==================== design 1
==> design_1/power_grid.png <==
Drawn at 4 px/µm. Pins as bars on the die edge.
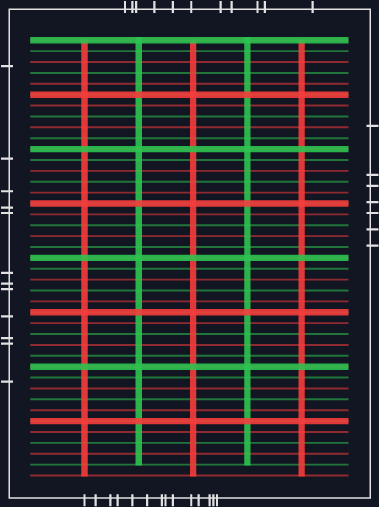
==> design_1/clk_routes.png <==
Drawn at 4 px/µm.
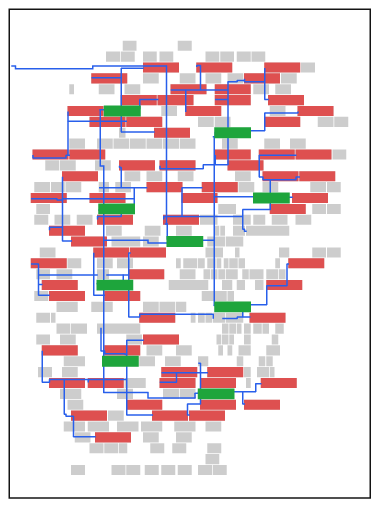
==> design_1/layer_met4.png <==
Drawn at 3 px/µm.
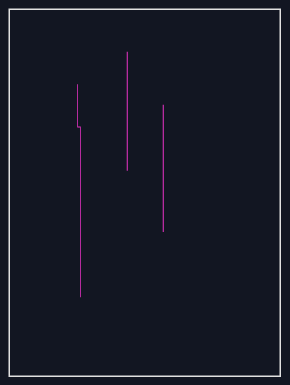
$ cat config.mk
export PLATFORM = sky130hd
export DESIGN_NAME = mdio_receptor_flat
export DESIGN_NICKNAME = d
export VERILOG_FILES = /design/src/rtl/mdio_receptor_if.sv /design/src/rtl/mdio_receptor.sv /design/src/flat_wrapper.sv
export SDC_FILE = /design/constraint.sdc
export NUM_CORES = 1
export LEC_CHECK = 0
export CORE_ASPECT_RATIO = 1.4
export CORE_MARGIN = 5
export CORE_UTILIZATION = 35
export DETAILED_ROUTE_END_ITERATION = 10
export PLACE_DENSITY = 0.56
export SLEW_MARGIN = 30
export SYNTH_ARGS = -nofsm -noshare
export SYNTH_HDL_FRONTEND = slang
export SYNTH_SLANG_ARGS = --single-unit
$ cat constraint.sdc
create_clock -name MDC -period 2.86 [get_ports MDC]
set_clock_uncertainty 0.1 [all_clocks]
set_input_delay 0.286 -clock MDC [delete_from_list [all_inputs] [get_ports MDC]]
set_output_delay 0.286 -clock MDC [all_outputs]
set_load 0.05 [all_outputs]
$ cat src/rtl/mdio_receptor_if.sv
// MDIO receptor bus: serial frame from the management controller and the
// register-side strobes, address, data and serial read path.
interface mdio_receptor_if;
    logic        MDIO_OUT;
    logic        MDIO_OE;
    logic [15:0] RD_DATA;
    logic        MDIO_IN;
    logic        WR_STB;
    logic        MDIO_DONE;
    logic [4:0]  ADDR;
    logic [15:0] WR_DATA;

    modport master (
        output MDIO_OUT, MDIO_OE, RD_DATA,
        input  MDIO_IN, WR_STB, MDIO_DONE, ADDR, WR_DATA
    );

    modport slave (
        input  MDIO_OUT, MDIO_OE, RD_DATA,
        output MDIO_IN, WR_STB, MDIO_DONE, ADDR, WR_DATA
    );
endinterface

$ cat src/rtl/mdio_receptor.sv
// Clause 22 MDIO frame receiver (PHY side): decodes write/read frames on MDC
// and serializes register read data back onto MDIO_IN.
module mdio_receptor (
    input  logic           MDC,
    input  logic           rst,
    mdio_receptor_if.slave bus
);
    typedef enum logic [1:0] {IDLE, HEADER, WRITE, READ} state_t;

    state_t      state, state_n;
    logic [4:0]  cnt, cnt_n;
    logic [31:0] sh, sh_n;
    logic [15:0] rd_sh, rd_sh_n;
    logic        mdio_in_q, mdio_in_n;
    logic        wr_stb_q, wr_stb_n;
    logic        done_q, done_n;
    logic [4:0]  addr_q, addr_n;
    logic [15:0] wr_data_q, wr_data_n;
    logic [31:0] frame_n;

    assign frame_n       = {sh[30:0], bus.MDIO_OUT};
    assign bus.MDIO_IN   = mdio_in_q;
    assign bus.WR_STB    = wr_stb_q;
    assign bus.MDIO_DONE = done_q;
    assign bus.ADDR      = addr_q;
    assign bus.WR_DATA   = wr_data_q;

    always_ff @(posedge MDC or posedge rst) begin
        if (rst) begin
            state     <= IDLE;
            cnt       <= '0;
            sh        <= '0;
            rd_sh     <= '0;
            mdio_in_q <= 1'b0;
            wr_stb_q  <= 1'b0;
            done_q    <= 1'b0;
            addr_q    <= '0;
            wr_data_q <= '0;
        end else begin
            state     <= state_n;
            cnt       <= cnt_n;
            sh        <= sh_n;
            rd_sh     <= rd_sh_n;
            mdio_in_q <= mdio_in_n;
            wr_stb_q  <= wr_stb_n;
            done_q    <= done_n;
            addr_q    <= addr_n;
            wr_data_q <= wr_data_n;
        end
    end

    always_comb begin
        state_n   = state;
        cnt_n     = cnt;
        sh_n      = sh;
        rd_sh_n   = rd_sh;
        mdio_in_n = 1'b0;
        wr_stb_n  = 1'b0;
        done_n    = 1'b0;
        addr_n    = addr_q;
        wr_data_n = wr_data_q;

        case (state)
            IDLE: begin
                if (bus.MDIO_OE) begin
                    sh_n    = frame_n;
                    cnt_n   = 5'd1;
                    state_n = HEADER;
                end
            end
            HEADER: begin
                if (!bus.MDIO_OE) begin
                    cnt_n   = '0;
                    state_n = IDLE;
                end else begin
                    sh_n = frame_n;
                    if (cnt == 5'd15) begin
                        // frame_n[15:0] now holds bits 31..16: ST, OP, PHYAD, REGAD, TA
                        cnt_n = '0;
                        if (frame_n[15:12] == 4'b0101) begin
                            state_n = WRITE;
                        end else if (frame_n[15:12] == 4'b0110) begin
                            addr_n    = frame_n[6:2];
                            rd_sh_n   = bus.RD_DATA;
                            mdio_in_n = bus.RD_DATA[15];
                            state_n   = READ;
                        end else begin
                            state_n = IDLE;
                        end
                    end else begin
                        cnt_n = cnt + 5'd1;
                    end
                end
            end
            WRITE: begin
                if (!bus.MDIO_OE) begin
                    cnt_n   = '0;
                    state_n = IDLE;
                end else begin
                    sh_n = frame_n;
                    if (cnt == 5'd15) begin
                        addr_n    = frame_n[22:18];
                        wr_data_n = frame_n[15:0];
                        wr_stb_n  = 1'b1;
                        done_n    = 1'b1;
                        cnt_n     = '0;
                        state_n   = IDLE;
                    end else begin
                        cnt_n = cnt + 5'd1;
                    end
                end
            end
            READ: begin
                // bit 15 went out on entry; the remaining bits follow MSB first
                if (cnt == 5'd15) begin
                    done_n  = 1'b1;
                    cnt_n   = '0;
                    state_n = IDLE;
                end else begin
                    mdio_in_n = rd_sh[14];
                    rd_sh_n   = {rd_sh[14:0], 1'b0};
                    cnt_n     = cnt + 5'd1;
                end
            end
            default: begin
                cnt_n   = '0;
                state_n = IDLE;
            end
        endcase
    end
endmodule

$ cat src/flat_wrapper.sv
// flat-port wrapper written by rule: the top's interface ports become plain ports
module mdio_receptor_flat 
  (MDC, rst, bus_MDIO_OUT, bus_MDIO_OE, bus_RD_DATA, bus_MDIO_IN, bus_WR_STB, bus_MDIO_DONE, bus_ADDR, bus_WR_DATA);
  mdio_receptor_if bus_i ();
  input  logic MDC;
  input  logic rst;
  input wire logic [$bits(bus_i.MDIO_OUT)-1:0] bus_MDIO_OUT;
  input wire logic [$bits(bus_i.MDIO_OE)-1:0] bus_MDIO_OE;
  input wire logic [$bits(bus_i.RD_DATA)-1:0] bus_RD_DATA;
  output wire logic [$bits(bus_i.MDIO_IN)-1:0] bus_MDIO_IN;
  output wire logic [$bits(bus_i.WR_STB)-1:0] bus_WR_STB;
  output wire logic [$bits(bus_i.MDIO_DONE)-1:0] bus_MDIO_DONE;
  output wire logic [$bits(bus_i.ADDR)-1:0] bus_ADDR;
  output wire logic [$bits(bus_i.WR_DATA)-1:0] bus_WR_DATA;
  assign bus_i.MDIO_OUT = bus_MDIO_OUT;
  assign bus_i.MDIO_OE = bus_MDIO_OE;
  assign bus_i.RD_DATA = bus_RD_DATA;
  assign bus_MDIO_IN = bus_i.MDIO_IN;
  assign bus_WR_STB = bus_i.WR_STB;
  assign bus_MDIO_DONE = bus_i.MDIO_DONE;
  assign bus_ADDR = bus_i.ADDR;
  assign bus_WR_DATA = bus_i.WR_DATA;
  mdio_receptor u_core (.MDC(MDC), .rst(rst), .bus(bus_i));
endmodule
==> out/notes.md <==
The flow ran to the end, and the final reports show no timing, DRC or antenna violations. The final worst slack is 0.584 ns, and the final hold violation count is 0. The tool warning count for the run is 30. Detailed placement reports a standard cell area of 0.00365 mm².

The critical path is of the reg -> reg type. The core region is 0.00866 mm². Nets still carrying antenna violations after routing amount to 0.

The run gives 0.356 mV for the worst IR drop on VDD. The total length of routed met2 wires was 2700 µm. The tools report the fraction of the yosys area taken by sequential cells as 0.544. The internal portion of the total power is 2120 µW. Simple-gate share of the synthesized area: 0.0653.

Buffers inserted to repair hold after CTS numbered 0. The run gives 2.97 ns for the data required time at the worst endpoint. With the number of endpoints failing setup at the final stage at 0, the weighted congestion reported at the end of routability-driven placement is 0.725. Setup repair after global routing left no endpoint under its margin. The logs give 0.00175 µW for the static leakage power and 293 for the final layout net count. The run gives 0.58 ns as the register-to-register setup slack.

The switching power is 724 µW, and the fraction of synthesis flops using an asynchronous set or reset pin is 1.00. The report shows a maximum critical-path fanout of 15. The critical path starts at u_core.cnt[0]. The tools report the global routing usage on met2 as 0.170. The share of the cycle needed by the critical path after routing was 0.796. The initial antenna violation count came out at 0. The most numerous cell in the Yosys netlist is dfrtp_1.

The synthesized netlist handed to floorplanning was reported with a cell count of 221. By area the synthesized netlist is led by dfrtp_1, mux2_2, mux2_4, ha_1, o21ai_0. Most area-hungry cell type in the Yosys netlist: dfrtp_1.

The number of gates given a new drive strength after cts was 0; the distinct cell type count of the synthesized netlist was 33. Fraction of power consumed by sequential logic: 0.439. CTS placed an instance of clkbuf_16 at the clock tree root.

The clock transition at the registers of the reported paths was 0.06 ns; the post-synthesis share of cell area spent on and-or and or-and gates was 0.0380. The count of library flops with an enable pin came out at 0. The logs give 0 for the final antenna diode count and 0.459 for the final cell utilization of the core. The run gives 2.28 ns for the shortest period the worst path allows.

Per the CTS log, the maximum H-tree level is 3. The run gives 2 as the number of buffers between clock root and the deepest sink. The run gives 0.293 for the share of cell area taken by muxes after synthesis.

The relative contribution of combinational cells to total power is 0.142. With the number of iterations in the first detailed-routing pass at 4, the routed via count divided by cell count is 4.80. Yosys shows that the main logic family after synthesis is multiplexers. The main flop type after synthesis was dfrtp_1. With the horizontal die dimension at 89.9 µm, the count of standard-cell rows is 40.

The script logs the mean routed wire length per placed instance as 14.7 µm. Synthesis produced a netlist with a net count of 247.
About design_1/power_grid.png:
green -> VDD
red -> VSS
signal pins = 44
rows = 40
met4 straps = 5

About design_1/clk_routes.png:
red -> flip-flops  # count 68
blue -> clock wires  # length 892 µm
green -> clock drivers  # count 9
flops lie = widely spread
routed clock nets = 10
part of the power in the clock network: 0.418
clock latency on the worst-skew pair: 0.33 ns
Clk power: 1190 µW

About design_1/layer_met4.png:
longest straight run = 56.6 µm
main direction = vertical
nets with wire on the layer = 2
final wirelength: 5540 µm
total vias in the final route: 1808

## layout make-up
cell class / count / area [µm²]
Clock buffer: 9 / 225
Clock inverter: 7 / 97.6
Fill cell: 772 / 4690
Inverter: 6 / 22.5
Multi-Input combinational cell: 135 / 1320
Sequential cell: 68 / 1700
Tap cell: 105 / 131
Timing Repair Buffer: 47 / 473
## state kept, by name (all words and copies together), names as in the netlist
register	cells
u_core.bus.WR_DATA	16
u_core.bus.MDIO_DONE	1
u_core.rd_sh	15
u_core.bus.MDIO_IN	1
u_core.bus.ADDR	5
u_core.cnt	5
u_core.bus.WR_STB	1
u_core.sh	22
u_core.state	2

==================== design 2
$ cat src/rtl/conv_addr_gen.sv
// conv_addr_gen: sweeps every k x k window of a linear tile at stride s, one tap address per accepted beat.
// Optional MULTI_CH_EN repeats the sweep per channel plane (adds cfg_chans input, ch_out output).
module conv_addr_gen #(
  parameter int ADDR_W = 10,
  parameter int DIM_W  = 6,
  parameter int FILT_W = 3
) (
  input  logic              clk,
  input  logic              res,
  input  logic              start,
  input  logic [ADDR_W-1:0] cfg_base,
  input  logic [DIM_W-1:0]  cfg_tile_w,
  input  logic [DIM_W-1:0]  cfg_tile_h,
  input  logic [FILT_W-1:0] cfg_filt,
  input  logic [FILT_W-1:0] cfg_stride,
`ifdef MULTI_CH_EN
  input  logic [FILT_W-1:0] cfg_chans,
  output logic [FILT_W-1:0] ch_out,
`endif
  output logic [ADDR_W-1:0] addr_out,
  output logic              addr_valid,
  input  logic              addr_ready,
  output logic              win_first,
  output logic              win_last,
  output logic              busy,
  output logic              done,
  output logic              err
);
  // XW is wide enough that no step can wrap past the overflow bits
  localparam int XW = ADDR_W + 2*DIM_W;
  localparam int PW = DIM_W + 2;

  typedef enum logic [2:0] {IDLE, CHECK, RUN, DONE, ERR} state_t;
  state_t state;

  logic [ADDR_W-1:0] base_r, win_start, row_org;
  logic [DIM_W-1:0]  tw, th;
  logic [FILT_W-1:0] k, s, fx, fy, km1, fx_n, fy_n;
  logic [PW-1:0]     ox_pos, oy_pos, ox_n, oy_n;
  logic [XW-1:0]     row_step, row_step_c, nxt;
  logic              tap_end, row_end, ox_more, oy_more;
  logic              last_beat, ovf, cfg_bad, new_win, new_row;
`ifdef MULTI_CH_EN
  logic [FILT_W-1:0] chans, ch_n;
  logic [ADDR_W-1:0] plane_base;
  logic [XW-1:0]     plane_size, plane_size_c;
  logic              new_plane;
`endif

  always_comb begin
    km1 = k - FILT_W'(1);
    // s*tile_w by shift-add over the few stride bits
    row_step_c = '0;
    for (int i = 0; i < FILT_W; i++)
      if (s[i]) row_step_c = row_step_c + (XW'(tw) << i);
    tap_end = (fx == km1);
    row_end = (fy == km1);
    ox_more = (ox_pos + PW'(s) + PW'(k)) <= PW'(tw);
    oy_more = (oy_pos + PW'(s) + PW'(k)) <= PW'(th);
    cfg_bad = (k == '0) || (s == '0) || (PW'(k) > PW'(tw)) || (PW'(k) > PW'(th));
`ifdef MULTI_CH_EN
    cfg_bad = cfg_bad || (chans == '0);
    plane_size_c = '0;
    for (int i = 0; i < DIM_W; i++)
      if (th[i]) plane_size_c = plane_size_c + (XW'(tw) << i);
    ch_n      = ch_out;
    new_plane = 1'b0;
`endif
    nxt       = '0;
    fx_n      = '0;
    fy_n      = '0;
    ox_n      = ox_pos;
    oy_n      = oy_pos;
    new_win   = 1'b0;
    new_row   = 1'b0;
    last_beat = 1'b0;
    if (!tap_end) begin
      nxt  = XW'(addr_out) + XW'(1);
      fx_n = fx + FILT_W'(1);
      fy_n = fy;
    end else if (!row_end) begin
      nxt  = XW'(addr_out) + XW'(tw) - XW'(km1);
      fy_n = fy + FILT_W'(1);
    end else if (ox_more) begin
      nxt     = XW'(win_start) + XW'(s);
      ox_n    = ox_pos + PW'(s);
      new_win = 1'b1;
    end else if (oy_more) begin
      nxt     = XW'(row_org) + row_step;
      ox_n    = '0;
      oy_n    = oy_pos + PW'(s);
      new_win = 1'b1;
      new_row = 1'b1;
`ifdef MULTI_CH_EN
    end else if (ch_out != chans - FILT_W'(1)) begin
      nxt       = XW'(plane_base) + plane_size;
      ox_n      = '0;
      oy_n      = '0;
      ch_n      = ch_out + FILT_W'(1);
      new_win   = 1'b1;
      new_row   = 1'b1;
      new_plane = 1'b1;
`endif
    end else begin
      last_beat = 1'b1;
    end
    ovf = |nxt[XW-1:ADDR_W];
  end

  always_ff @(posedge clk or posedge res) begin
    if (res) begin
      state      <= IDLE;
      addr_out   <= '0;
      addr_valid <= 1'b0;
      win_first  <= 1'b0;
      win_last   <= 1'b0;
      busy       <= 1'b0;
      done       <= 1'b0;
      err        <= 1'b0;
      base_r     <= '0;
      tw         <= '0;
      th         <= '0;
      k          <= '0;
      s          <= '0;
      fx         <= '0;
      fy         <= '0;
      ox_pos     <= '0;
      oy_pos     <= '0;
      win_start  <= '0;
      row_org    <= '0;
      row_step   <= '0;
`ifdef MULTI_CH_EN
      chans      <= '0;
      ch_out     <= '0;
      plane_base <= '0;
      plane_size <= '0;
`endif
    end else begin
      case (state)
        IDLE: begin
          done <= 1'b0;
          if (start) begin
            base_r <= cfg_base;
            tw     <= cfg_tile_w;
            th     <= cfg_tile_h;
            k      <= cfg_filt;
            s      <= cfg_stride;
`ifdef MULTI_CH_EN
            chans  <= cfg_chans;
`endif
            err    <= 1'b0;
            busy   <= 1'b1;
            state  <= CHECK;
          end
        end
        CHECK: begin
          if (cfg_bad) begin
            state <= ERR;
          end else begin
            addr_out  <= base_r;
            win_start <= base_r;
            row_org   <= base_r;
            row_step  <= row_step_c;
            fx        <= '0;
            fy        <= '0;
            ox_pos    <= '0;
            oy_pos    <= '0;
`ifdef MULTI_CH_EN
            ch_out     <= '0;
            plane_base <= base_r;
            plane_size <= plane_size_c;
`endif
            state     <= RUN;
          end
        end
        RUN: begin
          // first RUN cycle presents the preloaded base address
          if (!addr_valid) begin
            addr_valid <= 1'b1;
            win_first  <= 1'b1;
            win_last   <= (km1 == '0);
          end else if (addr_ready) begin
            if (last_beat || ovf) begin
              addr_valid <= 1'b0;
              win_first  <= 1'b0;
              win_last   <= 1'b0;
              state      <= last_beat ? DONE : ERR;
            end else begin
              addr_out  <= nxt[ADDR_W-1:0];
              fx        <= fx_n;
              fy        <= fy_n;
              ox_pos    <= ox_n;
              oy_pos    <= oy_n;
              win_first <= (fx_n == '0) && (fy_n == '0);
              win_last  <= (fx_n == km1) && (fy_n == km1);
              if (new_win) win_start <= nxt[ADDR_W-1:0];
              if (new_row) row_org   <= nxt[ADDR_W-1:0];
`ifdef MULTI_CH_EN
              ch_out <= ch_n;
              if (new_plane) plane_base <= nxt[ADDR_W-1:0];
`endif
            end
          end
        end
        DONE: begin
          done  <= 1'b1;
          busy  <= 1'b0;
          state <= IDLE;
        end
        ERR: begin
          err   <= 1'b1;
          busy  <= 1'b0;
          state <= IDLE;
        end
        default: state <= IDLE;
      endcase
    end
  end
endmodule

$ cat config.mk
export PLATFORM = sky130hd
export DESIGN_NAME = conv_addr_gen
export DESIGN_NICKNAME = d
export VERILOG_FILES = /design/src/rtl/conv_addr_gen.sv
export SDC_FILE = /design/constraint.sdc
export NUM_CORES = 1
export LEC_CHECK = 0
export ABC_CLOCK_PERIOD_IN_PS = 7100
export CAP_MARGIN = 20
export CORE_UTILIZATION = 55
export CTS_CLUSTER_DIAMETER = 100
export DETAILED_ROUTE_END_ITERATION = 16
export HOLD_SLACK_MARGIN = 0.12
export PLACE_DENSITY = 0.75
export REMOVE_ABC_BUFFERS = 1
export SLEW_MARGIN = 30
export SYNTH_ARGS = -nofsm -noshare
export SYNTH_HDL_FRONTEND = slang
export SYNTH_SLANG_ARGS = --single-unit
$ cat constraint.sdc
create_clock -name clk -period 7.1 [get_ports clk]
set_input_delay 1.42 -clock clk [delete_from_list [all_inputs] [get_ports clk]]
set_output_delay 1.42 -clock clk [all_outputs]
set_load 0.05 [all_outputs]
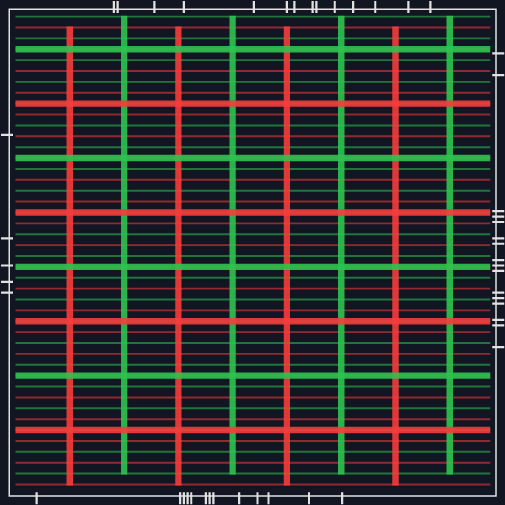
(design_2/power_grid.png)
Drawn at 4 px/µm. Pins as bars on the die edge.
green -> VDD
red -> VSS
met1 rails = 44
met5 straps = 8

==> out/notes.md <==
The run finished with clean final reports. Slowest cell on the critical path: dfrtp_1. In this run the maximum-capacitance check reported violations numbering 0. The buffer type at the clock tree root is clkbuf_16. According to the floorplan report, the die width is 121 µm. Counting tap cells, the placed design contains a total of 1060 instances. With the area share of the largest cell type after synthesis at 0.313, the final cell utilization of the core is 0.629. For this run, the number of Yosys warnings is 0.

For flop-to-flop paths, the worst setup slack is 1.12 ns. Counting stages on the worst path, the most repeated cell is a21oi_1. After detailed routing, the met2 layer carries 8900 µm of wire. In this run the cell area of the synthesized design comes to 0.00783 mm².

The critical path maximum fanout is 13. In this run, the number of DRC markers left after iteration 0 of detailed routing was 599. The fill cell instance count of the final layout came out at 1225. The run gives 670 for the multi-input gate count.

The tools report the global routing usage on met3 as 0.0461. The run gives 0.00503 mm² as the combinational cell area excluding buffers and inverters. Together, buffers and inverters on the worst path number 2.

The run gives 0.37 ns as the clock latency of the later-clocked register in the worst-skew pair.
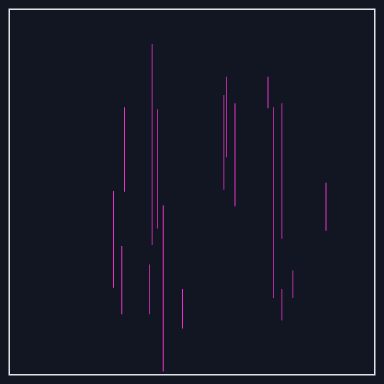
(design_2/layer_met4.png)
Drawn at 3 px/µm.
wire length on this layer = 518 µm
main direction = vertical
longest straight run = 66.6 µm
share of all routed wire = 2.6%
final wirelength: 19600 µm
total vias in the final route: 6507

## cells by family (layout without fill, tap and decap cells)
family / Yosys count / count (layout) / synth area share
adders and majority gates: 89 / 89 / 0.153
DFF: 98 / 98 / 0.313
muxes: 53 / 53 / 0.0794
buffers and inverters: 91 / 128 / 0.0460
and+or+nand+nor: 229 / 229 / 0.141
AOI/OAI and AO/OA: 237 / 237 / 0.196
xor gates and xnor gates: 62 / 62 / 0.0711

==================== design 3
==> design_3/congestion.png <==
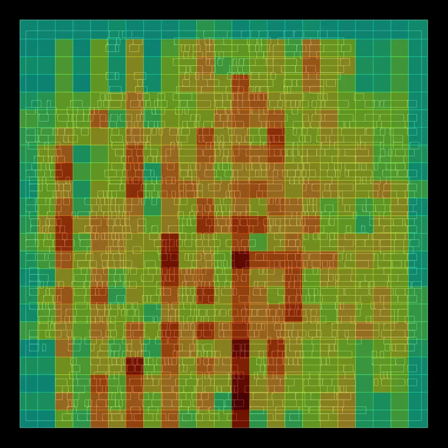
==> src/rtl/rv_pc_unit_if.sv <==
// rtl/rv_pc_unit_if.sv - decode/fetch-side signal bundle for the PC unit
interface rv_pc_unit_if #(
    parameter int XLEN = 32
);
    logic            enable;
    logic            stall;
    logic [31:0]     instr;
    logic [XLEN-1:0] rs1;
    logic [XLEN-1:0] rs2;
    logic [3:0]      br_op;
    logic [XLEN-1:0] pc;
    logic [XLEN-1:0] link_addr;
    logic            link_valid;
    logic            flush;
    logic            redirect;
    logic            trap;
    logic [XLEN-1:0] trap_pc;
    logic            halt;

    modport master (
        output enable, stall, instr, rs1, rs2, br_op,
        input  pc, link_addr, link_valid, flush, redirect, trap, trap_pc, halt
    );

    modport slave (
        input  enable, stall, instr, rs1, rs2, br_op,
        output pc, link_addr, link_valid, flush, redirect, trap, trap_pc, halt
    );
endinterface

==> src/rtl/rv_pc_unit.sv <==
// rtl/rv_pc_unit.sv - program counter, branch resolution and redirect/flush control
module rv_pc_unit #(
    parameter int              XLEN         = 32,
    parameter bit              BYTE_ADDR    = 1'b0,
    parameter logic [XLEN-1:0] RESET_VEC    = '0,
    parameter logic [XLEN-1:0] TRAP_VEC     = 'h40,
    parameter int              FLUSH_CYCLES = 2
) (
    input  logic         clk,
    input  logic         rst_n,
    rv_pc_unit_if.slave  bus
);
    localparam logic [XLEN-1:0] STEP       = BYTE_ADDR ? XLEN'(4) : XLEN'(1);
    localparam logic [XLEN-1:0] CLR_BIT0   = {{(XLEN-1){1'b1}}, 1'b0};
    localparam logic [3:0]      FLUSH_INIT = 4'(FLUSH_CYCLES);

    localparam logic [3:0] OP_JAL  = 4'd1;
    localparam logic [3:0] OP_JALR = 4'd2;
    localparam logic [3:0] OP_BEQ  = 4'd3;
    localparam logic [3:0] OP_BNE  = 4'd4;
    localparam logic [3:0] OP_BLT  = 4'd5;
    localparam logic [3:0] OP_BGE  = 4'd6;
    localparam logic [3:0] OP_BLTU = 4'd7;
    localparam logic [3:0] OP_BGEU = 4'd8;

    typedef enum logic {ST_RUN, ST_FLUSH} state_t;

    state_t          state;
    logic [3:0]      cnt;
    logic [XLEN-1:0] pc_q;
    logic [XLEN-1:0] link_q;
    logic [XLEN-1:0] trap_pc_q;
    logic            link_valid_q;
    logic            flush_q;
    logic            redirect_q;
    logic            trap_q;

    logic [XLEN-1:0] imm_j, imm_b, imm_i, imm_sel;
    logic [XLEN-1:0] off_j, off_b;
    logic [XLEN-1:0] pc_seq, jal_tgt, br_tgt, jalr_sum, jalr_tgt, target;
    logic            is_jal, is_jalr, br_taken, taken, misaligned;
    logic            eq, lt_s, lt_u, adv;

    assign adv = bus.enable & ~bus.stall;

    // RISC-V immediate layouts, sign-extended to the datapath width
    assign imm_j = {{(XLEN-20){bus.instr[31]}}, bus.instr[19:12], bus.instr[20], bus.instr[30:21], 1'b0};
    assign imm_b = {{(XLEN-12){bus.instr[31]}}, bus.instr[7], bus.instr[30:25], bus.instr[11:8], 1'b0};
    assign imm_i = {{(XLEN-12){bus.instr[31]}}, bus.instr[31:20]};

    // A word-indexed PC moves in units of 4 bytes, so byte offsets are scaled down arithmetically
    assign off_j = BYTE_ADDR ? imm_j : $unsigned($signed(imm_j) >>> 2);
    assign off_b = BYTE_ADDR ? imm_b : $unsigned($signed(imm_b) >>> 2);

    assign pc_seq   = pc_q + STEP;
    assign jal_tgt  = pc_q + off_j;
    assign br_tgt   = pc_q + off_b;
    assign jalr_sum = bus.rs1 + imm_i;
    assign jalr_tgt = BYTE_ADDR ? (jalr_sum & CLR_BIT0) : ((jalr_sum & CLR_BIT0) >> 2);

    assign eq   = (bus.rs1 == bus.rs2);
    assign lt_s = ($signed(bus.rs1) < $signed(bus.rs2));
    assign lt_u = (bus.rs1 < bus.rs2);

    // Decode the branch operation; unknown encodings fall through as sequential
    always_comb begin
        is_jal   = 1'b0;
        is_jalr  = 1'b0;
        br_taken = 1'b0;
        case (bus.br_op)
            OP_JAL:  is_jal   = 1'b1;
            OP_JALR: is_jalr  = 1'b1;
            OP_BEQ:  br_taken = eq;
            OP_BNE:  br_taken = ~eq;
            OP_BLT:  br_taken = lt_s;
            OP_BGE:  br_taken = ~lt_s;
            OP_BLTU: br_taken = lt_u;
            OP_BGEU: br_taken = ~lt_u;
            default: br_taken = 1'b0;
        endcase
    end

    assign taken   = is_jal | is_jalr | br_taken;
    assign target  = is_jalr ? jalr_tgt : (is_jal ? jal_tgt : br_tgt);
    assign imm_sel = is_jal ? imm_j : imm_b;

    // Word mode cannot see low target bits, so alignment is judged on the unscaled offset or JALR sum
    assign misaligned = BYTE_ADDR ? (target[1:0] != 2'b00)
                                  : (is_jalr ? jalr_sum[1] : (imm_sel[1:0] != 2'b00));

    // RUN/FLUSH control with registered pc, pulses and flush
    always_ff @(posedge clk or negedge rst_n) begin
        if (!rst_n) begin
            state        <= ST_FLUSH;
            cnt          <= FLUSH_INIT;
            pc_q         <= RESET_VEC;
            link_q       <= '0;
            trap_pc_q    <= '0;
            link_valid_q <= 1'b0;
            flush_q      <= 1'b1;
            redirect_q   <= 1'b0;
            trap_q       <= 1'b0;
        end else begin
            link_valid_q <= 1'b0;
            redirect_q   <= 1'b0;
            trap_q       <= 1'b0;
            if (adv) begin
                if (state == ST_FLUSH) begin
                    pc_q <= pc_seq;
                    cnt  <= cnt - 4'd1;
                    if (cnt == 4'd1) begin
                        state   <= ST_RUN;
                        flush_q <= 1'b0;
                    end
                end else if (taken) begin
                    redirect_q <= 1'b1;
                    state      <= ST_FLUSH;
                    cnt        <= FLUSH_INIT;
                    flush_q    <= 1'b1;
                    if (is_jal || is_jalr) begin
                        link_q       <= pc_seq;
                        link_valid_q <= 1'b1;
                    end
                    if (misaligned) begin
                        pc_q      <= TRAP_VEC;
                        trap_q    <= 1'b1;
                        trap_pc_q <= pc_q;
                    end else begin
                        pc_q <= target;
                    end
                end else begin
                    pc_q <= pc_seq;
                end
            end
        end
    end

    assign bus.pc         = pc_q;
    assign bus.link_addr  = link_q;
    assign bus.link_valid = link_valid_q;
    assign bus.flush      = flush_q;
    assign bus.redirect   = redirect_q;
    assign bus.trap       = trap_q;
    assign bus.trap_pc    = trap_pc_q;
    assign bus.halt       = ~bus.enable;
endmodule

==> src/flat_wrapper.sv <==
// flat-port wrapper written by rule: the top's interface ports become plain ports
module rv_pc_unit_flat 
#(
    parameter int              XLEN         = 32,
    parameter bit              BYTE_ADDR    = 1'b0,
    parameter logic [XLEN-1:0] RESET_VEC    = '0,
    parameter logic [XLEN-1:0] TRAP_VEC     = 'h40,
    parameter int              FLUSH_CYCLES = 2
)
  (clk, rst_n, bus_enable, bus_stall, bus_instr, bus_rs1, bus_rs2, bus_br_op, bus_pc, bus_link_addr, bus_link_valid, bus_flush, bus_redirect, bus_trap, bus_trap_pc, bus_halt);
  rv_pc_unit_if #(.XLEN(XLEN)) bus_i ();
  input  logic clk;
  input  logic rst_n;
  input wire logic [$bits(bus_i.enable)-1:0] bus_enable;
  input wire logic [$bits(bus_i.stall)-1:0] bus_stall;
  input wire logic [$bits(bus_i.instr)-1:0] bus_instr;
  input wire logic [$bits(bus_i.rs1)-1:0] bus_rs1;
  input wire logic [$bits(bus_i.rs2)-1:0] bus_rs2;
  input wire logic [$bits(bus_i.br_op)-1:0] bus_br_op;
  output wire logic [$bits(bus_i.pc)-1:0] bus_pc;
  output wire logic [$bits(bus_i.link_addr)-1:0] bus_link_addr;
  output wire logic [$bits(bus_i.link_valid)-1:0] bus_link_valid;
  output wire logic [$bits(bus_i.flush)-1:0] bus_flush;
  output wire logic [$bits(bus_i.redirect)-1:0] bus_redirect;
  output wire logic [$bits(bus_i.trap)-1:0] bus_trap;
  output wire logic [$bits(bus_i.trap_pc)-1:0] bus_trap_pc;
  output wire logic [$bits(bus_i.halt)-1:0] bus_halt;
  assign bus_i.enable = bus_enable;
  assign bus_i.stall = bus_stall;
  assign bus_i.instr = bus_instr;
  assign bus_i.rs1 = bus_rs1;
  assign bus_i.rs2 = bus_rs2;
  assign bus_i.br_op = bus_br_op;
  assign bus_pc = bus_i.pc;
  assign bus_link_addr = bus_i.link_addr;
  assign bus_link_valid = bus_i.link_valid;
  assign bus_flush = bus_i.flush;
  assign bus_redirect = bus_i.redirect;
  assign bus_trap = bus_i.trap;
  assign bus_trap_pc = bus_i.trap_pc;
  assign bus_halt = bus_i.halt;
  rv_pc_unit #(.XLEN(XLEN), .BYTE_ADDR(BYTE_ADDR), .RESET_VEC(RESET_VEC), .TRAP_VEC(TRAP_VEC), .FLUSH_CYCLES(FLUSH_CYCLES)) u_core (.clk(clk), .rst_n(rst_n), .bus(bus_i));
endmodule
==> config.mk <==
export PLATFORM = sky130hd
export DESIGN_NAME = rv_pc_unit_flat
export DESIGN_NICKNAME = d
export VERILOG_FILES = /design/src/rtl/rv_pc_unit_if.sv /design/src/rtl/rv_pc_unit.sv /design/src/flat_wrapper.sv
export SDC_FILE = /design/constraint.sdc
export NUM_CORES = 1
export LEC_CHECK = 0
export CORE_MARGIN = 2
export CORE_UTILIZATION = 40
export DETAILED_ROUTE_END_ITERATION = 8
export PLACE_DENSITY = 0.65
export SLEW_MARGIN = 20
export SYNTH_ARGS = -nofsm -noshare
export SYNTH_HDL_FRONTEND = slang
export SYNTH_SLANG_ARGS = --single-unit
==> constraint.sdc <==
create_clock -name clk -period 8.5 [get_ports clk]
set_input_delay 1.7 -clock clk [delete_from_list [all_inputs] [get_ports clk]]
set_output_delay 1.7 -clock clk [all_outputs]
set_load 0.05 [all_outputs]
==> out/notes.md <==
Max-cap violations in this run came to 0. Detailed placement finished with a half-perimeter wire length of 21800 µm. The area share of xor/xnor cells in the synthesized design came out at 0.0681. The floorplan step set the die width to 159 µm. The fraction of the mapped netlist area in adder cells works out to 0.129. The first global-routing pass estimated 44700 µm of wire. The final layout net count was 1527; the distinct cell type count of the synthesized netlist was 71. With the final antenna diode count at 0, the count of boundary I/O pins is 205. Final hold analysis gives a worst-case slack of 0.475 ns.

Of the combinational cells, the family taking the most area is AND-OR/OR-AND gates. Counting the buffers created by CTS gives 9. The run gives 0.00263 mm² as the footprint of the flip-flops and latches.

For this block, the initial DRC count from the detailed router was 687. For this design, the sink count on the clock tree is 105. The tools report the number of endpoints failing setup at the final stage as 0. Summed over all instances, the cell type with the most area after synthesis is dfrtp_1. The launch point of the worst min-delay path is recorded as u_core.bus.link_addr[1]. Counting flops and latches in the post-synthesis netlist gives 105. The tools report the final worst slack as 2.77 ns. The terminating pin of the worst hold path was u_core.bus.link_addr[1]. Entering global routing, the biggest net connects 65 pins.

The count of standard-cell rows was 56. The tools report the number of gates given a new drive strength after cts as 0. The post-synthesis share of cell area spent on and-or and or-and gates was 0.235; the antenna violation net count after detailed routing was 0. Adding up every negative setup slack in the final design gives 0 ns. Clock latency of the later-clocked register in the worst-skew pair: 0.35 ns. The global-route met1 utilization is 0.325.

Across the routed clock network, the largest skew measured is 0.00840 ns. The timing report gives the biggest stage delay along the critical path as 0.66 ns. The floorplan core density is 0.410. The tools report the critical path capture point type as a flip-flop. For the data required time at the worst endpoint, the log shows 8.72 ns. The run finished with clean final reports.
Notes on design_3/congestion.png above:
Global Route met3 Usage: 0.0260
GR Util met2: 0.331

## area by class of cell
cell class / count / area share
Clock buffer: 9 / 0.0185
Clock inverter: 6 / 0.00739
Inverter: 68 / 0.0209
Multi-Input combinational cell: 934 / 0.537
Sequential cell: 105 / 0.216
Tap cell: 319 / 0.0327
Timing Repair Buffer: 207 / 0.168
## report_power, final
group	switching (µW)	internal, µW	total (µW)
sequential	270	702	972
combinational	1490	940	2430
clock	192	258	450
total	1950	1900	3850
## routing by layer
metal,share of wire,vias to the layer above
met1,0.50,4153
met5,0,-
li1,-,4580
met4,0.0086,0
met2,0.43,294
met3,0.058,15

==================== design 4
**src/rtl/rom_loader.sv**
```systemverilog
// rom_loader: UART-fed program loader that assembles framed little-endian words and writes them into the instruction ROM
module rom_loader #(
  parameter int BAUD_DIV  = 434,
  parameter int ROM_DEPTH = 4096,
  parameter int TIMEOUT   = 0
) (
  input  logic        clk,
  input  logic        rst,
  input  logic        uart_rx_i,
  output logic        rom_we_o,
  output logic [31:0] rom_waddr_o,
  output logic [31:0] rom_wdata_o,
  output logic        busy_o,
  output logic        done_o,
  output logic        err_o
);
  localparam int CW = $clog2(BAUD_DIV);
  typedef enum logic [1:0] {RX_IDLE, RX_START, RX_DATA, RX_STOP} rx_t;
  typedef enum logic [2:0] {IDLE, LEN0, LEN1, DATA, CSUM} st_t;
  rx_t         rx_state, rx_state_n;
  st_t         state, state_n;
  logic        rx_s1, rx_s, rx_prev;
  logic [CW-1:0] cnt;
  logic [2:0]  bit_cnt;
  logic [7:0]  sh;
  logic        byte_rdy, ferr;
  logic [31:0] tmo;
  logic [15:0] n, idx, n_new;
  logic [7:0]  csum;
  logic [1:0]  k;
  logic [31:0] word;
  logic        tick, tick_half, start_edge, stop_tick, tmo_hit, too_big;
  logic        hdr, dat, wr, ok, bad;
  assign tick       = cnt == CW'(BAUD_DIV - 1);
  assign tick_half  = cnt == CW'(BAUD_DIV / 2 - 1);
  assign start_edge = rx_state == RX_IDLE && rx_prev && !rx_s;
  assign stop_tick  = rx_state == RX_STOP && tick;
  assign n_new      = {sh, n[7:0]};
  assign too_big    = {16'd0, n_new} > 32'(ROM_DEPTH);
  assign tmo_hit    = TIMEOUT != 0 && state != IDLE && tmo >= 32'(TIMEOUT - 1);
  assign hdr        = byte_rdy && state == IDLE && sh == 8'hA5;
  assign dat        = byte_rdy && state == DATA;
  assign wr         = dat && k == 2'd3;
  assign ok         = byte_rdy && state == CSUM && sh == csum;
  assign bad        = byte_rdy ? ((state == LEN1 && too_big) || (state == CSUM && sh != csum)) : (ferr || tmo_hit);
  assign busy_o     = state != IDLE;
  // RX bit-level sequencing: start qualification, 8 data bits, stop bit
  always_comb begin
    rx_state_n = rx_state;
    case (rx_state)
      RX_IDLE:  rx_state_n = start_edge ? RX_START : RX_IDLE;
      RX_START: rx_state_n = tick_half ? (rx_s ? RX_IDLE : RX_DATA) : RX_START;
      RX_DATA:  rx_state_n = tick && bit_cnt == 3'd7 ? RX_STOP : RX_DATA;
      default:  rx_state_n = tick ? RX_IDLE : RX_STOP;
    endcase
  end
  // RX synchroniser, bit timing, byte shift register and inter-byte timeout counter
  always_ff @(posedge clk or posedge rst)
    if (rst) begin
      rx_s1    <= 1'b1;
      rx_s     <= 1'b1;
      rx_prev  <= 1'b1;
      rx_state <= RX_IDLE;
      cnt      <= '0;
      bit_cnt  <= '0;
      sh       <= '0;
      byte_rdy <= 1'b0;
      ferr     <= 1'b0;
      tmo      <= '0;
    end else begin
      rx_s1    <= uart_rx_i;
      rx_s     <= rx_s1;
      rx_prev  <= rx_s;
      rx_state <= rx_state_n;
      cnt      <= (rx_state == RX_IDLE || rx_state_n != rx_state || tick) ? '0 : cnt + 1'b1;
      bit_cnt  <= rx_state != RX_DATA ? 3'd0 : bit_cnt + 3'(tick);
      if (rx_state == RX_DATA && tick) sh <= {rx_s, sh[7:1]};
      byte_rdy <= stop_tick && rx_s;
      ferr     <= stop_tick && !rx_s;
      tmo      <= start_edge ? '0 : tmo + 32'(tmo != '1);
    end
  // Frame state register
  always_ff @(posedge clk or posedge rst)
    if (rst) state <= IDLE;
    else state <= state_n;
  // Frame sequencing: header, length, data words, checksum; errors abort to IDLE
  always_comb begin
    state_n = state;
    if (byte_rdy)
      case (state)
        IDLE:    state_n = sh == 8'hA5 ? LEN0 : IDLE;
        LEN0:    state_n = LEN1;
        LEN1:    state_n = too_big ? IDLE : (n_new == 16'd0 ? CSUM : DATA);
        DATA:    state_n = wr && idx + 16'd1 == n ? CSUM : DATA;
        default: state_n = IDLE;
      endcase
    else if (ferr || tmo_hit)
      state_n = IDLE;
  end
  // Frame datapath: length capture, word assembly, checksum, ROM write and status flags
  always_ff @(posedge clk or posedge rst)
    if (rst) begin
      n           <= '0;
      idx         <= '0;
      csum        <= '0;
      k           <= '0;
      word        <= '0;
      rom_we_o    <= 1'b0;
      rom_waddr_o <= '0;
      rom_wdata_o <= '0;
      done_o      <= 1'b0;
      err_o       <= 1'b0;
    end else begin
      rom_we_o <= wr;
      done_o   <= ok;
      err_o    <= hdr ? 1'b0 : (bad | err_o);
      if (hdr) begin
        idx  <= '0;
        csum <= '0;
        k    <= '0;
      end
      if (byte_rdy && state == LEN0) n[7:0] <= sh;
      if (byte_rdy && state == LEN1) n[15:8] <= sh;
      if (dat) begin
        word[8*k +: 8] <= sh;
        csum           <= csum + sh;
        k              <= k + 2'd1;
      end
      if (wr) begin
        rom_waddr_o <= {14'd0, idx, 2'b00};
        rom_wdata_o <= {sh, word[23:0]};
        idx         <= idx + 16'd1;
      end
    end
endmodule

```
**config.mk**
```make
export PLATFORM = sky130hd
export DESIGN_NAME = rom_loader
export DESIGN_NICKNAME = d
export VERILOG_FILES = /design/src/rtl/rom_loader.sv
export SDC_FILE = /design/constraint.sdc
export NUM_CORES = 1
export LEC_CHECK = 0
export CORE_MARGIN = 1.5
export CORE_UTILIZATION = 45
export DETAILED_ROUTE_END_ITERATION = 6
export PLACE_DENSITY = 0.69
export RECOVER_POWER = 25
export SYNTH_ARGS = -nofsm -noshare
export SYNTH_HDL_FRONTEND = slang
export SYNTH_SLANG_ARGS = --single-unit
export TNS_END_PERCENT = 5
```
**constraint.sdc**
```tcl
create_clock -name clk -period 7.8 [get_ports clk]
set_input_delay 1.56 -clock clk [delete_from_list [all_inputs] [get_ports clk]]
set_output_delay 1.56 -clock clk [all_outputs]
set_load 0.01 [all_outputs]
```
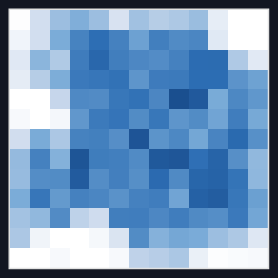
(design_4/cell_density.png)
Drawn at 2 px/µm. 13 x 13 tiles, from white (low) to dark blue (high), 0 to 100% covered.
nearly empty tiles = 8.9%
tiles over 75% full = 11%
fullest tile = 88%
mean over tiles = 48%
densest ninth of the die = center
emptiest ninth of the die = south-west

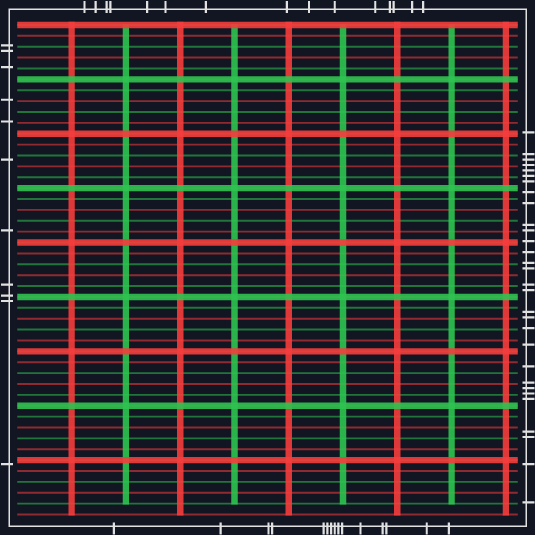
(design_4/power_grid.png)
Drawn at 4 px/µm. Pins as bars on the die edge.
red -> VSS
green -> VDD
signal pins = 71
met1 rails = 46
met4 straps = 9

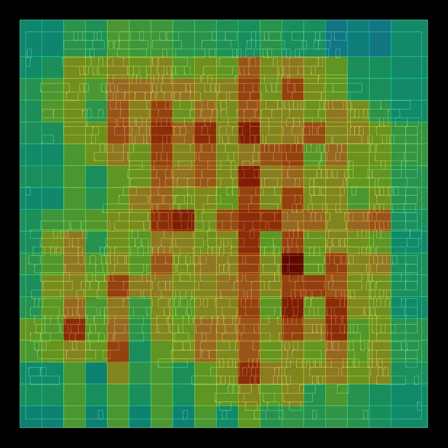
(design_4/congestion.png)
GR Util met2: 0.299
Global Route met3 Usage: 0.0308
grt met1 use: 0.270
Avg WL per Cell: 14.3 µm
busiest grt layer: met2

==> out/notes.md <==
For the finished layout, the period the worst path requires is 4.51 ns. The run gives 2 for the number of buffers between clock root and the deepest sink. The run gives 0.00313 mm² for the combinational cell area excluding buffers and inverters.

Detailed placement ended at an HPWL of 9290 µm. The register with the most flip-flops in the final layout is rom_wdata_o. Per the OpenROAD floorplan log, the width of the die is 129 µm. The simple-gate share of the synthesized area came out at 0.225. Endpoint of the most critical setup path: rom_wdata_o[6].

The footprint of the flip-flops and latches is 0.00368 mm², and the antenna violation net count after detailed routing is 0. Fraction of the mapped netlist area in adder cells: 0.0344. The initial antenna violation count is 0, and the wire length of the first global-routing pass is 24900 µm.

The most numerous cell in the Yosys netlist is nand2_1. With the total congestion overflow at 0, the delay contributed by the slowest stage of the critical path is 2.00 ns. Post-synthesis share of cell area spent on and-or and or-and gates: 0.0911.

The share of layout cells above drive strength 1 is 0.0859, and the number of max-cap violations is 3. There are 147 flip-flops and latches. In the final layout, the registers with the most flip-flops are rom_wdata_o: 32 flops, word: 24 flops. The flow ran to the end, but the final reports show violations.

The report shows a maximum critical-path fanout of 83. The worst IR drop on VDD was 0.133 mV; the final count of pins violating max slew was 214. The run gives 0.578 for the share of the cycle needed by the critical path after routing.

The final reports fail on max-capacitance violations, max-slew violations.
## power by group
part | leakage, µW | switching [µW] | internal [µW]
sequential | 0.00203 | 17.6 | 777
clock | 0.000283 | 315 | 512
combinational | 0.00154 | 35.3 | 20.6
total | 0.00385 | 367 | 1310
## layer usage
layer | global-route usage | share of wire | vias to the layer above
met4 | 0.0720 | 0.0094 | 0
met1 | 0.270 | 0.49 | 2436
met2 | 0.299 | 0.46 | 99
met3 | 0.0308 | 0.036 | 8
li1 | - | - | 2561
met5 | 0 | 0 | -
## worst max-delay path: cells and delay by family
kind | cells | cell delay [ns]
buffers and inverters | 3 | 3.32

==================== design 5
==> design_5/power_grid.png <==
Drawn at 4 px/µm. Pins as bars on the die edge.
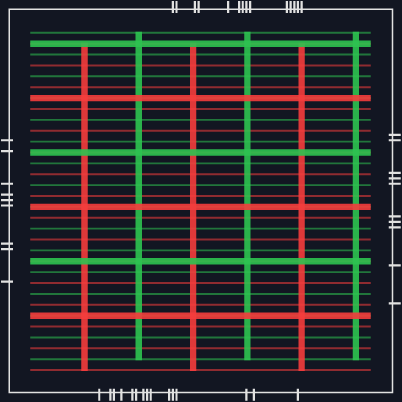
==> design_5/clk_routes.png <==
Drawn at 6 px/µm.
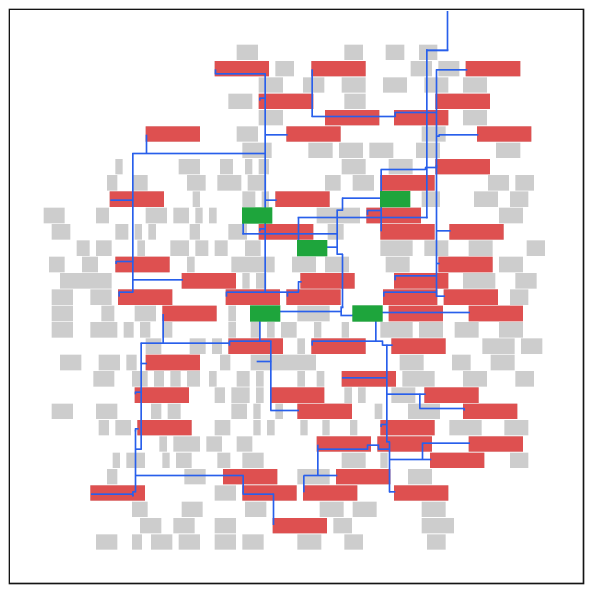
--- config.mk ---
export PLATFORM = sky130hd
export DESIGN_NAME = instr_fetch
export DESIGN_NICKNAME = d
export VERILOG_FILES = /design/src/rtl/instr_fetch.sv
export SDC_FILE = /design/constraint.sdc
export NUM_CORES = 1
export LEC_CHECK = 0
export CELL_PAD_IN_SITES_DETAIL_PLACEMENT = 1
export CELL_PAD_IN_SITES_GLOBAL_PLACEMENT = 1
export CORE_MARGIN = 5
export CORE_UTILIZATION = 35
export DETAILED_ROUTE_END_ITERATION = 10
export PLACE_DENSITY = 0.73
export SYNTH_ARGS = -nofsm -noshare
export SYNTH_HDL_FRONTEND = slang
export SYNTH_SLANG_ARGS = --single-unit
--- constraint.sdc ---
create_clock -name clk -period 2.7 [get_ports clk]
set_clock_uncertainty 0.1 [all_clocks]
set_input_delay 0.81 -clock clk [delete_from_list [all_inputs] [get_ports clk]]
set_output_delay 0.81 -clock clk [all_outputs]
set_load 0.03 [all_outputs]
--- src/rtl/instr_fetch.sv ---
// instr_fetch: owns the fetch PC, issues single-outstanding requests to instruction
//   memory, buffers returned bytes with their PC in a DEPTH-entry prefetch FIFO.
// Latency: first instr_valid one cycle after imem_rvalid (same cycle with IFETCH_BYPASS_EN).
// Backpressure: no request while the FIFO is full or a response is pending; decode stalls
//   via instr_ready. A taken branch (pc_src) flushes the FIFO and any in-flight response.
//
// Ports:
//   clk, rst_n                    clock, asynchronous active-low reset
//   imem_req/imem_addr/imem_gnt   request/grant handshake to instruction memory
//   imem_rvalid/imem_rdata        read response (at least one cycle after grant)
//   instr/instr_pc/instr_valid    FIFO head toward decode, consumed when instr_ready
//   pc_src/branch_target          taken-branch redirect, highest priority
//
// Optional feature macro: IFETCH_BYPASS_EN
//   When defined, a response arriving into an empty FIFO is presented to decode in
//   the same cycle; it is only written into the FIFO if decode does not take it.

module instr_fetch #(
    parameter int                ADDR_W   = 8,
    parameter int                DEPTH    = 2,
    parameter logic [ADDR_W-1:0] RESET_PC = '0
) (
    input  logic              clk,
    input  logic              rst_n,
    output logic              imem_req,
    output logic [ADDR_W-1:0] imem_addr,
    input  logic              imem_gnt,
    input  logic              imem_rvalid,
    input  logic [7:0]        imem_rdata,
    output logic [7:0]        instr,
    output logic [ADDR_W-1:0] instr_pc,
    output logic              instr_valid,
    input  logic              instr_ready,
    input  logic              pc_src,
    input  logic [ADDR_W-1:0] branch_target
);

    localparam int PTR_W = (DEPTH > 1) ? $clog2(DEPTH) : 1;
    localparam int CNT_W = PTR_W + 1;

    typedef enum logic [1:0] {
        ST_IDLE       = 2'd0,
        ST_WAIT_RESP  = 2'd1,
        ST_FLUSH_WAIT = 2'd2
    } state_e;

    state_e            state_q, state_d;
    logic [ADDR_W-1:0] fpc_q, fpc_d;
    logic [ADDR_W-1:0] req_pc_q, req_pc_d;

    logic [7:0]        fifo_instr_q [DEPTH];
    logic [ADDR_W-1:0] fifo_pc_q    [DEPTH];
    logic [PTR_W-1:0]  rd_ptr_q, wr_ptr_q;
    logic [CNT_W-1:0]  count_q;

    logic fifo_full, fifo_empty;
    logic grant, push, pop, bypass;

    assign fifo_full  = (count_q == CNT_W'(DEPTH));
    assign fifo_empty = (count_q == '0);

    // Request is gated by reset so nothing escapes while rst_n is low, and masked by
    // pc_src so a branch cycle can never be granted with the stale fpc.
    assign imem_req  = rst_n && (state_q == ST_IDLE) && !fifo_full && !pc_src;
    assign imem_addr = fpc_q;
    assign grant     = imem_req && imem_gnt;

`ifdef IFETCH_BYPASS_EN
    // Only a live response into an empty FIFO is forwarded; flushed responses never are.
    assign bypass      = (state_q == ST_WAIT_RESP) && fifo_empty && imem_rvalid && !pc_src;
    assign instr       = bypass ? imem_rdata : fifo_instr_q[rd_ptr_q];
    assign instr_pc    = bypass ? req_pc_q   : fifo_pc_q[rd_ptr_q];
    assign instr_valid = !fifo_empty || bypass;
`else
    assign bypass      = 1'b0;
    assign instr       = fifo_instr_q[rd_ptr_q];
    assign instr_pc    = fifo_pc_q[rd_ptr_q];
    assign instr_valid = !fifo_empty;
`endif

    // FIFO pop only when it holds data; a bypassed byte is consumed without touching it.
    // Any pop in a branch cycle is discarded because the FIFO is cleared anyway.
    assign pop = !fifo_empty && instr_ready && !pc_src;

    always_comb begin
        state_d  = state_q;
        fpc_d    = fpc_q;
        req_pc_d = req_pc_q;
        push     = 1'b0;

        unique case (state_q)
            ST_IDLE: begin
                if (grant) begin
                    req_pc_d = fpc_q;
                    fpc_d    = fpc_q + ADDR_W'(1);
                    state_d  = ST_WAIT_RESP;
                end
            end
            ST_WAIT_RESP: begin
                if (pc_src) begin
                    // Response in the branch cycle is simply dropped; otherwise it is
                    // still in flight and must be swallowed later.
                    state_d = imem_rvalid ? ST_IDLE : ST_FLUSH_WAIT;
                end else if (imem_rvalid) begin
                    // Slot is free: a request is only issued while count < DEPTH.
                    push    = !(bypass && instr_ready);
                    state_d = ST_IDLE;
                end
            end
            ST_FLUSH_WAIT: begin
                if (imem_rvalid) begin
                    state_d = ST_IDLE;
                end
            end
            default: state_d = ST_IDLE;
        endcase

        if (pc_src) begin
            fpc_d = branch_target;
        end
    end

    always_ff @(posedge clk or negedge rst_n) begin
        if (!rst_n) begin
            state_q  <= ST_IDLE;
            fpc_q    <= RESET_PC;
            req_pc_q <= '0;
        end else begin
            state_q  <= state_d;
            fpc_q    <= fpc_d;
            req_pc_q <= req_pc_d;
        end
    end

    always_ff @(posedge clk or negedge rst_n) begin
        if (!rst_n) begin
            rd_ptr_q <= '0;
            wr_ptr_q <= '0;
            count_q  <= '0;
            for (int i = 0; i < DEPTH; i++) begin
                fifo_instr_q[i] <= '0;
                fifo_pc_q[i]    <= '0;
            end
        end else if (pc_src) begin
            rd_ptr_q <= '0;
            wr_ptr_q <= '0;
            count_q  <= '0;
        end else begin
            if (push) begin
                fifo_instr_q[wr_ptr_q] <= imem_rdata;
                fifo_pc_q[wr_ptr_q]    <= req_pc_q;
                wr_ptr_q               <= wr_ptr_q + PTR_W'(1);
            end
            if (pop) begin
                rd_ptr_q <= rd_ptr_q + PTR_W'(1);
            end
            if (push && !pop) begin
                count_q <= count_q + CNT_W'(1);
            end else if (pop && !push) begin
                count_q <= count_q - CNT_W'(1);
            end
        end
    end

endmodule

==> out/notes.md <==
STA classifies the critical path endpoint as a primary output. STA shows the worst min-delay path finishing at fifo_pc_q[10]. Layout sequential cell count: 54.

Final cell utilization of the core: 0.455. The flow ran to the end, and the final reports show no timing, DRC or antenna violations. The run gives 151 µm as the wire length on met3.

The run gives 0 ns as the setup TNS after final layout. The clock passes through at most 2 buffers. The combinational share of cell area works out to 0.346.

The clock transition at the registers of the reported paths is 0.09 ns, and the initial antenna violation count is 0. The clock tree cell share of total cell area came out at 0.0345. The tools report the total length of routed met2 wires as 2950 µm. The global routing usage on met3 is 0.0189. Looking at the critical path, the single cell with the biggest stage delay is nor4b_4. After detailed routing, no signal wire sits above met4. Summing all placed instances gives a cell area of 0.00317 mm².

The first global-routing pass estimated 9540 µm of wire. Area added between synthesis and finish: 27.6%. For reference, the critical path is captured by imem_req. The flop share of the area came out at 0.414. With the total of plain and repair buffers excluding clock buffers at 57, the final routed wirelength across all metal layers is 5690 µm. The number of cells in the yosys synthesis report is 204, and the fill cell instance count of the final layout is 755.

The tools report the wire length on met1 as 2560 µm.
## Picture notes: design_5/power_grid.png
red -> VSS
green -> VDD
met4 straps = 6
signal pins = 48
met5 straps = 6
worst voltage drop across the vdd grid: 0.275 mV
Die Y: 95.5 µm
standard cell core area: 0.00718 mm²
horizontal die dimension: 95.5 µm

## Picture notes: design_5/clk_routes.png
green -> clock drivers  # count 5
blue -> clock wires  # length 646 µm
red -> flip-flops  # count 54
routed clock nets = 6
clock latency on the worst-skew pair: 0.30 ns
Clk power: 550 µW
part of the power in the clock network: 0.245

-- where the power goes --
| group | switching (µW) | internal [µW] |
|---|---|---|
| Combinational | 351 | 303 |
| Sequential | 94.9 | 944 |
| Clock | 253 | 297 |
-- sequential cells by signal, summed over array words and instances (netlist names) --
signal	count
state_q	2
req_pc_q	8
fifo_pc_q	16
rd_ptr_q	1
imem_addr	8
wr_ptr_q	1
fifo_instr_q	16
count_q	2
-- worst register-to-register path: cells and delay by family, from the launching register on --
kind / cells / cell delay (ns)
and+or+nand+nor: 2 / 0.59
DFF: 1 / 0.46
buffers and inverters: 2 / 0.37
AOI/OAI and AO/OA: 2 / 0.21

==================== design 6
[src/rtl/program_loader_if.sv]
// Byte-stream receive handshake plus instruction-memory write port for the boot loader.
// The master side is the loader; the slave side is the byte source and the memory.
interface program_loader_if #(
  parameter int unsigned ADDR_WIDTH = 9
);
  logic [7:0]            rx_data;
  logic                  rx_valid;
  logic                  rx_ready;
  logic [ADDR_WIDTH-1:0] im_addr;
  logic [15:0]           im_data;
  logic                  im_we;

  modport master (
    input  rx_data, rx_valid,
    output rx_ready, im_addr, im_data, im_we
  );

  modport slave (
    output rx_data, rx_valid,
    input  rx_ready, im_addr, im_data, im_we
  );
endinterface

[src/rtl/program_loader.sv]
// Boot-time loader: receives a length-prefixed, XOR-checksummed byte frame and writes
// 16-bit words into instruction memory, then releases the core from reset.
module program_loader #(
  parameter int unsigned ADDR_WIDTH = 9,
  parameter int unsigned DEPTH      = 512
) (
  input  logic                  clk,
  input  logic                  rst,
  input  logic                  load_start,
  program_loader_if.master      bus,
  output logic                  core_rst_n,
  output logic                  busy,
  output logic                  done,
  output logic                  error
);

  localparam int unsigned CNT_W = 10;

  typedef enum logic [3:0] {
    S_IDLE,
    S_LEN_HI,
    S_LEN_LO,
    S_DATA_HI,
    S_DATA_LO,
    S_WRITE,
    S_CHECK,
    S_DONE,
    S_ERROR
  } state_t;

  state_t            state;
  state_t            state_nxt;
  logic [7:0]        len_hi;
  logic [7:0]        xor_acc;
  logic [CNT_W-1:0]  remaining;
  logic [15:0]       len_word;
  logic              len_over;
  logic              chk_good;
  logic              accept;

  logic              rx_ready_nxt;
  logic              im_we_nxt;
  logic              core_rst_n_nxt;
  logic              busy_nxt;
  logic              done_nxt;
  logic              error_nxt;

  // rx_ready is a registered copy of the state decode, so accept has no loop through rx_valid
  assign accept   = bus.rx_valid && bus.rx_ready;
  assign len_word = {len_hi, bus.rx_data};
  assign len_over = len_word > 16'(DEPTH);
  assign chk_good = (xor_acc ^ bus.rx_data) == 8'h00;

  always_ff @(posedge clk) begin
    if (rst) state <= S_IDLE;
    else     state <= state_nxt;
  end

  always_comb begin
    state_nxt = state;
    case (state)
      S_IDLE, S_DONE, S_ERROR: if (load_start) state_nxt = S_LEN_HI;
      S_LEN_HI:  if (accept) state_nxt = S_LEN_LO;
      S_LEN_LO: begin
        if (accept) begin
          if (len_over)               state_nxt = S_ERROR;
          else if (len_word == 16'd0) state_nxt = S_CHECK;
          else                        state_nxt = S_DATA_HI;
        end
      end
      S_DATA_HI: if (accept) state_nxt = S_DATA_LO;
      S_DATA_LO: if (accept) state_nxt = S_WRITE;
      // remaining still holds the pre-decrement count here
      S_WRITE:   state_nxt = (remaining == CNT_W'(1)) ? S_CHECK : S_DATA_HI;
      S_CHECK:   if (accept) state_nxt = chk_good ? S_DONE : S_ERROR;
      default:   state_nxt = S_IDLE;
    endcase
  end

  // Outputs decoded from the next state and registered, so they track the state register exactly
  always_comb begin
    rx_ready_nxt   = 1'b0;
    im_we_nxt      = 1'b0;
    core_rst_n_nxt = 1'b0;
    busy_nxt       = 1'b0;
    done_nxt       = 1'b0;
    error_nxt      = 1'b0;
    case (state_nxt)
      S_LEN_HI, S_LEN_LO, S_DATA_HI, S_DATA_LO, S_CHECK: begin
        rx_ready_nxt = 1'b1;
        busy_nxt     = 1'b1;
      end
      S_WRITE: begin
        im_we_nxt = 1'b1;
        busy_nxt  = 1'b1;
      end
      S_DONE: begin
        done_nxt       = 1'b1;
        core_rst_n_nxt = 1'b1;
      end
      S_ERROR: error_nxt = 1'b1;
      default: ;
    endcase
  end

  always_ff @(posedge clk) begin
    if (rst) begin
      bus.rx_ready <= 1'b0;
      bus.im_we    <= 1'b0;
      core_rst_n   <= 1'b0;
      busy         <= 1'b0;
      done         <= 1'b0;
      error        <= 1'b0;
    end else begin
      bus.rx_ready <= rx_ready_nxt;
      bus.im_we    <= im_we_nxt;
      core_rst_n   <= core_rst_n_nxt;
      busy         <= busy_nxt;
      done         <= done_nxt;
      error        <= error_nxt;
    end
  end

  // Frame datapath: length capture, word assembly, address/count stepping and running XOR
  always_ff @(posedge clk) begin
    if (rst) begin
      bus.im_addr <= '0;
      bus.im_data <= '0;
      remaining   <= '0;
      xor_acc     <= '0;
      len_hi      <= '0;
    end else begin
      case (state)
        S_IDLE, S_DONE, S_ERROR: begin
          if (load_start) begin
            bus.im_addr <= '0;
            remaining   <= '0;
            xor_acc     <= '0;
          end
        end
        S_LEN_HI: begin
          if (accept) begin
            len_hi  <= bus.rx_data;
            xor_acc <= xor_acc ^ bus.rx_data;
          end
        end
        S_LEN_LO: begin
          if (accept) begin
            remaining <= len_word[CNT_W-1:0];
            xor_acc   <= xor_acc ^ bus.rx_data;
          end
        end
        S_DATA_HI: begin
          if (accept) begin
            bus.im_data[15:8] <= bus.rx_data;
            xor_acc           <= xor_acc ^ bus.rx_data;
          end
        end
        S_DATA_LO: begin
          if (accept) begin
            bus.im_data[7:0] <= bus.rx_data;
            xor_acc          <= xor_acc ^ bus.rx_data;
          end
        end
        S_WRITE: begin
          bus.im_addr <= bus.im_addr + ADDR_WIDTH'(1);
          remaining   <= remaining - CNT_W'(1);
        end
        default: ;
      endcase
    end
  end

endmodule
[src/flat_wrapper.sv]
// flat-port wrapper written by rule: the top's interface ports become plain ports
module program_loader_flat 
#(
  parameter int unsigned ADDR_WIDTH = 9,
  parameter int unsigned DEPTH      = 512
)
  (clk, rst, load_start, core_rst_n, busy, done, error, bus_rx_data, bus_rx_valid, bus_rx_ready, bus_im_addr, bus_im_data, bus_im_we);
  program_loader_if #(.ADDR_WIDTH(ADDR_WIDTH)) bus_i ();
  input  logic clk;
  input  logic rst;
  input  logic load_start;
  output logic core_rst_n;
  output logic busy;
  output logic done;
  output logic error;
  input wire logic [$bits(bus_i.rx_data)-1:0] bus_rx_data;
  input wire logic [$bits(bus_i.rx_valid)-1:0] bus_rx_valid;
  output wire logic [$bits(bus_i.rx_ready)-1:0] bus_rx_ready;
  output wire logic [$bits(bus_i.im_addr)-1:0] bus_im_addr;
  output wire logic [$bits(bus_i.im_data)-1:0] bus_im_data;
  output wire logic [$bits(bus_i.im_we)-1:0] bus_im_we;
  assign bus_i.rx_data = bus_rx_data;
  assign bus_i.rx_valid = bus_rx_valid;
  assign bus_rx_ready = bus_i.rx_ready;
  assign bus_im_addr = bus_i.im_addr;
  assign bus_im_data = bus_i.im_data;
  assign bus_im_we = bus_i.im_we;
  program_loader #(.ADDR_WIDTH(ADDR_WIDTH), .DEPTH(DEPTH)) u_core (.clk(clk), .rst(rst), .load_start(load_start), .bus(bus_i), .core_rst_n(core_rst_n), .busy(busy), .done(done), .error(error));
endmodule
[config.mk]
export PLATFORM = sky130hd
export DESIGN_NAME = program_loader_flat
export DESIGN_NICKNAME = d
export VERILOG_FILES = /design/src/rtl/program_loader_if.sv /design/src/rtl/program_loader.sv /design/src/flat_wrapper.sv
export SDC_FILE = /design/constraint.sdc
export NUM_CORES = 1
export LEC_CHECK = 0
export ABC_CLOCK_PERIOD_IN_PS = 2650
export CAP_MARGIN = 10
export CORE_ASPECT_RATIO = 1.75
export CORE_UTILIZATION = 54
export DETAILED_ROUTE_END_ITERATION = 6
export GPL_ROUTABILITY_DRIVEN = 0
export HOLD_SLACK_MARGIN = 0.1
export PLACE_DENSITY = 0.79
export SLEW_MARGIN = 20
export SYNTH_ARGS = -nofsm -noshare
export SYNTH_HDL_FRONTEND = slang
export SYNTH_SLANG_ARGS = --single-unit
[constraint.sdc]
create_clock -name clk -period 2.65 [get_ports clk]
set_clock_uncertainty 0.2 [all_clocks]
set_input_delay 0.53 -clock clk [delete_from_list [all_inputs] [get_ports clk]]
set_output_delay 0.53 -clock clk [all_outputs]
set_load 0.02 [all_outputs]
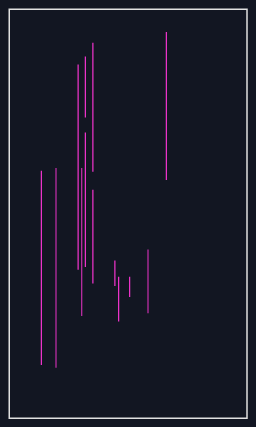
(design_6/layer_met4.png)
Drawn at 4 px/µm.
longest straight run = 51.0 µm
nets with wire on the layer = 12
total vias in the final route: 2893
final wirelength: 8090 µm

==> out/notes.md <==
The flow ran to the end, and the final reports show no timing, DRC or antenna violations. The non-clock buffer contribution to total cell area is 0.171. Per the skew report, the later register of the worst-skew pair sees a clock latency of 0.35 ns. Per the cell usage report, the commonest logic cells after layout are nor2_1, dfxtp_1, clkdlybuf4s50_1, buf_4, mux2i_1. Per the run report, area growth between synthesis and finish was 25.9%. The total overflow left after global routing is 0. The flop share of the area is 0.310, and the remaining design rule violation count is 0.

The most numerous cell in the Yosys netlist was nor2_1. With the post-synthesis share of cell area spent on and-or and or-and gates at 0.176, the final worst slack is 0.211 ns. Per the TritonCTS log, the buffer count is 9.

By count the netlist is led by nor2_1, dfxtp_1, mux2i_1. CTS reports a maximum clock tree buffer depth of 2. The first detailed-routing pass took 5 iterations.

The tools report the via count of the first global-routing pass as 2787. Global routing usage on met2: 0.524. The share of cell area taken by muxes after synthesis came out at 0.0813.

Dividing the synthesized area by the synthesized cell count gives 8.50 µm². The design draws 1990 µW. Looking at the global route congestion table, the highest-usage layer is met2. TritonCTS built the clock tree. The critical path maximum fanout is 4. The setup TNS after final layout was 0 ns. The die outline height works out to 102 µm. With the iteration-0 DRC count of the detailed router at 106, the count of standard-cell rows is 36. Post-route cell area: 0.00387 mm². The number of levels the H-tree was split into was 3; the wire length of the first global-routing pass was 13100 µm.

After the last flow step, the layout net total stands at 432. The number of gates resized after CTS was 0. Biggest cell category by area in the final layout: combinational gates.

Synthesis instantiated 59 different standard cells from the library. In the per-layer summary, the met1 wirelength comes to 3060 µm. Detailed routing placed a total of 4340 µm of wire on met2. Looking at the setup timing report, the critical path kind is in -> reg.

After detailed routing, the number of vias per cell comes to 5.81.
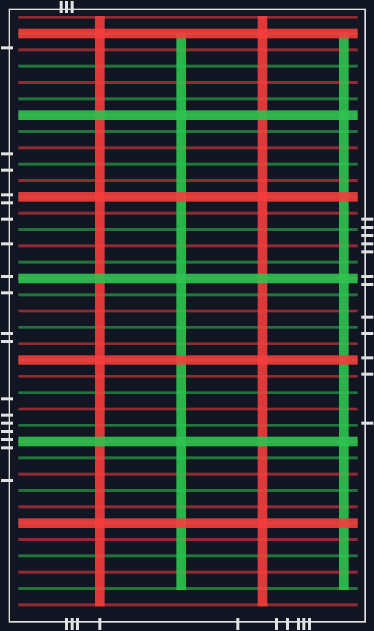
(design_6/power_grid.png)
Drawn at 6 px/µm. Pins as bars on the die edge.
red -> VSS
green -> VDD
rows = 36
met5 straps = 7
signal pins = 43
met4 straps = 4
met1 rails = 37

-- critical path, cell delays in order --
cell	delay [ns]
clkdlybuf4s50_1	0.54
nor4_2	0.29
nand3_1	0.21
o32ai_2	0.30
a211oi_1	0.13
and3_4	0.24
a221oi_2	0.25
-- cell families after synthesis --
kind of cell,after synthesis
xor+xnor,14
fa+ha+maj,3
simple gates,140
buf+inv,38
flops,60
mux,25
compound gates,82
-- flip-flops by register name, indices dropped and copies added, names as in the netlist, 4 cells and up --
register and cells:
u_core.bus.im_data 16, u_core.remaining 10, u_core.len_hi 8, u_core.state 4, u_core.xor_acc 8, u_core.bus.im_addr 9

==================== design 7
==> design_7/wires.png <==
Drawn at 10 px/µm. Two of the layers only.
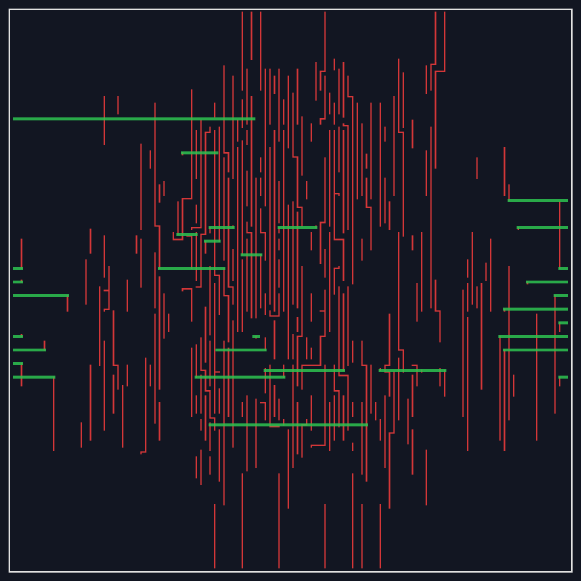
==> design_7/cell_density.png <==
Drawn at 4 px/µm. 11 x 11 tiles, from white (low) to dark blue (high), 0 to 100% covered.
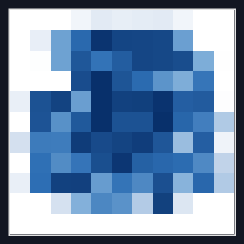
==> design_7/clk_routes.png <==
Drawn at 10 px/µm.
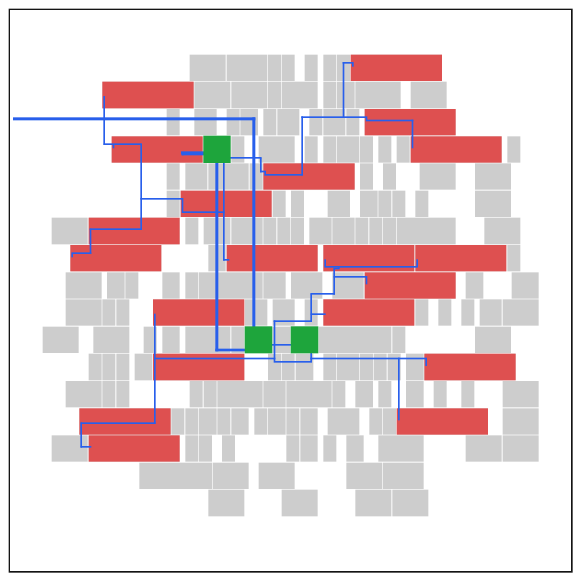
<file path="config.mk">
export PLATFORM = sky130hd
export DESIGN_NAME = add_restore
export DESIGN_NICKNAME = d
export VERILOG_FILES = /design/src/rtl/add_restore.sv
export SDC_FILE = /design/constraint.sdc
export NUM_CORES = 1
export LEC_CHECK = 0
export ABC_AREA = 1
export CAP_MARGIN = 20
export CORE_MARGIN = 3
export CORE_UTILIZATION = 48
export CTS_CLUSTER_SIZE = 16
export DETAILED_ROUTE_END_ITERATION = 6
export PLACE_DENSITY = 0.88
export SYNTH_ARGS = -nofsm -noshare
export SYNTH_HDL_FRONTEND = slang
export SYNTH_SLANG_ARGS = --single-unit
</file>
<file path="constraint.sdc">
create_clock -name clk -period 5.2 [get_ports clk]
set_input_delay 1.04 -clock clk [delete_from_list [all_inputs] [get_ports clk]]
set_output_delay 1.04 -clock clk [all_outputs]
set_load 0.1 [all_outputs]
</file>
<file path="src/rtl/add_restore.sv">
// add_restore
//   Rebuilds an unsigned sample stream from signed differences (diff = a - b).
//   A running value acc is seeded with a base sample. Each accepted difference
//   produces the sample acc + diff, clamped to [0, 2^DW-1]. The clamped value
//   becomes the new acc.
//
// Ports
//   clk         clock, rising edge
//   rst_n       asynchronous reset, active-high
//   seed_valid  load seed_data as the new base value (1-cycle strobe)
//   seed_data   unsigned base sample, DW bits
//   diff_valid  difference present
//   diff_ready  difference accepted this cycle
//   diff_data   signed two's-complement difference, DDW bits
//   out_valid   out_data holds a reconstructed sample
//   out_ready   downstream accepts out_data
//   out_data    reconstructed unsigned sample, DW bits
//   out_sat     current out_data was clamped
//   err_sticky  any clamp since the last seed or reset
//   err_cnt     saturating count of clamped samples, ERRW bits
//   seeded      high once a seed has been taken (RUN state)
module add_restore #(
  parameter int DW   = 4,
  parameter int ERRW = 8,
  localparam int DDW = DW + 1
) (
  input  logic            clk,
  input  logic            rst_n,
  input  logic            seed_valid,
  input  logic [DW-1:0]   seed_data,
  input  logic            diff_valid,
  output logic            diff_ready,
  input  logic [DDW-1:0]  diff_data,
  output logic            out_valid,
  input  logic            out_ready,
  output logic [DW-1:0]   out_data,
  output logic            out_sat,
  output logic            err_sticky,
  output logic [ERRW-1:0] err_cnt,
  output logic            seeded
);

  typedef enum logic {
    IDLE,
    RUN
  } state_t;

  state_t          state;
  state_t          state_nxt;
  logic [DW-1:0]   acc;
  logic [DW+1:0]   sum;
  logic [DW-1:0]   result;
  logic            sat;
  logic            accept;

  // State register
  always_ff @(posedge clk or posedge rst_n) begin
    if (rst_n) begin
      state <= IDLE;
    end else begin
      state <= state_nxt;
    end
  end

  // Next state, handshake and clamped sum
  always_comb begin
    state_nxt  = state;
    diff_ready = 1'b0;
    seeded     = 1'b0;
    result     = '0;
    sat        = 1'b0;

    case (state)
      IDLE: begin
        if (seed_valid) begin
          state_nxt = RUN;
        end
      end
      RUN: begin
        seeded     = 1'b1;
        // A seed in the same cycle wins; the source must hold its difference.
        diff_ready = ~seed_valid & (~out_valid | out_ready);
      end
      default: state_nxt = IDLE;
    endcase

    // Two extra bits: bit DW+1 flags a negative sum, bit DW an overflow.
    sum = {2'b00, acc} + {diff_data[DDW-1], diff_data};
    if (sum[DW+1]) begin
      result = '0;
      sat    = 1'b1;
    end else if (sum[DW]) begin
      result = '1;
      sat    = 1'b1;
    end else begin
      result = sum[DW-1:0];
    end
  end

  assign accept = diff_valid & diff_ready;

  // Accumulator, output register and error tracking
  always_ff @(posedge clk or posedge rst_n) begin
    if (rst_n) begin
      acc        <= '0;
      out_valid  <= 1'b0;
      out_data   <= '0;
      out_sat    <= 1'b0;
      err_sticky <= 1'b0;
      err_cnt    <= '0;
    end else begin
      if (seed_valid) begin
        acc        <= seed_data;
        err_sticky <= 1'b0;
      end else if (accept) begin
        acc <= result;
        if (sat) begin
          err_sticky <= 1'b1;
        end
      end

      if (accept) begin
        out_valid <= 1'b1;
        out_data  <= result;
        out_sat   <= sat;
        if (sat && (err_cnt != '1)) begin
          err_cnt <= err_cnt + {{(ERRW-1){1'b0}}, 1'b1};
        end
      end else if (out_ready) begin
        out_valid <= 1'b0;
      end
    end
  end

endmodule
</file>
==> out/notes.md <==
The run gives 0 for the number of endpoints failing setup at the final stage. The startpoint identified for the worst hold timing path is out_data[3]. The post-synthesis share of cell area spent on and-or and or-and gates is 0.0239, and the number of iterations in the first detailed-routing pass is 4. Per the layout area report, the register area comes to 500 µm². For the clock network fraction of design power, the log shows 0.107.

By count the netlist is led by nand2_1, dfrtp_1, inv_1, nand3_1, nand4_1. In this run the count of I/O pins placed on the die edge is 31. The uppermost signal routing layer after detailed routing was met4. In this run the clock root is driven by a clkbuf_4. The flow ran to the end, and the final reports show no timing, DRC or antenna violations. The core region is 0.00230 mm².

The tally of non-filler cells in the final layout was 211; the number of cells in the yosys synthesis report was 151. Clock latency of the later-clocked register in the worst-skew pair: 0.30 ns. Most numerous cell in the Yosys netlist: nand2_1. The run gives 11 for the depth of the worst register-to-register path. The fill cell instance count of the final layout was 184. The number of gates given a new drive strength after cts is 0, and the wire length on met1 is 1150 µm.

The instance count on the critical path is 3. Traced cell by cell, the critical path runs through clkdlybuf4s50_1 -> nor3_4 -> buf_4. The share of the cycle needed by the critical path after routing came out at 0.626. The final worst slack came out at 1.95 ns. Slowest cell on the critical path: clkdlybuf4s50_1. Type of the setup path with the least slack: in -> out. The total design power was 696 µW.

The share of cell area taken by muxes after synthesis is 0, and the area added between synthesis and finish is 29.1%. Counting the buffers created by CTS gives 3. For the worst reg-to-reg path, the endpoint reported by OpenROAD is err_cnt[7]. In the routed design, unresolved DRC markers number 0.

For the number of clock sinks seen by CTS, the log shows 20. The final antenna diode count is 0. Leaving out the clock tree, the finished layout contains a buffer count of 30.
## Picture notes: design_7/wires.png
green -> metal 3  # wire length 140 µm
red -> metal 2  # wire length 1510 µm
Avg WL per Cell: 13.5 µm
overall track demand over capacity in global routing: 0.195
total vias in the final route: 1130
final wirelength: 2840 µm

## Picture notes: design_7/cell_density.png
emptiest ninth of the die = north-west
nearly empty tiles = 27%
tiles over 75% full = 37%
mean over tiles = 48%

## Picture notes: design_7/clk_routes.png
red -> flip-flops  # count 20
blue -> clock wires  # length 255 µm
green -> clock drivers  # count 3
routed clock nets = 4

## power by group through the flow
stage | Combinational, µW | Sequential, µW | Clock [µW]
after floorplan | 106 | 420 | 0
after global placement | 390 | 222 | 0
after detailed placement | 401 | 223 | 0
after CTS | 403 | 221 | 73.7
after global routing | 424 | 225 | 82.5
final | 401 | 221 | 74.2
## state kept, by name, indices dropped and copies added, names as in the netlist
| name | cells |
|---|---|
| state | 1 |
| out_valid | 1 |
| err_cnt | 8 |
| out_sat | 1 |
| err_sticky | 1 |
| out_data | 4 |
| acc | 4 |

==================== design 8
==> design_8/power_grid.png <==
Drawn at 6 px/µm. Pins as bars on the die edge.
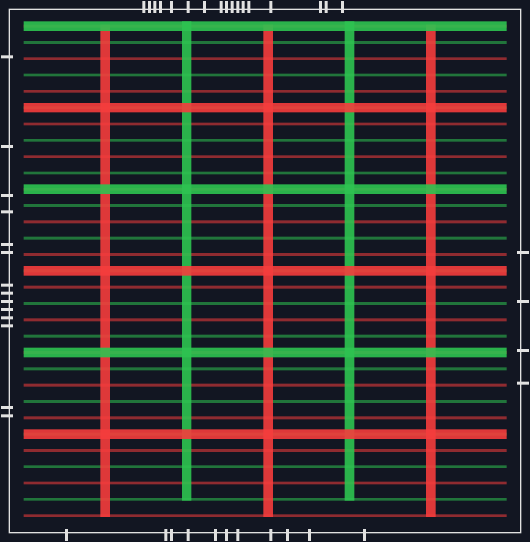
==> design_8/cell_density.png <==
Drawn at 3 px/µm. 8 x 9 tiles, from white (low) to dark blue (high), 0 to 100% covered.
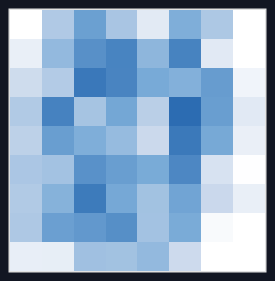
==> design_8/congestion.png <==
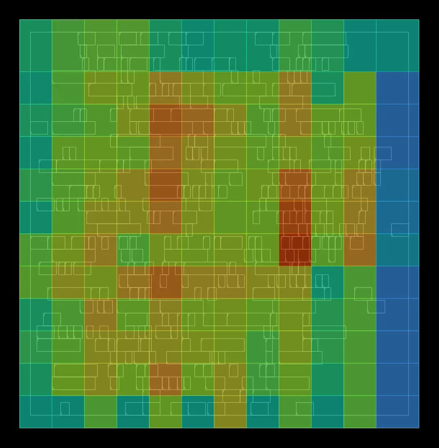
File: src/rtl/render_pkg.sv
// Shared render types: signed 3.5 fixed point, saturating add,
// and the ray sample generator state encoding.
package render_pkg;

  typedef logic signed [7:0] fx35_t;

  localparam fx35_t FX35_MAX = 8'sh7F;
  localparam fx35_t FX35_MIN = 8'sh80;

  typedef enum logic {
    IDLE,
    RUN
  } rsg_state_e;

  function automatic fx35_t sat_add_fx35(
    input fx35_t a,
    input fx35_t b
  );
    logic [8:0] s;
    s = {a[7], a} + {b[7], b};
    // Sign bit and bit 7 disagree only on overflow
    case (s[8:7])
      2'b01:   return FX35_MAX;
      2'b10:   return FX35_MIN;
      default: return fx35_t'(s[7:0]);
    endcase
  endfunction

endpackage

File: src/rtl/ray_sample_gen_lfsr16.sv
// 16-bit Fibonacci LFSR, taps 16,14,13,11, seeded 16'hACE1.
// Shifts right; feedback enters at bit 15.
module lfsr16 (
  input  logic        clk,
  input  logic        rst_n,
  input  logic        advance,
  output logic [15:0] value
);

  logic fb;

  assign fb = value[0] ^ value[2] ^ value[3] ^ value[5];

  always_ff @(posedge clk or negedge rst_n) begin
    if (!rst_n) begin
      value <= 16'hACE1;
    end else if (advance) begin
      value <= {fb, value[15:1]};
    end
  end

endmodule

File: src/rtl/ray_sample_gen.sv
// Ray sample distance generator feeding the spacing LUT stage.
// Define RAY_SAMPLE_JITTER_EN to add 0..3 LSB LFSR jitter to s_data.
module ray_sample_gen
  import render_pkg::*;
#(
  parameter int DATA_W = 8,
  parameter int CNT_W  = 6,
  parameter int ID_W   = 4
) (
  input  logic              clk,
  input  logic              rst_n,
  input  logic              req_valid,
  output logic              req_ready,
  input  logic [DATA_W-1:0] req_t_start,
  input  logic [DATA_W-1:0] req_step,
  input  logic [CNT_W-1:0]  req_count,
  input  logic [ID_W-1:0]   req_id,
  output logic              s_valid,
  input  logic              s_ready,
  output logic [DATA_W-1:0] s_data,
  output logic              s_last,
  output logic [ID_W-1:0]   s_id,
  output logic              busy
);

  rsg_state_e state, state_d;

  fx35_t            acc, acc_d;
  fx35_t            step_q, step_d;
  fx35_t            data_q, data_d;
  fx35_t            nv;
  logic [CNT_W-1:0] rem, rem_d;
  logic             ready_d;
  logic             valid_d;
  logic             last_d;
  logic [ID_W-1:0]  id_d;
  logic             take;
  logic             beat;
  logic             load;

  assign take = (state == IDLE) && req_valid && req_ready;
  assign beat = (state == RUN) && s_valid && s_ready;

`ifdef RAY_SAMPLE_JITTER_EN
  logic [15:0] lfsr;
  logic        adv;

  // Advance on every emitted or retired sample, jitter uses pre-advance value
  assign adv = (take && (req_count != '0)) || beat;

  lfsr16 u_lfsr (
    .clk     (clk),
    .rst_n   (rst_n),
    .advance (adv),
    .value   (lfsr)
  );
`endif

  always_comb begin
    state_d = state;
    acc_d   = acc;
    step_d  = step_q;
    rem_d   = rem;
    ready_d = req_ready;
    valid_d = s_valid;
    last_d  = s_last;
    id_d    = s_id;
    data_d  = data_q;
    nv      = acc;
    load    = 1'b0;
    unique case (state)
      IDLE: begin
        ready_d = 1'b1;
        if (take && (req_count != '0)) begin
          nv      = fx35_t'(req_t_start);
          load    = 1'b1;
          acc_d   = nv;
          step_d  = fx35_t'(req_step);
          rem_d   = req_count;
          valid_d = 1'b1;
          id_d    = req_id;
          last_d  = (req_count == CNT_W'(1));
          ready_d = 1'b0;
          state_d = RUN;
        end
      end
      RUN: begin
        if (beat) begin
          if (s_last) begin
            valid_d = 1'b0;
            last_d  = 1'b0;
            ready_d = 1'b1;
            state_d = IDLE;
          end else begin
            nv     = sat_add_fx35(acc, step_q);
            load   = 1'b1;
            acc_d  = nv;
            rem_d  = rem - CNT_W'(1);
            last_d = (rem == CNT_W'(2));
          end
        end
      end
      default: state_d = IDLE;
    endcase
    if (load) begin
`ifdef RAY_SAMPLE_JITTER_EN
      data_d = sat_add_fx35(nv, fx35_t'({6'b0, lfsr[1:0]}));
`else
      data_d = nv;
`endif
    end
  end

  always_ff @(posedge clk or negedge rst_n) begin
    if (!rst_n) begin
      state     <= IDLE;
      acc       <= '0;
      step_q    <= '0;
      rem       <= '0;
      req_ready <= 1'b0;
      s_valid   <= 1'b0;
      s_last    <= 1'b0;
      s_id      <= '0;
      data_q    <= '0;
    end else begin
      state     <= state_d;
      acc       <= acc_d;
      step_q    <= step_d;
      rem       <= rem_d;
      req_ready <= ready_d;
      s_valid   <= valid_d;
      s_last    <= last_d;
      s_id      <= id_d;
      data_q    <= data_d;
    end
  end

  assign s_data = DATA_W'(data_q);
  assign busy   = (state != IDLE);

endmodule

File: config.mk
export PLATFORM = sky130hd
export DESIGN_NAME = ray_sample_gen
export DESIGN_NICKNAME = d
export VERILOG_FILES = /design/src/rtl/render_pkg.sv /design/src/rtl/ray_sample_gen_lfsr16.sv /design/src/rtl/ray_sample_gen.sv
export SDC_FILE = /design/constraint.sdc
export NUM_CORES = 1
export LEC_CHECK = 0
export ABC_AREA = 1
export CAP_MARGIN = 10
export CELL_PAD_IN_SITES_DETAIL_PLACEMENT = 0
export CELL_PAD_IN_SITES_GLOBAL_PLACEMENT = 1
export CORE_AREA = 2 2 83 85
export DETAILED_ROUTE_END_ITERATION = 10
export DIE_AREA = 0 0 85 87
export GPL_ROUTABILITY_DRIVEN = 0
export PLACE_DENSITY_LB_ADDON = 0.25
export SYNTH_ARGS = -nofsm -noshare
export SYNTH_HDL_FRONTEND = slang
export SYNTH_SLANG_ARGS = --single-unit
File: constraint.sdc
create_clock -name clk -period 5.7 [get_ports clk]
set_clock_uncertainty 0.05 [all_clocks]
set_input_delay 0.855 -clock clk [delete_from_list [all_inputs] [get_ports clk]]
set_output_delay 0.855 -clock clk [all_outputs]
set_load 0.01 [all_outputs]
==> out/notes.md <==
The run finished with clean final reports. The gate count after technology mapping is 294. Nets still carrying antenna violations after routing amount to 0. The share of layout cells above drive strength 1 came out at 0.0588. Setup repair after global routing left no endpoint under its margin. The share of cell area taken by muxes after synthesis came out at 0.

TritonCTS built the clock tree. The share of total power consumed by net switching works out to 0.481. The biggest cell category by area in the final layout is combinational gates.

The wire length of the first global-routing pass was 9470 µm. The iteration-0 DRC count of the detailed router came out at 63. The worst slack at placement was 2.74 ns.

With the fraction of power consumed by sequential logic at 0.268, the clock latency of the later-clocked register in the worst-skew pair is 0.29 ns. The synthesized netlist has a Yosys-reported chip area of 0.00220 mm². Summed over all sequential cells, the power is 519 µW. The wire length on met3 was 267 µm.

With the final cell utilization of the core at 0.430, the final layout net count is 382. The non-clock buffer contribution to total cell area was 0.158; the post-route cell area was 0.00282 mm². The routed design shows a via density per instance of 4.72. The count of library flops with an enable pin is 0, and the headroom to the max-slew limit is 0.430. Tap insertion was completed with 80 tapcells. The count of boundary I/O pins was 46. The tools report the final worst slack as 2.70 ns. Entering global routing, the biggest net connects 39 pins. The non-clock inverters instantiated in the layout total 30.

The critical path capture point type was a flip-flop. The netlist uses 31 different library cells. After detailed placement, the total cell area comes to 0.00271 mm².

Slowest cell on the critical path: dfrtp_1. For the footprint of the flip-flops and latches, the log shows 951 µm². The number of clock sinks seen by CTS was 38. With the initial antenna violation count at 0, the post-synthesis share of cell area spent on and-or and or-and gates is 0.120.

Flop share of the area: 0.337. The power report puts the net switching power at 932 µW. The global-route met1 utilization was 0.240. The layout has 45 buffers outside the clock class. Per report_power, the Combinational row totals 1190 µW. The number of buffer and inverter instances along the worst setup path was 4. For reference, the top logic cell family by area is simple AND/OR/NAND/NOR gates.

The tools report the number of clock-tree buffers in the layout as 5. Counting tap cells, the placed design contains a total of 412 instances. The run gives 0.616 as the relative contribution of combinational cells to total power. Counting only logic cells after layout, the most numerous master is nand2_1. The H-tree was split into 2 levels. The run gives 0.00110 mm² as the combinational cell area excluding buffers and inverters. The number of maximum-capacitance violations recorded for the run is 0. Once synthesis finished, the tally of register bits stood at 38. There are 38 flip-flops and latches.

Adding up every negative setup slack in the final design gives 0 ns. Startpoint class of the critical path: a flip-flop. The tree is rooted in a clkbuf_8.

The final routed wirelength across all metal layers came out at 5560 µm. The post-CTS setup buffer count came out at 0. The layer flagged by global routing as most heavily used is met1. The power density of the placed cells came out at 687 mW/mm².
About design_8/power_grid.png:
green -> VDD
red -> VSS
met4 straps = 5
met5 straps = 6
signal pins = 46
met1 rails = 31
horizontal die dimension: 85 µm
Die Y: 87 µm
standard cell core area: 0.00657 mm²
worst voltage drop across the vdd grid: 0.257 mV

About design_8/cell_density.png:
nearly empty tiles = 9.7%
fullest tile = 76%
emptiest ninth of the die = south-east
tiles over 75% full = 1.4%
mean over tiles = 37%

About design_8/congestion.png:
overall track demand over capacity in global routing: 0.162
GR Util met2: 0.238
Global Route met3 Usage: 0.0341
Avg WL per Cell: 13.2 µm

## worst paths after layout
check | startpoint | to | slack [ns] | depth (start not counted)
hold / removal | s_id[1] | s_id[1] | 0.43 | 2
min in group asynchronous | rst_n | rem[0] | 0.62 | 1
setup / recovery | acc[0] | s_data[1] | 2.70 | 17
hold reg to reg | s_id[1] | s_id[1] | 0.43 | 2
setup reg to reg | acc[0] | s_data[1] | 2.70 | 17
max in group asynchronous | rst_n | s_id[3] | 4.44 | 1
## worst min-delay path: stages (launching register included)
cell     delay (ns)
dfrtp_1        0.34
nand2_1        0.05
nand2_1        0.06

==================== design 9
==> design_9/layer_met4.png <==
Drawn at 2 px/µm.
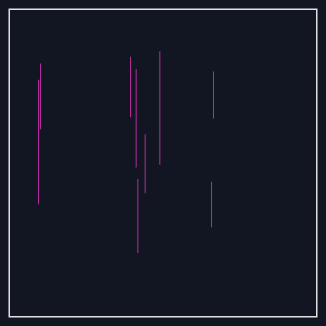
## src/rtl/my_pkg.sv

```systemverilog
// Shared definitions for the instruction-fetch stage.
//   NOP_INSTR     : bubble presented to decode when no instruction is valid
//   fetch_state_t : fetch FSM encoding
//   IF_ID_bus     : fields of the IF->ID pipeline register
package my_pkg;

  localparam logic [31:0] NOP_INSTR = 32'h0000_0013;

  typedef enum logic [1:0] {
    IDLE  = 2'd0,
    RUN   = 2'd1,
    FLUSH = 2'd2
  } fetch_state_t;

  typedef struct packed {
    logic [31:0] instr;
    logic [31:0] pc;
    logic        valid;
  } IF_ID_bus;

endpackage

```

## src/rtl/fetch_fifo.sv

```systemverilog
// In-order prefetch FIFO holding {pc, instr} pairs between memory and decode.
//   clk, rst : clock, asynchronous active-high reset (pointers/count only)
//   push     : write wdata at the tail
//   pop      : drop the head entry
//   flush    : discard all entries (wins over push/pop)
//   wdata    : entry to write
//   head     : oldest entry (meaningful only when count != 0)
//   count    : number of entries held
module fetch_fifo #(
  parameter int DEPTH = 2,
  parameter int WIDTH = 64,
  localparam int PW = $clog2(DEPTH),
  localparam int CW = $clog2(DEPTH + 1)
) (
  input  logic             clk,
  input  logic             rst,
  input  logic             push,
  input  logic             pop,
  input  logic             flush,
  input  logic [WIDTH-1:0] wdata,
  output logic [WIDTH-1:0] head,
  output logic [CW-1:0]    count
);

  logic [WIDTH-1:0] mem [DEPTH];
  logic [PW-1:0]    wr_ptr;
  logic [PW-1:0]    rd_ptr;

  // Storage carries no reset; only the pointers and count define validity.
  always_ff @(posedge clk) begin
    if (push && !flush) mem[wr_ptr] <= wdata;
  end

  // DEPTH is a power of two, so plain pointer increments wrap mod DEPTH.
  always_ff @(posedge clk or posedge rst) begin
    if (rst) begin
      wr_ptr <= '0;
      rd_ptr <= '0;
      count  <= '0;
    end else if (flush) begin
      wr_ptr <= '0;
      rd_ptr <= '0;
      count  <= '0;
    end else begin
      if (push) wr_ptr <= wr_ptr + 1'b1;
      if (pop)  rd_ptr <= rd_ptr + 1'b1;
      case ({push, pop})
        2'b10:   count <= count + 1'b1;
        2'b01:   count <= count - 1'b1;
        default: count <= count;
      endcase
    end
  end

  assign head = mem[rd_ptr];

endmodule

```

## src/rtl/fetch_block.sv

```systemverilog
// Instruction-fetch stage. Owns the PC, issues word requests over a
// req/gnt + rvalid memory handshake, buffers responses in an in-order
// prefetch FIFO and presents one instruction per cycle to decode.
// Redirects flush buffered and in-flight fetches.
//   CLK, RST, EN, START              : clock, async reset, stage enable, fetch enable
//   IMEM_req/addr/gnt/rvalid/rdata   : instruction memory interface
//   ID_stall                         : decode not consuming this cycle
//   BR_taken, BR_target              : redirect request and target PC
//   IF_instr, IF_pc, IF_valid        : instruction to decode (NOP/0 when invalid)
module fetch_block
  import my_pkg::*;
#(
  parameter logic [31:0] RESET_PC   = 32'h0000_0000,
  parameter int          FIFO_DEPTH = 2
) (
  input  logic        CLK,
  input  logic        RST,
  input  logic        EN,
  input  logic        START,
  output logic        IMEM_req,
  output logic [31:0] IMEM_addr,
  input  logic        IMEM_gnt,
  input  logic        IMEM_rvalid,
  input  logic [31:0] IMEM_rdata,
  input  logic        ID_stall,
  input  logic        BR_taken,
  input  logic [31:0] BR_target,
  output logic [31:0] IF_instr,
  output logic [31:0] IF_pc,
  output logic        IF_valid
);

  localparam int            CW      = $clog2(FIFO_DEPTH + 1);
  localparam logic [CW-1:0] DEPTH_C = CW'(FIFO_DEPTH);

  fetch_state_t  state;
  fetch_state_t  state_nx;
  logic [31:0]   pc;
  logic [31:0]   rsp_pc;
  logic [31:0]   target;
  logic [CW-1:0] outst;
  logic [CW-1:0] drop;
  logic [CW-1:0] drop_nx;
  logic [CW-1:0] drop_redir;
  logic [CW-1:0] count;
  logic [63:0]   head;
  logic          accept;
  logic          rv;
  logic          redirect;
  logic          push;
  logic          pop;
  logic          nonempty;
  IF_ID_bus      if_bus;

  // Credit counts buffered plus in-flight words, so a response always has a slot.
  assign IMEM_req  = (state == RUN) && START && EN && ((count + outst) < DEPTH_C);
  assign IMEM_addr = pc;

  assign target     = BR_target & 32'hFFFF_FFFC;
  assign accept     = IMEM_req & IMEM_gnt;
  assign rv         = IMEM_rvalid & (outst != '0);
  assign redirect   = BR_taken & (state != IDLE);
  assign push       = rv & (drop == '0) & ~redirect;
  assign nonempty   = (count != '0);
  assign pop        = nonempty & ~ID_stall & EN & ~redirect;
  // Every word still owed by memory after this cycle becomes stale on a redirect.
  assign drop_redir = outst + CW'(accept) - CW'(rv);

  always_comb begin
    drop_nx = drop;
    if (redirect)                drop_nx = drop_redir;
    else if (rv && drop != '0)   drop_nx = drop - 1'b1;
  end

  always_comb begin
    state_nx = state;
    case (state)
      IDLE:    if (START) state_nx = RUN;
      RUN: begin
        if (redirect)                    state_nx = (drop_redir != '0) ? FLUSH : RUN;
        else if (!START && outst == '0)  state_nx = IDLE;
      end
      // Leave FLUSH on the edge that retires the last stale word so the
      // first target request issues in the following cycle.
      FLUSH:   if (drop_nx == '0) state_nx = RUN;
      default: state_nx = IDLE;
    endcase
  end

  // rsp_pc is the PC of the next response that will be kept: requests are
  // contiguous between redirects and responses return in order.
  always_ff @(posedge CLK or posedge RST) begin
    if (RST) begin
      state  <= IDLE;
      pc     <= RESET_PC;
      rsp_pc <= RESET_PC;
      outst  <= '0;
      drop   <= '0;
    end else begin
      state <= state_nx;
      drop  <= drop_nx;
      outst <= outst + CW'(accept) - CW'(rv);
      if (redirect) begin
        pc     <= target;
        rsp_pc <= target;
      end else begin
        if (accept) pc     <= pc + 32'd4;
        if (push)   rsp_pc <= rsp_pc + 32'd4;
      end
    end
  end

  fetch_fifo #(
    .DEPTH (FIFO_DEPTH),
    .WIDTH (64)
  ) u_fifo (
    .clk   (CLK),
    .rst   (RST),
    .push  (push),
    .pop   (pop),
    .flush (redirect),
    .wdata ({rsp_pc, IMEM_rdata}),
    .head  (head),
    .count (count)
  );

  always_comb begin
    if_bus.valid = nonempty;
    if_bus.pc    = nonempty ? head[63:32] : 32'h0;
    if_bus.instr = nonempty ? head[31:0]  : NOP_INSTR;
  end

  assign IF_valid = if_bus.valid;
  assign IF_pc    = if_bus.pc;
  assign IF_instr = if_bus.instr;

  // Memory shares RST, so rvalid is low whenever outst was just cleared.
  always @(posedge CLK) begin
    assert (!(IMEM_rvalid && outst == '0));
  end

endmodule

```

## config.mk

```make
export PLATFORM = sky130hd
export DESIGN_NAME = fetch_block
export DESIGN_NICKNAME = d
export VERILOG_FILES = /design/src/rtl/my_pkg.sv /design/src/rtl/fetch_fifo.sv /design/src/rtl/fetch_block.sv
export SDC_FILE = /design/constraint.sdc
export NUM_CORES = 1
export LEC_CHECK = 0
export ABC_AREA = 1
export CAP_MARGIN = 20
export CORE_MARGIN = 3
export CORE_UTILIZATION = 45
export DETAILED_ROUTE_END_ITERATION = 8
export PLACE_DENSITY = 0.7
export SYNTH_ARGS = -nofsm -noshare
export SYNTH_HDL_FRONTEND = slang
export SYNTH_SLANG_ARGS = --single-unit
```

## constraint.sdc

```tcl
create_clock -name CLK -period 4.4 [get_ports CLK]
set_input_delay 0.88 -clock CLK [delete_from_list [all_inputs] [get_ports CLK]]
set_output_delay 0.88 -clock CLK [all_outputs]
set_load 0.05 [all_outputs]
```

==> out/notes.md <==
The run gives 1596 as the tally of non-filler cells in the final layout. The power drawn by the combinational cells is 4360 µW, and the share of cell area taken by muxes after synthesis is 0. Among the non-sequential cells, simple AND/OR/NAND/NOR gates take the most area. The tools report the number of buffers between clock root and the deepest sink as 2.

Setup repair after global routing left no endpoint under its margin. The final count of pins violating max slew is 0, and the non-clock buffer contribution to total cell area is 0.144. The clock buffers instantiated in the layout total 18. The final timing report lists clock skew as 0.0208 ns. The relative contribution of combinational cells to total power is 0.493, and the switching power is 4240 µW.

The headroom to the max-slew limit was 0.346. The run gives 0.0835 for the post-synthesis share of cell area spent on and-or and or-and gates. The final report lists the setup-violating endpoint count as 0.

In the routed layout, each cell is associated on average with a via count of 5.14. The tools report the buffer type at the clock tree root as clkbuf_16. The completed layout was analyzed and its total power is 8830 µW. The run gives 0.936 ns for the worst slack at placement. After technology mapping, the gate count stands at 1152. The flow ran to the end, and the final reports show no timing, DRC or antenna violations. The share of layout cells above drive strength 1 is 0.0606, and the area share of xor/xnor cells in the synthesized design is 0.00360.
## Picture notes: design_9/layer_met4.png
share of all routed wire = 1.4%
wire length on this layer = 341 µm
main direction = vertical
longest straight run = 61.9 µm

[synth_stat cells (all sizes together)]
cell type and instances:
a21boi 2, nand3 57, xnor2 1, dfrtp 70
o211ai 7, nor3b 1, o21bai 7, conb 1
inv 73, buf 25, o21ai 16, or2 2
clkbuf 18, edfxtp 124, a21oi 103, a31o 1
nor2 166, nand2 426, o31ai 1, xor2 3
nor3 5, ha 5, nand4 10, a211oi 1
nand3b 16, a31oi 11
[critical path: stages, from the launching register on]
cell and delay [ns]:
dfrtp_2 0.67, inv_2 0.14, buf_4 0.43, nand2_1 0.12
a21oi_1 0.16, clkdlybuf4s50_1 0.87

==================== design 10
[config.mk]
export PLATFORM = sky130hd
export DESIGN_NAME = fetch_stage
export DESIGN_NICKNAME = d
export VERILOG_FILES = /design/src/rtl/fetch_pkg.sv /design/src/rtl/fetch_hold_buf.sv /design/src/rtl/fetch_stage.sv
export SDC_FILE = /design/constraint.sdc
export NUM_CORES = 1
export LEC_CHECK = 0
export CAP_MARGIN = 10
export CORE_UTILIZATION = 48
export DETAILED_ROUTE_END_ITERATION = 6
export PLACE_DENSITY = 0.77
export SKIP_CTS_REPAIR_TIMING = 1
export SLEW_MARGIN = 20
export SYNTH_ARGS = -nofsm -noshare
export SYNTH_HDL_FRONTEND = slang
export SYNTH_SLANG_ARGS = --single-unit
[constraint.sdc]
create_clock -name clk -period 6.3 [get_ports clk]
set_clock_uncertainty 0.1 [all_clocks]
set_input_delay 0.945 -clock clk [delete_from_list [all_inputs] [get_ports clk]]
set_output_delay 0.945 -clock clk [all_outputs]
set_load 0.02 [all_outputs]
[src/rtl/fetch_pkg.sv]
// fetch_pkg: shared types and defaults for the instruction-fetch stage.
// Provides XLEN, the fetch FSM state enum and default reset/NOP constants.
package fetch_pkg;

    localparam int XLEN = 32;

    localparam logic [XLEN-1:0] DEFAULT_RESET_PC = 32'h0000_0000;
    localparam logic [XLEN-1:0] DEFAULT_NOP      = 32'h0000_0013;

    typedef enum logic [1:0] {
        FETCH   = 2'd0,
        HOLD    = 2'd1,
        DISCARD = 2'd2
    } state_t;

endpackage

[src/rtl/fetch_hold_buf.sv]
// fetch_hold_buf: one-entry {pcplus4, instruction} buffer used while stalled.
// Ports: clk, rst (async high), load, clear, in_pcplus4, in_instr
//        -> pcplus4, instruction, full.
module fetch_hold_buf
    import fetch_pkg::*;
(
    input  logic            clk,
    input  logic            rst,
    input  logic            load,
    input  logic            clear,
    input  logic [XLEN-1:0] in_pcplus4,
    input  logic [XLEN-1:0] in_instr,
    output logic [XLEN-1:0] pcplus4,
    output logic [XLEN-1:0] instruction,
    output logic            full
);

    always_ff @(posedge clk or posedge rst) begin
        if (rst) begin
            pcplus4     <= '0;
            instruction <= '0;
            full        <= 1'b0;
        end else if (clear) begin
            full <= 1'b0;
        end else if (load) begin
            pcplus4     <= in_pcplus4;
            instruction <= in_instr;
            full        <= 1'b1;
        end
    end

endmodule

[src/rtl/fetch_stage.sv]
// fetch_stage: owns the PC, requests instructions over imem req/ack and
// drives the registered {pcplus4, instruction, valid} IF/ID bundle.
// Ports: clk, rst (async high), stall, redirect, redirect_pc,
//        imem_req/imem_addr/imem_ack/imem_rdata, pcplus4, instruction, valid.
module fetch_stage
    import fetch_pkg::*;
#(
    parameter logic [XLEN-1:0] RESET_PC  = DEFAULT_RESET_PC,
    parameter logic [XLEN-1:0] NOP_INSTR = DEFAULT_NOP
) (
    input  logic            clk,
    input  logic            rst,
    input  logic            stall,
    input  logic            redirect,
    input  logic [XLEN-1:0] redirect_pc,
    output logic            imem_req,
    output logic [XLEN-1:0] imem_addr,
    input  logic            imem_ack,
    input  logic [XLEN-1:0] imem_rdata,
    output logic [XLEN-1:0] pcplus4,
    output logic [XLEN-1:0] instruction,
    output logic            valid
);

    localparam logic [XLEN-1:0] ALIGN = ~32'h3;

    state_t          state, state_nx;
    logic [XLEN-1:0] pc, pc_nx;
    logic [XLEN-1:0] req_addr, req_addr_nx;
    logic [XLEN-1:0] pcplus4_nx, instr_nx;
    logic            valid_nx;
    logic [XLEN-1:0] pc_inc, target;
    logic            buf_load, buf_clear, buf_full;
    logic [XLEN-1:0] buf_pcplus4, buf_instr;

    assign pc_inc = pc + 32'd4;
    assign target = redirect_pc & ALIGN;

    // Request is combinationally gated by rst so memory sees it drop at once.
    assign imem_req  = !rst && (state == FETCH || state == DISCARD);
    assign imem_addr = req_addr;

    fetch_hold_buf u_buf (
        .clk         (clk),
        .rst         (rst),
        .load        (buf_load),
        .clear       (buf_clear),
        .in_pcplus4  (pc_inc),
        .in_instr    (imem_rdata),
        .pcplus4     (buf_pcplus4),
        .instruction (buf_instr),
        .full        (buf_full)
    );

    always_ff @(posedge clk or posedge rst) begin
        if (rst) begin
            state       <= FETCH;
            pc          <= RESET_PC & ALIGN;
            req_addr    <= RESET_PC & ALIGN;
            pcplus4     <= '0;
            instruction <= NOP_INSTR;
            valid       <= 1'b0;
        end else begin
            state       <= state_nx;
            pc          <= pc_nx;
            req_addr    <= req_addr_nx;
            pcplus4     <= pcplus4_nx;
            instruction <= instr_nx;
            valid       <= valid_nx;
        end
    end

    always_comb begin
        state_nx    = state;
        pc_nx       = pc;
        req_addr_nx = req_addr;
        pcplus4_nx  = pcplus4;
        instr_nx    = instruction;
        valid_nx    = valid;
        buf_load    = 1'b0;
        buf_clear   = 1'b0;
        if (redirect) begin
            pc_nx      = target;
            pcplus4_nx = '0;
            instr_nx   = NOP_INSTR;
            valid_nx   = 1'b0;
            buf_clear  = 1'b1;
            // An unanswered request must still be drained before refetching.
            if (!imem_ack && state != HOLD) begin
                state_nx = DISCARD;
            end else begin
                state_nx    = FETCH;
                req_addr_nx = target;
            end
        end else begin
            unique case (state)
                FETCH: begin
                    if (imem_ack) begin
                        pc_nx       = pc_inc;
                        req_addr_nx = pc_inc;
                        if (stall) begin
                            buf_load = 1'b1;
                            state_nx = HOLD;
                        end else begin
                            pcplus4_nx = pc_inc;
                            instr_nx   = imem_rdata;
                            valid_nx   = 1'b1;
                        end
                    end else if (!stall) begin
                        instr_nx = NOP_INSTR;
                        valid_nx = 1'b0;
                    end
                end
                HOLD: begin
                    if (!stall) begin
                        pcplus4_nx = buf_pcplus4;
                        instr_nx   = buf_instr;
                        valid_nx   = buf_full;
                        buf_clear  = 1'b1;
                        state_nx   = FETCH;
                    end
                end
                DISCARD: begin
                    if (imem_ack) begin
                        state_nx    = FETCH;
                        req_addr_nx = pc;
                    end
                end
                default: state_nx = FETCH;
            endcase
        end
    end

endmodule

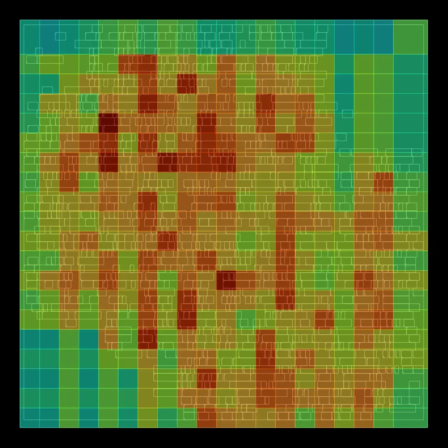
(design_10/congestion.png)
Final Core Density: 0.605
Avg WL per Cell: 17.3 µm
overall track demand over capacity in global routing: 0.245
Global Route met3 Usage: 0.0439

==> out/notes.md <==
Detailed placement ended at an HPWL of 16100 µm. The report lists the number of standard-cell rows as 51. Setup repair after global routing left no endpoint under its margin. With the headroom to the max-slew limit at 0.297, the share of the cycle needed by the critical path after routing is 0.600.

Counting flops and latches in the post-synthesis netlist gives 190. For the wire length of the first global-routing pass, the log shows 38900 µm. Among the non-sequential cells, simple AND/OR/NAND/NOR gates take the most area. The synthesis report lists the Yosys warning total as 0.

For reference, the final report shows the hold violation count at 0. The post-synthesis share of cell area spent on and-or and or-and gates was 0.163; the number of well taps was 265. The hold slack came out at 0.378 ns. The number of ordinary inverters in the final layout came out at 15.

The flow ran to the end, and the final reports show no timing, DRC or antenna violations. There are 190 flip-flops and latches. Per report_power, the Sequential row totals 1520 µW. For the final layout net count, the log shows 1190.

For this run, the chip area from Yosys synthesis comes to 0.00956 mm². The total via count after detailed routing was 7713; the core region area was 0.0195 mm². The logs give 0.194 for the relative contribution of combinational cells to total power and 1015 for the number of cells in the yosys synthesis report. After technology mapping, the gate count stands at 1015. After the first detailed-routing iteration, the DRC count stood at 664. With the combinational share of cell area at 0.362, the number of clock sinks seen by CTS is 190.

STA classifies the critical path endpoint as a flip-flop. Data on the critical path arrives at its endpoint at 4.01 ns. The category of cells accounting for the largest share of critical-path delay was buffers and inverters.

The smallest clock period supported by the final layout is computed as 3.78 ns. The power group with the highest consumption was registers. With the via count of the first global-routing pass at 7572, the initial antenna violation count is 0.

Die outline height: 143 µm. For the number of iterations in the first detailed-routing pass, the log shows 5. Prior to clock tree synthesis, the placed netlist has a worst setup slack of 2.09 ns.

The count of cells along the worst hold path was 2. 720 cells are multi-input combinational gates. The total congestion overflow is 0. The timing report gives the worst reg2reg path a setup slack of 3.24 ns. The final antenna diode count is 0, and the fraction of power consumed by sequential logic is 0.469. The count of library flops with an enable pin was 0; the non-clock buffer contribution to total cell area was 0.148.
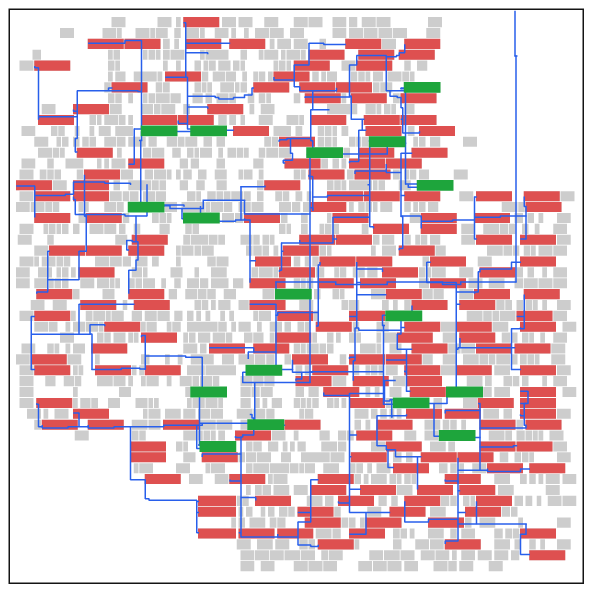
(design_10/clk_routes.png)
Drawn at 4 px/µm.
blue -> clock wires  # length 2220 µm
red -> flip-flops  # count 190
green -> clock drivers  # count 17
flops lie = widely spread
routed clock nets = 18
clock latency on the worst-skew pair: 0.44 ns
part of the power in the clock network: 0.337
Clk power: 1090 µW

## cells in the final DEF (no fill, tap or decap), drive strengths merged, types with 16 or more instances in the layout
master	synthesis	final
a21oi	80	80
and3	32	32
clkbuf	55	17
clkdlybuf4s50	0	163
dfrtp	187	187
inv	15	20
mux2	37	37
nand2	128	128
nand3	18	18
nor2	73	73
nor3	32	32
nor4	16	16
o21ai	135	135
xnor2	39	39
xor2	19	19
## routing by layer
layer  routed length [µm]  vias to the layer above  share of wire
met5                    0                        -              0
met4                  448                        0          0.019
met3                 1430                       34          0.059
met2                11400                      216           0.47
met1                10900                     3720           0.45
li1                     -                     3743              -

==================== design 11
==> design_11/power_grid.png <==
Drawn at 2 px/µm. Pins as bars on the die edge.
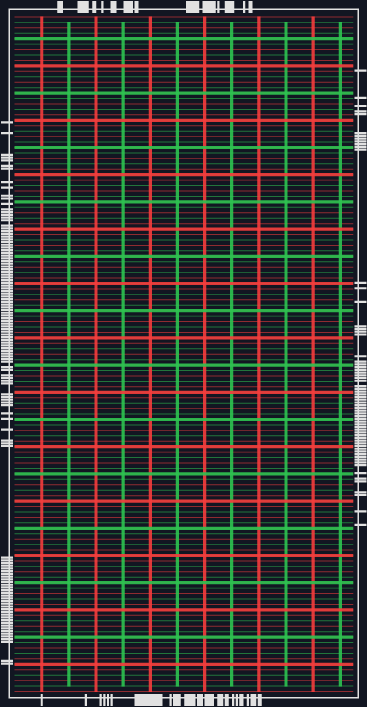
==> design_11/congestion.png <==
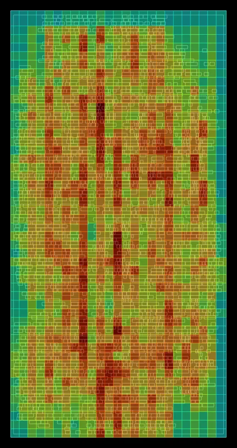
[config.mk]
export PLATFORM = sky130hd
export DESIGN_NAME = efi_output_bank
export DESIGN_NICKNAME = d
export VERILOG_FILES = /design/src/rtl/efi_output_bank.sv
export SDC_FILE = /design/constraint.sdc
export NUM_CORES = 1
export LEC_CHECK = 0
export ABC_AREA = 0
export CAP_MARGIN = 20
export CELL_PAD_IN_SITES_DETAIL_PLACEMENT = 0
export CELL_PAD_IN_SITES_GLOBAL_PLACEMENT = 1
export CORE_ASPECT_RATIO = 2
export CORE_MARGIN = 2
export CORE_UTILIZATION = 51
export DETAILED_ROUTE_END_ITERATION = 6
export HOLD_SLACK_MARGIN = 0.15
export PLACE_DENSITY = 0.84
export SLEW_MARGIN = 30
export SYNTH_ARGS = -nofsm -noshare
export SYNTH_HDL_FRONTEND = slang
export SYNTH_SLANG_ARGS = --single-unit
export TNS_END_PERCENT = 50
[constraint.sdc]
create_clock -name clk -period 48.6 [get_ports clk]
set_clock_uncertainty 0.2 [all_clocks]
set_input_delay 9.72 -clock clk [delete_from_list [all_inputs] [get_ports clk]]
set_output_delay 9.72 -clock clk [all_outputs]
set_load 0.02 [all_outputs]
[src/rtl/efi_output_bank.sv]
// Angle-scheduled N-channel output driver bank: start/end windows in (tooth, count)
// space, shadow config committed at tooth 0, per-channel dwell guard, distributor folding.
module efi_output_bank #(
  parameter int N_CH      = 4,
  parameter int TOOTH_W   = 8,
  parameter int COUNT_W   = 24,
  parameter int DWELL_W   = 24,
  parameter int MAX_DWELL = 40000,
  localparam int CFG_W    = 2*TOOTH_W + 2*COUNT_W
) (
  input  logic                  clk,
  input  logic                  reset,
  input  logic                  synced,
  input  logic                  trigger,
  input  logic [TOOTH_W-1:0]    eng_phase,
  input  logic [N_CH-1:0]       ch_en,
  input  logic                  distributor_mode,
  input  logic [N_CH*CFG_W-1:0] cfg_in,
  input  logic                  cfg_load,
  input  logic                  fault_clr,
  output logic                  cfg_pending,
  output logic [N_CH-1:0]       ch_out,
  output logic [N_CH-1:0]       dwell_fault
);

  typedef enum logic {CH_OFF = 1'b0, CH_ON = 1'b1} ch_state_e;

  // Holds at all-ones so a missing-tooth gap can never wrap back onto a match.
  function automatic logic [COUNT_W-1:0] sat_inc(input logic [COUNT_W-1:0] v);
    return (&v) ? v : v + 1'b1;
  endfunction

  logic [N_CH*CFG_W-1:0] shadow_q;
  logic [N_CH*CFG_W-1:0] active_q;
  logic [TOOTH_W-1:0]    tooth_r;
  logic [COUNT_W-1:0]    tcnt;
  logic                  commit;
  logic [N_CH-1:0]       on_q;
  logic [N_CH-1:0]       fault_set;

  assign commit = (trigger && (eng_phase == '0)) || (cfg_pending && !synced);

  // Position tracking and configuration double buffer
  always_ff @(posedge clk or posedge reset) begin
    if (reset) begin
      tooth_r     <= '0;
      tcnt        <= '1;
      shadow_q    <= '0;
      active_q    <= '0;
      cfg_pending <= 1'b0;
    end else begin
      if (trigger) begin
        tooth_r <= eng_phase;
        tcnt    <= '0;
      end else begin
        tcnt    <= sat_inc(tcnt);
      end
      if (commit)   active_q <= shadow_q;
      if (cfg_load) shadow_q <= cfg_in;
      cfg_pending <= cfg_load | (cfg_pending & ~commit);
    end
  end

  // Per-channel window state and dwell guard
  for (genvar c = 0; c < N_CH; c++) begin : g_ch
    logic [TOOTH_W-1:0] st_tooth, en_tooth;
    logic [COUNT_W-1:0] st_count, en_count;
    logic               start_hit, end_hit, gate, expire;
    logic [DWELL_W-1:0] dwell_q;
    ch_state_e          state_q, state_d;

    assign {st_tooth, en_tooth, st_count, en_count} = active_q[c*CFG_W +: CFG_W];
    assign start_hit = (tooth_r == st_tooth) && (tcnt == st_count);
    assign end_hit   = (tooth_r == en_tooth) && (tcnt == en_count);
    assign gate      = synced & ch_en[c];
    assign expire    = (state_q == CH_ON) && (dwell_q == DWELL_W'(MAX_DWELL));

    always_comb begin
      state_d = state_q;
      case (state_q)
        CH_OFF: if (start_hit && !end_hit && gate) state_d = CH_ON;
        CH_ON:  if (end_hit || expire || !gate)    state_d = CH_OFF;
      endcase
    end

    always_ff @(posedge clk or posedge reset) begin
      if (reset) begin
        state_q <= CH_OFF;
        dwell_q <= '0;
      end else begin
        state_q <= state_d;
        dwell_q <= (state_q == CH_ON && state_d == CH_ON) ? dwell_q + 1'b1 : '0;
      end
    end

    assign on_q[c]      = (state_q == CH_ON);
    assign fault_set[c] = expire;
  end

  // A fault raised in the same cycle as a clear survives the clear.
  always_ff @(posedge clk or posedge reset) begin
    if (reset) dwell_fault <= '0;
    else       dwell_fault <= (dwell_fault & ~{N_CH{fault_clr}}) | fault_set;
  end

  always_comb begin
    ch_out = '0;
    if (distributor_mode) ch_out[0] = |on_q;
    else                  ch_out    = on_q;
  end

endmodule

==> out/notes.md <==
The flow ran to the end, and the final reports show no timing, DRC or antenna violations. Power attributed to the clock group is 488 µW. Using the TritonRoute via totals, the vias-per-cell ratio works out to 5.54. After detailed routing, the met2 layer carries 38700 µm of wire. The min-delay analysis places its worst path in the category reg -> reg. With the share of total power consumed by net switching at 0.247, the power drawn by the combinational cells is 179 µW. The group that draws the most power in this run is registers. The OpenROAD report gives the critical path a required time of 38.68 ns. The combinational cell area excluding buffers and inverters came out at 0.0124 mm². The flop share of the area was 0.468; the multi-input gate count was 1387. The H-tree generated during clock tree synthesis spans 2 levels.

The tools report the buffer type at the clock tree root as clkbuf_16. Looking at hold timing, the worst path starts from shadow_q[129]. The run gives 0.515 for the floorplan core density. Setup violations remaining at the end of the flow were counted as 0.

The per-instance average area after synthesis was 13.5 µm². The worst IR drop on VDD came out at 0.0252 mV. According to the floorplan log, the row count is 124. TritonCTS built the clock tree. dfrtp_1 takes more of the synthesized area than any other cell.

The run gives 1154 as the iteration-0 DRC count of the detailed router. The critical path capture point type was a primary output. The critical path is of the in -> out type. The tools report the antenna violation net count after detailed routing as 0. The run gives 1 for the count of cells along the worst hold path.

Per the detail_route report, DRC violations left total 0. By area the synthesized netlist is led by dfrtp_1, mux2_2, mux2_4, xnor2_1, xor2_1. The dominant logic cell type in the layout was dfrtp_1. The report lists the power per cell area as 38.1 mW/mm². Per the timing report, the most critical flop-to-flop path originates at cfg_pending.
## Picture notes: design_11/power_grid.png
green -> VDD
red -> VSS
met4 straps = 12
met5 straps = 24
rows = 124
met1 rails = 125

## Picture notes: design_11/congestion.png
Final Core Density: 0.610
grt met1 use: 0.313

[worst max path at each step]
stage	from	endpoint	slack (ns)
after global routing	distributor_mode	ch_out[0]	27.60
after global placement	distributor_mode	ch_out[0]	27.64
after floorplan	reset	active_q[0]	20.54
after detailed placement	distributor_mode	ch_out[0]	27.66
final	distributor_mode	ch_out[0]	27.66
after CTS	distributor_mode	ch_out[0]	27.66
[worst reg2reg max path, stage by stage (launching register included)]
cell and delay [ns]:
dfrtp_1 0.45, a32oi_4 0.19, buf_6 0.56, buf_12 0.72, buf_6 0.73, mux2_2 0.50

==================== design 12
==> design_12/congestion.png <==
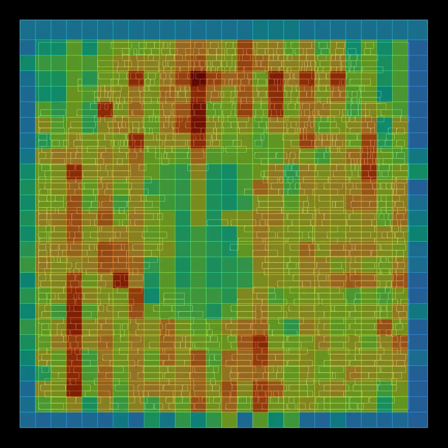
==> design_12/cell_density.png <==
Drawn at 1.5 px/µm. 18 x 18 tiles, from white (low) to dark blue (high), 0 to 100% covered.
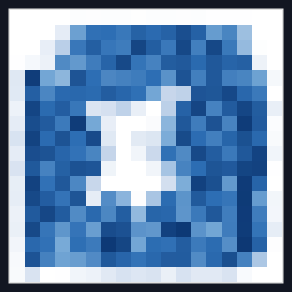
==> design_12/layer_met4.png <==
Drawn at 2 px/µm.
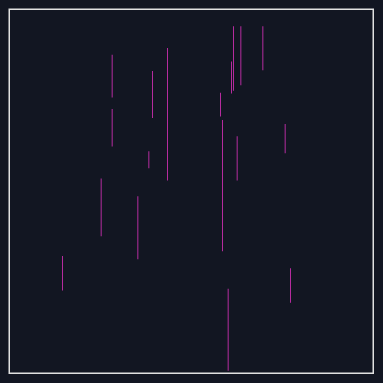
===== src/rtl/network_interface.sv =====
// Local-port network interface between a core and its mesh router.
// Buffers packets in both directions and keeps traffic counters and sticky error flags.
package network_interface_pkg;
  typedef struct packed {
    logic [3:0]  x_dest;
    logic [3:0]  y_dest;
    logic [23:0] payload;
  } packet_t;
endpackage

// Circular buffer with an occupancy counter and a registered "room available" enable.
module network_interface_fifo #(
  parameter int DEPTH = 4,
  parameter int W     = 32
) (
  input  logic                       clk,
  input  logic                       reset_n,
  input  logic                       push,
  input  logic                       pop,
  input  logic [W-1:0]               wr_data,
  output logic [W-1:0]               rd_data,
  output logic [$clog2(DEPTH):0]     cnt,
  output logic                       en
);
  localparam int AW = $clog2(DEPTH);
  localparam int CW = AW + 1;
  localparam logic [CW-1:0] FULL = CW'(DEPTH);

  logic [W-1:0]  mem [DEPTH];
  logic [AW-1:0] wr_ptr, rd_ptr;
  logic [CW-1:0] cnt_nxt;

  always_comb begin
    cnt_nxt = cnt;
    if (push && !pop)      cnt_nxt = cnt + CW'(1);
    else if (!push && pop) cnt_nxt = cnt - CW'(1);
  end

  always_ff @(posedge clk or negedge reset_n) begin
    if (!reset_n) begin
      wr_ptr <= '0;
      rd_ptr <= '0;
      cnt    <= '0;
      en     <= 1'b0;
    end else begin
      if (push) wr_ptr <= wr_ptr + AW'(1);
      if (pop)  rd_ptr <= rd_ptr + AW'(1);
      cnt <= cnt_nxt;
      en  <= (cnt_nxt < FULL);
    end
  end

  always_ff @(posedge clk) begin
    if (push) mem[wr_ptr] <= wr_data;
  end

  // Head is forced to zero when empty so stale storage never reaches the outputs.
  assign rd_data = (cnt == '0) ? '0 : mem[rd_ptr];
endmodule

module network_interface
  import network_interface_pkg::*;
#(
  parameter int X_LOC    = 0,
  parameter int Y_LOC    = 0,
  parameter int TX_DEPTH = 4,
  parameter int RX_DEPTH = 4,
  parameter int CNT_W    = 32
) (
  input  logic             clk,
  input  logic             reset_n,
  input  packet_t          i_core_data,
  input  logic             i_core_val,
  output logic             o_core_en,
  output packet_t          o_rtr_data,
  output logic             o_rtr_val,
  input  logic             i_rtr_en,
  input  packet_t          i_rtr_data,
  input  logic             i_rtr_val,
  output logic             o_rtr_en,
  output packet_t          o_core_data,
  output logic             o_core_val,
  input  logic             i_core_en,
  output logic [CNT_W-1:0] o_tx_count,
  output logic [CNT_W-1:0] o_rx_count,
  output logic             o_misroute,
  output logic             o_rx_overflow
);
  localparam int PW = $bits(packet_t);
  localparam logic [3:0] X_ADDR = 4'(X_LOC);
  localparam logic [3:0] Y_ADDR = 4'(Y_LOC);
  localparam logic [$clog2(RX_DEPTH):0] RX_FULL = ($clog2(RX_DEPTH)+1)'(RX_DEPTH);

  logic [$clog2(TX_DEPTH):0] tx_cnt;
  logic [$clog2(RX_DEPTH):0] rx_cnt;
  logic [PW-1:0]             tx_head, rx_head;
  logic                      tx_push, rx_push, rx_full;

  // A core packet offered while o_core_en is low is a protocol violation and is ignored.
  assign tx_push   = i_core_val && o_core_en;
  assign o_rtr_val = (tx_cnt != '0) && i_rtr_en;
  assign o_rtr_data = packet_t'(tx_head);

  assign rx_full    = (rx_cnt == RX_FULL);
  assign rx_push    = i_rtr_val && !rx_full;
  assign o_core_val = (rx_cnt != '0) && i_core_en;
  assign o_core_data = packet_t'(rx_head);

  network_interface_fifo #(.DEPTH(TX_DEPTH), .W(PW)) u_tx_fifo (
    .clk     (clk),
    .reset_n (reset_n),
    .push    (tx_push),
    .pop     (o_rtr_val),
    .wr_data (i_core_data),
    .rd_data (tx_head),
    .cnt     (tx_cnt),
    .en      (o_core_en)
  );

  network_interface_fifo #(.DEPTH(RX_DEPTH), .W(PW)) u_rx_fifo (
    .clk     (clk),
    .reset_n (reset_n),
    .push    (rx_push),
    .pop     (o_core_val),
    .wr_data (i_rtr_data),
    .rd_data (rx_head),
    .cnt     (rx_cnt),
    .en      (o_rtr_en)
  );

  always_ff @(posedge clk or negedge reset_n) begin
    if (!reset_n) begin
      o_tx_count    <= '0;
      o_rx_count    <= '0;
      o_misroute    <= 1'b0;
      o_rx_overflow <= 1'b0;
    end else begin
      if (o_rtr_val) o_tx_count <= o_tx_count + CNT_W'(1);
      if (rx_push) begin
        o_rx_count <= o_rx_count + CNT_W'(1);
        if (i_rtr_data.x_dest != X_ADDR || i_rtr_data.y_dest != Y_ADDR)
          o_misroute <= 1'b1;
      end
      if (i_rtr_val && rx_full) o_rx_overflow <= 1'b1;
    end
  end
endmodule


===== config.mk =====
export PLATFORM = sky130hd
export DESIGN_NAME = network_interface
export DESIGN_NICKNAME = d
export VERILOG_FILES = /design/src/rtl/network_interface.sv
export SDC_FILE = /design/constraint.sdc
export NUM_CORES = 1
export LEC_CHECK = 0
export CAP_MARGIN = 20
export CORE_MARGIN = 8
export CORE_UTILIZATION = 50
export CTS_BUF_LIST = sky130_fd_sc_hd__clkbuf_8 sky130_fd_sc_hd__clkbuf_16
export CTS_CLUSTER_DIAMETER = 80
export DETAILED_ROUTE_END_ITERATION = 12
export PLACE_DENSITY = 0.86
export SYNTH_ARGS = -nofsm -noshare
export SYNTH_HDL_FRONTEND = slang
export SYNTH_SLANG_ARGS = --single-unit

===== constraint.sdc =====
create_clock -name clk -period 3 [get_ports clk]
set_clock_uncertainty 0.1 [all_clocks]
set_input_delay 0.6 -clock clk [delete_from_list [all_inputs] [get_ports clk]]
set_output_delay 0.6 -clock clk [all_outputs]
set_load 0.02 [all_outputs]

==> out/notes.md <==
The flow ran to the end, and the final reports show no timing, DRC or antenna violations. The tools report the multi-input gate count as 384. Count of cells along the worst hold path: 1. Type of the setup path with the least slack: reg -> out.

Based on the critical path, the design can be clocked at up to 342 MHz. In this run the VDD rail shows a maximum IR drop of 0.746 mV. Category of cells accounting for the largest share of critical-path delay: multiplexers. Buffers inserted to repair hold after CTS numbered 0.

The cell area after synthesis is 0.0137 mm². The cell sequence reported for the critical path is buf_12 -> mux4_2 -> and2_1 -> dlygate4sd2_1. Per the hold report, the tightest min-delay path originates at o_rx_count[31]. With the total of plain and repair buffers excluding clock buffers at 229, the die outline height is 181 µm. At the end of routability-driven placement, the weighted congestion stood at 0.756. Following the worst setup path forward leads to its endpoint at o_core_data[27].

STA shows the worst reg2reg path with a cell count of 11. The run gives 0 for the post-CTS setup buffer count. TritonCTS built the clock tree. For this floorplan the total number of well-tap instances is 341. Wires add up to 29200 µm. The fill cell instance count of the final layout was 1843. The run gives 0.06 ns for the clock transition at the registers of the reported paths.
About design_12/congestion.png:
grt met1 use: 0.222
GR Util met2: 0.295
Avg WL per Cell: 21.3 µm
busiest grt layer: met2
Global Route met3 Usage: 0.0457

About design_12/cell_density.png:
mean over tiles = 52%
nearly empty tiles = 16%
emptiest ninth of the die = center
Final Core Density: 0.646
standard cell core area: 0.0269 mm²
starting density of the core: 0.508

About design_12/layer_met4.png:
share of all routed wire = 1.7%
wire length on this layer = 483 µm
longest straight run = 66.0 µm

==> kinds of logic (layout without fill, tap and decap cells) <==
group,after synthesis,after routing,share of synthesized area
adders and majority gates,20,20,0.0183
and+or+nand+nor,210,210,0.0913
AOI/OAI and AO/OA,20,20,0.00934
muxes,64,64,0.106
buffers and inverters,52,312,0.0177
xor gates and xnor gates,70,70,0.0449
DFF,338,338,0.713
==> power by group <==
| group | internal, µW | total (µW) | switching, µW | leakage, µW |
|---|---|---|---|---|
| registers | 5940 | 6320 | 376 | 0.00342 |
| logic | 2720 | 6000 | 3280 | 0.00236 |
| clock network | 2330 | 4060 | 1730 | 0.000549 |

==================== design 13
==> design_13/power_grid.png <==
Drawn at 8 px/µm. Pins as bars on the die edge.
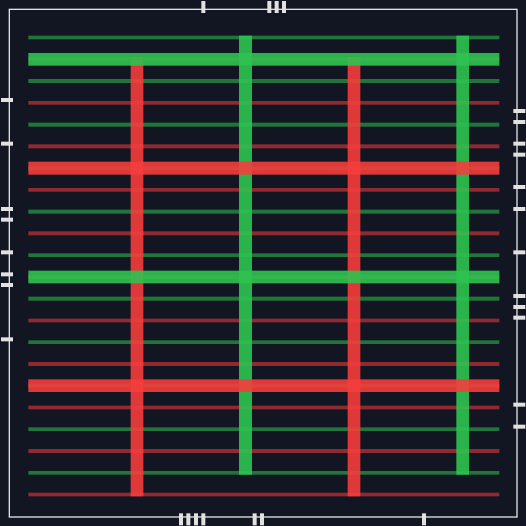
==> design_13/congestion.png <==
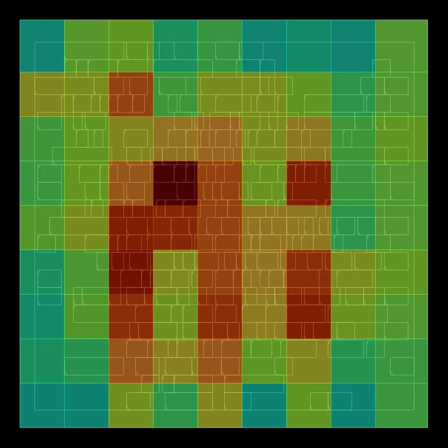
==> design_13/layer_met4.png <==
Drawn at 6 px/µm.
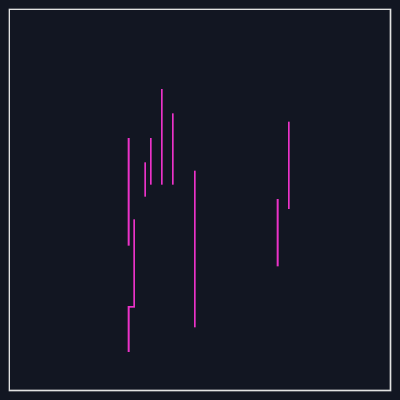
`src/rtl/led_reg_pkg.sv`:
```
// Shared definitions for the LED register bank: mode encoding and helpers.
package led_reg_pkg;

    typedef logic [1:0] mode_t;

    localparam mode_t MODE_LOAD = 2'b00;
    localparam mode_t MODE_INC  = 2'b01;
    localparam mode_t MODE_DEC  = 2'b10;
    localparam mode_t MODE_SHL  = 2'b11;

    // Width of a down-counter able to hold the value n.
    function automatic int cnt_width(input int n);
        return (n < 1) ? 1 : $clog2(n + 1);
    endfunction

endpackage

```
`src/rtl/led_act_stretch.sv`:
```
// Retriggerable pulse stretcher: trig_i reloads STRETCH, led_o stays high while nonzero.
module led_act_stretch
    import led_reg_pkg::*;
#(
    parameter int STRETCH = 15
) (
    input  logic clk_i,
    input  logic rst_i,
    input  logic trig_i,
    output logic led_o
);

    localparam int CW = cnt_width(STRETCH);
    localparam logic [CW-1:0] LOAD_VAL = CW'(STRETCH);

    logic [CW-1:0] cnt;

    // Retrigger overwrites rather than adds, so holding time never accumulates.
    always_ff @(posedge clk_i or posedge rst_i) begin
        if (rst_i)
            cnt <= '0;
        else if (trig_i)
            cnt <= LOAD_VAL;
        else if (cnt != '0)
            cnt <= cnt - CW'(1);
    end

    assign led_o = (cnt != '0);

endmodule

```
`src/rtl/led_reg_bank.sv`:
```
// Loadable/counting/shifting register with wrap pulse, per-bit LEDs and a stretched activity LED.
module led_reg_bank
    import led_reg_pkg::*;
#(
    parameter int WIDTH = 8,
    parameter int STRETCH = 15,
    parameter logic [WIDTH-1:0] RESET_VAL = '0
) (
    input  logic             clk_i,
    input  logic             rst_i,
    input  logic             en_i,
    input  logic [1:0]       mode_i,
    input  logic [WIDTH-1:0] d_i,
    output logic [WIDTH-1:0] q_o,
    output logic             wrap_o,
    output logic [WIDTH-1:0] led_o,
    output logic             act_led_o
);

    mode_t            mode;
    logic [WIDTH-1:0] q;
    logic [WIDTH-1:0] q_inc;
    logic [WIDTH-1:0] q_dec;
    logic [WIDTH-1:0] q_shl;
    logic [WIDTH-1:0] q_op;
    logic [WIDTH-1:0] q_nxt;
    logic             wrap_q;
    logic             wrap_nxt;
    logic             changed;

    assign mode  = mode_t'(mode_i);
    assign q_inc = q + WIDTH'(1);
    assign q_dec = q - WIDTH'(1);

    generate
        if (WIDTH == 1) begin : g_shl_1
            assign q_shl = d_i[0];
        end else begin : g_shl_n
            assign q_shl = {q[WIDTH-2:0], d_i[0]};
        end
    endgenerate

    always_comb begin
        q_op = q;
        case (mode)
            MODE_LOAD: q_op = d_i;
            MODE_INC:  q_op = q_inc;
            MODE_DEC:  q_op = q_dec;
            MODE_SHL:  q_op = q_shl;
            default:   q_op = q;
        endcase
    end

    assign q_nxt    = en_i ? q_op : q;
    assign wrap_nxt = en_i && (((mode == MODE_INC) && (&q)) ||
                               ((mode == MODE_DEC) && (~|q)));
    // Activity is judged on the value, so no-op loads/shifts stay dark.
    assign changed  = (q_nxt != q);

    always_ff @(posedge clk_i or posedge rst_i) begin
        if (rst_i) begin
            q      <= RESET_VAL;
            wrap_q <= 1'b0;
        end else begin
            q      <= q_nxt;
            wrap_q <= wrap_nxt;
        end
    end

    led_act_stretch #(
        .STRETCH (STRETCH)
    ) u_act (
        .clk_i  (clk_i),
        .rst_i  (rst_i),
        .trig_i (changed),
        .led_o  (act_led_o)
    );

    assign q_o    = q;
    assign led_o  = q;
    assign wrap_o = wrap_q;

endmodule

```
`config.mk`:
```
export PLATFORM = sky130hd
export DESIGN_NAME = led_reg_bank
export DESIGN_NICKNAME = d
export VERILOG_FILES = /design/src/rtl/led_reg_pkg.sv /design/src/rtl/led_act_stretch.sv /design/src/rtl/led_reg_bank.sv
export SDC_FILE = /design/constraint.sdc
export NUM_CORES = 1
export LEC_CHECK = 0
export CAP_MARGIN = 20
export CORE_MARGIN = 2
export CORE_UTILIZATION = 45
export CTS_BUF_LIST = sky130_fd_sc_hd__clkbuf_4 sky130_fd_sc_hd__clkbuf_8 sky130_fd_sc_hd__clkbuf_16
export CTS_CLUSTER_DIAMETER = 150
export DETAILED_ROUTE_END_ITERATION = 16
export GPL_TIMING_DRIVEN = 0
export PLACE_DENSITY = 0.81
export SYNTH_ARGS = -nofsm -noshare
export SYNTH_HDL_FRONTEND = slang
export SYNTH_SLANG_ARGS = --single-unit
```
`constraint.sdc`:
```
create_clock -name clk_i -period 2.8 [get_ports clk_i]
set_clock_uncertainty 0.1 [all_clocks]
set_input_delay 0.56 -clock clk_i [delete_from_list [all_inputs] [get_ports clk_i]]
set_output_delay 0.56 -clock clk_i [all_outputs]
set_load 0.005 [all_outputs]
```
==> out/notes.md <==
The flow ran to the end, but the final reports show violations. The final reports fail on negative setup slack. Counting pins that exceed their max-slew limit in the final report gives 0. The number of well taps is 46.

The number of clock sinks seen by CTS was 13; the slew at the pin with the worst max-slew slack was 0.539 ns. The run gives 1.00 for the fraction of synthesis flops using an asynchronous set or reset pin. The run gives 0.311 as the global-route met1 utilization. The layout sequential cell count is 13. With the overall track demand over capacity in global routing at 0.229, the critical-path maximum fanout is 4.

The final layout report lists a filler cell count of 305. Number of endpoints failing setup at the final stage: 4. By area, the combinational part of the netlist is dominated by AND-OR/OR-AND gates. With the headroom to the max-slew limit at 0.641, the area share of the largest cell type after synthesis is 0.206. 155 cells are multi-input combinational gates. The horizontal die dimension works out to 63.3 µm. The run gives 488 µW for the switching power. The number of cells in the yosys synthesis report is 206. With the share of cell area taken by muxes after synthesis at 0.0340, the sequential power is 291 µW.

The script reports the combined buffer and inverter count of the critical path as 5. The run gives 2 as the number of buffers between clock root and the deepest sink. With the core region area at 0.00336 mm², the die outline height is 63.3 µm. Per the power-grid run, VDD falls by no more than 0.279 mV. With the clock tree cell share of total cell area at 0.0140, the power density of the placed cells is 539 mW/mm².

For the number of iterations in the first detailed-routing pass, the log shows 4. The largest individual stage delay along the critical path comes from the cell or3_4. The tightest hold path in the finished design has a slack of 0.447 ns. The clock latency of the later-clocked register in the worst-skew pair is 0.29 ns. Startpoint class of the critical path: an input pin. After synthesis, the mean cell area works out to 7.68 µm². The top cell types in the final layout, fill and taps aside, are clkdlybuf4s50_1, nand2_1, nor2_1, buf_4. Clock network power for this build is 138 µW. The total die size was 0.00400 mm²; the global routing usage on met3 was 0.0268. Buffers inserted to repair hold after CTS numbered 0. The delay contributed by the slowest stage of the critical path is 0.40 ns, and the final worst slack is -0.170 ns.

The run gives 0.470 as the floorplan core density. The total of plain and repair buffers excluding clock buffers is 62, and the flop share of the area is 0.152. In this run, distinct cell masters in the synthesized netlist total 57. The maximum number of pins on one net before global-route repair is 16, and the number of gates given a new drive strength after cts is 24. The most used flip-flop cell after synthesis is dfrtp_1.

The post-synthesis sequential element count was 13; the fmax was 337 MHz. Share of the cycle needed by the critical path after routing: 1.06. The critical path goes through buf_12 -> inv_12 -> ha_4 -> buf_8 -> xor2_2 -> ha_2 -> buf_6 -> buf_6 -> a21oi_4 -> o32ai_2 -> a221oi_2 -> o32ai_2 -> or3_4 -> a211oi_4 -> nand3_1.

After routing the design area is 0.00215 mm². With the gate count after technology mapping at 206, the simple-gate share of the synthesized area is 0.252. The biggest area contributor in the post-synthesis netlist is dfrtp_1. The fraction of the yosys area taken by sequential cells is 0.206, and the post-synthesis share of cell area spent on and-or and or-and gates is 0.266. The weighted congestion reported at the end of routability-driven placement is 0.904.

The power drawn by the combinational cells was 730 µW. The run gives 1160 µW as the total design power. The run gives 0.421 for the share of total power consumed by net switching.

The clock network fraction of design power was 0.119. The net count of the mapped netlist came out at 227. The run gives 1 for the number of levels the H-tree was split into. The area added between synthesis and finish works out to 35.9%.
Notes on design_13/power_grid.png above:
red -> VSS
green -> VDD
met5 straps = 4
met1 rails = 22
rows = 21
met4 straps = 4
signal pins = 31

Notes on design_13/congestion.png above:
Final Core Density: 0.639
busiest grt layer: met2
GR Util met2: 0.370
Avg WL per Cell: 15.1 µm

Notes on design_13/layer_met4.png above:
share of all routed wire = 3.0%
main direction = vertical
longest straight run = 25.8 µm
wire length on this layer = 132 µm
nets with wire on the layer = 9
final wirelength: 4410 µm
total vias in the final route: 1739

[path summary, 6_finish.rpt]
| check | start | end | slack, ns | cells past startpoint |
|---|---|---|---|---|
| max in group asynchronous | rst_i | led_o[1] | 1.72 | 2 |
| max reg2reg | led_o[1] | u_act.cnt[1] | -0.13 | 11 |
| min in group asynchronous | rst_i | wrap_o | 0.50 | 2 |
| min reg2reg | u_act.cnt[1] | u_act.cnt[1] | 0.45 | 2 |
| min | u_act.cnt[1] | u_act.cnt[1] | 0.45 | 2 |
| max | mode_i[0] | u_act.cnt[1] | -0.17 | 15 |

==================== design 14
--- config.mk ---
export PLATFORM = sky130hd
export DESIGN_NAME = tt_um_and_tester
export DESIGN_NICKNAME = d
export VERILOG_FILES = /design/src/rtl/tt_um_and_tester.sv
export SDC_FILE = /design/constraint.sdc
export NUM_CORES = 1
export LEC_CHECK = 0
export CORE_UTILIZATION = 47
export CTS_CLUSTER_SIZE = 28
export DETAILED_ROUTE_END_ITERATION = 8
export PLACE_DENSITY = 0.85
export RECOVER_POWER = 100
export SLEW_MARGIN = 15
export SYNTH_ARGS = -nofsm -noshare
export SYNTH_HDL_FRONTEND = slang
export SYNTH_SLANG_ARGS = --single-unit
--- constraint.sdc ---
create_clock -name clk -period 2.6 [get_ports clk]
set_clock_uncertainty 0.2 [all_clocks]
set_input_delay 0.65 -clock clk [delete_from_list [all_inputs] [get_ports clk]]
set_output_delay 0.65 -clock clk [all_outputs]
set_load 0.005 [all_outputs]
--- src/rtl/tt_um_and_tester.sv ---
// Two-input gate tester: steps a/b through 00,01,10,11, waits a selectable
// settle time per vector, and compares the synchronized gate output against
// a latched expected function. It reports a per-vector fail mask, a mismatch
// count and a pass flag.
module tt_um_and_tester (
    input  logic       clk,
    input  logic       rst_n,
    input  logic       ena,
    input  logic [7:0] ui_in,
    output logic [7:0] uo_out,
    input  logic [7:0] uio_in,
    output logic [7:0] uio_out,
    output logic [7:0] uio_oe
);

    localparam int unsigned VEC_W    = 2;
    localparam int unsigned CNT_W    = 3;
    localparam int unsigned MASK_W   = 4;
    localparam int unsigned COUNT_W  = 3;
    localparam int unsigned FUNC_W   = 2;
    localparam int unsigned SETTLE_BASE = 3;

    typedef enum logic [1:0] {
        ST_IDLE   = 2'd0,
        ST_DRIVE  = 2'd1,
        ST_SAMPLE = 2'd2,
        ST_DONE   = 2'd3
    } state_e;

    state_e              state_q;
    logic                start_prev_q;
    logic                c_meta_q;
    logic                c_sync_q;
    logic [VEC_W-1:0]    vec_q;
    logic [CNT_W-1:0]    cnt_q;
    logic [CNT_W-1:0]    settle_q;
    logic [FUNC_W-1:0]   func_q;
    logic                a_q;
    logic                b_q;
    logic [MASK_W-1:0]   mask_q;
    logic [COUNT_W-1:0]  count_q;
    logic                pass_q;

    logic                start_c;
    logic                start_edge_c;
    logic                expected_c;
    logic                mismatch_c;
    logic [VEC_W-1:0]    vec_next_c;
    logic                busy_c;
    logic                done_c;
    logic                unused_inputs;

    // Inputs with no function in this design
    assign unused_inputs = ^{ena, uio_in, ui_in[7:6]};

    assign start_c      = ui_in[0];
    assign start_edge_c = start_c & ~start_prev_q;
    assign vec_next_c   = vec_q + VEC_W'(1);

    // Two-flop synchronizer for the external gate output
    always_ff @(posedge clk or negedge rst_n) begin
        if (!rst_n) begin
            c_meta_q <= 1'b0;
            c_sync_q <= 1'b0;
        end else begin
            c_meta_q <= ui_in[1];
            c_sync_q <= c_meta_q;
        end
    end

    // Expected gate response for the vector currently driven
    always_comb begin
        expected_c = 1'b0;
        case (func_q)
            2'b00:   expected_c = a_q & b_q;
            2'b01:   expected_c = a_q | b_q;
            2'b10:   expected_c = a_q ^ b_q;
            default: expected_c = ~(a_q & b_q);
        endcase
        mismatch_c = (c_sync_q != expected_c);
    end

    // Sequencer: drive each vector for S cycles, sample once, then advance
    always_ff @(posedge clk or negedge rst_n) begin
        if (!rst_n) begin
            state_q      <= ST_IDLE;
            start_prev_q <= 1'b1;
            vec_q        <= '0;
            cnt_q        <= '0;
            settle_q     <= CNT_W'(SETTLE_BASE);
            func_q       <= '0;
            a_q          <= 1'b0;
            b_q          <= 1'b0;
            mask_q       <= '0;
            count_q      <= '0;
            pass_q       <= 1'b0;
        end else begin
            start_prev_q <= start_c;
            case (state_q)
                ST_IDLE, ST_DONE: begin
                    if (start_edge_c) begin
                        state_q  <= ST_DRIVE;
                        vec_q    <= '0;
                        cnt_q    <= '0;
                        mask_q   <= '0;
                        count_q  <= '0;
                        pass_q   <= 1'b0;
                        settle_q <= CNT_W'(SETTLE_BASE) + CNT_W'(ui_in[3:2]);
                        func_q   <= ui_in[5:4];
                        a_q      <= 1'b0;
                        b_q      <= 1'b0;
                    end
                end
                ST_DRIVE: begin
                    cnt_q <= cnt_q + CNT_W'(1);
                    if (cnt_q == settle_q - CNT_W'(1)) begin
                        state_q <= ST_SAMPLE;
                    end
                end
                ST_SAMPLE: begin
                    if (mismatch_c) begin
                        mask_q[vec_q] <= 1'b1;
                        count_q       <= count_q + COUNT_W'(1);
                    end
                    if (vec_q != VEC_W'(3)) begin
                        state_q <= ST_DRIVE;
                        vec_q   <= vec_next_c;
                        cnt_q   <= '0;
                        a_q     <= vec_next_c[0];
                        b_q     <= vec_next_c[1];
                    end else begin
                        state_q <= ST_DONE;
                        a_q     <= 1'b0;
                        b_q     <= 1'b0;
                        pass_q  <= (mask_q == '0) && !mismatch_c;
                    end
                end
                default: state_q <= ST_IDLE;
            endcase
        end
    end

    // Status flags decoded from registered state
    assign busy_c = (state_q == ST_DRIVE) || (state_q == ST_SAMPLE);
    assign done_c = (state_q == ST_DONE);

    assign uo_out  = {count_q, pass_q, done_c, busy_c, b_q, a_q};
    assign uio_out = {4'b0000, mask_q};
    assign uio_oe  = 8'h0F;

endmodule

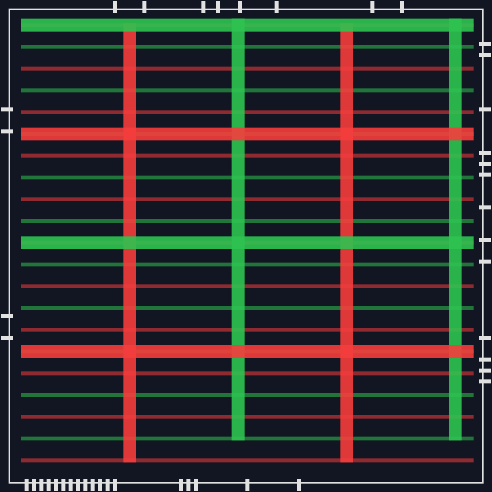
(design_14/power_grid.png)
Drawn at 8 px/µm. Pins as bars on the die edge.
green -> VDD
red -> VSS
rows = 20
signal pins = 43
met4 straps = 4
met5 straps = 4
worst voltage drop across the vdd grid: 0.485 mV
standard cell core area: 0.00308 mm²

==> out/notes.md <==
The weighted congestion reported at the end of routability-driven placement is 0.833, and the fmax is 402 MHz. The tightest hold path in the finished design has a slack of 0.175 ns. The run gives 153 for the number of cells in the yosys synthesis report. For the total die size, the log shows 0.00348 mm². Before antenna repair, the detailed router went through 4 iterations. The synthesis report names the predominant flop master as dfrtp_1.

STA lists the endpoint of the worst register-to-register path as count_q[0]. The power report puts the net switching power at 727 µW. The run gives 0.130 for the simple-gate share of the synthesized area. After clock tree synthesis, the flow added hold-fix buffers numbering 0. Setup violations remaining at the end of the flow were counted as 0. Max-slew check failures listed in the final report amount to 0.

The tools report the relative contribution of combinational cells to total power as 0.528. The run finished with clean final reports. The logs give 0 ns for the setup TNS after final layout and 72 µm for the wire length on met3. Hold-check failures listed in the final report amount to 0. Type of the setup path with the least slack: reg -> out. The depth of the worst register-to-register path works out to 6.

The tools report the beginning of the worst hold path as c_meta_q. The count of standard-cell rows is 20, and the area figure in the yosys stat output is 0.00153 mm². The worst register-to-register path has a setup slack of 0.30 ns. The first global-routing pass estimated 4300 µm of wire. Synthesis instantiated 41 different standard cells from the library. Delay contributed by the slowest stage of the critical path: 0.49 ns.

Per the run summary, max-cap violations total 0. Per the TritonCTS log, the buffer count is 3. The critical path crosses 4 cells after its start point.

The register with the most flip-flops in the layout has 4 of them. For the global routing usage on met3, the log shows 0.0197. For the post-route cell area, the log shows 0.00171 mm².

In this run the remaining antenna-violating nets after routing total 0. Beginning of the critical path: state_q[0].
==> worst register-to-register path: cells and delay by family (launching register included) <==
family	cells	cell delay [ns]
AND-OR/OR-AND	2	0.78
flip-flops	1	0.40
multiplexers	1	0.38
adder cells (fa/ha/maj)	1	0.23
buffers and inverters	2	0.20
==> cell type report <==
| type | instances | area (µm²) |
|---|---|---|
| fill | 285 | 1370 |
| tap | 44 | 55.1 |
| clock buffer | 4 | 26.3 |
| timing repair buffer | 22 | 205 |
| sequential | 25 | 629 |
| multi-input combinational | 106 | 738 |
| inverter | 14 | 52.6 |

==================== design 15
==> design_15/congestion.png <==
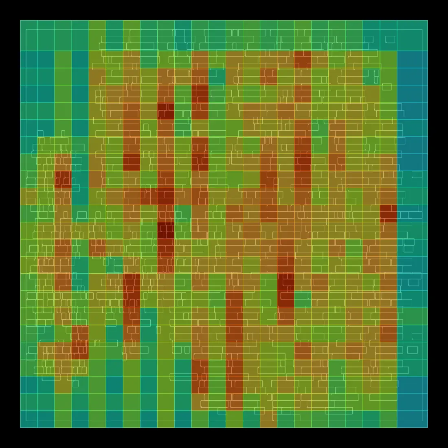
===== src/rtl/dac_sample_fifo.sv =====
// dac_sample_fifo: sample buffer between an upstream AXI-Stream source and a
// DAC driver that pulls one sample per DAC period. Output is held off (FILL)
// until PRIME_LEVEL samples are stored, then streams (RUN).
// Optional feature macro: DAC_FIFO_HOLD_LAST_EN -- on underflow, keep
// presenting the last popped sample and stay in RUN instead of re-priming.
module dac_sample_fifo #(
    parameter int DEPTH       = 16,
    parameter int PRIME_LEVEL = 4
) (
    input  logic                     mclk,
    input  logic                     rst,
    input  logic                     en,
    input  logic                     s_axis_valid,
    output logic                     s_axis_ready,
    input  logic [15:0]              s_axis_data,
    output logic                     m_axis_valid,
    input  logic                     m_axis_ready,
    output logic [15:0]              m_axis_data,
    output logic [$clog2(DEPTH):0]   level,
    output logic [15:0]              underflow_cnt
);

    localparam int             AW      = $clog2(DEPTH);
    localparam logic [AW:0]    PRIME_L = (AW+1)'(PRIME_LEVEL);

    typedef enum logic {FILL, RUN} state_t;

    state_t          state_q, state_d;
    logic [AW:0]     wr_ptr_q, wr_ptr_d;
    logic [AW:0]     rd_ptr_q, rd_ptr_d;
    logic [AW:0]     level_q, level_d;
    logic [15:0]     last_sample_q, last_sample_d;
    logic [15:0]     underflow_cnt_q, underflow_cnt_d;
    logic [15:0]     mem_q [DEPTH];

    logic full, empty, wr_en, run_en, pop, underflow;

    // Handshake decode from registered pointers; extra MSB separates full from empty.
    always_comb begin
        full         = (wr_ptr_q[AW] != rd_ptr_q[AW]) &&
                       (wr_ptr_q[AW-1:0] == rd_ptr_q[AW-1:0]);
        empty        = (wr_ptr_q == rd_ptr_q);
        s_axis_ready = !rst && !full;
        wr_en        = s_axis_valid && s_axis_ready;
        run_en       = (state_q == RUN) && en;
        pop          = run_en && m_axis_ready && !empty;
        underflow    = run_en && m_axis_ready && empty;
`ifdef DAC_FIFO_HOLD_LAST_EN
        m_axis_valid = run_en;
        m_axis_data  = empty ? last_sample_q : mem_q[rd_ptr_q[AW-1:0]];
`else
        m_axis_valid = run_en && !empty;
        m_axis_data  = mem_q[rd_ptr_q[AW-1:0]];
`endif
        level         = level_q;
        underflow_cnt = underflow_cnt_q;
    end

    // Next-state for pointers, occupancy, hold register, underflow counter and FSM.
    always_comb begin
        wr_ptr_d        = wr_ptr_q;
        rd_ptr_d        = rd_ptr_q;
        level_d         = level_q;
        last_sample_d   = last_sample_q;
        underflow_cnt_d = underflow_cnt_q;
        state_d         = state_q;

        if (wr_en) wr_ptr_d = wr_ptr_q + 1'b1;
        if (pop) begin
            rd_ptr_d      = rd_ptr_q + 1'b1;
            last_sample_d = m_axis_data;
        end

        case ({wr_en, pop})
            2'b10:   level_d = level_q + 1'b1;
            2'b01:   level_d = level_q - 1'b1;
            default: level_d = level_q;
        endcase

        if (underflow && underflow_cnt_q != 16'hFFFF)
            underflow_cnt_d = underflow_cnt_q + 1'b1;

        case (state_q)
            FILL: if (en && level_q >= PRIME_L) state_d = RUN;
            RUN: begin
                if (!en) state_d = FILL;
`ifndef DAC_FIFO_HOLD_LAST_EN
                else if (underflow) state_d = FILL;
`endif
            end
            default: state_d = FILL;
        endcase
    end

    // Control state register with synchronous reset.
    always_ff @(posedge mclk) begin
        if (rst) begin
            wr_ptr_q        <= '0;
            rd_ptr_q        <= '0;
            level_q         <= '0;
            last_sample_q   <= '0;
            underflow_cnt_q <= '0;
            state_q         <= FILL;
        end else begin
            wr_ptr_q        <= wr_ptr_d;
            rd_ptr_q        <= rd_ptr_d;
            level_q         <= level_d;
            last_sample_q   <= last_sample_d;
            underflow_cnt_q <= underflow_cnt_d;
            state_q         <= state_d;
        end
    end

    // Sample storage; contents are intentionally not cleared by reset.
    always_ff @(posedge mclk) begin
        if (wr_en) mem_q[wr_ptr_q[AW-1:0]] <= s_axis_data;
    end

endmodule


===== config.mk =====
export PLATFORM = sky130hd
export DESIGN_NAME = dac_sample_fifo
export DESIGN_NICKNAME = d
export VERILOG_FILES = /design/src/rtl/dac_sample_fifo.sv
export SDC_FILE = /design/constraint.sdc
export NUM_CORES = 1
export LEC_CHECK = 0
export CAP_MARGIN = 40
export CORE_MARGIN = 2
export CORE_UTILIZATION = 45
export CTS_BUF_LIST = sky130_fd_sc_hd__clkbuf_2
export CTS_CLUSTER_DIAMETER = 100
export DETAILED_ROUTE_END_ITERATION = 16
export SYNTH_ARGS = -nofsm -noshare
export SYNTH_HDL_FRONTEND = slang
export SYNTH_SLANG_ARGS = --single-unit

===== constraint.sdc =====
create_clock -name mclk -period 3.65 [get_ports mclk]
set_clock_uncertainty 0.15 [all_clocks]
set_input_delay 0.73 -clock mclk [delete_from_list [all_inputs] [get_ports mclk]]
set_output_delay 0.73 -clock mclk [all_outputs]
set_load 0.05 [all_outputs]

==> out/notes.md <==
For this design the static power due to leakage is 0.00453 µW. The tools report the final layout net count as 773. The share of the cycle needed by the critical path after routing is 0.988, and the number of gates given a new drive strength after cts is 38. The number of sequential cells reported for the layout is 292.

The worst path meets setup with 0.0432 ns of slack. The fraction of the mapped netlist area in adder cells was 0.00976. The combinational share of cell area is 0.217, and the post-synthesis sequential element count is 292. For the worst reg-to-reg path, the startpoint reported by OpenROAD is wr_ptr_q[0]. The setup TNS after final layout is 0 ns, and the sequential power is 3660 µW. The clock tree cell share of total cell area is 0.0491.

Per the cell usage report, the commonest logic cells after layout are edfxtp_1, clkbuf_2, mux4_2, clkdlybuf4s50_1, dfxtp_1. Per the cell usage report, the commonest logic cell in the layout is edfxtp_1. The horizontal die dimension came out at 164 µm.

The startpoint identified for the worst hold timing path is underflow_cnt[8]. With the count of boundary I/O pins at 60, the clock transition at the registers of the reported paths is 0.11 ns. Per report_power, the Combinational row totals 216 µW.

In this run the mean area of a mapped cell was 19.6 µm². The tools report the fraction of the yosys area taken by sequential cells as 0.729. Most area-hungry cell type in the Yosys netlist: edfxtp_1. For the iteration-0 DRC count of the detailed router, the log shows 464. STA classifies the critical path startpoint as a flip-flop. Count of library flops with an enable pin: 256.

The run finished with clean final reports. The layout has 99 clock buffers. Clock latency on the worst-skew pair, taken at its later pin, is 0.79 ns. The total tool warning count is 32. The tools report the via count of the first global-routing pass as 6629. The logs give 6187 for the total via count after detailed routing and 43 for the distinct cell type count of the synthesized netlist. In this run the post-CTS setup repair buffer count came out at 6.

The area share of the largest cell type after synthesis works out to 0.666. For the finished layout, the period the worst path requires is 3.61 ns. The run gives 292 for the number of clock sinks seen by CTS.

For the overall track demand over capacity in global routing, the log shows 0.196. The most numerous cell in the Yosys netlist is edfxtp_1. Fmax: 277 MHz. For the final cell utilization of the core, the log shows 0.550. The number of cells reported by Yosys stat comes to 589.

The die outline height was 164 µm.
## Picture notes: design_15/congestion.png
Global Route met3 Usage: 0.0442
GR Util met2: 0.337
Avg WL per Cell: 22.5 µm
busiest grt layer: met2

==> state kept, by name, indices dropped and copies added (netlist names), named ones only <==
signal / flops
level: 5
state_q: 1
underflow_cnt: 16
mem_q: 256
rd_ptr_q: 5
wr_ptr_q: 5
==> worst min-delay path, stage by stage, from the launching register on <==
cell     delay, ns
dfxtp_1       0.35
o31ai_1       0.07
a21oi_1       0.06
==> worst paths after layout <==
path	slack, ns	depth (start not counted)	end
setup / recovery	0.04	5	m_axis_data[8]
hold / removal	0.37	2	underflow_cnt[8]
setup reg to reg	0.59	12	level[4]
hold reg to reg	0.37	2	underflow_cnt[8]

==================== design 16
[src/rtl/ext_ctrl_pkg.sv]
// ext_ctrl_pkg: shared state encoding and default parameters for the razor extension controller
package ext_ctrl_pkg;
   typedef enum logic [1:0] {IDLE, ISSUE, DRAIN, DONE} state_t;
   localparam int DEF_ADDR_W = 10;
   localparam int DEF_CNT_W = 8;
   localparam int DEF_PIPE = 2;
   localparam int DEF_MAX_RETRY = 3;
   localparam int DEF_ERR_HI = 4;
endpackage

[src/rtl/ext_razor_ctrl_if.sv]
// ext_razor_ctrl_if: frame request, step issue and result/voltage signals of the razor controller
interface ext_razor_ctrl_if
   import ext_ctrl_pkg::*;
#(
   parameter int ADDR_W = DEF_ADDR_W,
   parameter int CNT_W = DEF_CNT_W
) ();
   logic start;
   logic abort;
   logic [ADDR_W-1:0] frame_len;
   logic err_in;
   logic issue_en;
   logic [ADDR_W-1:0] issue_addr;
   logic ext_valid;
   logic [ADDR_W-1:0] ext_addr;
   logic busy;
   logic done;
   logic [CNT_W-1:0] err_count;
   logic retry_fail;
   logic volt_up;
   logic volt_down;
   modport master (
      output start, abort, frame_len, err_in,
      input issue_en, issue_addr, ext_valid, ext_addr, busy, done, err_count, retry_fail, volt_up, volt_down
   );
   modport slave (
      input start, abort, frame_len, err_in,
      output issue_en, issue_addr, ext_valid, ext_addr, busy, done, err_count, retry_fail, volt_up, volt_down
   );
endinterface

[src/rtl/ext_inflight_pipe.sv]
// ext_inflight_pipe: PIPE-deep {valid,addr} tracker of issued steps awaiting their result
module ext_inflight_pipe #(
   parameter int ADDR_W = 10,
   parameter int PIPE = 2
) (
   input  logic Clock,
   input  logic nReset,
   input  logic flush,
   input  logic in_valid,
   input  logic [ADDR_W-1:0] in_addr,
   output logic out_valid,
   output logic [ADDR_W-1:0] out_addr
);
   logic [PIPE-1:0] vld;
   logic [ADDR_W-1:0] adr [PIPE];
   // shift issues toward the result end; flush also drops the step issued this cycle
   always_ff @(posedge Clock or negedge nReset)
      if (!nReset) begin
         vld <= '0;
         for (int i = 0; i < PIPE; i++) adr[i] <= '0;
      end else begin
         vld[0] <= in_valid & ~flush;
         adr[0] <= in_addr;
         for (int i = 1; i < PIPE; i++) begin
            vld[i] <= vld[i-1] & ~flush;
            adr[i] <= adr[i-1];
         end
      end
   assign out_valid = vld[PIPE-1];
   assign out_addr = adr[PIPE-1];
endmodule

[src/rtl/ext_razor_ctrl.sv]
// ext_razor_ctrl: issues trellis steps, accepts or replays results on razor errors, requests voltage changes
module ext_razor_ctrl
   import ext_ctrl_pkg::*;
#(
   parameter int ADDR_W = DEF_ADDR_W,
   parameter int CNT_W = DEF_CNT_W,
   parameter int PIPE = DEF_PIPE,
   parameter int MAX_RETRY = DEF_MAX_RETRY,
   parameter int ERR_HI = DEF_ERR_HI
) (
   input logic Clock,
   input logic nReset,
   ext_razor_ctrl_if.slave bus
);
   localparam int RW = $clog2(MAX_RETRY + 1);
   state_t state;
   logic [ADDR_W-1:0] ptr, last, ret_addr;
   logic [RW-1:0] retry;
   logic [CNT_W-1:0] err_cnt;
   logic rfail, ret_valid, act, kill, err_hit, give_up, replay, accept;
   assign act = state == ISSUE || state == DRAIN;
   assign kill = act && bus.abort;
   assign err_hit = ret_valid && bus.err_in && !kill;
   assign give_up = err_hit && retry == RW'(MAX_RETRY - 1);
   assign replay = err_hit && !give_up;
   assign accept = ret_valid && !kill && (!bus.err_in || give_up);
   ext_inflight_pipe #(.ADDR_W(ADDR_W), .PIPE(PIPE)) u_pipe (
      .Clock(Clock),
      .nReset(nReset),
      .flush(replay || kill),
      .in_valid(state == ISSUE),
      .in_addr(ptr),
      .out_valid(ret_valid),
      .out_addr(ret_addr)
   );
   // frame sequencing, replay from the errored step, per-frame error bookkeeping
   always_ff @(posedge Clock or negedge nReset)
      if (!nReset) begin
         state <= IDLE;
         ptr <= '0;
         last <= '0;
         retry <= '0;
         err_cnt <= '0;
         rfail <= 1'b0;
      end else if (state == IDLE) begin
         if (bus.start) begin
            state <= bus.frame_len == '0 ? DONE : ISSUE;
            ptr <= '0;
            last <= bus.frame_len - ADDR_W'(1);
            retry <= '0;
            err_cnt <= '0;
            rfail <= 1'b0;
         end
      end else if (state == DONE) begin
         state <= IDLE;
      end else if (kill) begin
         state <= IDLE;
         retry <= '0;
      end else begin
         if (err_hit && err_cnt != '1) err_cnt <= err_cnt + CNT_W'(1);
         if (give_up) rfail <= 1'b1;
         retry <= accept ? '0 : replay ? retry + RW'(1) : retry;
         if (replay) begin
            ptr <= ret_addr;
            state <= ISSUE;
         end else if (state == ISSUE) begin
            ptr <= ptr + ADDR_W'(1);
            if (ptr == last) state <= DRAIN;
         end else if (accept && ret_addr == last) begin
            state <= DONE;
         end
      end
   assign bus.issue_en = state == ISSUE;
   assign bus.issue_addr = ptr;
   assign bus.ext_valid = accept;
   assign bus.ext_addr = ret_addr;
   assign bus.busy = act;
   assign bus.done = state == DONE;
   assign bus.err_count = err_cnt;
   assign bus.retry_fail = rfail;
   assign bus.volt_up = state == DONE && int'(err_cnt) >= ERR_HI;
   assign bus.volt_down = state == DONE && err_cnt == '0;
endmodule

[src/flat_wrapper.sv]
// flat-port wrapper written by rule: the top's interface ports become plain ports
module ext_razor_ctrl_flat import ext_ctrl_pkg::*;
#(
   parameter int ADDR_W = DEF_ADDR_W,
   parameter int CNT_W = DEF_CNT_W,
   parameter int PIPE = DEF_PIPE,
   parameter int MAX_RETRY = DEF_MAX_RETRY,
   parameter int ERR_HI = DEF_ERR_HI
)
  (Clock, nReset, bus_start, bus_abort, bus_frame_len, bus_err_in, bus_issue_en, bus_issue_addr, bus_ext_valid, bus_ext_addr, bus_busy, bus_done, bus_err_count, bus_retry_fail, bus_volt_up, bus_volt_down);
  ext_razor_ctrl_if #(.ADDR_W(ADDR_W), .CNT_W(CNT_W)) bus_i ();
  input logic Clock;
  input logic nReset;
  input wire logic [$bits(bus_i.start)-1:0] bus_start;
  input wire logic [$bits(bus_i.abort)-1:0] bus_abort;
  input wire logic [$bits(bus_i.frame_len)-1:0] bus_frame_len;
  input wire logic [$bits(bus_i.err_in)-1:0] bus_err_in;
  output wire logic [$bits(bus_i.issue_en)-1:0] bus_issue_en;
  output wire logic [$bits(bus_i.issue_addr)-1:0] bus_issue_addr;
  output wire logic [$bits(bus_i.ext_valid)-1:0] bus_ext_valid;
  output wire logic [$bits(bus_i.ext_addr)-1:0] bus_ext_addr;
  output wire logic [$bits(bus_i.busy)-1:0] bus_busy;
  output wire logic [$bits(bus_i.done)-1:0] bus_done;
  output wire logic [$bits(bus_i.err_count)-1:0] bus_err_count;
  output wire logic [$bits(bus_i.retry_fail)-1:0] bus_retry_fail;
  output wire logic [$bits(bus_i.volt_up)-1:0] bus_volt_up;
  output wire logic [$bits(bus_i.volt_down)-1:0] bus_volt_down;
  assign bus_i.start = bus_start;
  assign bus_i.abort = bus_abort;
  assign bus_i.frame_len = bus_frame_len;
  assign bus_i.err_in = bus_err_in;
  assign bus_issue_en = bus_i.issue_en;
  assign bus_issue_addr = bus_i.issue_addr;
  assign bus_ext_valid = bus_i.ext_valid;
  assign bus_ext_addr = bus_i.ext_addr;
  assign bus_busy = bus_i.busy;
  assign bus_done = bus_i.done;
  assign bus_err_count = bus_i.err_count;
  assign bus_retry_fail = bus_i.retry_fail;
  assign bus_volt_up = bus_i.volt_up;
  assign bus_volt_down = bus_i.volt_down;
  ext_razor_ctrl #(.ADDR_W(ADDR_W), .CNT_W(CNT_W), .PIPE(PIPE), .MAX_RETRY(MAX_RETRY), .ERR_HI(ERR_HI)) u_core (.Clock(Clock), .nReset(nReset), .bus(bus_i));
endmodule
[config.mk]
export PLATFORM = sky130hd
export DESIGN_NAME = ext_razor_ctrl_flat
export DESIGN_NICKNAME = d
export VERILOG_FILES = /design/src/rtl/ext_ctrl_pkg.sv /design/src/rtl/ext_razor_ctrl_if.sv /design/src/rtl/ext_inflight_pipe.sv /design/src/rtl/ext_razor_ctrl.sv /design/src/flat_wrapper.sv
export SDC_FILE = /design/constraint.sdc
export NUM_CORES = 1
export LEC_CHECK = 0
export CAP_MARGIN = 5
export CORE_UTILIZATION = 45
export DETAILED_ROUTE_END_ITERATION = 10
export PLACE_DENSITY = 0.73
export SYNTH_ARGS = -nofsm -noshare
export SYNTH_HDL_FRONTEND = slang
export SYNTH_SLANG_ARGS = --single-unit
[constraint.sdc]
create_clock -name Clock -period 5.25 [get_ports Clock]
set_input_delay 0.525 -clock Clock [delete_from_list [all_inputs] [get_ports Clock]]
set_output_delay 0.525 -clock Clock [all_outputs]
set_load 0.005 [all_outputs]
==> out/notes.md <==
Pin placement for this block handled 50 I/O pins. Per the summary, power density relative to cell area is 427 mW/mm². The fraction of the yosys area taken by sequential cells is 0.481. The repair_antennas step left the layout with diodes totalling 0. The worst endpoint data arrival time came out at 2.92 ns. The fill cell instance count of the final layout is 546, and the number of ordinary inverters in the final layout is 10.

The destination of the worst register-to-register timing path was u_core.state[0]. The fraction of the mapped netlist area in adder cells was 0.0394. By count the netlist is led by dfrtp_1, nand2_1, o21ai_0. In this run the layout overhead on the synthesized area is reported as 20.6%. In the post-synthesis netlist, the biggest area contributors are dfrtp_1, xor2_1, o21ai_0, nand2_1, ha_1.

The run finished with clean final reports. Counting along the longest clock path gives a buffer depth of 2. 211 cells are multi-input combinational gates. Layout sequential cell count: 55. In this run the worst setup path begins at u_core.state[0]. With the post-synthesis sequential element count at 55, the number of max-cap violations is 0. Count of library flops with an enable pin: 0. The worst VDD IR drop from the latest analysis is 0.200 mV. Detailed placement ended at an HPWL of 4390 µm. The data required time at the worst endpoint is 5.45 ns, and the initial antenna violation count is 0. After technology mapping, the gate count stands at 293. The run gives 5 for the clock buffer count from CTS. TritonCTS built the clock tree. Among all cell classes, the greatest summed area belongs to flip-flops and latches. Counting buffers and inverters, the worst setup path is 7 cells deep.

The synthesized netlist was found by Yosys to have 293 cells. The stage logs contain a warning count of 30. Clock tree cell share of total cell area: 0.0326. According to the floorplan report, the die height is 81.7 µm. The total placed cells including tap cells was 401; the fmax was 368 MHz. Global routing finished with a remaining overflow of 0. The area share of xor/xnor cells in the synthesized design is 0.0949.

The run gives 10100 µm for the wire length of the first global-routing pass. The iteration count recorded for the first detailed-route pass is 4. The routed via count divided by cell count came out at 5.44. The via count of the first global-routing pass is 2119.

For this floorplan the total number of well-tap instances is 75. With the area share of the largest cell type after synthesis at 0.481, the number of clock sinks seen by CTS is 55. The share of the cycle needed by the critical path after routing is 0.518.
-- per-stage QoR --
stage | utilization | hold slack [ns] | cell area (µm²)
final | 0.573 | 0.332 | 3450
after global routing | 0.573 | 0.366 | 3450
after CTS | 0.573 | 0.357 | 3450
after detailed placement | 0.554 | 0.335 | 3340
after global placement | 0.554 | 0.332 | 3340
after floorplan | - | 0.229 | 2860
-- where the power goes --
group	switching (µW)	total, µW	internal [µW]	leakage [µW]
clock network	139	282	142	0.0000581
registers	92.7	606	513	0.000740
logic	314	586	272	0.000716
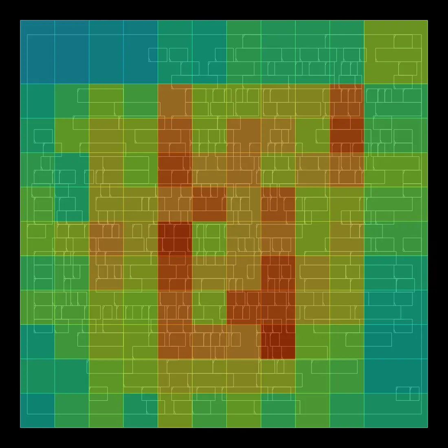
(design_16/congestion.png)
Global Route met3 Usage: 0.0389
Final Core Density: 0.573
Avg WL per Cell: 14.7 µm
GR Util met2: 0.326

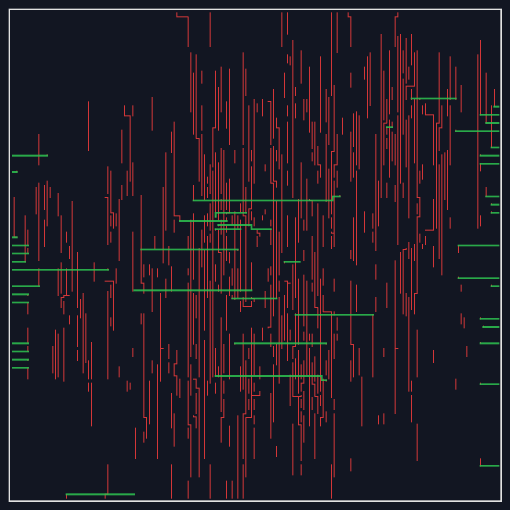
(design_16/wires.png)
Drawn at 6 px/µm. Two of the layers only.
red -> metal 2  # wire length 2870 µm
green -> metal 3  # wire length 267 µm
overall track demand over capacity in global routing: 0.200
final wirelength: 6000 µm
total vias in the final route: 2226

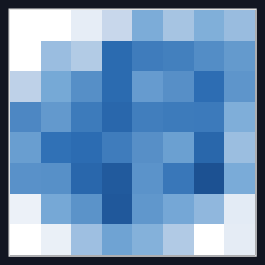
(design_16/cell_density.png)
Drawn at 3 px/µm. 8 x 8 tiles, from white (low) to dark blue (high), 0 to 100% covered.
mean over tiles = 50%
emptiest ninth of the die = north-west
nearly empty tiles = 7.8%
tiles over 75% full = 16%
fullest tile = 87%
densest ninth of the die = center


==================== design 17
==> design_17/congestion.png <==
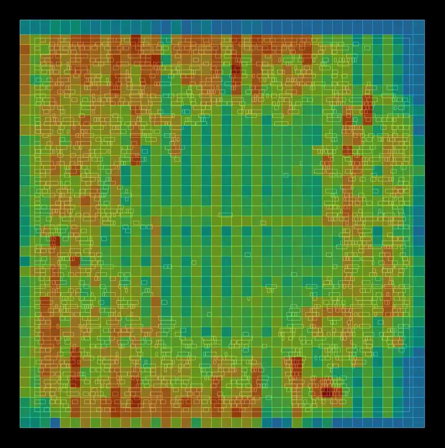
==> design_17/clk_routes.png <==
Drawn at 2 px/µm.
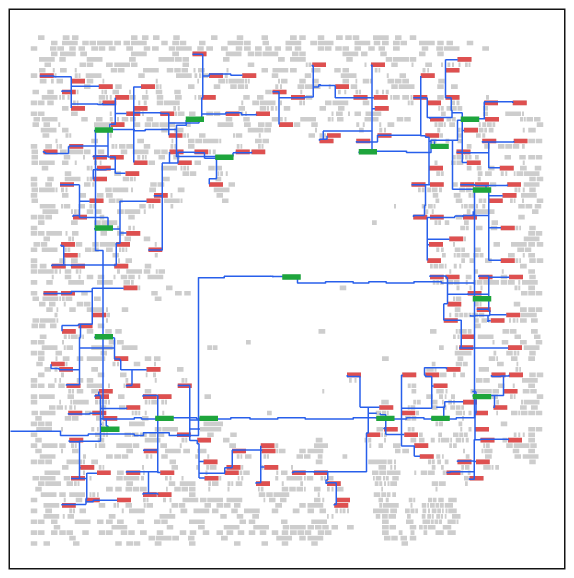
`config.mk`:
```
export PLATFORM = sky130hd
export DESIGN_NAME = rto_write_arbiter
export DESIGN_NICKNAME = d
export VERILOG_FILES = /design/src/rtl/rto_arb_pkg.sv /design/src/rtl/rr_priority_picker.sv /design/src/rtl/rto_write_arbiter.sv
export SDC_FILE = /design/constraint.sdc
export NUM_CORES = 1
export LEC_CHECK = 0
export CAP_MARGIN = 20
export CORE_AREA = 10 10 267 269
export DETAILED_ROUTE_END_ITERATION = 10
export DIE_AREA = 0 0 277 279
export PLACE_DENSITY_LB_ADDON = 0.15
export REMOVE_ABC_BUFFERS = 1
export SLEW_MARGIN = 20
export SYNTH_ARGS = -nofsm -noshare
export SYNTH_HDL_FRONTEND = slang
export SYNTH_HIERARCHICAL = 1
export SYNTH_SLANG_ARGS = --single-unit
export TNS_END_PERCENT = 10
```
`constraint.sdc`:
```
create_clock -name clk -period 7.55 [get_ports clk]
set_input_delay 1.1325 -clock clk [delete_from_list [all_inputs] [get_ports clk]]
set_output_delay 1.1325 -clock clk [all_outputs]
set_load 0.005 [all_outputs]
```
`src/rtl/rto_arb_pkg.sv`:
```
// Shared types and widths for the RTO write arbiter.
//   NUM_REQ requesters, each offering DATA_W-bit entries ({timestamp, payload}).
package rto_arb_pkg;

  localparam int unsigned NUM_REQ = 4;
  localparam int unsigned DATA_W  = 128;
  localparam int unsigned TS_W    = 64;
  localparam int unsigned PAY_W   = DATA_W - TS_W;
  localparam int unsigned IDX_W   = 2;
  localparam int unsigned WCNT_W  = 32;
  localparam int unsigned DCNT_W  = 16;

  typedef logic [IDX_W-1:0] req_idx_t;

  // One queued RTO entry as carried on req_data / fifo_din.
  typedef struct packed {
    logic [TS_W-1:0]  timestamp;
    logic [PAY_W-1:0] payload;
  } rto_entry_t;

endpackage

```
`src/rtl/rr_priority_picker.sv`:
```
// Round-robin priority picker (purely combinational).
//   req_valid  : per-requester valid
//   last_grant : most recently granted index; search starts one above it
//   grant_oh   : one-hot winner (zero when nothing is valid)
//   grant_idx  : binary index of the winner
//   grant_any  : any requester valid
module rr_priority_picker
  import rto_arb_pkg::*;
(
  input  logic [NUM_REQ-1:0] req_valid,
  input  req_idx_t           last_grant,
  output logic [NUM_REQ-1:0] grant_oh,
  output req_idx_t           grant_idx,
  output logic               grant_any
);

  req_idx_t cand;

  // Walk the requesters cyclically from last_grant+1; first valid one wins.
  always_comb begin
    grant_oh  = '0;
    grant_idx = '0;
    grant_any = 1'b0;
    cand      = '0;
    for (int unsigned k = 1; k <= NUM_REQ; k++) begin
      cand = req_idx_t'(32'(last_grant) + k);
      if (!grant_any && req_valid[cand]) begin
        grant_any       = 1'b1;
        grant_idx       = cand;
        grant_oh[cand]  = 1'b1;
      end
    end
  end

endmodule

```
`src/rtl/rto_write_arbiter.sv`:
```
// Round-robin arbiter feeding the RTO core FIFO through a one-entry holding
// register. A grant loads the hold register; the entry is written on the next
// cycle that the FIFO is not full, and can be discarded by flush.
//   clk, reset     : clock, synchronous active-high reset
//   flush          : drop pending entry, block grants this cycle
//   enable         : allow new grants
//   req_valid/data : 4 requesters, 128-bit entries packed per requester
//   req_ready      : one-hot accept
//   full           : downstream prog_full
//   write/fifo_din : write strobe and entry to the RTO core
//   last_grant     : most recently granted requester
//   write_count    : entries written (wrapping)
//   drop_count     : entries flushed (saturating)
module rto_write_arbiter
  import rto_arb_pkg::*;
(
  input  logic                        clk,
  input  logic                        reset,
  input  logic                        flush,
  input  logic                        enable,
  input  logic [NUM_REQ-1:0]          req_valid,
  input  logic [NUM_REQ*DATA_W-1:0]   req_data,
  output logic [NUM_REQ-1:0]          req_ready,
  input  logic                        full,
  output logic                        write,
  output logic [DATA_W-1:0]           fifo_din,
  output req_idx_t                    last_grant,
  output logic [WCNT_W-1:0]           write_count,
  output logic [DCNT_W-1:0]           drop_count
);

  rto_entry_t         req_entry [NUM_REQ];
  rto_entry_t         hold_data;
  logic               hold_valid;
  logic               can_grant;
  logic               grant_fire;
  logic [NUM_REQ-1:0] pick_oh;
  req_idx_t           pick_idx;
  logic               pick_any;

  // Unpack the flat request bus into per-requester entries.
  for (genvar i = 0; i < NUM_REQ; i++) begin : g_unpack
    assign req_entry[i] = rto_entry_t'(req_data[i*DATA_W +: DATA_W]);
  end

  rr_priority_picker u_picker (
    .req_valid  (req_valid),
    .last_grant (last_grant),
    .grant_oh   (pick_oh),
    .grant_idx  (pick_idx),
    .grant_any  (pick_any)
  );

  // Write and accept decisions; reset masks both so nothing leaks during reset.
  always_comb begin
    write      = hold_valid && !full && !flush && !reset;
    can_grant  = enable && !flush && !full && (!hold_valid || write) && !reset;
    grant_fire = can_grant && pick_any;
    req_ready  = can_grant ? pick_oh : '0;
    fifo_din   = DATA_W'(hold_data);
  end

  // Hold register, grant pointer and counters.
  always_ff @(posedge clk) begin
    if (reset) begin
      hold_valid  <= 1'b0;
      hold_data   <= '0;
      last_grant  <= req_idx_t'(NUM_REQ - 1);
      write_count <= '0;
      drop_count  <= '0;
    end else begin
      if (grant_fire) begin
        hold_data  <= req_entry[pick_idx];
        hold_valid <= 1'b1;
        last_grant <= pick_idx;
      end else if (write) begin
        hold_valid <= 1'b0;
      end else if (flush && hold_valid) begin
        hold_valid <= 1'b0;
        if (drop_count != '1) begin
          drop_count <= drop_count + DCNT_W'(1);
        end
      end
      if (write) begin
        write_count <= write_count + WCNT_W'(1);
      end
    end
  end

endmodule

```
==> out/notes.md <==
Cell area after synthesis: 0.0105 mm². The instance count on the critical path is 7, and the share of cell area taken by muxes after synthesis is 0.288. The endpoint of the most critical setup path is req_ready[3]. The footprint of the flip-flops and latches came out at 0.00358 mm². Tracing the worst setup path back leads to its startpoint at req_valid[0].

In the final design database the tool counted 2266 nets. The run gives 0.160 as the floorplan core density. The clock tree cell share of total cell area was 0.0330. The min-delay analysis places its worst path in the category reg -> reg.

The highest metal layer carrying signal wires in the routed design is met5. Once iteration 0 of detailed routing completed, the report listed 601 DRC markers. The internal power of the cells totals 1990 µW. There are 179 flip-flops and latches. The slowest cell on the critical path is mux4_2. By area, the combinational part of the netlist is dominated by multiplexers.

The run gives 15 for the number of ordinary inverters in the final layout. The number of buffers and inverters on the critical path is 2. Across the run, the number of max-cap violations was 0. The number of gates given a new drive strength after cts came out at 0. The pin closest to its max-slew limit shows a slew of 0.935 ns. The placed wire-length estimate after detailed placement was 54500 µm. The cell with the most instances on the worst path was clkdlybuf4s50_1. The run gives 0.0119 for the fraction of the mapped netlist area in adder cells. In this run the most critical hold path is launched from fifo_din[100]. Entering global routing, the biggest net connects 91 pins. The count of standard-cell rows is 94, and the critical-path maximum fanout is 16. Sorting the synthesized cells by area gives the leading types as dfxtp_1, mux4_2, nand2_1, a21oi_1, clkbuf_1. The run finished with clean final reports. The relative contribution of combinational cells to total power was 0.264; the core region area was 0.0656 mm². The library cells used most frequently in the layout, excluding fill and tap cells, are clkdlybuf4s50_1, nand2_1, dfxtp_1, a21oi_1, mux4_2. The number of port buffers is 703, and the number of cells in the yosys synthesis report is 1097.

The tools report the total number of yosys warnings as 6. Adding up every negative setup slack in the final design gives 0 ns. Once the clock tree was built, the setup fixing pass inserted 0 buffers.

The combinational share of cell area was 0.341. The wire length of the first global-routing pass is 92600 µm. Fraction of the yosys area taken by sequential cells: 0.341.

For this run, the final setup violation count is recorded as 0. The die is 277 µm wide. The share of layout cells above drive strength 1 is 0.109, and the fraction of synthesis flops using an asynchronous set or reset pin is 0.

The number of buffers inserted for hold repair after clock tree synthesis is 0. In this design, the largest share of critical-path delay is due to buffers and inverters. The run gives 11567 as the total via count after detailed routing. Summed over all cells, the static leakage comes to 0.00609 µW. The power density of the placed cells was 142 mW/mm²; the via count of the first global-routing pass was 12013.

TritonCTS built the clock tree. Setup repair after global routing left no endpoint under its margin. Per the timing report, the achievable frequency comes out to 206 MHz.

In the CTS report, the clock slew at the register clock pins of the worst setup and hold paths is listed as 0.07 ns. Looking at the gate-level netlist, the highest instance count belongs to nand2_1. The total of plain and repair buffers excluding clock buffers is 715. From synthesis to final layout, the design area changed by 81.0%. The total die size was 0.0773 mm²; the total design power was 2690 µW. The synthesis stat section lists a flop and latch total of 179. The highest supply drop recorded on VDD is 0.144 mV.

In the post-route report, total wirelength is listed as 66500 µm. The depth of the worst register-to-register path was 10. With the number of well taps at 864, the total tool warning count is 32.

Per STA, the highest per-stage delay on the worst path measures 0.69 ns.
## Picture notes: design_17/congestion.png
grt met1 use: 0.178
Global Route met3 Usage: 0.0705
busiest grt layer: met2
overall track demand over capacity in global routing: 0.165
GR Util met2: 0.297

## Picture notes: design_17/clk_routes.png
blue -> clock wires  # length 3440 µm
green -> clock drivers  # count 17
red -> flip-flops  # count 179
routed clock nets = 18
clock latency on the worst-skew pair: 0.49 ns
post-route clock skew: 0.0137 ns
Clk power: 1010 µW
part of the power in the clock network: 0.375

per-stage QoR:
step	std cells	util	area, µm²	hold slack [ns]	worst slack [ns]
2_1_floorplan	1001	-	10100	0.447	-12.88
4_1_cts	2612	0.290	19000	0.457	2.65
6_report	2619	0.290	19000	0.454	2.69
5_1_grt	2615	0.290	19000	0.469	2.47
3_5_place_dp	2580	0.280	18400	0.447	2.72
3_3_place_gp	2579	0.280	18300	0.443	2.73
state kept, by name, indices dropped and copies added (netlist names):
name / count
drop_count: 16
fifo_din: 128
hold_valid: 1
last_grant: 2
write_count: 32

==================== design 18
==> design_18/clk_routes.png <==
Drawn at 4 px/µm.
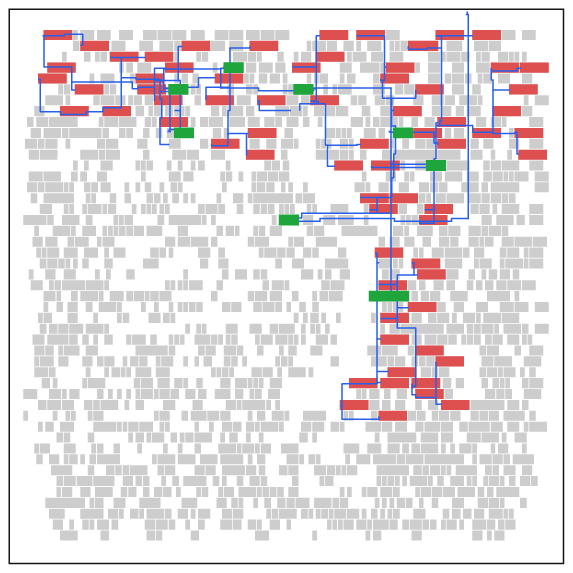
==> design_18/layer_met4.png <==
Drawn at 3 px/µm.
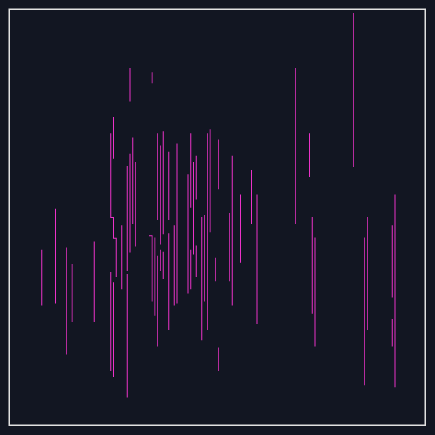
<file path="src/rtl/acc_requant_pkg.sv">
// Shared definitions for the accumulate-and-requantise block: FSM encoding and default widths.
package acc_requant_pkg;

   localparam int CW_DEF = 17;
   localparam int AW_DEF = 24;
   localparam int OW_DEF = 8;
   localparam int CNT_W  = 16;

   typedef enum logic [1:0] {
      S_IDLE = 2'd0,
      S_ACC  = 2'd1,
      S_OUT  = 2'd2
   } state_e;

endpackage

</file>
<file path="src/rtl/acc_requant_requant_sat.sv">
// Combinational round-half-up right shift, optional ReLU and saturation to OW bits.
// ReLU is only built when ACC_REQUANT_RELU_EN is defined.
module requant_sat
   import acc_requant_pkg::*;
#(
   parameter int AW = AW_DEF,
   parameter int OW = OW_DEF
) (
   input  logic [AW-1:0] acc_in,
   input  logic [4:0]    shift,
   input  logic          relu_en,
   output logic [OW-1:0] q_out
);

   logic signed [AW:0] ext;
   logic signed [AW:0] rnd;
   logic signed [AW:0] sum_r;
   logic signed [AW:0] r;
   logic [AW-OW+1:0]   hi;

`ifndef ACC_REQUANT_RELU_EN
   logic unused_relu;
   assign unused_relu = relu_en;
`endif

   always_comb begin
      ext   = $signed({acc_in[AW-1], acc_in});
      rnd   = $signed({{AW{1'b0}}, 1'b1} << (shift - 5'd1));
      sum_r = ext + rnd;
      r     = (shift == 5'd0) ? ext : (sum_r >>> shift);
`ifdef ACC_REQUANT_RELU_EN
      if (relu_en && r[AW]) begin
         r = '0;
      end
`endif
      // In range only when every bit above the output sign bit matches it.
      hi = r[AW:OW-1];
      if (hi == '0 || hi == '1) begin
         q_out = r[OW-1:0];
      end else if (r[AW]) begin
         q_out = {1'b1, {(OW-1){1'b0}}};
      end else begin
         q_out = {1'b0, {(OW-1){1'b1}}};
      end
   end

endmodule

</file>
<file path="src/rtl/acc_requant.sv">
// Accumulates signed partial products per vector, then requantises the sum on the last beat.
// Optional ReLU: define ACC_REQUANT_RELU_EN.
module acc_requant
   import acc_requant_pkg::*;
#(
   parameter int CW = CW_DEF,
   parameter int AW = AW_DEF,
   parameter int OW = OW_DEF
) (
   input  logic             clk,
   input  logic             rst,
   input  logic             in_valid,
   output logic             in_ready,
   input  logic [CW-1:0]    in_data,
   input  logic             in_last,
   input  logic [4:0]       shift,
   input  logic             relu_en,
   output logic             out_valid,
   input  logic             out_ready,
   output logic [OW-1:0]    out_data,
   output logic             out_ovf,
   output logic [CNT_W-1:0] out_cnt
);

   state_e             state_q, state_d;
   logic [AW-1:0]      acc_q, acc_d;
   logic               ovf_q, ovf_d;
   logic [CNT_W-1:0]   cnt_q, cnt_d;
   logic               out_valid_q, out_valid_d;
   logic [OW-1:0]      out_data_q, out_data_d;
   logic               out_ovf_q, out_ovf_d;
   logic [CNT_W-1:0]   out_cnt_q, out_cnt_d;

   logic               accept;
   logic               in_vec;
   logic [AW-1:0]      acc_base;
   logic [AW:0]        sum;
   logic               acc_ovf;
   logic [AW-1:0]      acc_next;
   logic               ovf_next;
   logic [CNT_W-1:0]   cnt_base;
   logic [CNT_W-1:0]   cnt_next;
   logic [OW-1:0]      req_data;

   // A beat while S_ACC extends the vector; any other accepted beat starts a fresh one.
   always_comb begin
      in_ready = !rst && ((state_q != S_OUT) || out_ready);
      accept   = in_valid && in_ready;
      in_vec   = (state_q == S_ACC);
      acc_base = in_vec ? acc_q : '0;
      sum      = {acc_base[AW-1], acc_base} + {{(AW+1-CW){in_data[CW-1]}}, in_data};
      acc_ovf  = sum[AW] ^ sum[AW-1];
      if (!acc_ovf) begin
         acc_next = sum[AW-1:0];
      end else if (sum[AW]) begin
         acc_next = {1'b1, {(AW-1){1'b0}}};
      end else begin
         acc_next = {1'b0, {(AW-1){1'b1}}};
      end
      ovf_next = (in_vec && ovf_q) || acc_ovf;
      cnt_base = in_vec ? cnt_q : '0;
      cnt_next = (cnt_base == '1) ? cnt_base : cnt_base + 16'd1;
   end

   requant_sat #(.AW(AW), .OW(OW)) u_requant_sat (
      .acc_in  (acc_next),
      .shift   (shift),
      .relu_en (relu_en),
      .q_out   (req_data)
   );

   always_comb begin
      state_d     = state_q;
      acc_d       = acc_q;
      ovf_d       = ovf_q;
      cnt_d       = cnt_q;
      out_valid_d = out_valid_q;
      out_data_d  = out_data_q;
      out_ovf_d   = out_ovf_q;
      out_cnt_d   = out_cnt_q;
      if (state_q == S_OUT && out_ready) begin
         out_valid_d = 1'b0;
         state_d     = S_IDLE;
      end
      if (accept) begin
         acc_d = acc_next;
         ovf_d = ovf_next;
         cnt_d = cnt_next;
         if (in_last) begin
            state_d     = S_OUT;
            out_valid_d = 1'b1;
            out_data_d  = req_data;
            out_ovf_d   = ovf_next;
            out_cnt_d   = cnt_next;
         end else begin
            state_d = S_ACC;
         end
      end
   end

   always_ff @(posedge clk) begin
      if (rst) begin
         state_q     <= S_IDLE;
         acc_q       <= '0;
         ovf_q       <= 1'b0;
         cnt_q       <= '0;
         out_valid_q <= 1'b0;
         out_data_q  <= '0;
         out_ovf_q   <= 1'b0;
         out_cnt_q   <= '0;
      end else begin
         state_q     <= state_d;
         acc_q       <= acc_d;
         ovf_q       <= ovf_d;
         cnt_q       <= cnt_d;
         out_valid_q <= out_valid_d;
         out_data_q  <= out_data_d;
         out_ovf_q   <= out_ovf_d;
         out_cnt_q   <= out_cnt_d;
      end
   end

   assign out_valid = out_valid_q;
   assign out_data  = out_data_q;
   assign out_ovf   = out_ovf_q;
   assign out_cnt   = out_cnt_q;

endmodule

</file>
<file path="config.mk">
export PLATFORM = sky130hd
export DESIGN_NAME = acc_requant
export DESIGN_NICKNAME = d
export VERILOG_FILES = /design/src/rtl/acc_requant_pkg.sv /design/src/rtl/acc_requant_requant_sat.sv /design/src/rtl/acc_requant.sv
export SDC_FILE = /design/constraint.sdc
export NUM_CORES = 1
export LEC_CHECK = 0
export CAP_MARGIN = 30
export CORE_MARGIN = 3
export CORE_UTILIZATION = 50
export CTS_BUF_LIST = sky130_fd_sc_hd__clkbuf_8
export DETAILED_ROUTE_END_ITERATION = 12
export GPL_TIMING_DRIVEN = 0
export PLACE_DENSITY = 0.69
export SYNTH_ARGS = -nofsm -noshare
export SYNTH_HDL_FRONTEND = slang
export SYNTH_SLANG_ARGS = --single-unit
</file>
<file path="constraint.sdc">
create_clock -name clk -period 8.5 [get_ports clk]
set_input_delay 0.85 -clock clk [delete_from_list [all_inputs] [get_ports clk]]
set_output_delay 0.85 -clock clk [all_outputs]
set_load 0.005 [all_outputs]
</file>
==> out/notes.md <==
In this run the power density over the cells is 122 mW/mm². Final hold violation count: 0. The commonest cells after synthesis are nand2_1, nor2_1, a21oi_1. Entering global routing, the biggest net connects 20 pins. The run gives 0.37 ns for the clock latency of the later-clocked register in the worst-skew pair. The placement summary gives the final routability congestion estimate as 1.07. The number of buffers inserted for hold repair after clock tree synthesis is 0. With the total length of routed met2 wires at 14800 µm, the clock network fraction of design power is 0.257. The power drawn by the combinational cells is 575 µW, and the clock buffer count from CTS is 9. The fraction of synthesis flops using an asynchronous set or reset pin works out to 0. The global router reports that the layer with the highest usage is met2. Signal nets in the final route climb as high as met4. For the total congestion overflow, the log shows 0.

The fmax was 122 MHz; the post-synthesis sequential element count was 69. The flop share of the area works out to 0.135. According to the tapcell log, the count of inserted taps is 220. The final routed wirelength across all metal layers is 34400 µm. The run gives 0.427 for the share of total power consumed by net switching. Startpoint of the worst register-to-register path: state_q[0].

Buffer type at the clock tree root: clkbuf_8. Global-route met1 utilization: 0.450. The run gives 0 for the initial antenna violation count. STA classifies the critical path startpoint as a flip-flop. The area share of the largest cell type after synthesis was 0.158; the switching power was 531 µW. For the fraction of power consumed by sequential logic, the log shows 0.281. TritonCTS built the clock tree.

The run gives 1002 for the iteration-0 DRC count of the detailed router. Number of levels the H-tree was split into: 3. Counting cells, the worst reg-to-reg path comes to 35. 55 I/O pins were placed.

The shortest period the worst path allows was 8.21 ns; the total number of yosys warnings was 0. Cell area after synthesis: 0.00873 mm². The tools report the wire length of the first global-routing pass as 52600 µm. The final cell utilization of the core was 0.608. At the pin with the least slew margin, the transition time is 1.03 ns. Summed over all failing endpoints, the final setup total negative slack is 0 ns. The combinational share of cell area was 0.714; the die outline height was 138 µm. In this run the core area contains 47 standard-cell rows. According to the floorplan report, the die width is 138 µm. The global routing usage on met2 was 0.517; the data required time at the worst endpoint was 8.79 ns. The distinct cell type count of the synthesized netlist was 93; the area added between synthesis and finish was 17.0%. The most numerous cell in the Yosys netlist was nand2_1. The via count of the first global-routing pass was 9528; the final worst slack was 0.288 ns. Synthesis produced a netlist whose cell count is 1254.

The tools report the footprint of the flip-flops and latches as 0.00138 mm². The number of port buffers is 49, and the per-instance average area after synthesis is 6.97 µm². The total via count after detailed routing was 10511. The analysis reports a worst IR drop on VDD of 0.0997 mV.

Synthesis produced a netlist with a net count of 1333. Dividing the detail-routed wire length by the instance count gives 22.2 µm. With the number of clock sinks seen by CTS at 69, the delay contributed by the slowest stage of the critical path is 0.47 ns. The total of plain and repair buffers excluding clock buffers works out to 138. The run finished with clean final reports. The routed via count divided by cell count is 6.79. In the finished design the tool counted flip-flops and latches totalling 69. The total internal power is 712 µW, and the count of cells along the worst hold path is 2. The share of layout cells above drive strength 1 works out to 0.0971. Counting along the longest clock path gives a buffer depth of 2.
## Picture notes: design_18/clk_routes.png
red -> flip-flops  # count 69
blue -> clock wires  # length 1000 µm
green -> clock drivers  # count 9
routed clock nets = 10

## Picture notes: design_18/layer_met4.png
nets with wire on the layer = 54
main direction = vertical
share of all routed wire = 4.8%

## logic make-up (layout without fill, tap and decap cells)
| family | count (synthesis) | count (layout) | synth area share |
|---|---|---|---|
| AOI/OAI and AO/OA | 411 | 412 | 0.324 |
| xor gates and xnor gates | 48 | 48 | 0.0481 |
| adders and majority gates | 57 | 57 | 0.0818 |
| buffers and inverters | 113 | 187 | 0.0507 |
| DFF | 69 | 69 | 0.158 |
| muxes | 22 | 22 | 0.0304 |
| and+or+nand+nor | 534 | 534 | 0.307 |

==================== design 19
==> src/rtl/timer_digit_register_countdown_pkg.sv <==
// Shared constants and types for the MM:SS keypad/countdown digit register.
package timer_digit_register_countdown_pkg;

  localparam int unsigned BCD_W                 = 4;
  localparam int unsigned NDIGITS_DEFAULT       = 4;
  localparam logic [3:0]  BCD_MAX               = 4'd9;
  localparam logic [3:0]  SEC_TENS_WRAP_DEFAULT = 4'd5;

  typedef logic [BCD_W-1:0] bcd_t;

  // IDLE: keypad entry allowed. COUNT: decrement on ticks.
  // EXPIRED: count enabled but register already 00:00, nothing acts.
  typedef enum logic [1:0] {
    MODE_IDLE    = 2'd0,
    MODE_COUNT   = 2'd1,
    MODE_EXPIRED = 2'd2
  } mode_e;

endpackage

==> src/rtl/timer_digit_register_countdown_bcd_digit_down.sv <==
// Single BCD digit decrementer; a borrow from a zero digit reloads WRAP
// and passes the borrow on to the next more significant digit.
module bcd_digit_down
  import timer_digit_register_countdown_pkg::*;
#(
  parameter bcd_t WRAP = BCD_MAX
) (
  input  logic [BCD_W-1:0] digit_i,
  input  logic             borrow_i,
  output logic [BCD_W-1:0] digit_o,
  output logic             borrow_o
);

  // Decrement when borrowed from, wrapping and borrowing onward at zero.
  always_comb begin
    digit_o  = digit_i;
    borrow_o = 1'b0;
    if (borrow_i) begin
      if (digit_i == '0) begin
        digit_o  = WRAP;
        borrow_o = 1'b1;
      end else begin
        digit_o = digit_i - bcd_t'(1);
      end
    end
  end

endmodule

==> src/rtl/timer_digit_register_countdown.sv <==
// MM:SS digit register: keypad digits shift in right-to-left while idle,
// and the value counts down once per 1 Hz tick while enabled.
module timer_digit_register_countdown
  import timer_digit_register_countdown_pkg::*;
#(
  parameter int unsigned NDIGITS       = NDIGITS_DEFAULT,
  parameter bcd_t        SEC_TENS_WRAP = SEC_TENS_WRAP_DEFAULT
) (
  input  logic             clock_100Hz,
  input  logic             clearn,
  input  logic [BCD_W-1:0] D,
  input  logic             loadn,
  input  logic             pgt_1Hz,
  input  logic             startn,
  input  logic             clrdigitsn,
  output logic [BCD_W-1:0] sec_ones,
  output logic [BCD_W-1:0] sec_tens,
  output logic [BCD_W-1:0] min_ones,
  output logic [BCD_W-1:0] min_tens,
  output logic             zero,
  output logic             done
);

  bcd_t         dig_q   [NDIGITS];
  bcd_t         dig_d   [NDIGITS];
  bcd_t         dig_dec [NDIGITS];
  logic [NDIGITS:0] borrow;
  logic         loadn_q, pgt_q;
  logic         done_q, done_d;
  logic         load_ev, tick_ev, dec_zero;
  mode_e        mode;

  assign load_ev = loadn_q & ~loadn;
  assign tick_ev = ~pgt_q & pgt_1Hz;

  // Chain always computes value-minus-one; the next-state mux decides
  // whether to take it. Index 0 is seconds ones.
  assign borrow[0] = 1'b1;
  for (genvar i = 0; i < NDIGITS; i++) begin : g_chain
    bcd_digit_down #(
      .WRAP((i == 1) ? SEC_TENS_WRAP : BCD_MAX)
    ) u_digit (
      .digit_i  (dig_q[i]),
      .borrow_i (borrow[i]),
      .digit_o  (dig_dec[i]),
      .borrow_o (borrow[i+1])
    );
  end

  // All-zero flags for the current and the decremented value.
  always_comb begin
    zero     = 1'b1;
    dec_zero = 1'b1;
    for (int unsigned i = 0; i < NDIGITS; i++) begin
      if (dig_q[i] != '0)   zero     = 1'b0;
      if (dig_dec[i] != '0) dec_zero = 1'b0;
    end
  end

  // Operating mode from the count enable and the register contents.
  always_comb begin
    mode = MODE_IDLE;
    if (!startn) mode = zero ? MODE_EXPIRED : MODE_COUNT;
  end

  // Next digit value: clear beats load beats tick; a final borrow-out
  // (underflow past 00:00) is never committed.
  always_comb begin
    dig_d  = dig_q;
    done_d = 1'b0;
    if (!clrdigitsn) begin
      for (int unsigned i = 0; i < NDIGITS; i++) dig_d[i] = '0;
    end else if (mode == MODE_IDLE && load_ev && D <= BCD_MAX) begin
      dig_d[0] = D;
      for (int unsigned i = 1; i < NDIGITS; i++) dig_d[i] = dig_q[i-1];
    end else if (mode == MODE_COUNT && tick_ev && !borrow[NDIGITS]) begin
      dig_d  = dig_dec;
      done_d = dec_zero;
    end
  end

  // State registers; edge-detect history resets high so no false edge follows reset.
  always_ff @(posedge clock_100Hz or negedge clearn) begin
    if (!clearn) begin
      for (int unsigned i = 0; i < NDIGITS; i++) dig_q[i] <= '0;
      loadn_q <= 1'b1;
      pgt_q   <= 1'b1;
      done_q  <= 1'b0;
    end else begin
      dig_q   <= dig_d;
      loadn_q <= loadn;
      pgt_q   <= pgt_1Hz;
      done_q  <= done_d;
    end
  end

  assign sec_ones = dig_q[0];
  assign sec_tens = dig_q[1];
  assign min_ones = dig_q[2];
  assign min_tens = dig_q[3];
  assign done     = done_q;

endmodule

==> config.mk <==
export PLATFORM = sky130hd
export DESIGN_NAME = timer_digit_register_countdown
export DESIGN_NICKNAME = d
export VERILOG_FILES = /design/src/rtl/timer_digit_register_countdown_pkg.sv /design/src/rtl/timer_digit_register_countdown_bcd_digit_down.sv /design/src/rtl/timer_digit_register_countdown.sv
export SDC_FILE = /design/constraint.sdc
export NUM_CORES = 1
export LEC_CHECK = 0
export CAP_MARGIN = 20
export CORE_AREA = 10 10 73 106
export CTS_CLUSTER_DIAMETER = 100
export DETAILED_ROUTE_END_ITERATION = 12
export DIE_AREA = 0 0 83 116
export PLACE_DENSITY_LB_ADDON = 0.25
export SKIP_CTS_REPAIR_TIMING = 1
export SLEW_MARGIN = 20
export SYNTH_ARGS = -nofsm -noshare
export SYNTH_HDL_FRONTEND = slang
export SYNTH_HIERARCHICAL = 1
export SYNTH_SLANG_ARGS = --single-unit
export TNS_END_PERCENT = 50
==> constraint.sdc <==
create_clock -name clock_100Hz -period 3.8 [get_ports clock_100Hz]
set_clock_uncertainty 0.1 [all_clocks]
set_input_delay 0.76 -clock clock_100Hz [delete_from_list [all_inputs] [get_ports clock_100Hz]]
set_output_delay 0.76 -clock clock_100Hz [all_outputs]
set_load 0.01 [all_outputs]
==> out/notes.md <==
Uppermost signal routing layer after detailed routing: met4. The number of different library cells used by synthesis comes to 32. The total placed instance area is 0.00183 mm².

In the Yosys report the total cell count is 154. Max fanout on the critical path was recorded as 6. The final hold violation count recorded for this run is 0. Fmax: 292 MHz. In this run the critical path is formed by nand2b_4 -> nor4_1 -> inv_1 -> or3_4 -> nor3_2 -> nand2b_4 -> nor4_1 -> buf_4 -> nand2b_4 -> or4b_1 -> nand2_1 -> nor4_1 -> and4_1 -> and3_1. The total tool warning count was 26; the via count of the first global-routing pass was 1434. Per the TritonCTS log, the buffer count is 3. The clock net in this run drives a total of 19 sinks.

The switching power was 137 µW. The non-clock buffer contribution to total cell area is 0.183. The synthesized netlist handed to floorplanning was reported with a cell count of 154. For reference, the critical path is captured by done.

The tools report the fraction of the yosys area taken by sequential cells as 0.332. The most common logic cell in the final layout is nand2_1. The flow ran to the end, and the final reports show no timing, DRC or antenna violations.

Together, buffers and inverters on the worst path number 2. According to the timing report, the arrival time at the worst endpoint equals 3.48 ns. Per the layout area report, the combinational gate area comes to 918 µm².

The detailed router reports a met2 wire length of 2350 µm. The delay contributed by the slowest stage of the critical path came out at 0.46 ns. The final weighted congestion recorded by global placement is 0.828.

At the placement stage, the worst setup path has a slack of 0.0301 ns. Before antenna repair, the detailed router went through 4 iterations. The detailed router reports a met3 wire length of 166 µm.

The number of ordinary inverters in the final layout works out to 2. The overall track demand over capacity in global routing was 0.0912. The class occupying the most area after layout is reported as combinational gates. The final timing report lists a max-slew violation count of 0. The share of the cycle needed by the critical path after routing is 0.902, and the total placed cells including tap cells is 255. For the total number of yosys warnings, the log shows 6.

In this run the worst setup path begins at sec_ones[0]. The run gives 1 as the number of levels the H-tree was split into. The run gives 72 as the number of well taps. In this run, the number of DRC markers left after iteration 0 of detailed routing was 75.

With the combinational share of cell area at 0.487, the number of clock-tree buffers in the layout is 4. Data on the critical path is required at its endpoint by 3.85 ns. The worst register-to-register path begins at sec_ones[0]. The run gives 0.249 as the floorplan core density. 28 I/O pins were placed. The static leakage power is 0.000819 µW, and the fill cell instance count of the final layout is 639.
[cell families after synthesis]
kind of cell    after synthesis  share of synthesized area
buf+inv                      11                     0.0391
xor+xnor                      8                     0.0487
simple gates                 86                      0.398
flops                        19                      0.332
compound gates               29                      0.179
other cells                   1                    0.00261
[routing by layer]
metal / up-vias / global-route usage
met4: 0 / 0.0387
met3: 4 / 0.0176
met5: - / 0
met1: 640 / 0.0966
li1: 644 / -
met2: 20 / 0.171
[state kept, by name, summed over array words and instances (netlist names)]
register / flops
pgt_q: 1
sec_ones: 4
done: 1
min_tens: 4
sec_tens: 4
min_ones: 4
loadn_q: 1
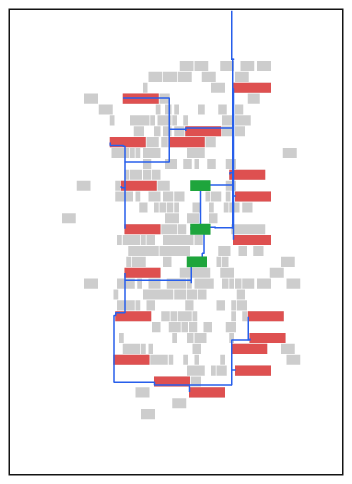
(design_19/clk_routes.png)
Drawn at 4 px/µm.
green -> clock drivers  # count 3
blue -> clock wires  # length 330 µm
red -> flip-flops  # count 19
routed clock nets = 4
clock latency on the worst-skew pair: 0.26 ns
part of the power in the clock network: 0.320
Clk power: 148 µW


==================== design 20
==> design_20/power_grid.png <==
Drawn at 2 px/µm. Pins as bars on the die edge.
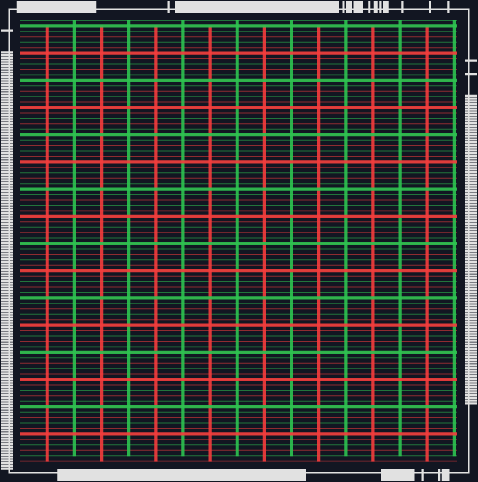
==> design_20/layer_met4.png <==
Drawn at 1.5 px/µm.
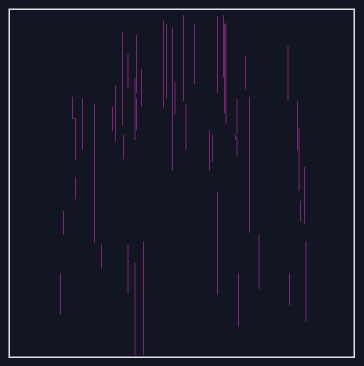
## src/rtl/if_axi_fetch.sv

```systemverilog
// Instruction-fetch stage: owns the PC, issues one single-beat AXI4 read per
// instruction and holds the result on the IF/ID interface until decode consumes it.
module if_axi_fetch #(
    parameter logic [63:0] PC_INIT = 64'h0000_0000_8000_0000,
    parameter logic [3:0]  AXI_ID  = 4'd0
) (
    input  logic        cpu_clk_50M,
    input  logic        cpu_rst,
    input  logic        id_stall,
    input  logic        data_read_stall,
    input  logic        flush,
    input  logic [63:0] flush_pc,
    input  logic        excep_flush,
    input  logic [63:0] excep_pc,
    input  logic        bp_jump_ena,
    input  logic [63:0] bp_jump_pc,
    output logic [63:0] if_pc,
    output logic [63:0] if_pc_plus_4,
    output logic [31:0] if_inst,
    output logic        if_jump_ena,
    output logic [63:0] if_jump_pc,
    output logic        handshake_done,
    output logic        if_fetch_fault,
    output logic        arvalid,
    input  logic        arready,
    output logic [63:0] araddr,
    output logic [3:0]  arid,
    output logic [7:0]  arlen,
    output logic [2:0]  arsize,
    output logic [1:0]  arburst,
    input  logic        rvalid,
    output logic        rready,
    input  logic [63:0] rdata,
    input  logic [1:0]  rresp,
    input  logic        rlast,
    input  logic [3:0]  rid
);
    typedef enum logic [1:0] {S_IDLE, S_AR, S_R, S_HOLD} state_e;

    state_e      state_q, state_d;
    logic [63:0] pc_q, pc_d;
    logic [63:0] redir_pc_q, redir_pc_d;
    logic        discard_q, discard_d;
    logic [31:0] inst_q, inst_d;
    logic        fault_q, fault_d;
    logic        jena_q, jena_d;
    logic [63:0] jpc_q, jpc_d;

    logic        redir, beat, stalled;
    logic [63:0] redir_tgt;

    assign redir     = excep_flush | flush;
    assign redir_tgt = excep_flush ? excep_pc : flush_pc;
    assign stalled   = id_stall | data_read_stall;
    assign beat      = rvalid && (rid == AXI_ID) && rlast;

    assign if_pc          = pc_q;
    assign if_pc_plus_4   = pc_q + 64'd4;
    assign if_inst        = inst_q;
    assign if_jump_ena    = jena_q;
    assign if_jump_pc     = jpc_q;
    assign if_fetch_fault = fault_q;
    assign araddr         = pc_q;
    assign arid           = AXI_ID;
    assign arlen          = 8'd0;
    assign arsize         = 3'b010;
    assign arburst        = 2'b01;

    always_comb begin
        state_d        = state_q;
        pc_d           = pc_q;
        redir_pc_d     = redir_pc_q;
        discard_d      = discard_q;
        inst_d         = inst_q;
        fault_d        = fault_q;
        jena_d         = jena_q;
        jpc_d          = jpc_q;
        arvalid        = 1'b0;
        rready         = 1'b0;
        handshake_done = 1'b0;
        case (state_q)
            S_IDLE: begin
                if (redir) pc_d = redir_tgt;
                state_d = S_AR;
            end
            S_AR: begin
                arvalid = 1'b1;
                // An issued address cannot be withdrawn; remember where to go instead.
                if (redir) begin
                    discard_d  = 1'b1;
                    redir_pc_d = redir_tgt;
                end
                if (arready) state_d = S_R;
            end
            S_R: begin
                rready = 1'b1;
                if (beat) begin
                    if (discard_q || redir) begin
                        discard_d = 1'b0;
                        pc_d      = redir ? redir_tgt : redir_pc_q;
                        state_d   = S_AR;
                    end else begin
                        fault_d = (rresp != 2'b00);
                        inst_d  = (rresp != 2'b00) ? 32'h0 :
                                  (pc_q[2] ? rdata[63:32] : rdata[31:0]);
                        jena_d  = bp_jump_ena;
                        jpc_d   = bp_jump_pc;
                        state_d = S_HOLD;
                    end
                end else if (redir) begin
                    discard_d  = 1'b1;
                    redir_pc_d = redir_tgt;
                end
            end
            S_HOLD: begin
                handshake_done = 1'b1;
                // A flush overrides any stall; otherwise advance only when decode is free.
                if (redir) begin
                    pc_d    = redir_tgt;
                    state_d = S_AR;
                end else if (!stalled) begin
                    pc_d    = jena_q ? jpc_q : pc_q + 64'd4;
                    state_d = S_AR;
                end
            end
            default: state_d = S_IDLE;
        endcase
    end

    always_ff @(posedge cpu_clk_50M or posedge cpu_rst) begin
        if (cpu_rst) begin
            state_q    <= S_IDLE;
            pc_q       <= PC_INIT;
            redir_pc_q <= 64'h0;
            discard_q  <= 1'b0;
            inst_q     <= 32'h0;
            fault_q    <= 1'b0;
            jena_q     <= 1'b0;
            jpc_q      <= 64'h0;
        end else begin
            state_q    <= state_d;
            pc_q       <= pc_d;
            redir_pc_q <= redir_pc_d;
            discard_q  <= discard_d;
            inst_q     <= inst_d;
            fault_q    <= fault_d;
            jena_q     <= jena_d;
            jpc_q      <= jpc_d;
        end
    end
endmodule

```

## config.mk

```make
export PLATFORM = sky130hd
export DESIGN_NAME = if_axi_fetch
export DESIGN_NICKNAME = d
export VERILOG_FILES = /design/src/rtl/if_axi_fetch.sv
export SDC_FILE = /design/constraint.sdc
export NUM_CORES = 1
export LEC_CHECK = 0
export ABC_AREA = 1
export CORE_AREA = 5 5 224 226
export CTS_CLUSTER_DIAMETER = 50
export DETAILED_ROUTE_END_ITERATION = 16
export DIE_AREA = 0 0 229 231
export PLACE_DENSITY_LB_ADDON = 0.2
export SYNTH_ARGS = -nofsm -noshare
export SYNTH_HDL_FRONTEND = slang
export SYNTH_SLANG_ARGS = --single-unit
```

## constraint.sdc

```tcl
create_clock -name cpu_clk_50M -period 22.8 [get_ports cpu_clk_50M]
set_input_delay 6.84 -clock cpu_clk_50M [delete_from_list [all_inputs] [get_ports cpu_clk_50M]]
set_output_delay 6.84 -clock cpu_clk_50M [all_outputs]
set_load 0.02 [all_outputs]
```

==> out/notes.md <==
The tools report the terminating pin of the worst hold path as if_inst[26]. The worst hold path begins at if_inst[26]. The clock tree synthesis step divided the H-tree into 2 levels. Warnings raised by the tools during the run amount to 30. The final layout report lists a non-clock inverter count of 242. Synthesis handed over a netlist of 2334 instances. The data required time at the worst endpoint was 15.96 ns; the initial antenna violation count was 0.

With the number of iterations in the first detailed-routing pass at 8, the number of buffers inserted for hold repair after clock tree synthesis is 0. The flow ran to the end, and the final reports show no timing, DRC or antenna violations. The power group with the highest consumption is combinational logic. In this run, CTS created clock tree buffers numbering 38. Sequential power for this build is 722 µW. Looking at the post-CTS report, the setup buffer insertion count equals 0. The headroom to the max-slew limit was 0.244; the number of port buffers was 564. For this block, the routed nets add up to 69900 µm of wire.

During synthesis, Yosys emitted a total of 0 warnings. According to the tapcell log, the count of inserted taps is 622. In this run, synthesis inferred 0 flip-flops with an integrated enable.

The routed design shows a via density per instance of 4.97. Biggest cell category by area in the final layout: combinational gates. The worst setup path is launched from a flip-flop. The routed wirelength on the met1 layer is recorded as 29000 µm. The total placed cells including tap cells was 3358. Once layout is done, the placed cells without fillers occupy 0.0222 mm². STA lists the startpoint of the worst register-to-register path as state_q[0]. The first global-routing pass estimated 104000 µm of wire. After detailed routing, the number of remaining DRC violations is 0.
Notes on design_20/power_grid.png above:
red -> VSS
green -> VDD
signal pins = 582
met4 straps = 16
rows = 81
met5 straps = 16

Notes on design_20/layer_met4.png above:
longest straight run = 95.2 µm
nets with wire on the layer = 35

[worst max-delay path by stage]
stage               cells past startpoint                to
floorplan                               1         araddr[0]
global placement                       10       if_inst[27]
detailed placement                     10       if_inst[27]
CTS                                     8  if_pc_plus_4[52]
global route                            8  if_pc_plus_4[52]
finish                                  8  if_pc_plus_4[52]
[cell families after synthesis]
group	Yosys count	share of synthesized area
AND/OR/NAND/NOR	1205	0.312
buffers and inverters	434	0.132
AND-OR/OR-AND	411	0.148
other	2	0.000489
adder cells (fa/ha/maj)	6	0.00488
multiplexers	33	0.0215
XOR/XNOR	14	0.00798
flip-flops	229	0.373

==================== design 21
$ cat src/rtl/fifo_sync_prog_if.sv
// fifo_sync_prog_if: producer/consumer bundle for the sync FIFO.
// master drives requests, slave returns data and status.
interface fifo_sync_prog_if #(
  parameter int DATA_WIDTH = 8,
  parameter int ADDR_WIDTH = 4
);
  logic                  i_winc;
  logic [DATA_WIDTH-1:0] i_wdata;
  logic                  i_rinc;
  logic                  i_clr_err;
  logic [DATA_WIDTH-1:0] o_rdata;
  logic                  o_wfull;
  logic                  o_rempty;
  logic                  o_walmost_full;
  logic                  o_ralmost_empty;
  logic [ADDR_WIDTH:0]   o_count;
  logic                  o_overflow;
  logic                  o_underflow;

  modport master (
    output i_winc, i_wdata, i_rinc, i_clr_err,
    input  o_rdata, o_wfull, o_rempty,
    input  o_walmost_full, o_ralmost_empty,
    input  o_count, o_overflow, o_underflow
  );

  modport slave (
    input  i_winc, i_wdata, i_rinc, i_clr_err,
    output o_rdata, o_wfull, o_rempty,
    output o_walmost_full, o_ralmost_empty,
    output o_count, o_overflow, o_underflow
  );
endinterface

$ cat src/rtl/fifo_sync_prog.sv
// fifo_sync_prog: single-clock FIFO with registered count,
// programmable almost flags, FWFT option and sticky errors.
module fifo_sync_prog #(
  parameter int DATA_WIDTH    = 8,
  parameter int ADDR_WIDTH    = 4,
  parameter bit FWFT          = 1'b0,
  parameter int AFULL_THRESH  = 12,
  parameter int AEMPTY_THRESH = 2
) (
  input logic              i_clk,
  input logic              i_rst_n,
  fifo_sync_prog_if.slave  bus
);

  localparam int AW = ADDR_WIDTH;
  localparam int DW = DATA_WIDTH;
  localparam int DEPTH = 1 << AW;

  typedef logic [AW:0] ptr_t;

  logic [DW-1:0] mem [DEPTH];

  ptr_t wptr_q, wptr_d;
  ptr_t rptr_q, rptr_d;
  ptr_t count_q, count_d;
  logic full_q, full_d;
  logic empty_q, empty_d;
  logic afull_q, afull_d;
  logic aempty_q, aempty_d;
  logic ovf_q, ovf_d;
  logic unf_q, unf_d;
  logic wr_ok, rd_ok;

  // Accept decisions and next-state occupancy, all from pre-edge flags
  always_comb begin
    wr_ok  = bus.i_winc & ~full_q;
    rd_ok  = bus.i_rinc & ~empty_q;
    wptr_d = wptr_q + ptr_t'(wr_ok);
    rptr_d = rptr_q + ptr_t'(rd_ok);
    case ({wr_ok, rd_ok})
      2'b10:   count_d = count_q + ptr_t'(1);
      2'b01:   count_d = count_q - ptr_t'(1);
      default: count_d = count_q;
    endcase
    full_d   = (wptr_d[AW] != rptr_d[AW]) &&
               (wptr_d[AW-1:0] == rptr_d[AW-1:0]);
    empty_d  = (wptr_d == rptr_d);
    afull_d  = (count_d >= ptr_t'(AFULL_THRESH));
    aempty_d = (count_d <= ptr_t'(AEMPTY_THRESH));
    ovf_d    = (bus.i_winc & full_q) |
               (ovf_q & ~bus.i_clr_err);
    unf_d    = (bus.i_rinc & empty_q) |
               (unf_q & ~bus.i_clr_err);
  end

  // Pointer, count and flag registers
  always_ff @(posedge i_clk or negedge i_rst_n) begin
    if (!i_rst_n) begin
      wptr_q   <= '0;
      rptr_q   <= '0;
      count_q  <= '0;
      full_q   <= 1'b0;
      empty_q  <= 1'b1;
      afull_q  <= 1'b0;
      aempty_q <= 1'b1;
      ovf_q    <= 1'b0;
      unf_q    <= 1'b0;
    end else begin
      wptr_q   <= wptr_d;
      rptr_q   <= rptr_d;
      count_q  <= count_d;
      full_q   <= full_d;
      empty_q  <= empty_d;
      afull_q  <= afull_d;
      aempty_q <= aempty_d;
      ovf_q    <= ovf_d;
      unf_q    <= unf_d;
    end
  end

  // Storage array; contents are not cleared by reset
  always_ff @(posedge i_clk) begin
    if (wr_ok) mem[wptr_q[AW-1:0]] <= bus.i_wdata;
  end

  if (FWFT) begin : g_fwft
    assign bus.o_rdata = mem[rptr_q[AW-1:0]];
  end else begin : g_reg
    logic [DW-1:0] rdata_q, rdata_d;

    // Capture the head word only when a pop is accepted
    always_comb begin
      rdata_d = rdata_q;
      if (rd_ok) rdata_d = mem[rptr_q[AW-1:0]];
    end

    // Registered read data
    always_ff @(posedge i_clk or negedge i_rst_n) begin
      if (!i_rst_n) rdata_q <= '0;
      else          rdata_q <= rdata_d;
    end

    assign bus.o_rdata = rdata_q;
  end

  assign bus.o_count         = count_q;
  assign bus.o_wfull         = full_q;
  assign bus.o_rempty        = empty_q;
  assign bus.o_walmost_full  = afull_q;
  assign bus.o_ralmost_empty = aempty_q;
  assign bus.o_overflow      = ovf_q;
  assign bus.o_underflow     = unf_q;

endmodule

$ cat src/flat_wrapper.sv
// flat-port wrapper written by rule: the top's interface ports become plain ports
module fifo_sync_prog_flat 
#(
  parameter int DATA_WIDTH    = 8,
  parameter int ADDR_WIDTH    = 4,
  parameter bit FWFT          = 1'b0,
  parameter int AFULL_THRESH  = 12,
  parameter int AEMPTY_THRESH = 2
)
  (i_clk, i_rst_n, bus_i_winc, bus_i_wdata, bus_i_rinc, bus_i_clr_err, bus_o_rdata, bus_o_wfull, bus_o_rempty, bus_o_walmost_full, bus_o_ralmost_empty, bus_o_count, bus_o_overflow, bus_o_underflow);
  fifo_sync_prog_if #(.DATA_WIDTH(DATA_WIDTH), .ADDR_WIDTH(ADDR_WIDTH)) bus_i ();
  input logic i_clk;
  input logic i_rst_n;
  input wire logic [$bits(bus_i.i_winc)-1:0] bus_i_winc;
  input wire logic [$bits(bus_i.i_wdata)-1:0] bus_i_wdata;
  input wire logic [$bits(bus_i.i_rinc)-1:0] bus_i_rinc;
  input wire logic [$bits(bus_i.i_clr_err)-1:0] bus_i_clr_err;
  output wire logic [$bits(bus_i.o_rdata)-1:0] bus_o_rdata;
  output wire logic [$bits(bus_i.o_wfull)-1:0] bus_o_wfull;
  output wire logic [$bits(bus_i.o_rempty)-1:0] bus_o_rempty;
  output wire logic [$bits(bus_i.o_walmost_full)-1:0] bus_o_walmost_full;
  output wire logic [$bits(bus_i.o_ralmost_empty)-1:0] bus_o_ralmost_empty;
  output wire logic [$bits(bus_i.o_count)-1:0] bus_o_count;
  output wire logic [$bits(bus_i.o_overflow)-1:0] bus_o_overflow;
  output wire logic [$bits(bus_i.o_underflow)-1:0] bus_o_underflow;
  assign bus_i.i_winc = bus_i_winc;
  assign bus_i.i_wdata = bus_i_wdata;
  assign bus_i.i_rinc = bus_i_rinc;
  assign bus_i.i_clr_err = bus_i_clr_err;
  assign bus_o_rdata = bus_i.o_rdata;
  assign bus_o_wfull = bus_i.o_wfull;
  assign bus_o_rempty = bus_i.o_rempty;
  assign bus_o_walmost_full = bus_i.o_walmost_full;
  assign bus_o_ralmost_empty = bus_i.o_ralmost_empty;
  assign bus_o_count = bus_i.o_count;
  assign bus_o_overflow = bus_i.o_overflow;
  assign bus_o_underflow = bus_i.o_underflow;
  fifo_sync_prog #(.DATA_WIDTH(DATA_WIDTH), .ADDR_WIDTH(ADDR_WIDTH), .FWFT(FWFT), .AFULL_THRESH(AFULL_THRESH), .AEMPTY_THRESH(AEMPTY_THRESH)) u_core (.i_clk(i_clk), .i_rst_n(i_rst_n), .bus(bus_i));
endmodule
$ cat config.mk
export PLATFORM = sky130hd
export DESIGN_NAME = fifo_sync_prog_flat
export DESIGN_NICKNAME = d
export VERILOG_FILES = /design/src/rtl/fifo_sync_prog_if.sv /design/src/rtl/fifo_sync_prog.sv /design/src/flat_wrapper.sv
export SDC_FILE = /design/constraint.sdc
export NUM_CORES = 1
export LEC_CHECK = 0
export CORE_AREA = 10 10 138 140
export CTS_CLUSTER_SIZE = 12
export DETAILED_ROUTE_END_ITERATION = 8
export DIE_AREA = 0 0 148 150
export HOLD_SLACK_MARGIN = 0.03
export SLEW_MARGIN = 20
export SYNTH_ARGS = -nofsm -noshare
export SYNTH_HDL_FRONTEND = slang
export SYNTH_SLANG_ARGS = --single-unit
$ cat constraint.sdc
create_clock -name i_clk -period 2.5 [get_ports i_clk]
set_input_delay 0.5 -clock i_clk [delete_from_list [all_inputs] [get_ports i_clk]]
set_output_delay 0.5 -clock i_clk [all_outputs]
set_load 0.03 [all_outputs]
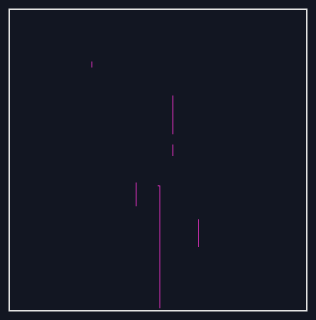
(design_21/layer_met4.png)
Drawn at 2 px/µm.
wire length on this layer = 115 µm
main direction = vertical
total vias in the final route: 3318
final wirelength: 13000 µm

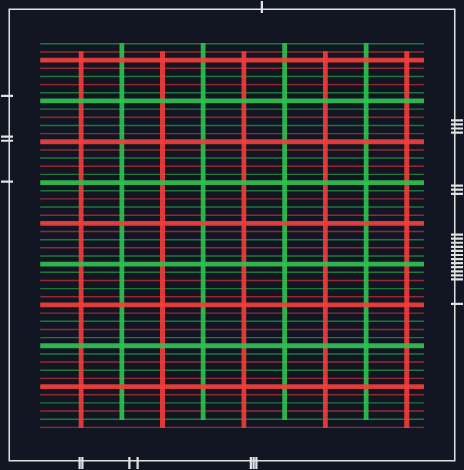
(design_21/power_grid.png)
Drawn at 3 px/µm. Pins as bars on the die edge.
red -> VSS
green -> VDD
met1 rails = 48
met4 straps = 9
rows = 47
signal pins = 32
Die Y: 150 µm
standard cell core area: 0.0163 mm²
horizontal die dimension: 148 µm
worst voltage drop across the vdd grid: 0.565 mV

==> out/notes.md <==
The register with the most flip-flops in the layout has 128 of them. The synthesized netlist occupies a cell area of 0.00644 mm². For this run, combinational gates with multiple inputs come to 161. The cell that appears most often on the critical path is nor2b_1. Destination of the worst register-to-register timing path: u_core.bus.o_walmost_full. The switching component of the power was reported as 3030 µW. With the area share of the largest cell type after synthesis at 0.597, the maximum number of pins on one net before global-route repair is 30. Counting along the longest clock path gives a buffer depth of 2. The delay contributed by the slowest stage of the critical path was 0.48 ns.

The run gives 0 as the total congestion overflow. Global-route met1 utilization: 0.150. STA classifies the critical path endpoint as a flip-flop. The flow ran to the end, and the final reports show no timing, DRC or antenna violations. Counting every instance in the synthesized netlist gives 345. For this design, the slowest cell found on the critical path is clkdlybuf4s50_1. The post-synthesis share of cell area spent on and-or and or-and gates is 0.0280.
==> cell usage in the layout, fill, tap and decap left out, types with 8 or more instances in the layout <==
cell type | Yosys | routed
a221o_1 | 8 | 8
buf_4 | 1 | 37
clkbuf_16 | 0 | 17
clkdlybuf4s50_1 | 0 | 31
dfrtp_1 | 27 | 26
edfxtp_1 | 128 | 128
mux2_2 | 9 | 9
mux2i_1 | 8 | 8
mux4_1 | 16 | 16
mux4_2 | 16 | 16
nand2_1 | 8 | 8
nor2_1 | 18 | 18
nor3_1 | 14 | 14
xor2_1 | 11 | 11

==================== design 22
==> design_22/layer_met4.png <==
Drawn at 3 px/µm.
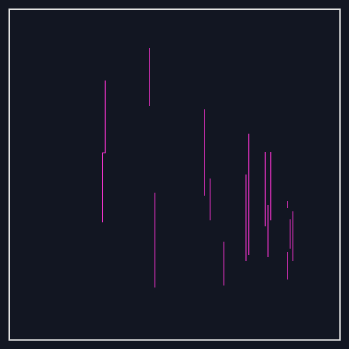
==> design_22/clk_routes.png <==
Drawn at 4 px/µm.
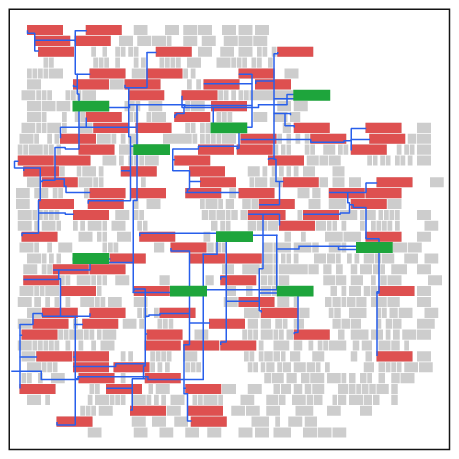
File: src/rtl/rom_read_arbiter.sv
// Round-robin per-beat arbiter sharing one ROM read port between single reads (A) and bursts (B).
// Address-to-data latency is one cycle; neither side can stall returned data, and A pauses B at most every other beat.
module rom_read_arbiter #(
   parameter int ADDR_WIDTH = 12,
   parameter int LEN_WIDTH  = 8
) (
   input  logic                  clk,
   input  logic                  rst,
   input  logic                  a_req,
   input  logic [ADDR_WIDTH-1:0] a_addr,
   output logic                  a_gnt,
   output logic                  a_rvalid,
   output logic [31:0]           a_rdata,
   input  logic                  b_req,
   input  logic [ADDR_WIDTH-1:0] b_addr,
   input  logic [LEN_WIDTH-1:0]  b_len,
   output logic                  b_gnt,
   output logic                  b_rvalid,
   output logic [31:0]           b_rdata,
   output logic                  b_done,
   output logic                  busy,
   output logic [ADDR_WIDTH-1:0] rom_addr,
   input  logic [31:0]           rom_data
);

   typedef enum logic {IDLE, BURST} state_t;

   state_t                state, state_nxt;
   logic [ADDR_WIDTH-1:0] base, base_nxt;
   logic [LEN_WIDTH:0]    cnt, cnt_nxt;
   logic [LEN_WIDTH-1:0]  len, len_nxt;
   logic                  last, last_nxt;
   logic                  b_beat, b_final;
   logic [ADDR_WIDTH-1:0] cnt_ext;

   // cnt is one bit wider than len so an all-ones b_len never overflows
   assign cnt_ext = ADDR_WIDTH'(cnt);
   assign busy    = (state == BURST);

   always_comb begin
      state_nxt = state;
      base_nxt  = base;
      cnt_nxt   = cnt;
      len_nxt   = len;
      last_nxt  = last;
      a_gnt     = 1'b0;
      b_gnt     = 1'b0;
      b_beat    = 1'b0;
      b_final   = 1'b0;
      rom_addr  = '0;
      case (state)
         IDLE: begin
            if (a_req && (!b_req || last)) begin
               a_gnt    = 1'b1;
               rom_addr = a_addr;
               last_nxt = 1'b0;
            end else if (b_req) begin
               b_gnt    = 1'b1;
               b_beat   = 1'b1;
               rom_addr = b_addr;
               base_nxt = b_addr;
               len_nxt  = b_len;
               cnt_nxt  = {{LEN_WIDTH{1'b0}}, 1'b1};
               last_nxt = 1'b1;
               if (b_len == '0) b_final = 1'b1;
               else             state_nxt = BURST;
            end
         end
         BURST: begin
            // an A beat pauses the burst without advancing cnt
            if (a_req && last) begin
               a_gnt    = 1'b1;
               rom_addr = a_addr;
               last_nxt = 1'b0;
            end else begin
               b_beat   = 1'b1;
               rom_addr = base + cnt_ext;
               cnt_nxt  = cnt + 1'b1;
               last_nxt = 1'b1;
               if (cnt == {1'b0, len}) begin
                  b_final   = 1'b1;
                  state_nxt = IDLE;
               end
            end
         end
         default: state_nxt = IDLE;
      endcase
   end

   always_ff @(posedge clk or posedge rst) begin
      if (rst) begin
         state <= IDLE;
         base  <= '0;
         cnt   <= '0;
         len   <= '0;
         last  <= 1'b1;
      end else begin
         state <= state_nxt;
         base  <= base_nxt;
         cnt   <= cnt_nxt;
         len   <= len_nxt;
         last  <= last_nxt;
      end
   end

   always_ff @(posedge clk or posedge rst) begin
      if (rst) begin
         a_rvalid <= 1'b0;
         a_rdata  <= '0;
         b_rvalid <= 1'b0;
         b_rdata  <= '0;
         b_done   <= 1'b0;
      end else begin
         a_rvalid <= a_gnt;
         b_rvalid <= b_beat;
         b_done   <= b_final;
         if (a_gnt)  a_rdata <= rom_data;
         if (b_beat) b_rdata <= rom_data;
      end
   end

endmodule

File: config.mk
export PLATFORM = sky130hd
export DESIGN_NAME = rom_read_arbiter
export DESIGN_NICKNAME = d
export VERILOG_FILES = /design/src/rtl/rom_read_arbiter.sv
export SDC_FILE = /design/constraint.sdc
export NUM_CORES = 1
export LEC_CHECK = 0
export CAP_MARGIN = 20
export CORE_UTILIZATION = 40
export CTS_BUF_LIST = sky130_fd_sc_hd__clkbuf_16
export DETAILED_ROUTE_END_ITERATION = 7
export PLACE_DENSITY = 0.74
export SYNTH_ARGS = -nofsm -noshare
export SYNTH_HDL_FRONTEND = slang
export SYNTH_SLANG_ARGS = --single-unit
export TNS_END_PERCENT = 1
File: constraint.sdc
create_clock -name clk -period 3.6 [get_ports clk]
set_input_delay 0.72 -clock clk [delete_from_list [all_inputs] [get_ports clk]]
set_output_delay 0.72 -clock clk [all_outputs]
set_load 0.02 [all_outputs]
==> out/notes.md <==
The tools report the total die size as 0.0120 mm². The main flop type after synthesis is dfrtp_1. Depth of the worst register-to-register path: 5. For this design, Yosys synthesis ends with a cell count of 554. Among all cell types in the netlist, the one instantiated most often is nand2_1. The STA report counts the stages on the worst setup path as 7. Yosys attributes the largest share of cell area to dfrtp_1, nand2_1, ha_1, xor2_1, a21oi_1. The critical path capture point type was a primary output. The flow ran to the end, and the final reports show no timing, DRC or antenna violations. The final antenna diode count was 0; the net count of the mapped netlist was 633. For the clock buffer count from CTS, the log shows 9. Power group with the highest consumption: combinational logic.

The fraction of synthesis flops using an asynchronous set or reset pin is 1.00, and the flop share of the area is 0.368. The number of clock sinks came to 98. Entering global routing, the biggest net connects 49 pins. TritonCTS built the clock tree. The number of well taps was 140. The fraction of the mapped netlist area in adder cells was 0.0313; the total design power was 4870 µW. The run gives 0.529 as the fraction of the yosys area taken by sequential cells. The floorplan has 38 rows. The combinational share of cell area works out to 0.307. The delay contributed by the slowest stage of the critical path was 0.59 ns.

The tools report the final layout net count as 785. The endpoint of the most critical setup path is rom_addr[5]. The share of the cycle needed by the critical path after routing is 0.952.

Port buffering added 149 buffers. The number of max-cap violations came out at 0. A synthesized cell averages 8.38 µm².

In the synthesized netlist, the number of instances is 554. The synthesized design contains 0 enable-type register cells. After its last routability iteration, the placer logged a weighted congestion of 0.870.

Setup repair after global routing left no endpoint under its margin. Sequential cells placed in the final layout were counted as 98. The static leakage power is 0.00326 µW.
## Picture notes: design_22/layer_met4.png
main direction = vertical
wire length on this layer = 324 µm

## Picture notes: design_22/clk_routes.png
green -> clock drivers  # count 9
red -> flip-flops  # count 98
blue -> clock wires  # length 1210 µm
flops lie = widely spread
routed clock nets = 10
Clk power: 959 µW
post-route clock skew: 0.00582 ns

layer usage:
layer	GRT usage	share of wire	vias up
li1	-	-	2100
met1	0.276	0.40	2091
met2	0.404	0.47	217
met3	0.0937	0.11	34
met4	0.0876	0.024	0
met5	0	0	-
worst register-to-register path: stages (launching register included):
cell and delay (ns):
dfrtp_1 0.48, xor2_1 0.20, nor4_1 0.28, nand4_1 0.13, or4_1 0.44, a22o_1 0.20
sequential cells by signal, indices dropped and copies added, names as in the netlist, 8 cells and up:
name and count:
a_rdata 32, b_rdata 32, cnt 9, base 12, len 8

==================== design 23
==> design_23/congestion.png <==
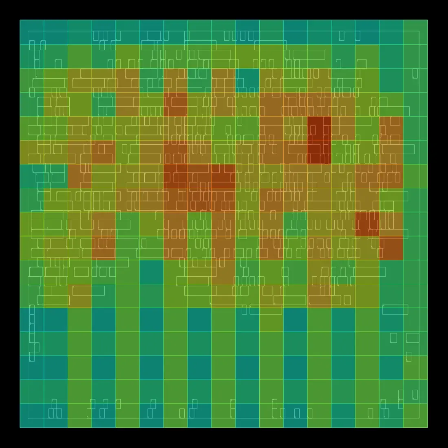
<file path="src/rtl/controlador_de_interrupcao.sv">
// controlador_de_interrupcao
//   Interrupt controller for the control unit. Gathers the user-mode quantum
//   timer and disk I/O completion, arbitrates them (disk over timer), raises
//   intr only while the processor is in user mode, and holds the accepted
//   cause and disk pid until the kernel clears them.
//
// Ports
//   clk        in   processor clock, rising edge
//   rst        in   asynchronous reset, active low
//   halt       in   processor halted; freezes the quantum counter
//   userMode   in   pulse: enter user mode, restart the quantum
//   kernelMode in   pulse: leave user mode (wins over userMode)
//   inta       in   interrupt acknowledge
//   clearIntr  in   clear the latched cause / pid
//   diskDone   in   pulse: disk I/O complete
//   diskPid    in   [7:0] program id of the finished I/O
//   intr       out  interrupt request (decoded from the state register)
//   intrCode   out  [31:0] latched cause: 0 none, 1 timer, 2 disk
//   intrPid    out  [31:0] latched disk pid, 0 unless the cause is disk

module controlador_de_interrupcao #(
   parameter int unsigned QUANTUM = 1000
) (
   input  logic        clk,
   input  logic        rst,
   input  logic        halt,
   input  logic        userMode,
   input  logic        kernelMode,
   input  logic        inta,
   input  logic        clearIntr,
   input  logic        diskDone,
   input  logic [7:0]  diskPid,
   output logic        intr,
   output logic [31:0] intrCode,
   output logic [31:0] intrPid
);

   localparam logic [31:0] QLast = 32'(QUANTUM - 1);

   typedef enum logic [1:0] {
      StIdle    = 2'd0,
      StReq     = 2'd1,
      StService = 2'd2
   } state_e;

   state_e      state_q, state_d;
   logic        in_user_q, in_user_d;
   logic [31:0] qcount_q, qcount_d;
   logic        timer_pend_q, timer_pend_d;
   logic        disk_pend_q, disk_pend_d;
   logic [7:0]  pid_pend_q, pid_pend_d;
   logic [31:0] code_q, code_d;
   logic [31:0] pid_q, pid_d;

   logic counting;
   logic timer_hit;
   logic accept;
   logic disk_wins;
   logic disk_set;

   assign counting  = in_user_q && !halt;
   assign timer_hit = counting && (qcount_q == QLast);
   assign accept    = (state_q == StReq) && inta;
   assign disk_wins = disk_pend_q;
   // A new completion is taken when nothing is pending, or when the pending
   // one is being consumed in this same cycle.
   assign disk_set  = diskDone && (!disk_pend_q || (accept && disk_wins));

   always_comb begin
      state_d      = state_q;
      in_user_d    = in_user_q;
      qcount_d     = qcount_q;
      timer_pend_d = timer_pend_q;
      disk_pend_d  = disk_pend_q;
      pid_pend_d   = pid_pend_q;
      code_d       = code_q;
      pid_d        = pid_q;

      // Mode tracking: kernelMode and acceptance both beat userMode.
      if (kernelMode || accept) begin
         in_user_d = 1'b0;
      end else if (userMode) begin
         in_user_d = 1'b1;
      end

      // Quantum counter; a userMode pulse restarts the slice.
      if (timer_hit) begin
         qcount_d = '0;
      end else if (counting) begin
         qcount_d = qcount_q + 32'd1;
      end
      if (userMode && !kernelMode) begin
         qcount_d = '0;
      end

      // Pending bits: a fresh event overrides the clear from acceptance.
      if (timer_hit) begin
         timer_pend_d = 1'b1;
      end else if (accept && !disk_wins) begin
         timer_pend_d = 1'b0;
      end

      if (disk_set) begin
         disk_pend_d = 1'b1;
         pid_pend_d  = diskPid;
      end else if (accept && disk_wins) begin
         disk_pend_d = 1'b0;
      end

      // Output registers: acceptance loads, clearIntr zeroes otherwise.
      if (accept) begin
         if (disk_wins) begin
            code_d = 32'd2;
            pid_d  = {24'd0, pid_pend_q};
         end else begin
            code_d = 32'd1;
            pid_d  = '0;
         end
      end else if (clearIntr) begin
         code_d = '0;
         pid_d  = '0;
      end

      unique case (state_q)
         StIdle: begin
            if (in_user_q && (timer_pend_q || disk_pend_q)) begin
               state_d = StReq;
            end
         end
         StReq: begin
            if (inta) begin
               state_d = StService;
            end else if (kernelMode) begin
               state_d = StIdle;
            end
         end
         StService: begin
            if (clearIntr) begin
               state_d = StIdle;
            end
         end
         default: state_d = StIdle;
      endcase
   end

   always_ff @(posedge clk or negedge rst) begin
      if (!rst) begin
         state_q      <= StIdle;
         in_user_q    <= 1'b0;
         qcount_q     <= '0;
         timer_pend_q <= 1'b0;
         disk_pend_q  <= 1'b0;
         pid_pend_q   <= '0;
         code_q       <= '0;
         pid_q        <= '0;
      end else begin
         state_q      <= state_d;
         in_user_q    <= in_user_d;
         qcount_q     <= qcount_d;
         timer_pend_q <= timer_pend_d;
         disk_pend_q  <= disk_pend_d;
         pid_pend_q   <= pid_pend_d;
         code_q       <= code_d;
         pid_q        <= pid_d;
      end
   end

   assign intr     = (state_q == StReq);
   assign intrCode = code_q;
   assign intrPid  = pid_q;

endmodule

</file>
<file path="config.mk">
export PLATFORM = sky130hd
export DESIGN_NAME = controlador_de_interrupcao
export DESIGN_NICKNAME = d
export VERILOG_FILES = /design/src/rtl/controlador_de_interrupcao.sv
export SDC_FILE = /design/constraint.sdc
export NUM_CORES = 1
export LEC_CHECK = 0
export ABC_AREA = 1
export ABC_CLOCK_PERIOD_IN_PS = 1700
export CAP_MARGIN = 20
export CELL_PAD_IN_SITES_DETAIL_PLACEMENT = 1
export CELL_PAD_IN_SITES_GLOBAL_PLACEMENT = 2
export CORE_MARGIN = 2
export CORE_UTILIZATION = 28
export CTS_CLUSTER_SIZE = 12
export DETAILED_ROUTE_END_ITERATION = 8
export PLACE_DENSITY = 0.87
export SLEW_MARGIN = 20
export SYNTH_ARGS = -nofsm -noshare
export SYNTH_HDL_FRONTEND = slang
export SYNTH_SLANG_ARGS = --single-unit
</file>
<file path="constraint.sdc">
create_clock -name clk -period 1.7 [get_ports clk]
set_input_delay 0.17 -clock clk [delete_from_list [all_inputs] [get_ports clk]]
set_output_delay 0.17 -clock clk [all_outputs]
set_load 0.005 [all_outputs]
</file>
==> out/notes.md <==
The report lists the power per cell area as 826 mW/mm². By area, combinational gates come first. The maximum number of pins on one net before global-route repair is 56, and the total of plain and repair buffers excluding clock buffers is 53. The run gives 41 as the count of standard-cell rows.

The register containing the most flip-flops in the final layout is qcount_q. Yosys shows that the main logic family after synthesis is simple AND/OR/NAND/NOR gates. The net count of the finished layout is 556.

The run finished with clean final reports. The clock latency of the later-clocked register in the worst-skew pair was 0.30 ns; the final antenna diode count was 0. The timing report gives the worst reg2reg path a setup slack of 0.11 ns. The tools report the layout sequential cell count as 55. The tools report the startpoint of the worst register-to-register path as qcount_q[22].

The number of different library cells used by synthesis comes to 28. The post-CTS setup buffer count is 0. The number of endpoints failing setup at the final stage is 0, and the non-clock buffer contribution to total cell area is 0.119. The run gives 1 as the number of buffers inserted for hold repair after clock tree synthesis. The signal on the critical path passes through nor2_4 -> clkdlybuf4s50_1. The worst setup path is launched from a flip-flop. The run gives 1586 for the fill cell instance count of the final layout. Summed over all layers, the global routing overflow is 0. The fraction of the yosys area taken by sequential cells came out at 0.382. After synthesis, the design contains 492 cells according to Yosys. For the floorplan core density, the log shows 0.287.

At the end of routability-driven placement, the weighted congestion stood at 0.791. The area figure in the yosys stat output came out at 0.00360 mm². Setup repair after global routing left no endpoint under its margin. The final routed wirelength across all metal layers came out at 9590 µm. The most common cell in the synthesized netlist is nand2_1. Area share of xor/xnor cells in the synthesized design: 0.0340. The combinational share of cell area works out to 0.439. Per the cell usage report, the commonest logic cells after layout are nand2_1, nor2_1, dfrtp_1, conb_1, nand3_1.

Clock tree synthesis found a total of 55 sinks. Summing all non-filler instances in the final layout gives an area of 0.00419 mm². The routed design shows a via density per instance of 4.37.

TritonCTS built the clock tree. The final cell utilization of the core is 0.333, and the share of layout cells above drive strength 1 is 0.111. The depth of the worst register-to-register path was 8. With the total tool warning count at 26, the total design power is 3460 µW. With the fraction of the mapped netlist area in adder cells at 0.00347, the overall track demand over capacity in global routing is 0.141. Share of cell area taken by muxes after synthesis: 0.0250. The combinational cell area excluding buffers and inverters was 0.00184 mm²; the post-synthesis share of cell area spent on and-or and or-and gates was 0.0288.

The number of iterations in the first detailed-routing pass is 4. Per the detail_route report, routed wire per instance is 13.5 µm. Compared with the post-synthesis result, the final layout area differs by 16.3%.

The path category of the worst min-delay check was in -> async. Registers take 0.00138 mm².
## Picture notes: design_23/congestion.png
Global Route met3 Usage: 0.0258
busiest grt layer: met2

-- power breakdown --
group          switching (µW)  internal [µW]  total (µW)
sequential                104           1490        1600
clock                     535            600        1140
combinational             374            353         728
total                    1010           2450        3460
-- routing by layer --
| layer | GRT usage | vias up | share of wire |
|---|---|---|---|
| met5 | 0 | - | 0 |
| met4 | 0.0279 | 0 | 0.0090 |
| met3 | 0.0258 | 9 | 0.034 |
| met2 | 0.238 | 59 | 0.48 |
| met1 | 0.189 | 1501 | 0.48 |
| li1 | - | 1541 | - |

==================== design 24
==> design_24/wires.png <==
Drawn at 6 px/µm. Two of the layers only.
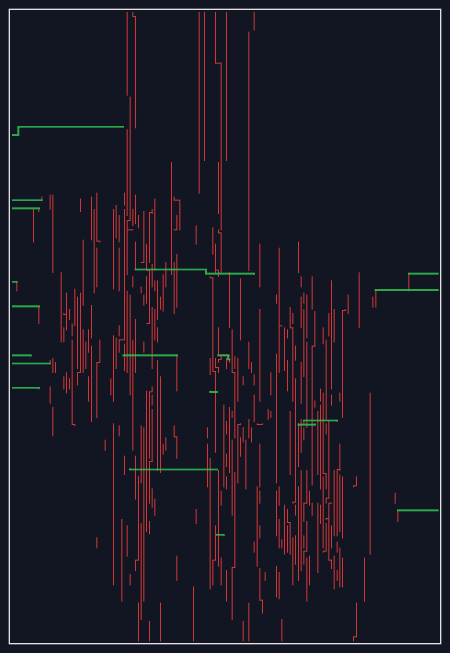
==> design_24/clk_routes.png <==
Drawn at 6 px/µm.
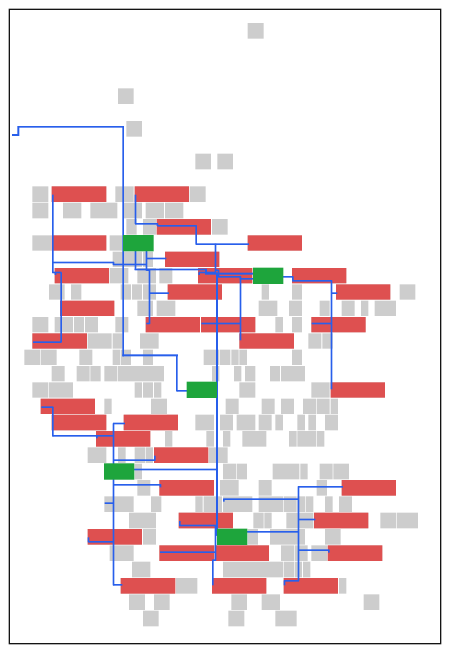
==> design_24/congestion.png <==
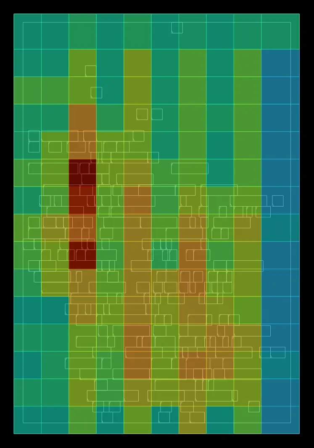
File: src/rtl/aer_req_rx_pkg.sv
// Shared definitions for the AER request receiver: handshake FSM states and
// the default timing constants the sampling top level also relies on.
package aer_req_rx_pkg;

    // Handshake FSM states
    typedef enum logic [1:0] {
        ST_IDLE  = 2'd0,
        ST_ACK   = 2'd1,
        ST_ABORT = 2'd2
    } aer_state_e;

    // Default synchroniser depth for chip_req
    localparam int DEF_SYNC_STAGES = 2;
    // Default minimum number of cycles chip_ack stays high
    localparam int DEF_ACK_HOLD    = 4;
    // Default number of ACK cycles before a stuck request is aborted
    localparam int DEF_TIMEOUT     = 1024;
    // Default event counter width
    localparam int DEF_BIT_CNT     = 16;

endpackage : aer_req_rx_pkg

File: src/rtl/aer_req_rx_sync_ff.sv
// sync_ff: a stages-deep flip-flop synchroniser for an asynchronous
// single-bit input. Reusable for any other chip-side input.
module aer_req_rx_sync_ff #(
    parameter int stages = 2
) (
    input  logic clk_i,
    input  logic rst_ni,
    input  logic d_i,
    output logic q_o
);

    logic [stages-1:0] sync_q;

    // Shift the raw input through the chain; only the last flop is used.
    always_ff @(posedge clk_i or negedge rst_ni) begin
        if (!rst_ni) begin
            sync_q <= '0;
        end else begin
            sync_q <= {sync_q[stages-2:0], d_i};
        end
    end

    assign q_o = sync_q[stages-1];

endmodule : aer_req_rx_sync_ff

File: src/rtl/aer_req_rx.sv
// aer_req_rx: four-phase AER request receiver. Synchronises chip_req,
// answers it with chip_ack, emits one request_z pulse per accepted event,
// keeps a saturating event count and a sticky handshake-timeout flag.
//
// Handshake semantics: an event is accepted only in IDLE when en=1 and the
// synchronised request is high; acceptance raises chip_ack and request_z on
// the same clock edge. chip_ack stays high for at least ack_hold cycles and
// drops once the synchronised request is low; a request still high after
// timeout ACK cycles is aborted (chip_ack drops, err_timeout set) and the
// block waits for the request to fall before accepting anything new.
module aer_req_rx
    import aer_req_rx_pkg::*;
#(
    parameter int sync_stages = DEF_SYNC_STAGES,
    parameter int ack_hold    = DEF_ACK_HOLD,
    parameter int timeout     = DEF_TIMEOUT,
    parameter int bit_cnt     = DEF_BIT_CNT
) (
    input  logic               clk_main,
    input  logic               rst,
    input  logic               chip_req,
    input  logic               en,
    input  logic               clr_err,
    output logic               chip_ack,
    output logic               request_z,
    output logic [bit_cnt-1:0] evt_cnt,
    output logic               err_timeout,
    output aer_state_e         dbg_state_o
);

    // Hold/timeout counter must be able to hold the value timeout.
    localparam int CW = $clog2(timeout + 1);
    localparam logic [CW-1:0] HOLD_LAST = CW'(ack_hold - 1);
    localparam logic [CW-1:0] TO_LAST   = CW'(timeout - 1);
    localparam logic [CW-1:0] TO_MAX    = CW'(timeout);

    logic               req_s;
    aer_state_e         state_q, state_d;
    logic [CW-1:0]      hold_cnt_q, hold_cnt_d;
    logic               chip_ack_q, chip_ack_d;
    logic               request_z_q, request_z_d;
    logic [bit_cnt-1:0] evt_cnt_q, evt_cnt_d;
    logic               err_q, err_d;
    logic               accept;
    logic               timeout_hit;

    aer_req_rx_sync_ff #(
        .stages (sync_stages)
    ) u_sync_req (
        .clk_i  (clk_main),
        .rst_ni (rst),
        .d_i    (chip_req),
        .q_o    (req_s)
    );

    // Next-state logic: handshake FSM, hold/timeout counter, event counter
    // and the sticky error flag.
    always_comb begin
        state_d     = state_q;
        hold_cnt_d  = hold_cnt_q;
        evt_cnt_d   = evt_cnt_q;
        err_d       = err_q;
        accept      = 1'b0;
        timeout_hit = 1'b0;

        case (state_q)
            ST_IDLE: begin
                if (en && req_s) begin
                    state_d    = ST_ACK;
                    accept     = 1'b1;
                    hold_cnt_d = '0;
                end
            end
            ST_ACK: begin
                if (hold_cnt_q != TO_MAX) begin
                    hold_cnt_d = hold_cnt_q + CW'(1);
                end
                if ((hold_cnt_q >= HOLD_LAST) && !req_s) begin
                    state_d = ST_IDLE;
                end else if ((hold_cnt_q == TO_LAST) && req_s) begin
                    state_d     = ST_ABORT;
                    timeout_hit = 1'b1;
                end
            end
            ST_ABORT: begin
                if (!req_s) begin
                    state_d = ST_IDLE;
                end
            end
            default: begin
                state_d = ST_IDLE;
            end
        endcase

        // Saturation guard on the counter enable: all-ones holds.
        if (accept && (evt_cnt_q != {bit_cnt{1'b1}})) begin
            evt_cnt_d = evt_cnt_q + bit_cnt'(1);
        end

        // A timeout in the same cycle as clr_err leaves the flag set.
        if (timeout_hit) begin
            err_d = 1'b1;
        end else if (clr_err) begin
            err_d = 1'b0;
        end

        request_z_d = accept;
        chip_ack_d  = (state_d == ST_ACK);
    end

    // State and output registers; reset drops chip_ack immediately.
    always_ff @(posedge clk_main or negedge rst) begin
        if (!rst) begin
            state_q     <= ST_IDLE;
            hold_cnt_q  <= '0;
            chip_ack_q  <= 1'b0;
            request_z_q <= 1'b0;
            evt_cnt_q   <= '0;
            err_q       <= 1'b0;
        end else begin
            state_q     <= state_d;
            hold_cnt_q  <= hold_cnt_d;
            chip_ack_q  <= chip_ack_d;
            request_z_q <= request_z_d;
            evt_cnt_q   <= evt_cnt_d;
            err_q       <= err_d;
        end
    end

    assign chip_ack    = chip_ack_q;
    assign request_z   = request_z_q;
    assign evt_cnt     = evt_cnt_q;
    assign err_timeout = err_q;
    assign dbg_state_o = state_q;

endmodule : aer_req_rx

File: config.mk
export PLATFORM = sky130hd
export DESIGN_NAME = aer_req_rx
export DESIGN_NICKNAME = d
export VERILOG_FILES = /design/src/rtl/aer_req_rx_pkg.sv /design/src/rtl/aer_req_rx_sync_ff.sv /design/src/rtl/aer_req_rx.sv
export SDC_FILE = /design/constraint.sdc
export NUM_CORES = 1
export LEC_CHECK = 0
export ABC_CLOCK_PERIOD_IN_PS = 3000
export CORE_ASPECT_RATIO = 1.5
export CORE_MARGIN = 2
export CORE_UTILIZATION = 25
export DETAILED_ROUTE_END_ITERATION = 12
export GPL_ROUTABILITY_DRIVEN = 0
export SETUP_SLACK_MARGIN = 0.1
export SLEW_MARGIN = 20
export SYNTH_ARGS = -nofsm -noshare
export SYNTH_HDL_FRONTEND = slang
export SYNTH_HIERARCHICAL = 1
export SYNTH_SLANG_ARGS = --single-unit
export TNS_END_PERCENT = 10
File: constraint.sdc
create_clock -name clk_main -period 3 [get_ports clk_main]
set_input_delay 0.6 -clock clk_main [delete_from_list [all_inputs] [get_ports clk_main]]
set_output_delay 0.6 -clock clk_main [all_outputs]
set_load 0.1 [all_outputs]
==> out/notes.md <==
For the number of buffers between clock root and the deepest sink, the log shows 2. The slowest cell on the critical path was clkdlybuf4s50_1. In the routed layout, each cell is associated on average with a via count of 4.96. Counting buffers and inverters, the worst setup path is 6 cells deep. The run gives 1.00 for the fraction of synthesis flops using an asynchronous set or reset pin.

In this run the worst hold path is classified as reg -> reg. Excluding fillers, the count of instances in the completed layout stands at 276. The highest supply drop recorded on VDD is 0.497 mV. A synthesized cell averages 10.4 µm². The highest-utilization routing layer at the global route stage was met2. The post-synth count of flops with an enable pin is 0.

Per the timing report, the biggest fanout along the worst path comes to 6. Sorting the Yosys area breakdown by cell type puts at the top dfrtp_1. Per STA, the endpoint of the critical path is evt_cnt[15]. With the post-synthesis sequential element count at 34, the total placed instance area is 0.00202 mm². The OpenROAD report gives the critical path a required time of 3.17 ns. The run finished with clean final reports. TritonCTS built the clock tree. Register-to-register setup slack: 1.05 ns. The final layout net count came out at 205.

The run gives 0 for the number of buffers inserted for hold repair after clock tree synthesis. Final hold violation count: 0. Hold is met by 0.357 ns. Per the timing report, the most critical flop-to-flop path finishes at evt_cnt[15]. In the layout the commonest cells are dfrtp_1, buf_4, nor2_1, nor4_1.

The total internal power is 936 µW, and the fraction of the mapped netlist area in adder cells is 0.0219. The tools report the combinational cell area excluding buffers and inverters as 828 µm². The HPWL after detailed placement is 2820 µm. Final worst slack: 0.842 ns. The post-synthesis share of cell area spent on and-or and or-and gates came out at 0.0816. Per the placement report, the placed cell count is 268.

The run gives 0 as the total congestion overflow. Type of the setup path with the least slack: in -> reg. Along the critical path, the tally of buffer and inverter instances is 2. The run gives 24.1% for the area added between synthesis and finish. The slew at the pin with the worst max-slew slack was 0.436 ns.

After floorplanning, the core was divided into 37 placement rows. Summed over all failing endpoints, the final setup total negative slack is 0 ns. The tools report the static leakage power as 0.000949 µW. Setup repair after global routing left no endpoint under its margin.
## Picture notes: design_24/wires.png
red -> metal 2  # wire length 2060 µm
green -> metal 3  # wire length 127 µm
Avg WL per Cell: 13.8 µm
overall track demand over capacity in global routing: 0.112
total vias in the final route: 1368
final wirelength: 3810 µm

## Picture notes: design_24/clk_routes.png
blue -> clock wires  # length 489 µm
red -> flip-flops  # count 34
green -> clock drivers  # count 5
routed clock nets = 6

## Picture notes: design_24/congestion.png
grt met1 use: 0.128
Final Core Density: 0.315

## flip-flops by register name, indices dropped and copies added, names as in the netlist
| register | count |
|---|---|
| chip_ack | 1 |
| evt_cnt | 16 |
| u_sync_req/sync_q | 2 |
| dbg_state_o | 2 |
| request_z | 1 |
| err_timeout | 1 |
| hold_cnt_q | 11 |
## layout make-up
type                       count  share of cell area
clock buffer                   8              0.0517
tap                           78              0.0458
timing repair buffer          27              0.0999
sequential                    34               0.400
inverter                       8              0.0141
multi-input combinational    121               0.389
## metal layers
metal,vias up,part of all wire
met3,6,0.033
met4,0,0.021
met1,667,0.41
met2,23,0.54
li1,672,-
met5,-,0

==================== design 25
==> design_25/wires.png <==
Drawn at 6 px/µm. Two of the layers only.
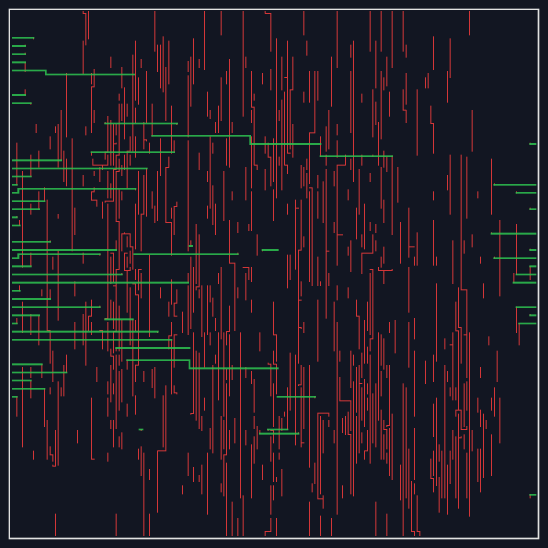
==> design_25/cell_density.png <==
Drawn at 3 px/µm. 9 x 9 tiles, from white (low) to dark blue (high), 0 to 100% covered.
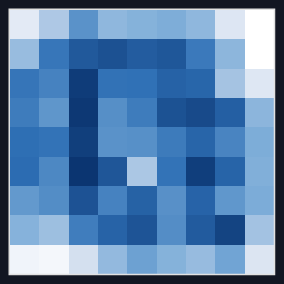
**src/rtl/program_loader.sv**
```systemverilog
`default_nettype none
// ============================================================================
// Module      : program_loader
// Description : Boot-time loader; packs a byte stream into 32-bit words and
//               writes them to program RAM while holding the CPU in reset.
// Revision    : 1.0 - initial release
// ============================================================================
module program_loader #(
    parameter int DEPTH  = 16,
    parameter int ADDR_W = 16
) (
    input  logic              clk,
    input  logic              rst,
    input  logic              start,
    input  logic [4:0]        word_count,
    input  logic              byte_valid,
    input  logic [7:0]        byte_data,
    output logic              byte_ready,
    output logic [ADDR_W-1:0] mem_addr,
    output logic [31:0]       mem_wdata,
    output logic              mem_rw,
    output logic              bus_own,
    output logic              cpu_rst_n,
    output logic              busy,
    output logic              done,
    output logic              err,
    output logic [7:0]        checksum
);
    localparam int         IDX_W   = (DEPTH > 1) ? $clog2(DEPTH) : 1;
    localparam logic [5:0] c_depth = 6'(DEPTH);

    typedef enum logic [2:0] {
        S_IDLE  = 3'd0,
        S_RECV  = 3'd1,
        S_WRITE = 3'd2,
        S_DONE  = 3'd3,
        S_ERR   = 3'd4
    } state_t;

    state_t           r_state;
    logic [4:0]       r_count;
    logic [IDX_W-1:0] r_idx;
    logic [1:0]       r_bcnt;
    logic [23:0]      r_word;

    logic w_legal;
    logic w_last;

    assign w_legal = (word_count != 5'd0) && ({1'b0, word_count} <= c_depth);
    assign w_last  = (6'(r_idx) == (6'(r_count) - 6'd1));

    always_ff @(posedge clk or negedge rst) begin
        if (!rst) begin
            r_state    <= S_IDLE;
            r_count    <= '0;
            r_idx      <= '0;
            r_bcnt     <= '0;
            r_word     <= '0;
            byte_ready <= 1'b0;
            mem_addr   <= '0;
            mem_wdata  <= '0;
            mem_rw     <= 1'b1;
            bus_own    <= 1'b0;
            cpu_rst_n  <= 1'b0;
            busy       <= 1'b0;
            done       <= 1'b0;
            err        <= 1'b0;
            checksum   <= '0;
        end else begin
            case (r_state)
                S_IDLE, S_DONE, S_ERR: begin
                    if (start) begin
                        checksum  <= '0;
                        done      <= 1'b0;
                        cpu_rst_n <= 1'b0;
                        if (w_legal) begin
                            r_state    <= S_RECV;
                            r_count    <= word_count;
                            r_idx      <= '0;
                            r_bcnt     <= '0;
                            err        <= 1'b0;
                            bus_own    <= 1'b1;
                            busy       <= 1'b1;
                            byte_ready <= 1'b1;
                        end else begin
                            r_state    <= S_ERR;
                            err        <= 1'b1;
                            bus_own    <= 1'b0;
                            busy       <= 1'b0;
                            byte_ready <= 1'b0;
                        end
                    end
                end
                S_RECV: begin
                    // byte_ready is registered high for the whole of RECV
                    if (byte_valid) begin
                        r_word   <= {r_word[15:0], byte_data};
                        checksum <= checksum ^ byte_data;
                        if (r_bcnt == 2'd3) begin
                            r_bcnt     <= '0;
                            r_state    <= S_WRITE;
                            byte_ready <= 1'b0;
                            mem_rw     <= 1'b0;
                            mem_addr   <= ADDR_W'(r_idx);
                            mem_wdata  <= {r_word, byte_data};
                        end else begin
                            r_bcnt <= r_bcnt + 2'd1;
                        end
                    end
                end
                S_WRITE: begin
                    mem_rw <= 1'b1;
                    if (w_last) begin
                        r_state   <= S_DONE;
                        done      <= 1'b1;
                        bus_own   <= 1'b0;
                        cpu_rst_n <= 1'b1;
                        busy      <= 1'b0;
                    end else begin
                        r_idx      <= r_idx + IDX_W'(1);
                        r_state    <= S_RECV;
                        byte_ready <= 1'b1;
                    end
                end
                default: r_state <= S_IDLE;
            endcase
        end
    end

endmodule
`default_nettype wire

```
**config.mk**
```make
export PLATFORM = sky130hd
export DESIGN_NAME = program_loader
export DESIGN_NICKNAME = d
export VERILOG_FILES = /design/src/rtl/program_loader.sv
export SDC_FILE = /design/constraint.sdc
export NUM_CORES = 1
export LEC_CHECK = 0
export CAP_MARGIN = 15
export CORE_UTILIZATION = 51
export DETAILED_ROUTE_END_ITERATION = 6
export PLACE_DENSITY_LB_ADDON = 0.3
export SLEW_MARGIN = 20
export SYNTH_ARGS = -nofsm -noshare
export SYNTH_HDL_FRONTEND = slang
export SYNTH_SLANG_ARGS = --single-unit
```
**constraint.sdc**
```tcl
create_clock -name clk -period 2.4 [get_ports clk]
set_input_delay 0.24 -clock clk [delete_from_list [all_inputs] [get_ports clk]]
set_output_delay 0.24 -clock clk [all_outputs]
set_load 0.03 [all_outputs]
```
==> out/notes.md <==
The synthesis log from Yosys contains 0 warnings. Dividing the synthesized area by the synthesized cell count gives 11.5 µm². Following the worst setup path forward leads to its endpoint at r_idx[3]. The tools report the critical path capture point type as a flip-flop.

The run finished with clean final reports. With the number of endpoints failing setup at the final stage at 0, the number of buffers inserted for hold repair after clock tree synthesis is 0. For reference, the most critical setup path is categorized as reg -> reg. Leaving out buffers and inverters, the combinational logic in the layout accounts for 0.00145 mm².

The logs give 3270 µm for the wire length on met1 and 12 for the number of clock-tree buffers in the layout. Before any placement, the netlist area is recorded as 0.00377 mm². Summed over all failing endpoints, the final setup total negative slack is 0 ns. The run gives 0.00698 mm² for the core region area.

The area share of the largest cell type after synthesis was 0.571. Beginning of the critical path: r_count[0]. The synthesized netlist has a Yosys-reported chip area of 0.00377 mm². The post-synthesis share of cell area spent on and-or and or-and gates was 0.0624.

The tally of non-filler cells in the final layout is 504, and the total internal power is 3950 µW. The fraction of synthesis flops using an asynchronous set or reset pin was 1.00; the register-to-register setup slack was 0.40 ns. Buffers placed on the I/O ports in this run total 67. The register containing the most flip-flops in the final layout is mem_wdata. Per the detail_route log, met3 wirelength is 479 µm. Total congestion overflow: 0. The highest-utilization routing layer at the global route stage was met2. Across all setup checks in the final design, the least slack found is 0.403 ns. On the worst setup and hold paths after CTS, the clock-pin slew comes to 0.08 ns. The combinational share of cell area is 0.304, and the horizontal die dimension is 87.9 µm. STA shows the worst reg2reg path with a cell count of 7.

The sequential cells in the finished layout cover a total of 0.00218 mm². The post-placement cell area is 0.00451 mm². The main flop type after synthesis is dfrtp_1. In this run the power spent charging and discharging nets is 2510 µW. The count of library flops with an enable pin was 0.
## Picture notes: design_25/wires.png
red -> metal 2  # wire length 3380 µm
green -> metal 3  # wire length 480 µm
total vias in the final route: 2606
final wirelength: 7230 µm

## Picture notes: design_25/cell_density.png
emptiest ninth of the die = north-east
densest ninth of the die = west
mean over tiles = 60%

-- synthesized netlist by cell type, types with 4 or more instances --
master / instances
clkbuf_1: 5
inv_1: 5
dfrtp_1: 86
nor2_1: 11
o21ai_1: 4
nand2_1: 85
o21ai_0: 17
xnor2_1: 4
buf_4: 15
mux2_1: 25
nand3b_1: 5
mux2_2: 4
mux2_4: 10
-- critical path, cell delays in order, from the launching register on --
cell,delay (ns)
dfrtp_1,0.42
inv_1,0.08
ha_1,0.17
nor3b_1,0.23
xor2_1,0.26
nor4_4,0.10
or4_1,0.51
a21boi_1,0.15


==> layout pictures side by side <==
Supply network.
(a)
Drawn at 1.5 px/µm. Pins as bars on the die edge.
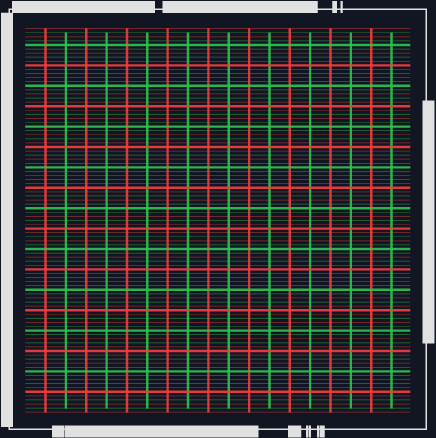
(b)
Drawn at 4 px/µm. Pins as bars on the die edge.
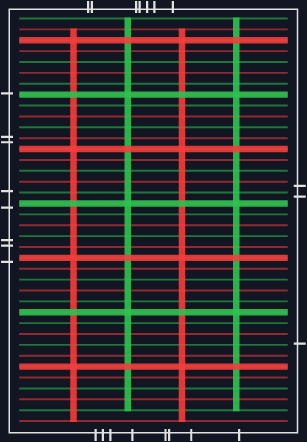
(c)
Drawn at 3 px/µm. Pins as bars on the die edge.
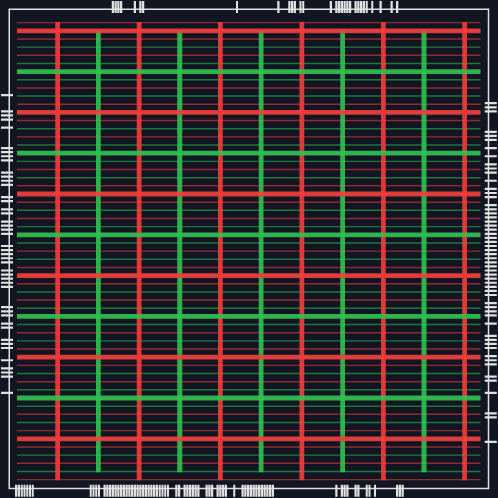
(d)
Drawn at 2 px/µm. Pins as bars on the die edge.
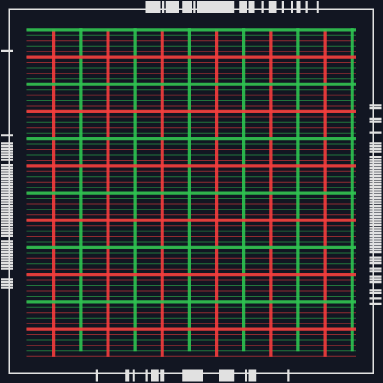
(e)
Drawn at 4 px/µm. Pins as bars on the die edge.
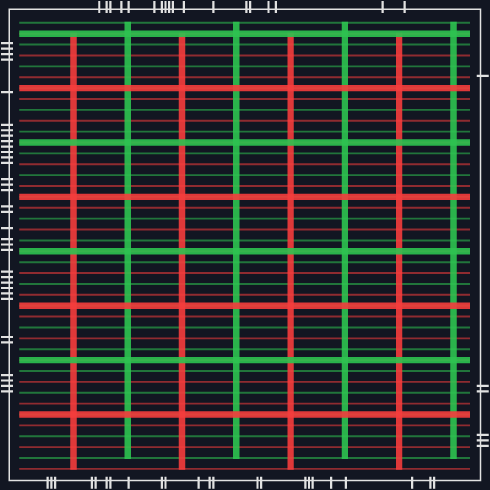
(f)
Drawn at 8 px/µm. Pins as bars on the die edge.
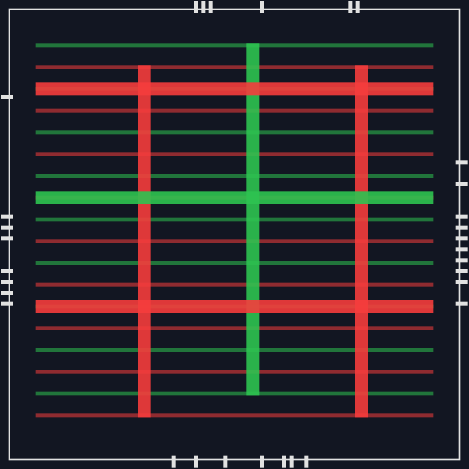
Of these, largest die: (a)
Of these, most pins: (a)
(c): design 3
(e): design 23
(b): design 24
(f): design 7
(a): design 17
(d): design 12

Key to (f):
green -> VDD
red -> VSS
met4 straps = 3
met1 rails = 18
signal pins = 31
met5 straps = 3
rows = 17


==> gallery <==
The metal 4 layer.
panel A
Drawn at 2 px/µm.
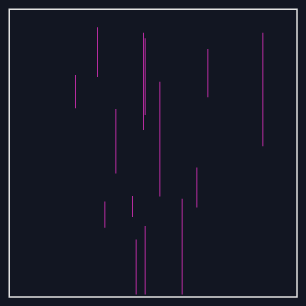
panel B
Drawn at 1.5 px/µm.
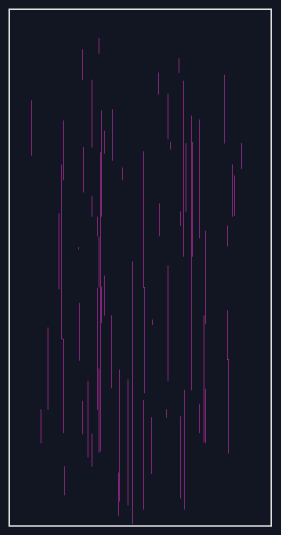
panel C
Drawn at 2 px/µm.
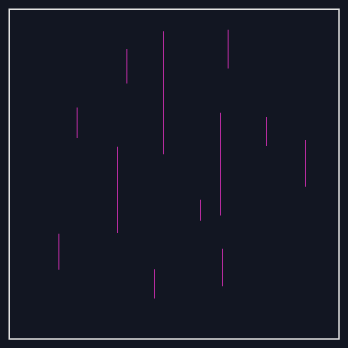
panel D
Drawn at 2 px/µm.
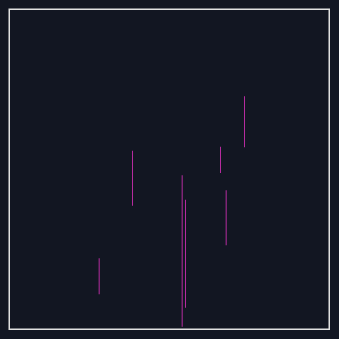
panel E
Drawn at 1.5 px/µm.
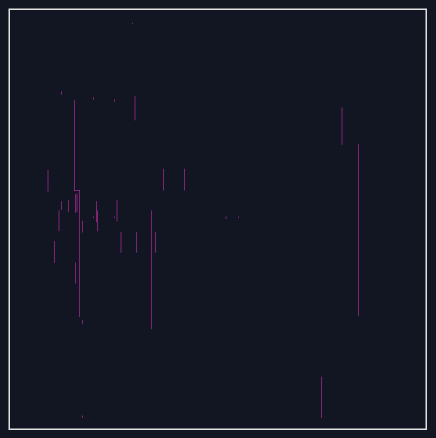
Of these, largest die: panel E
Of these, smallest die: panel A
panel B: design 11
panel D: design 3
panel A: design 10
panel C: design 15
panel E: design 17

Key to panel D:
wire length on this layer = 239 µm
share of all routed wire = 0.86%
nets with wire on the layer = 5
main direction = vertical

Power is estimated from default activity; no workload was simulated.
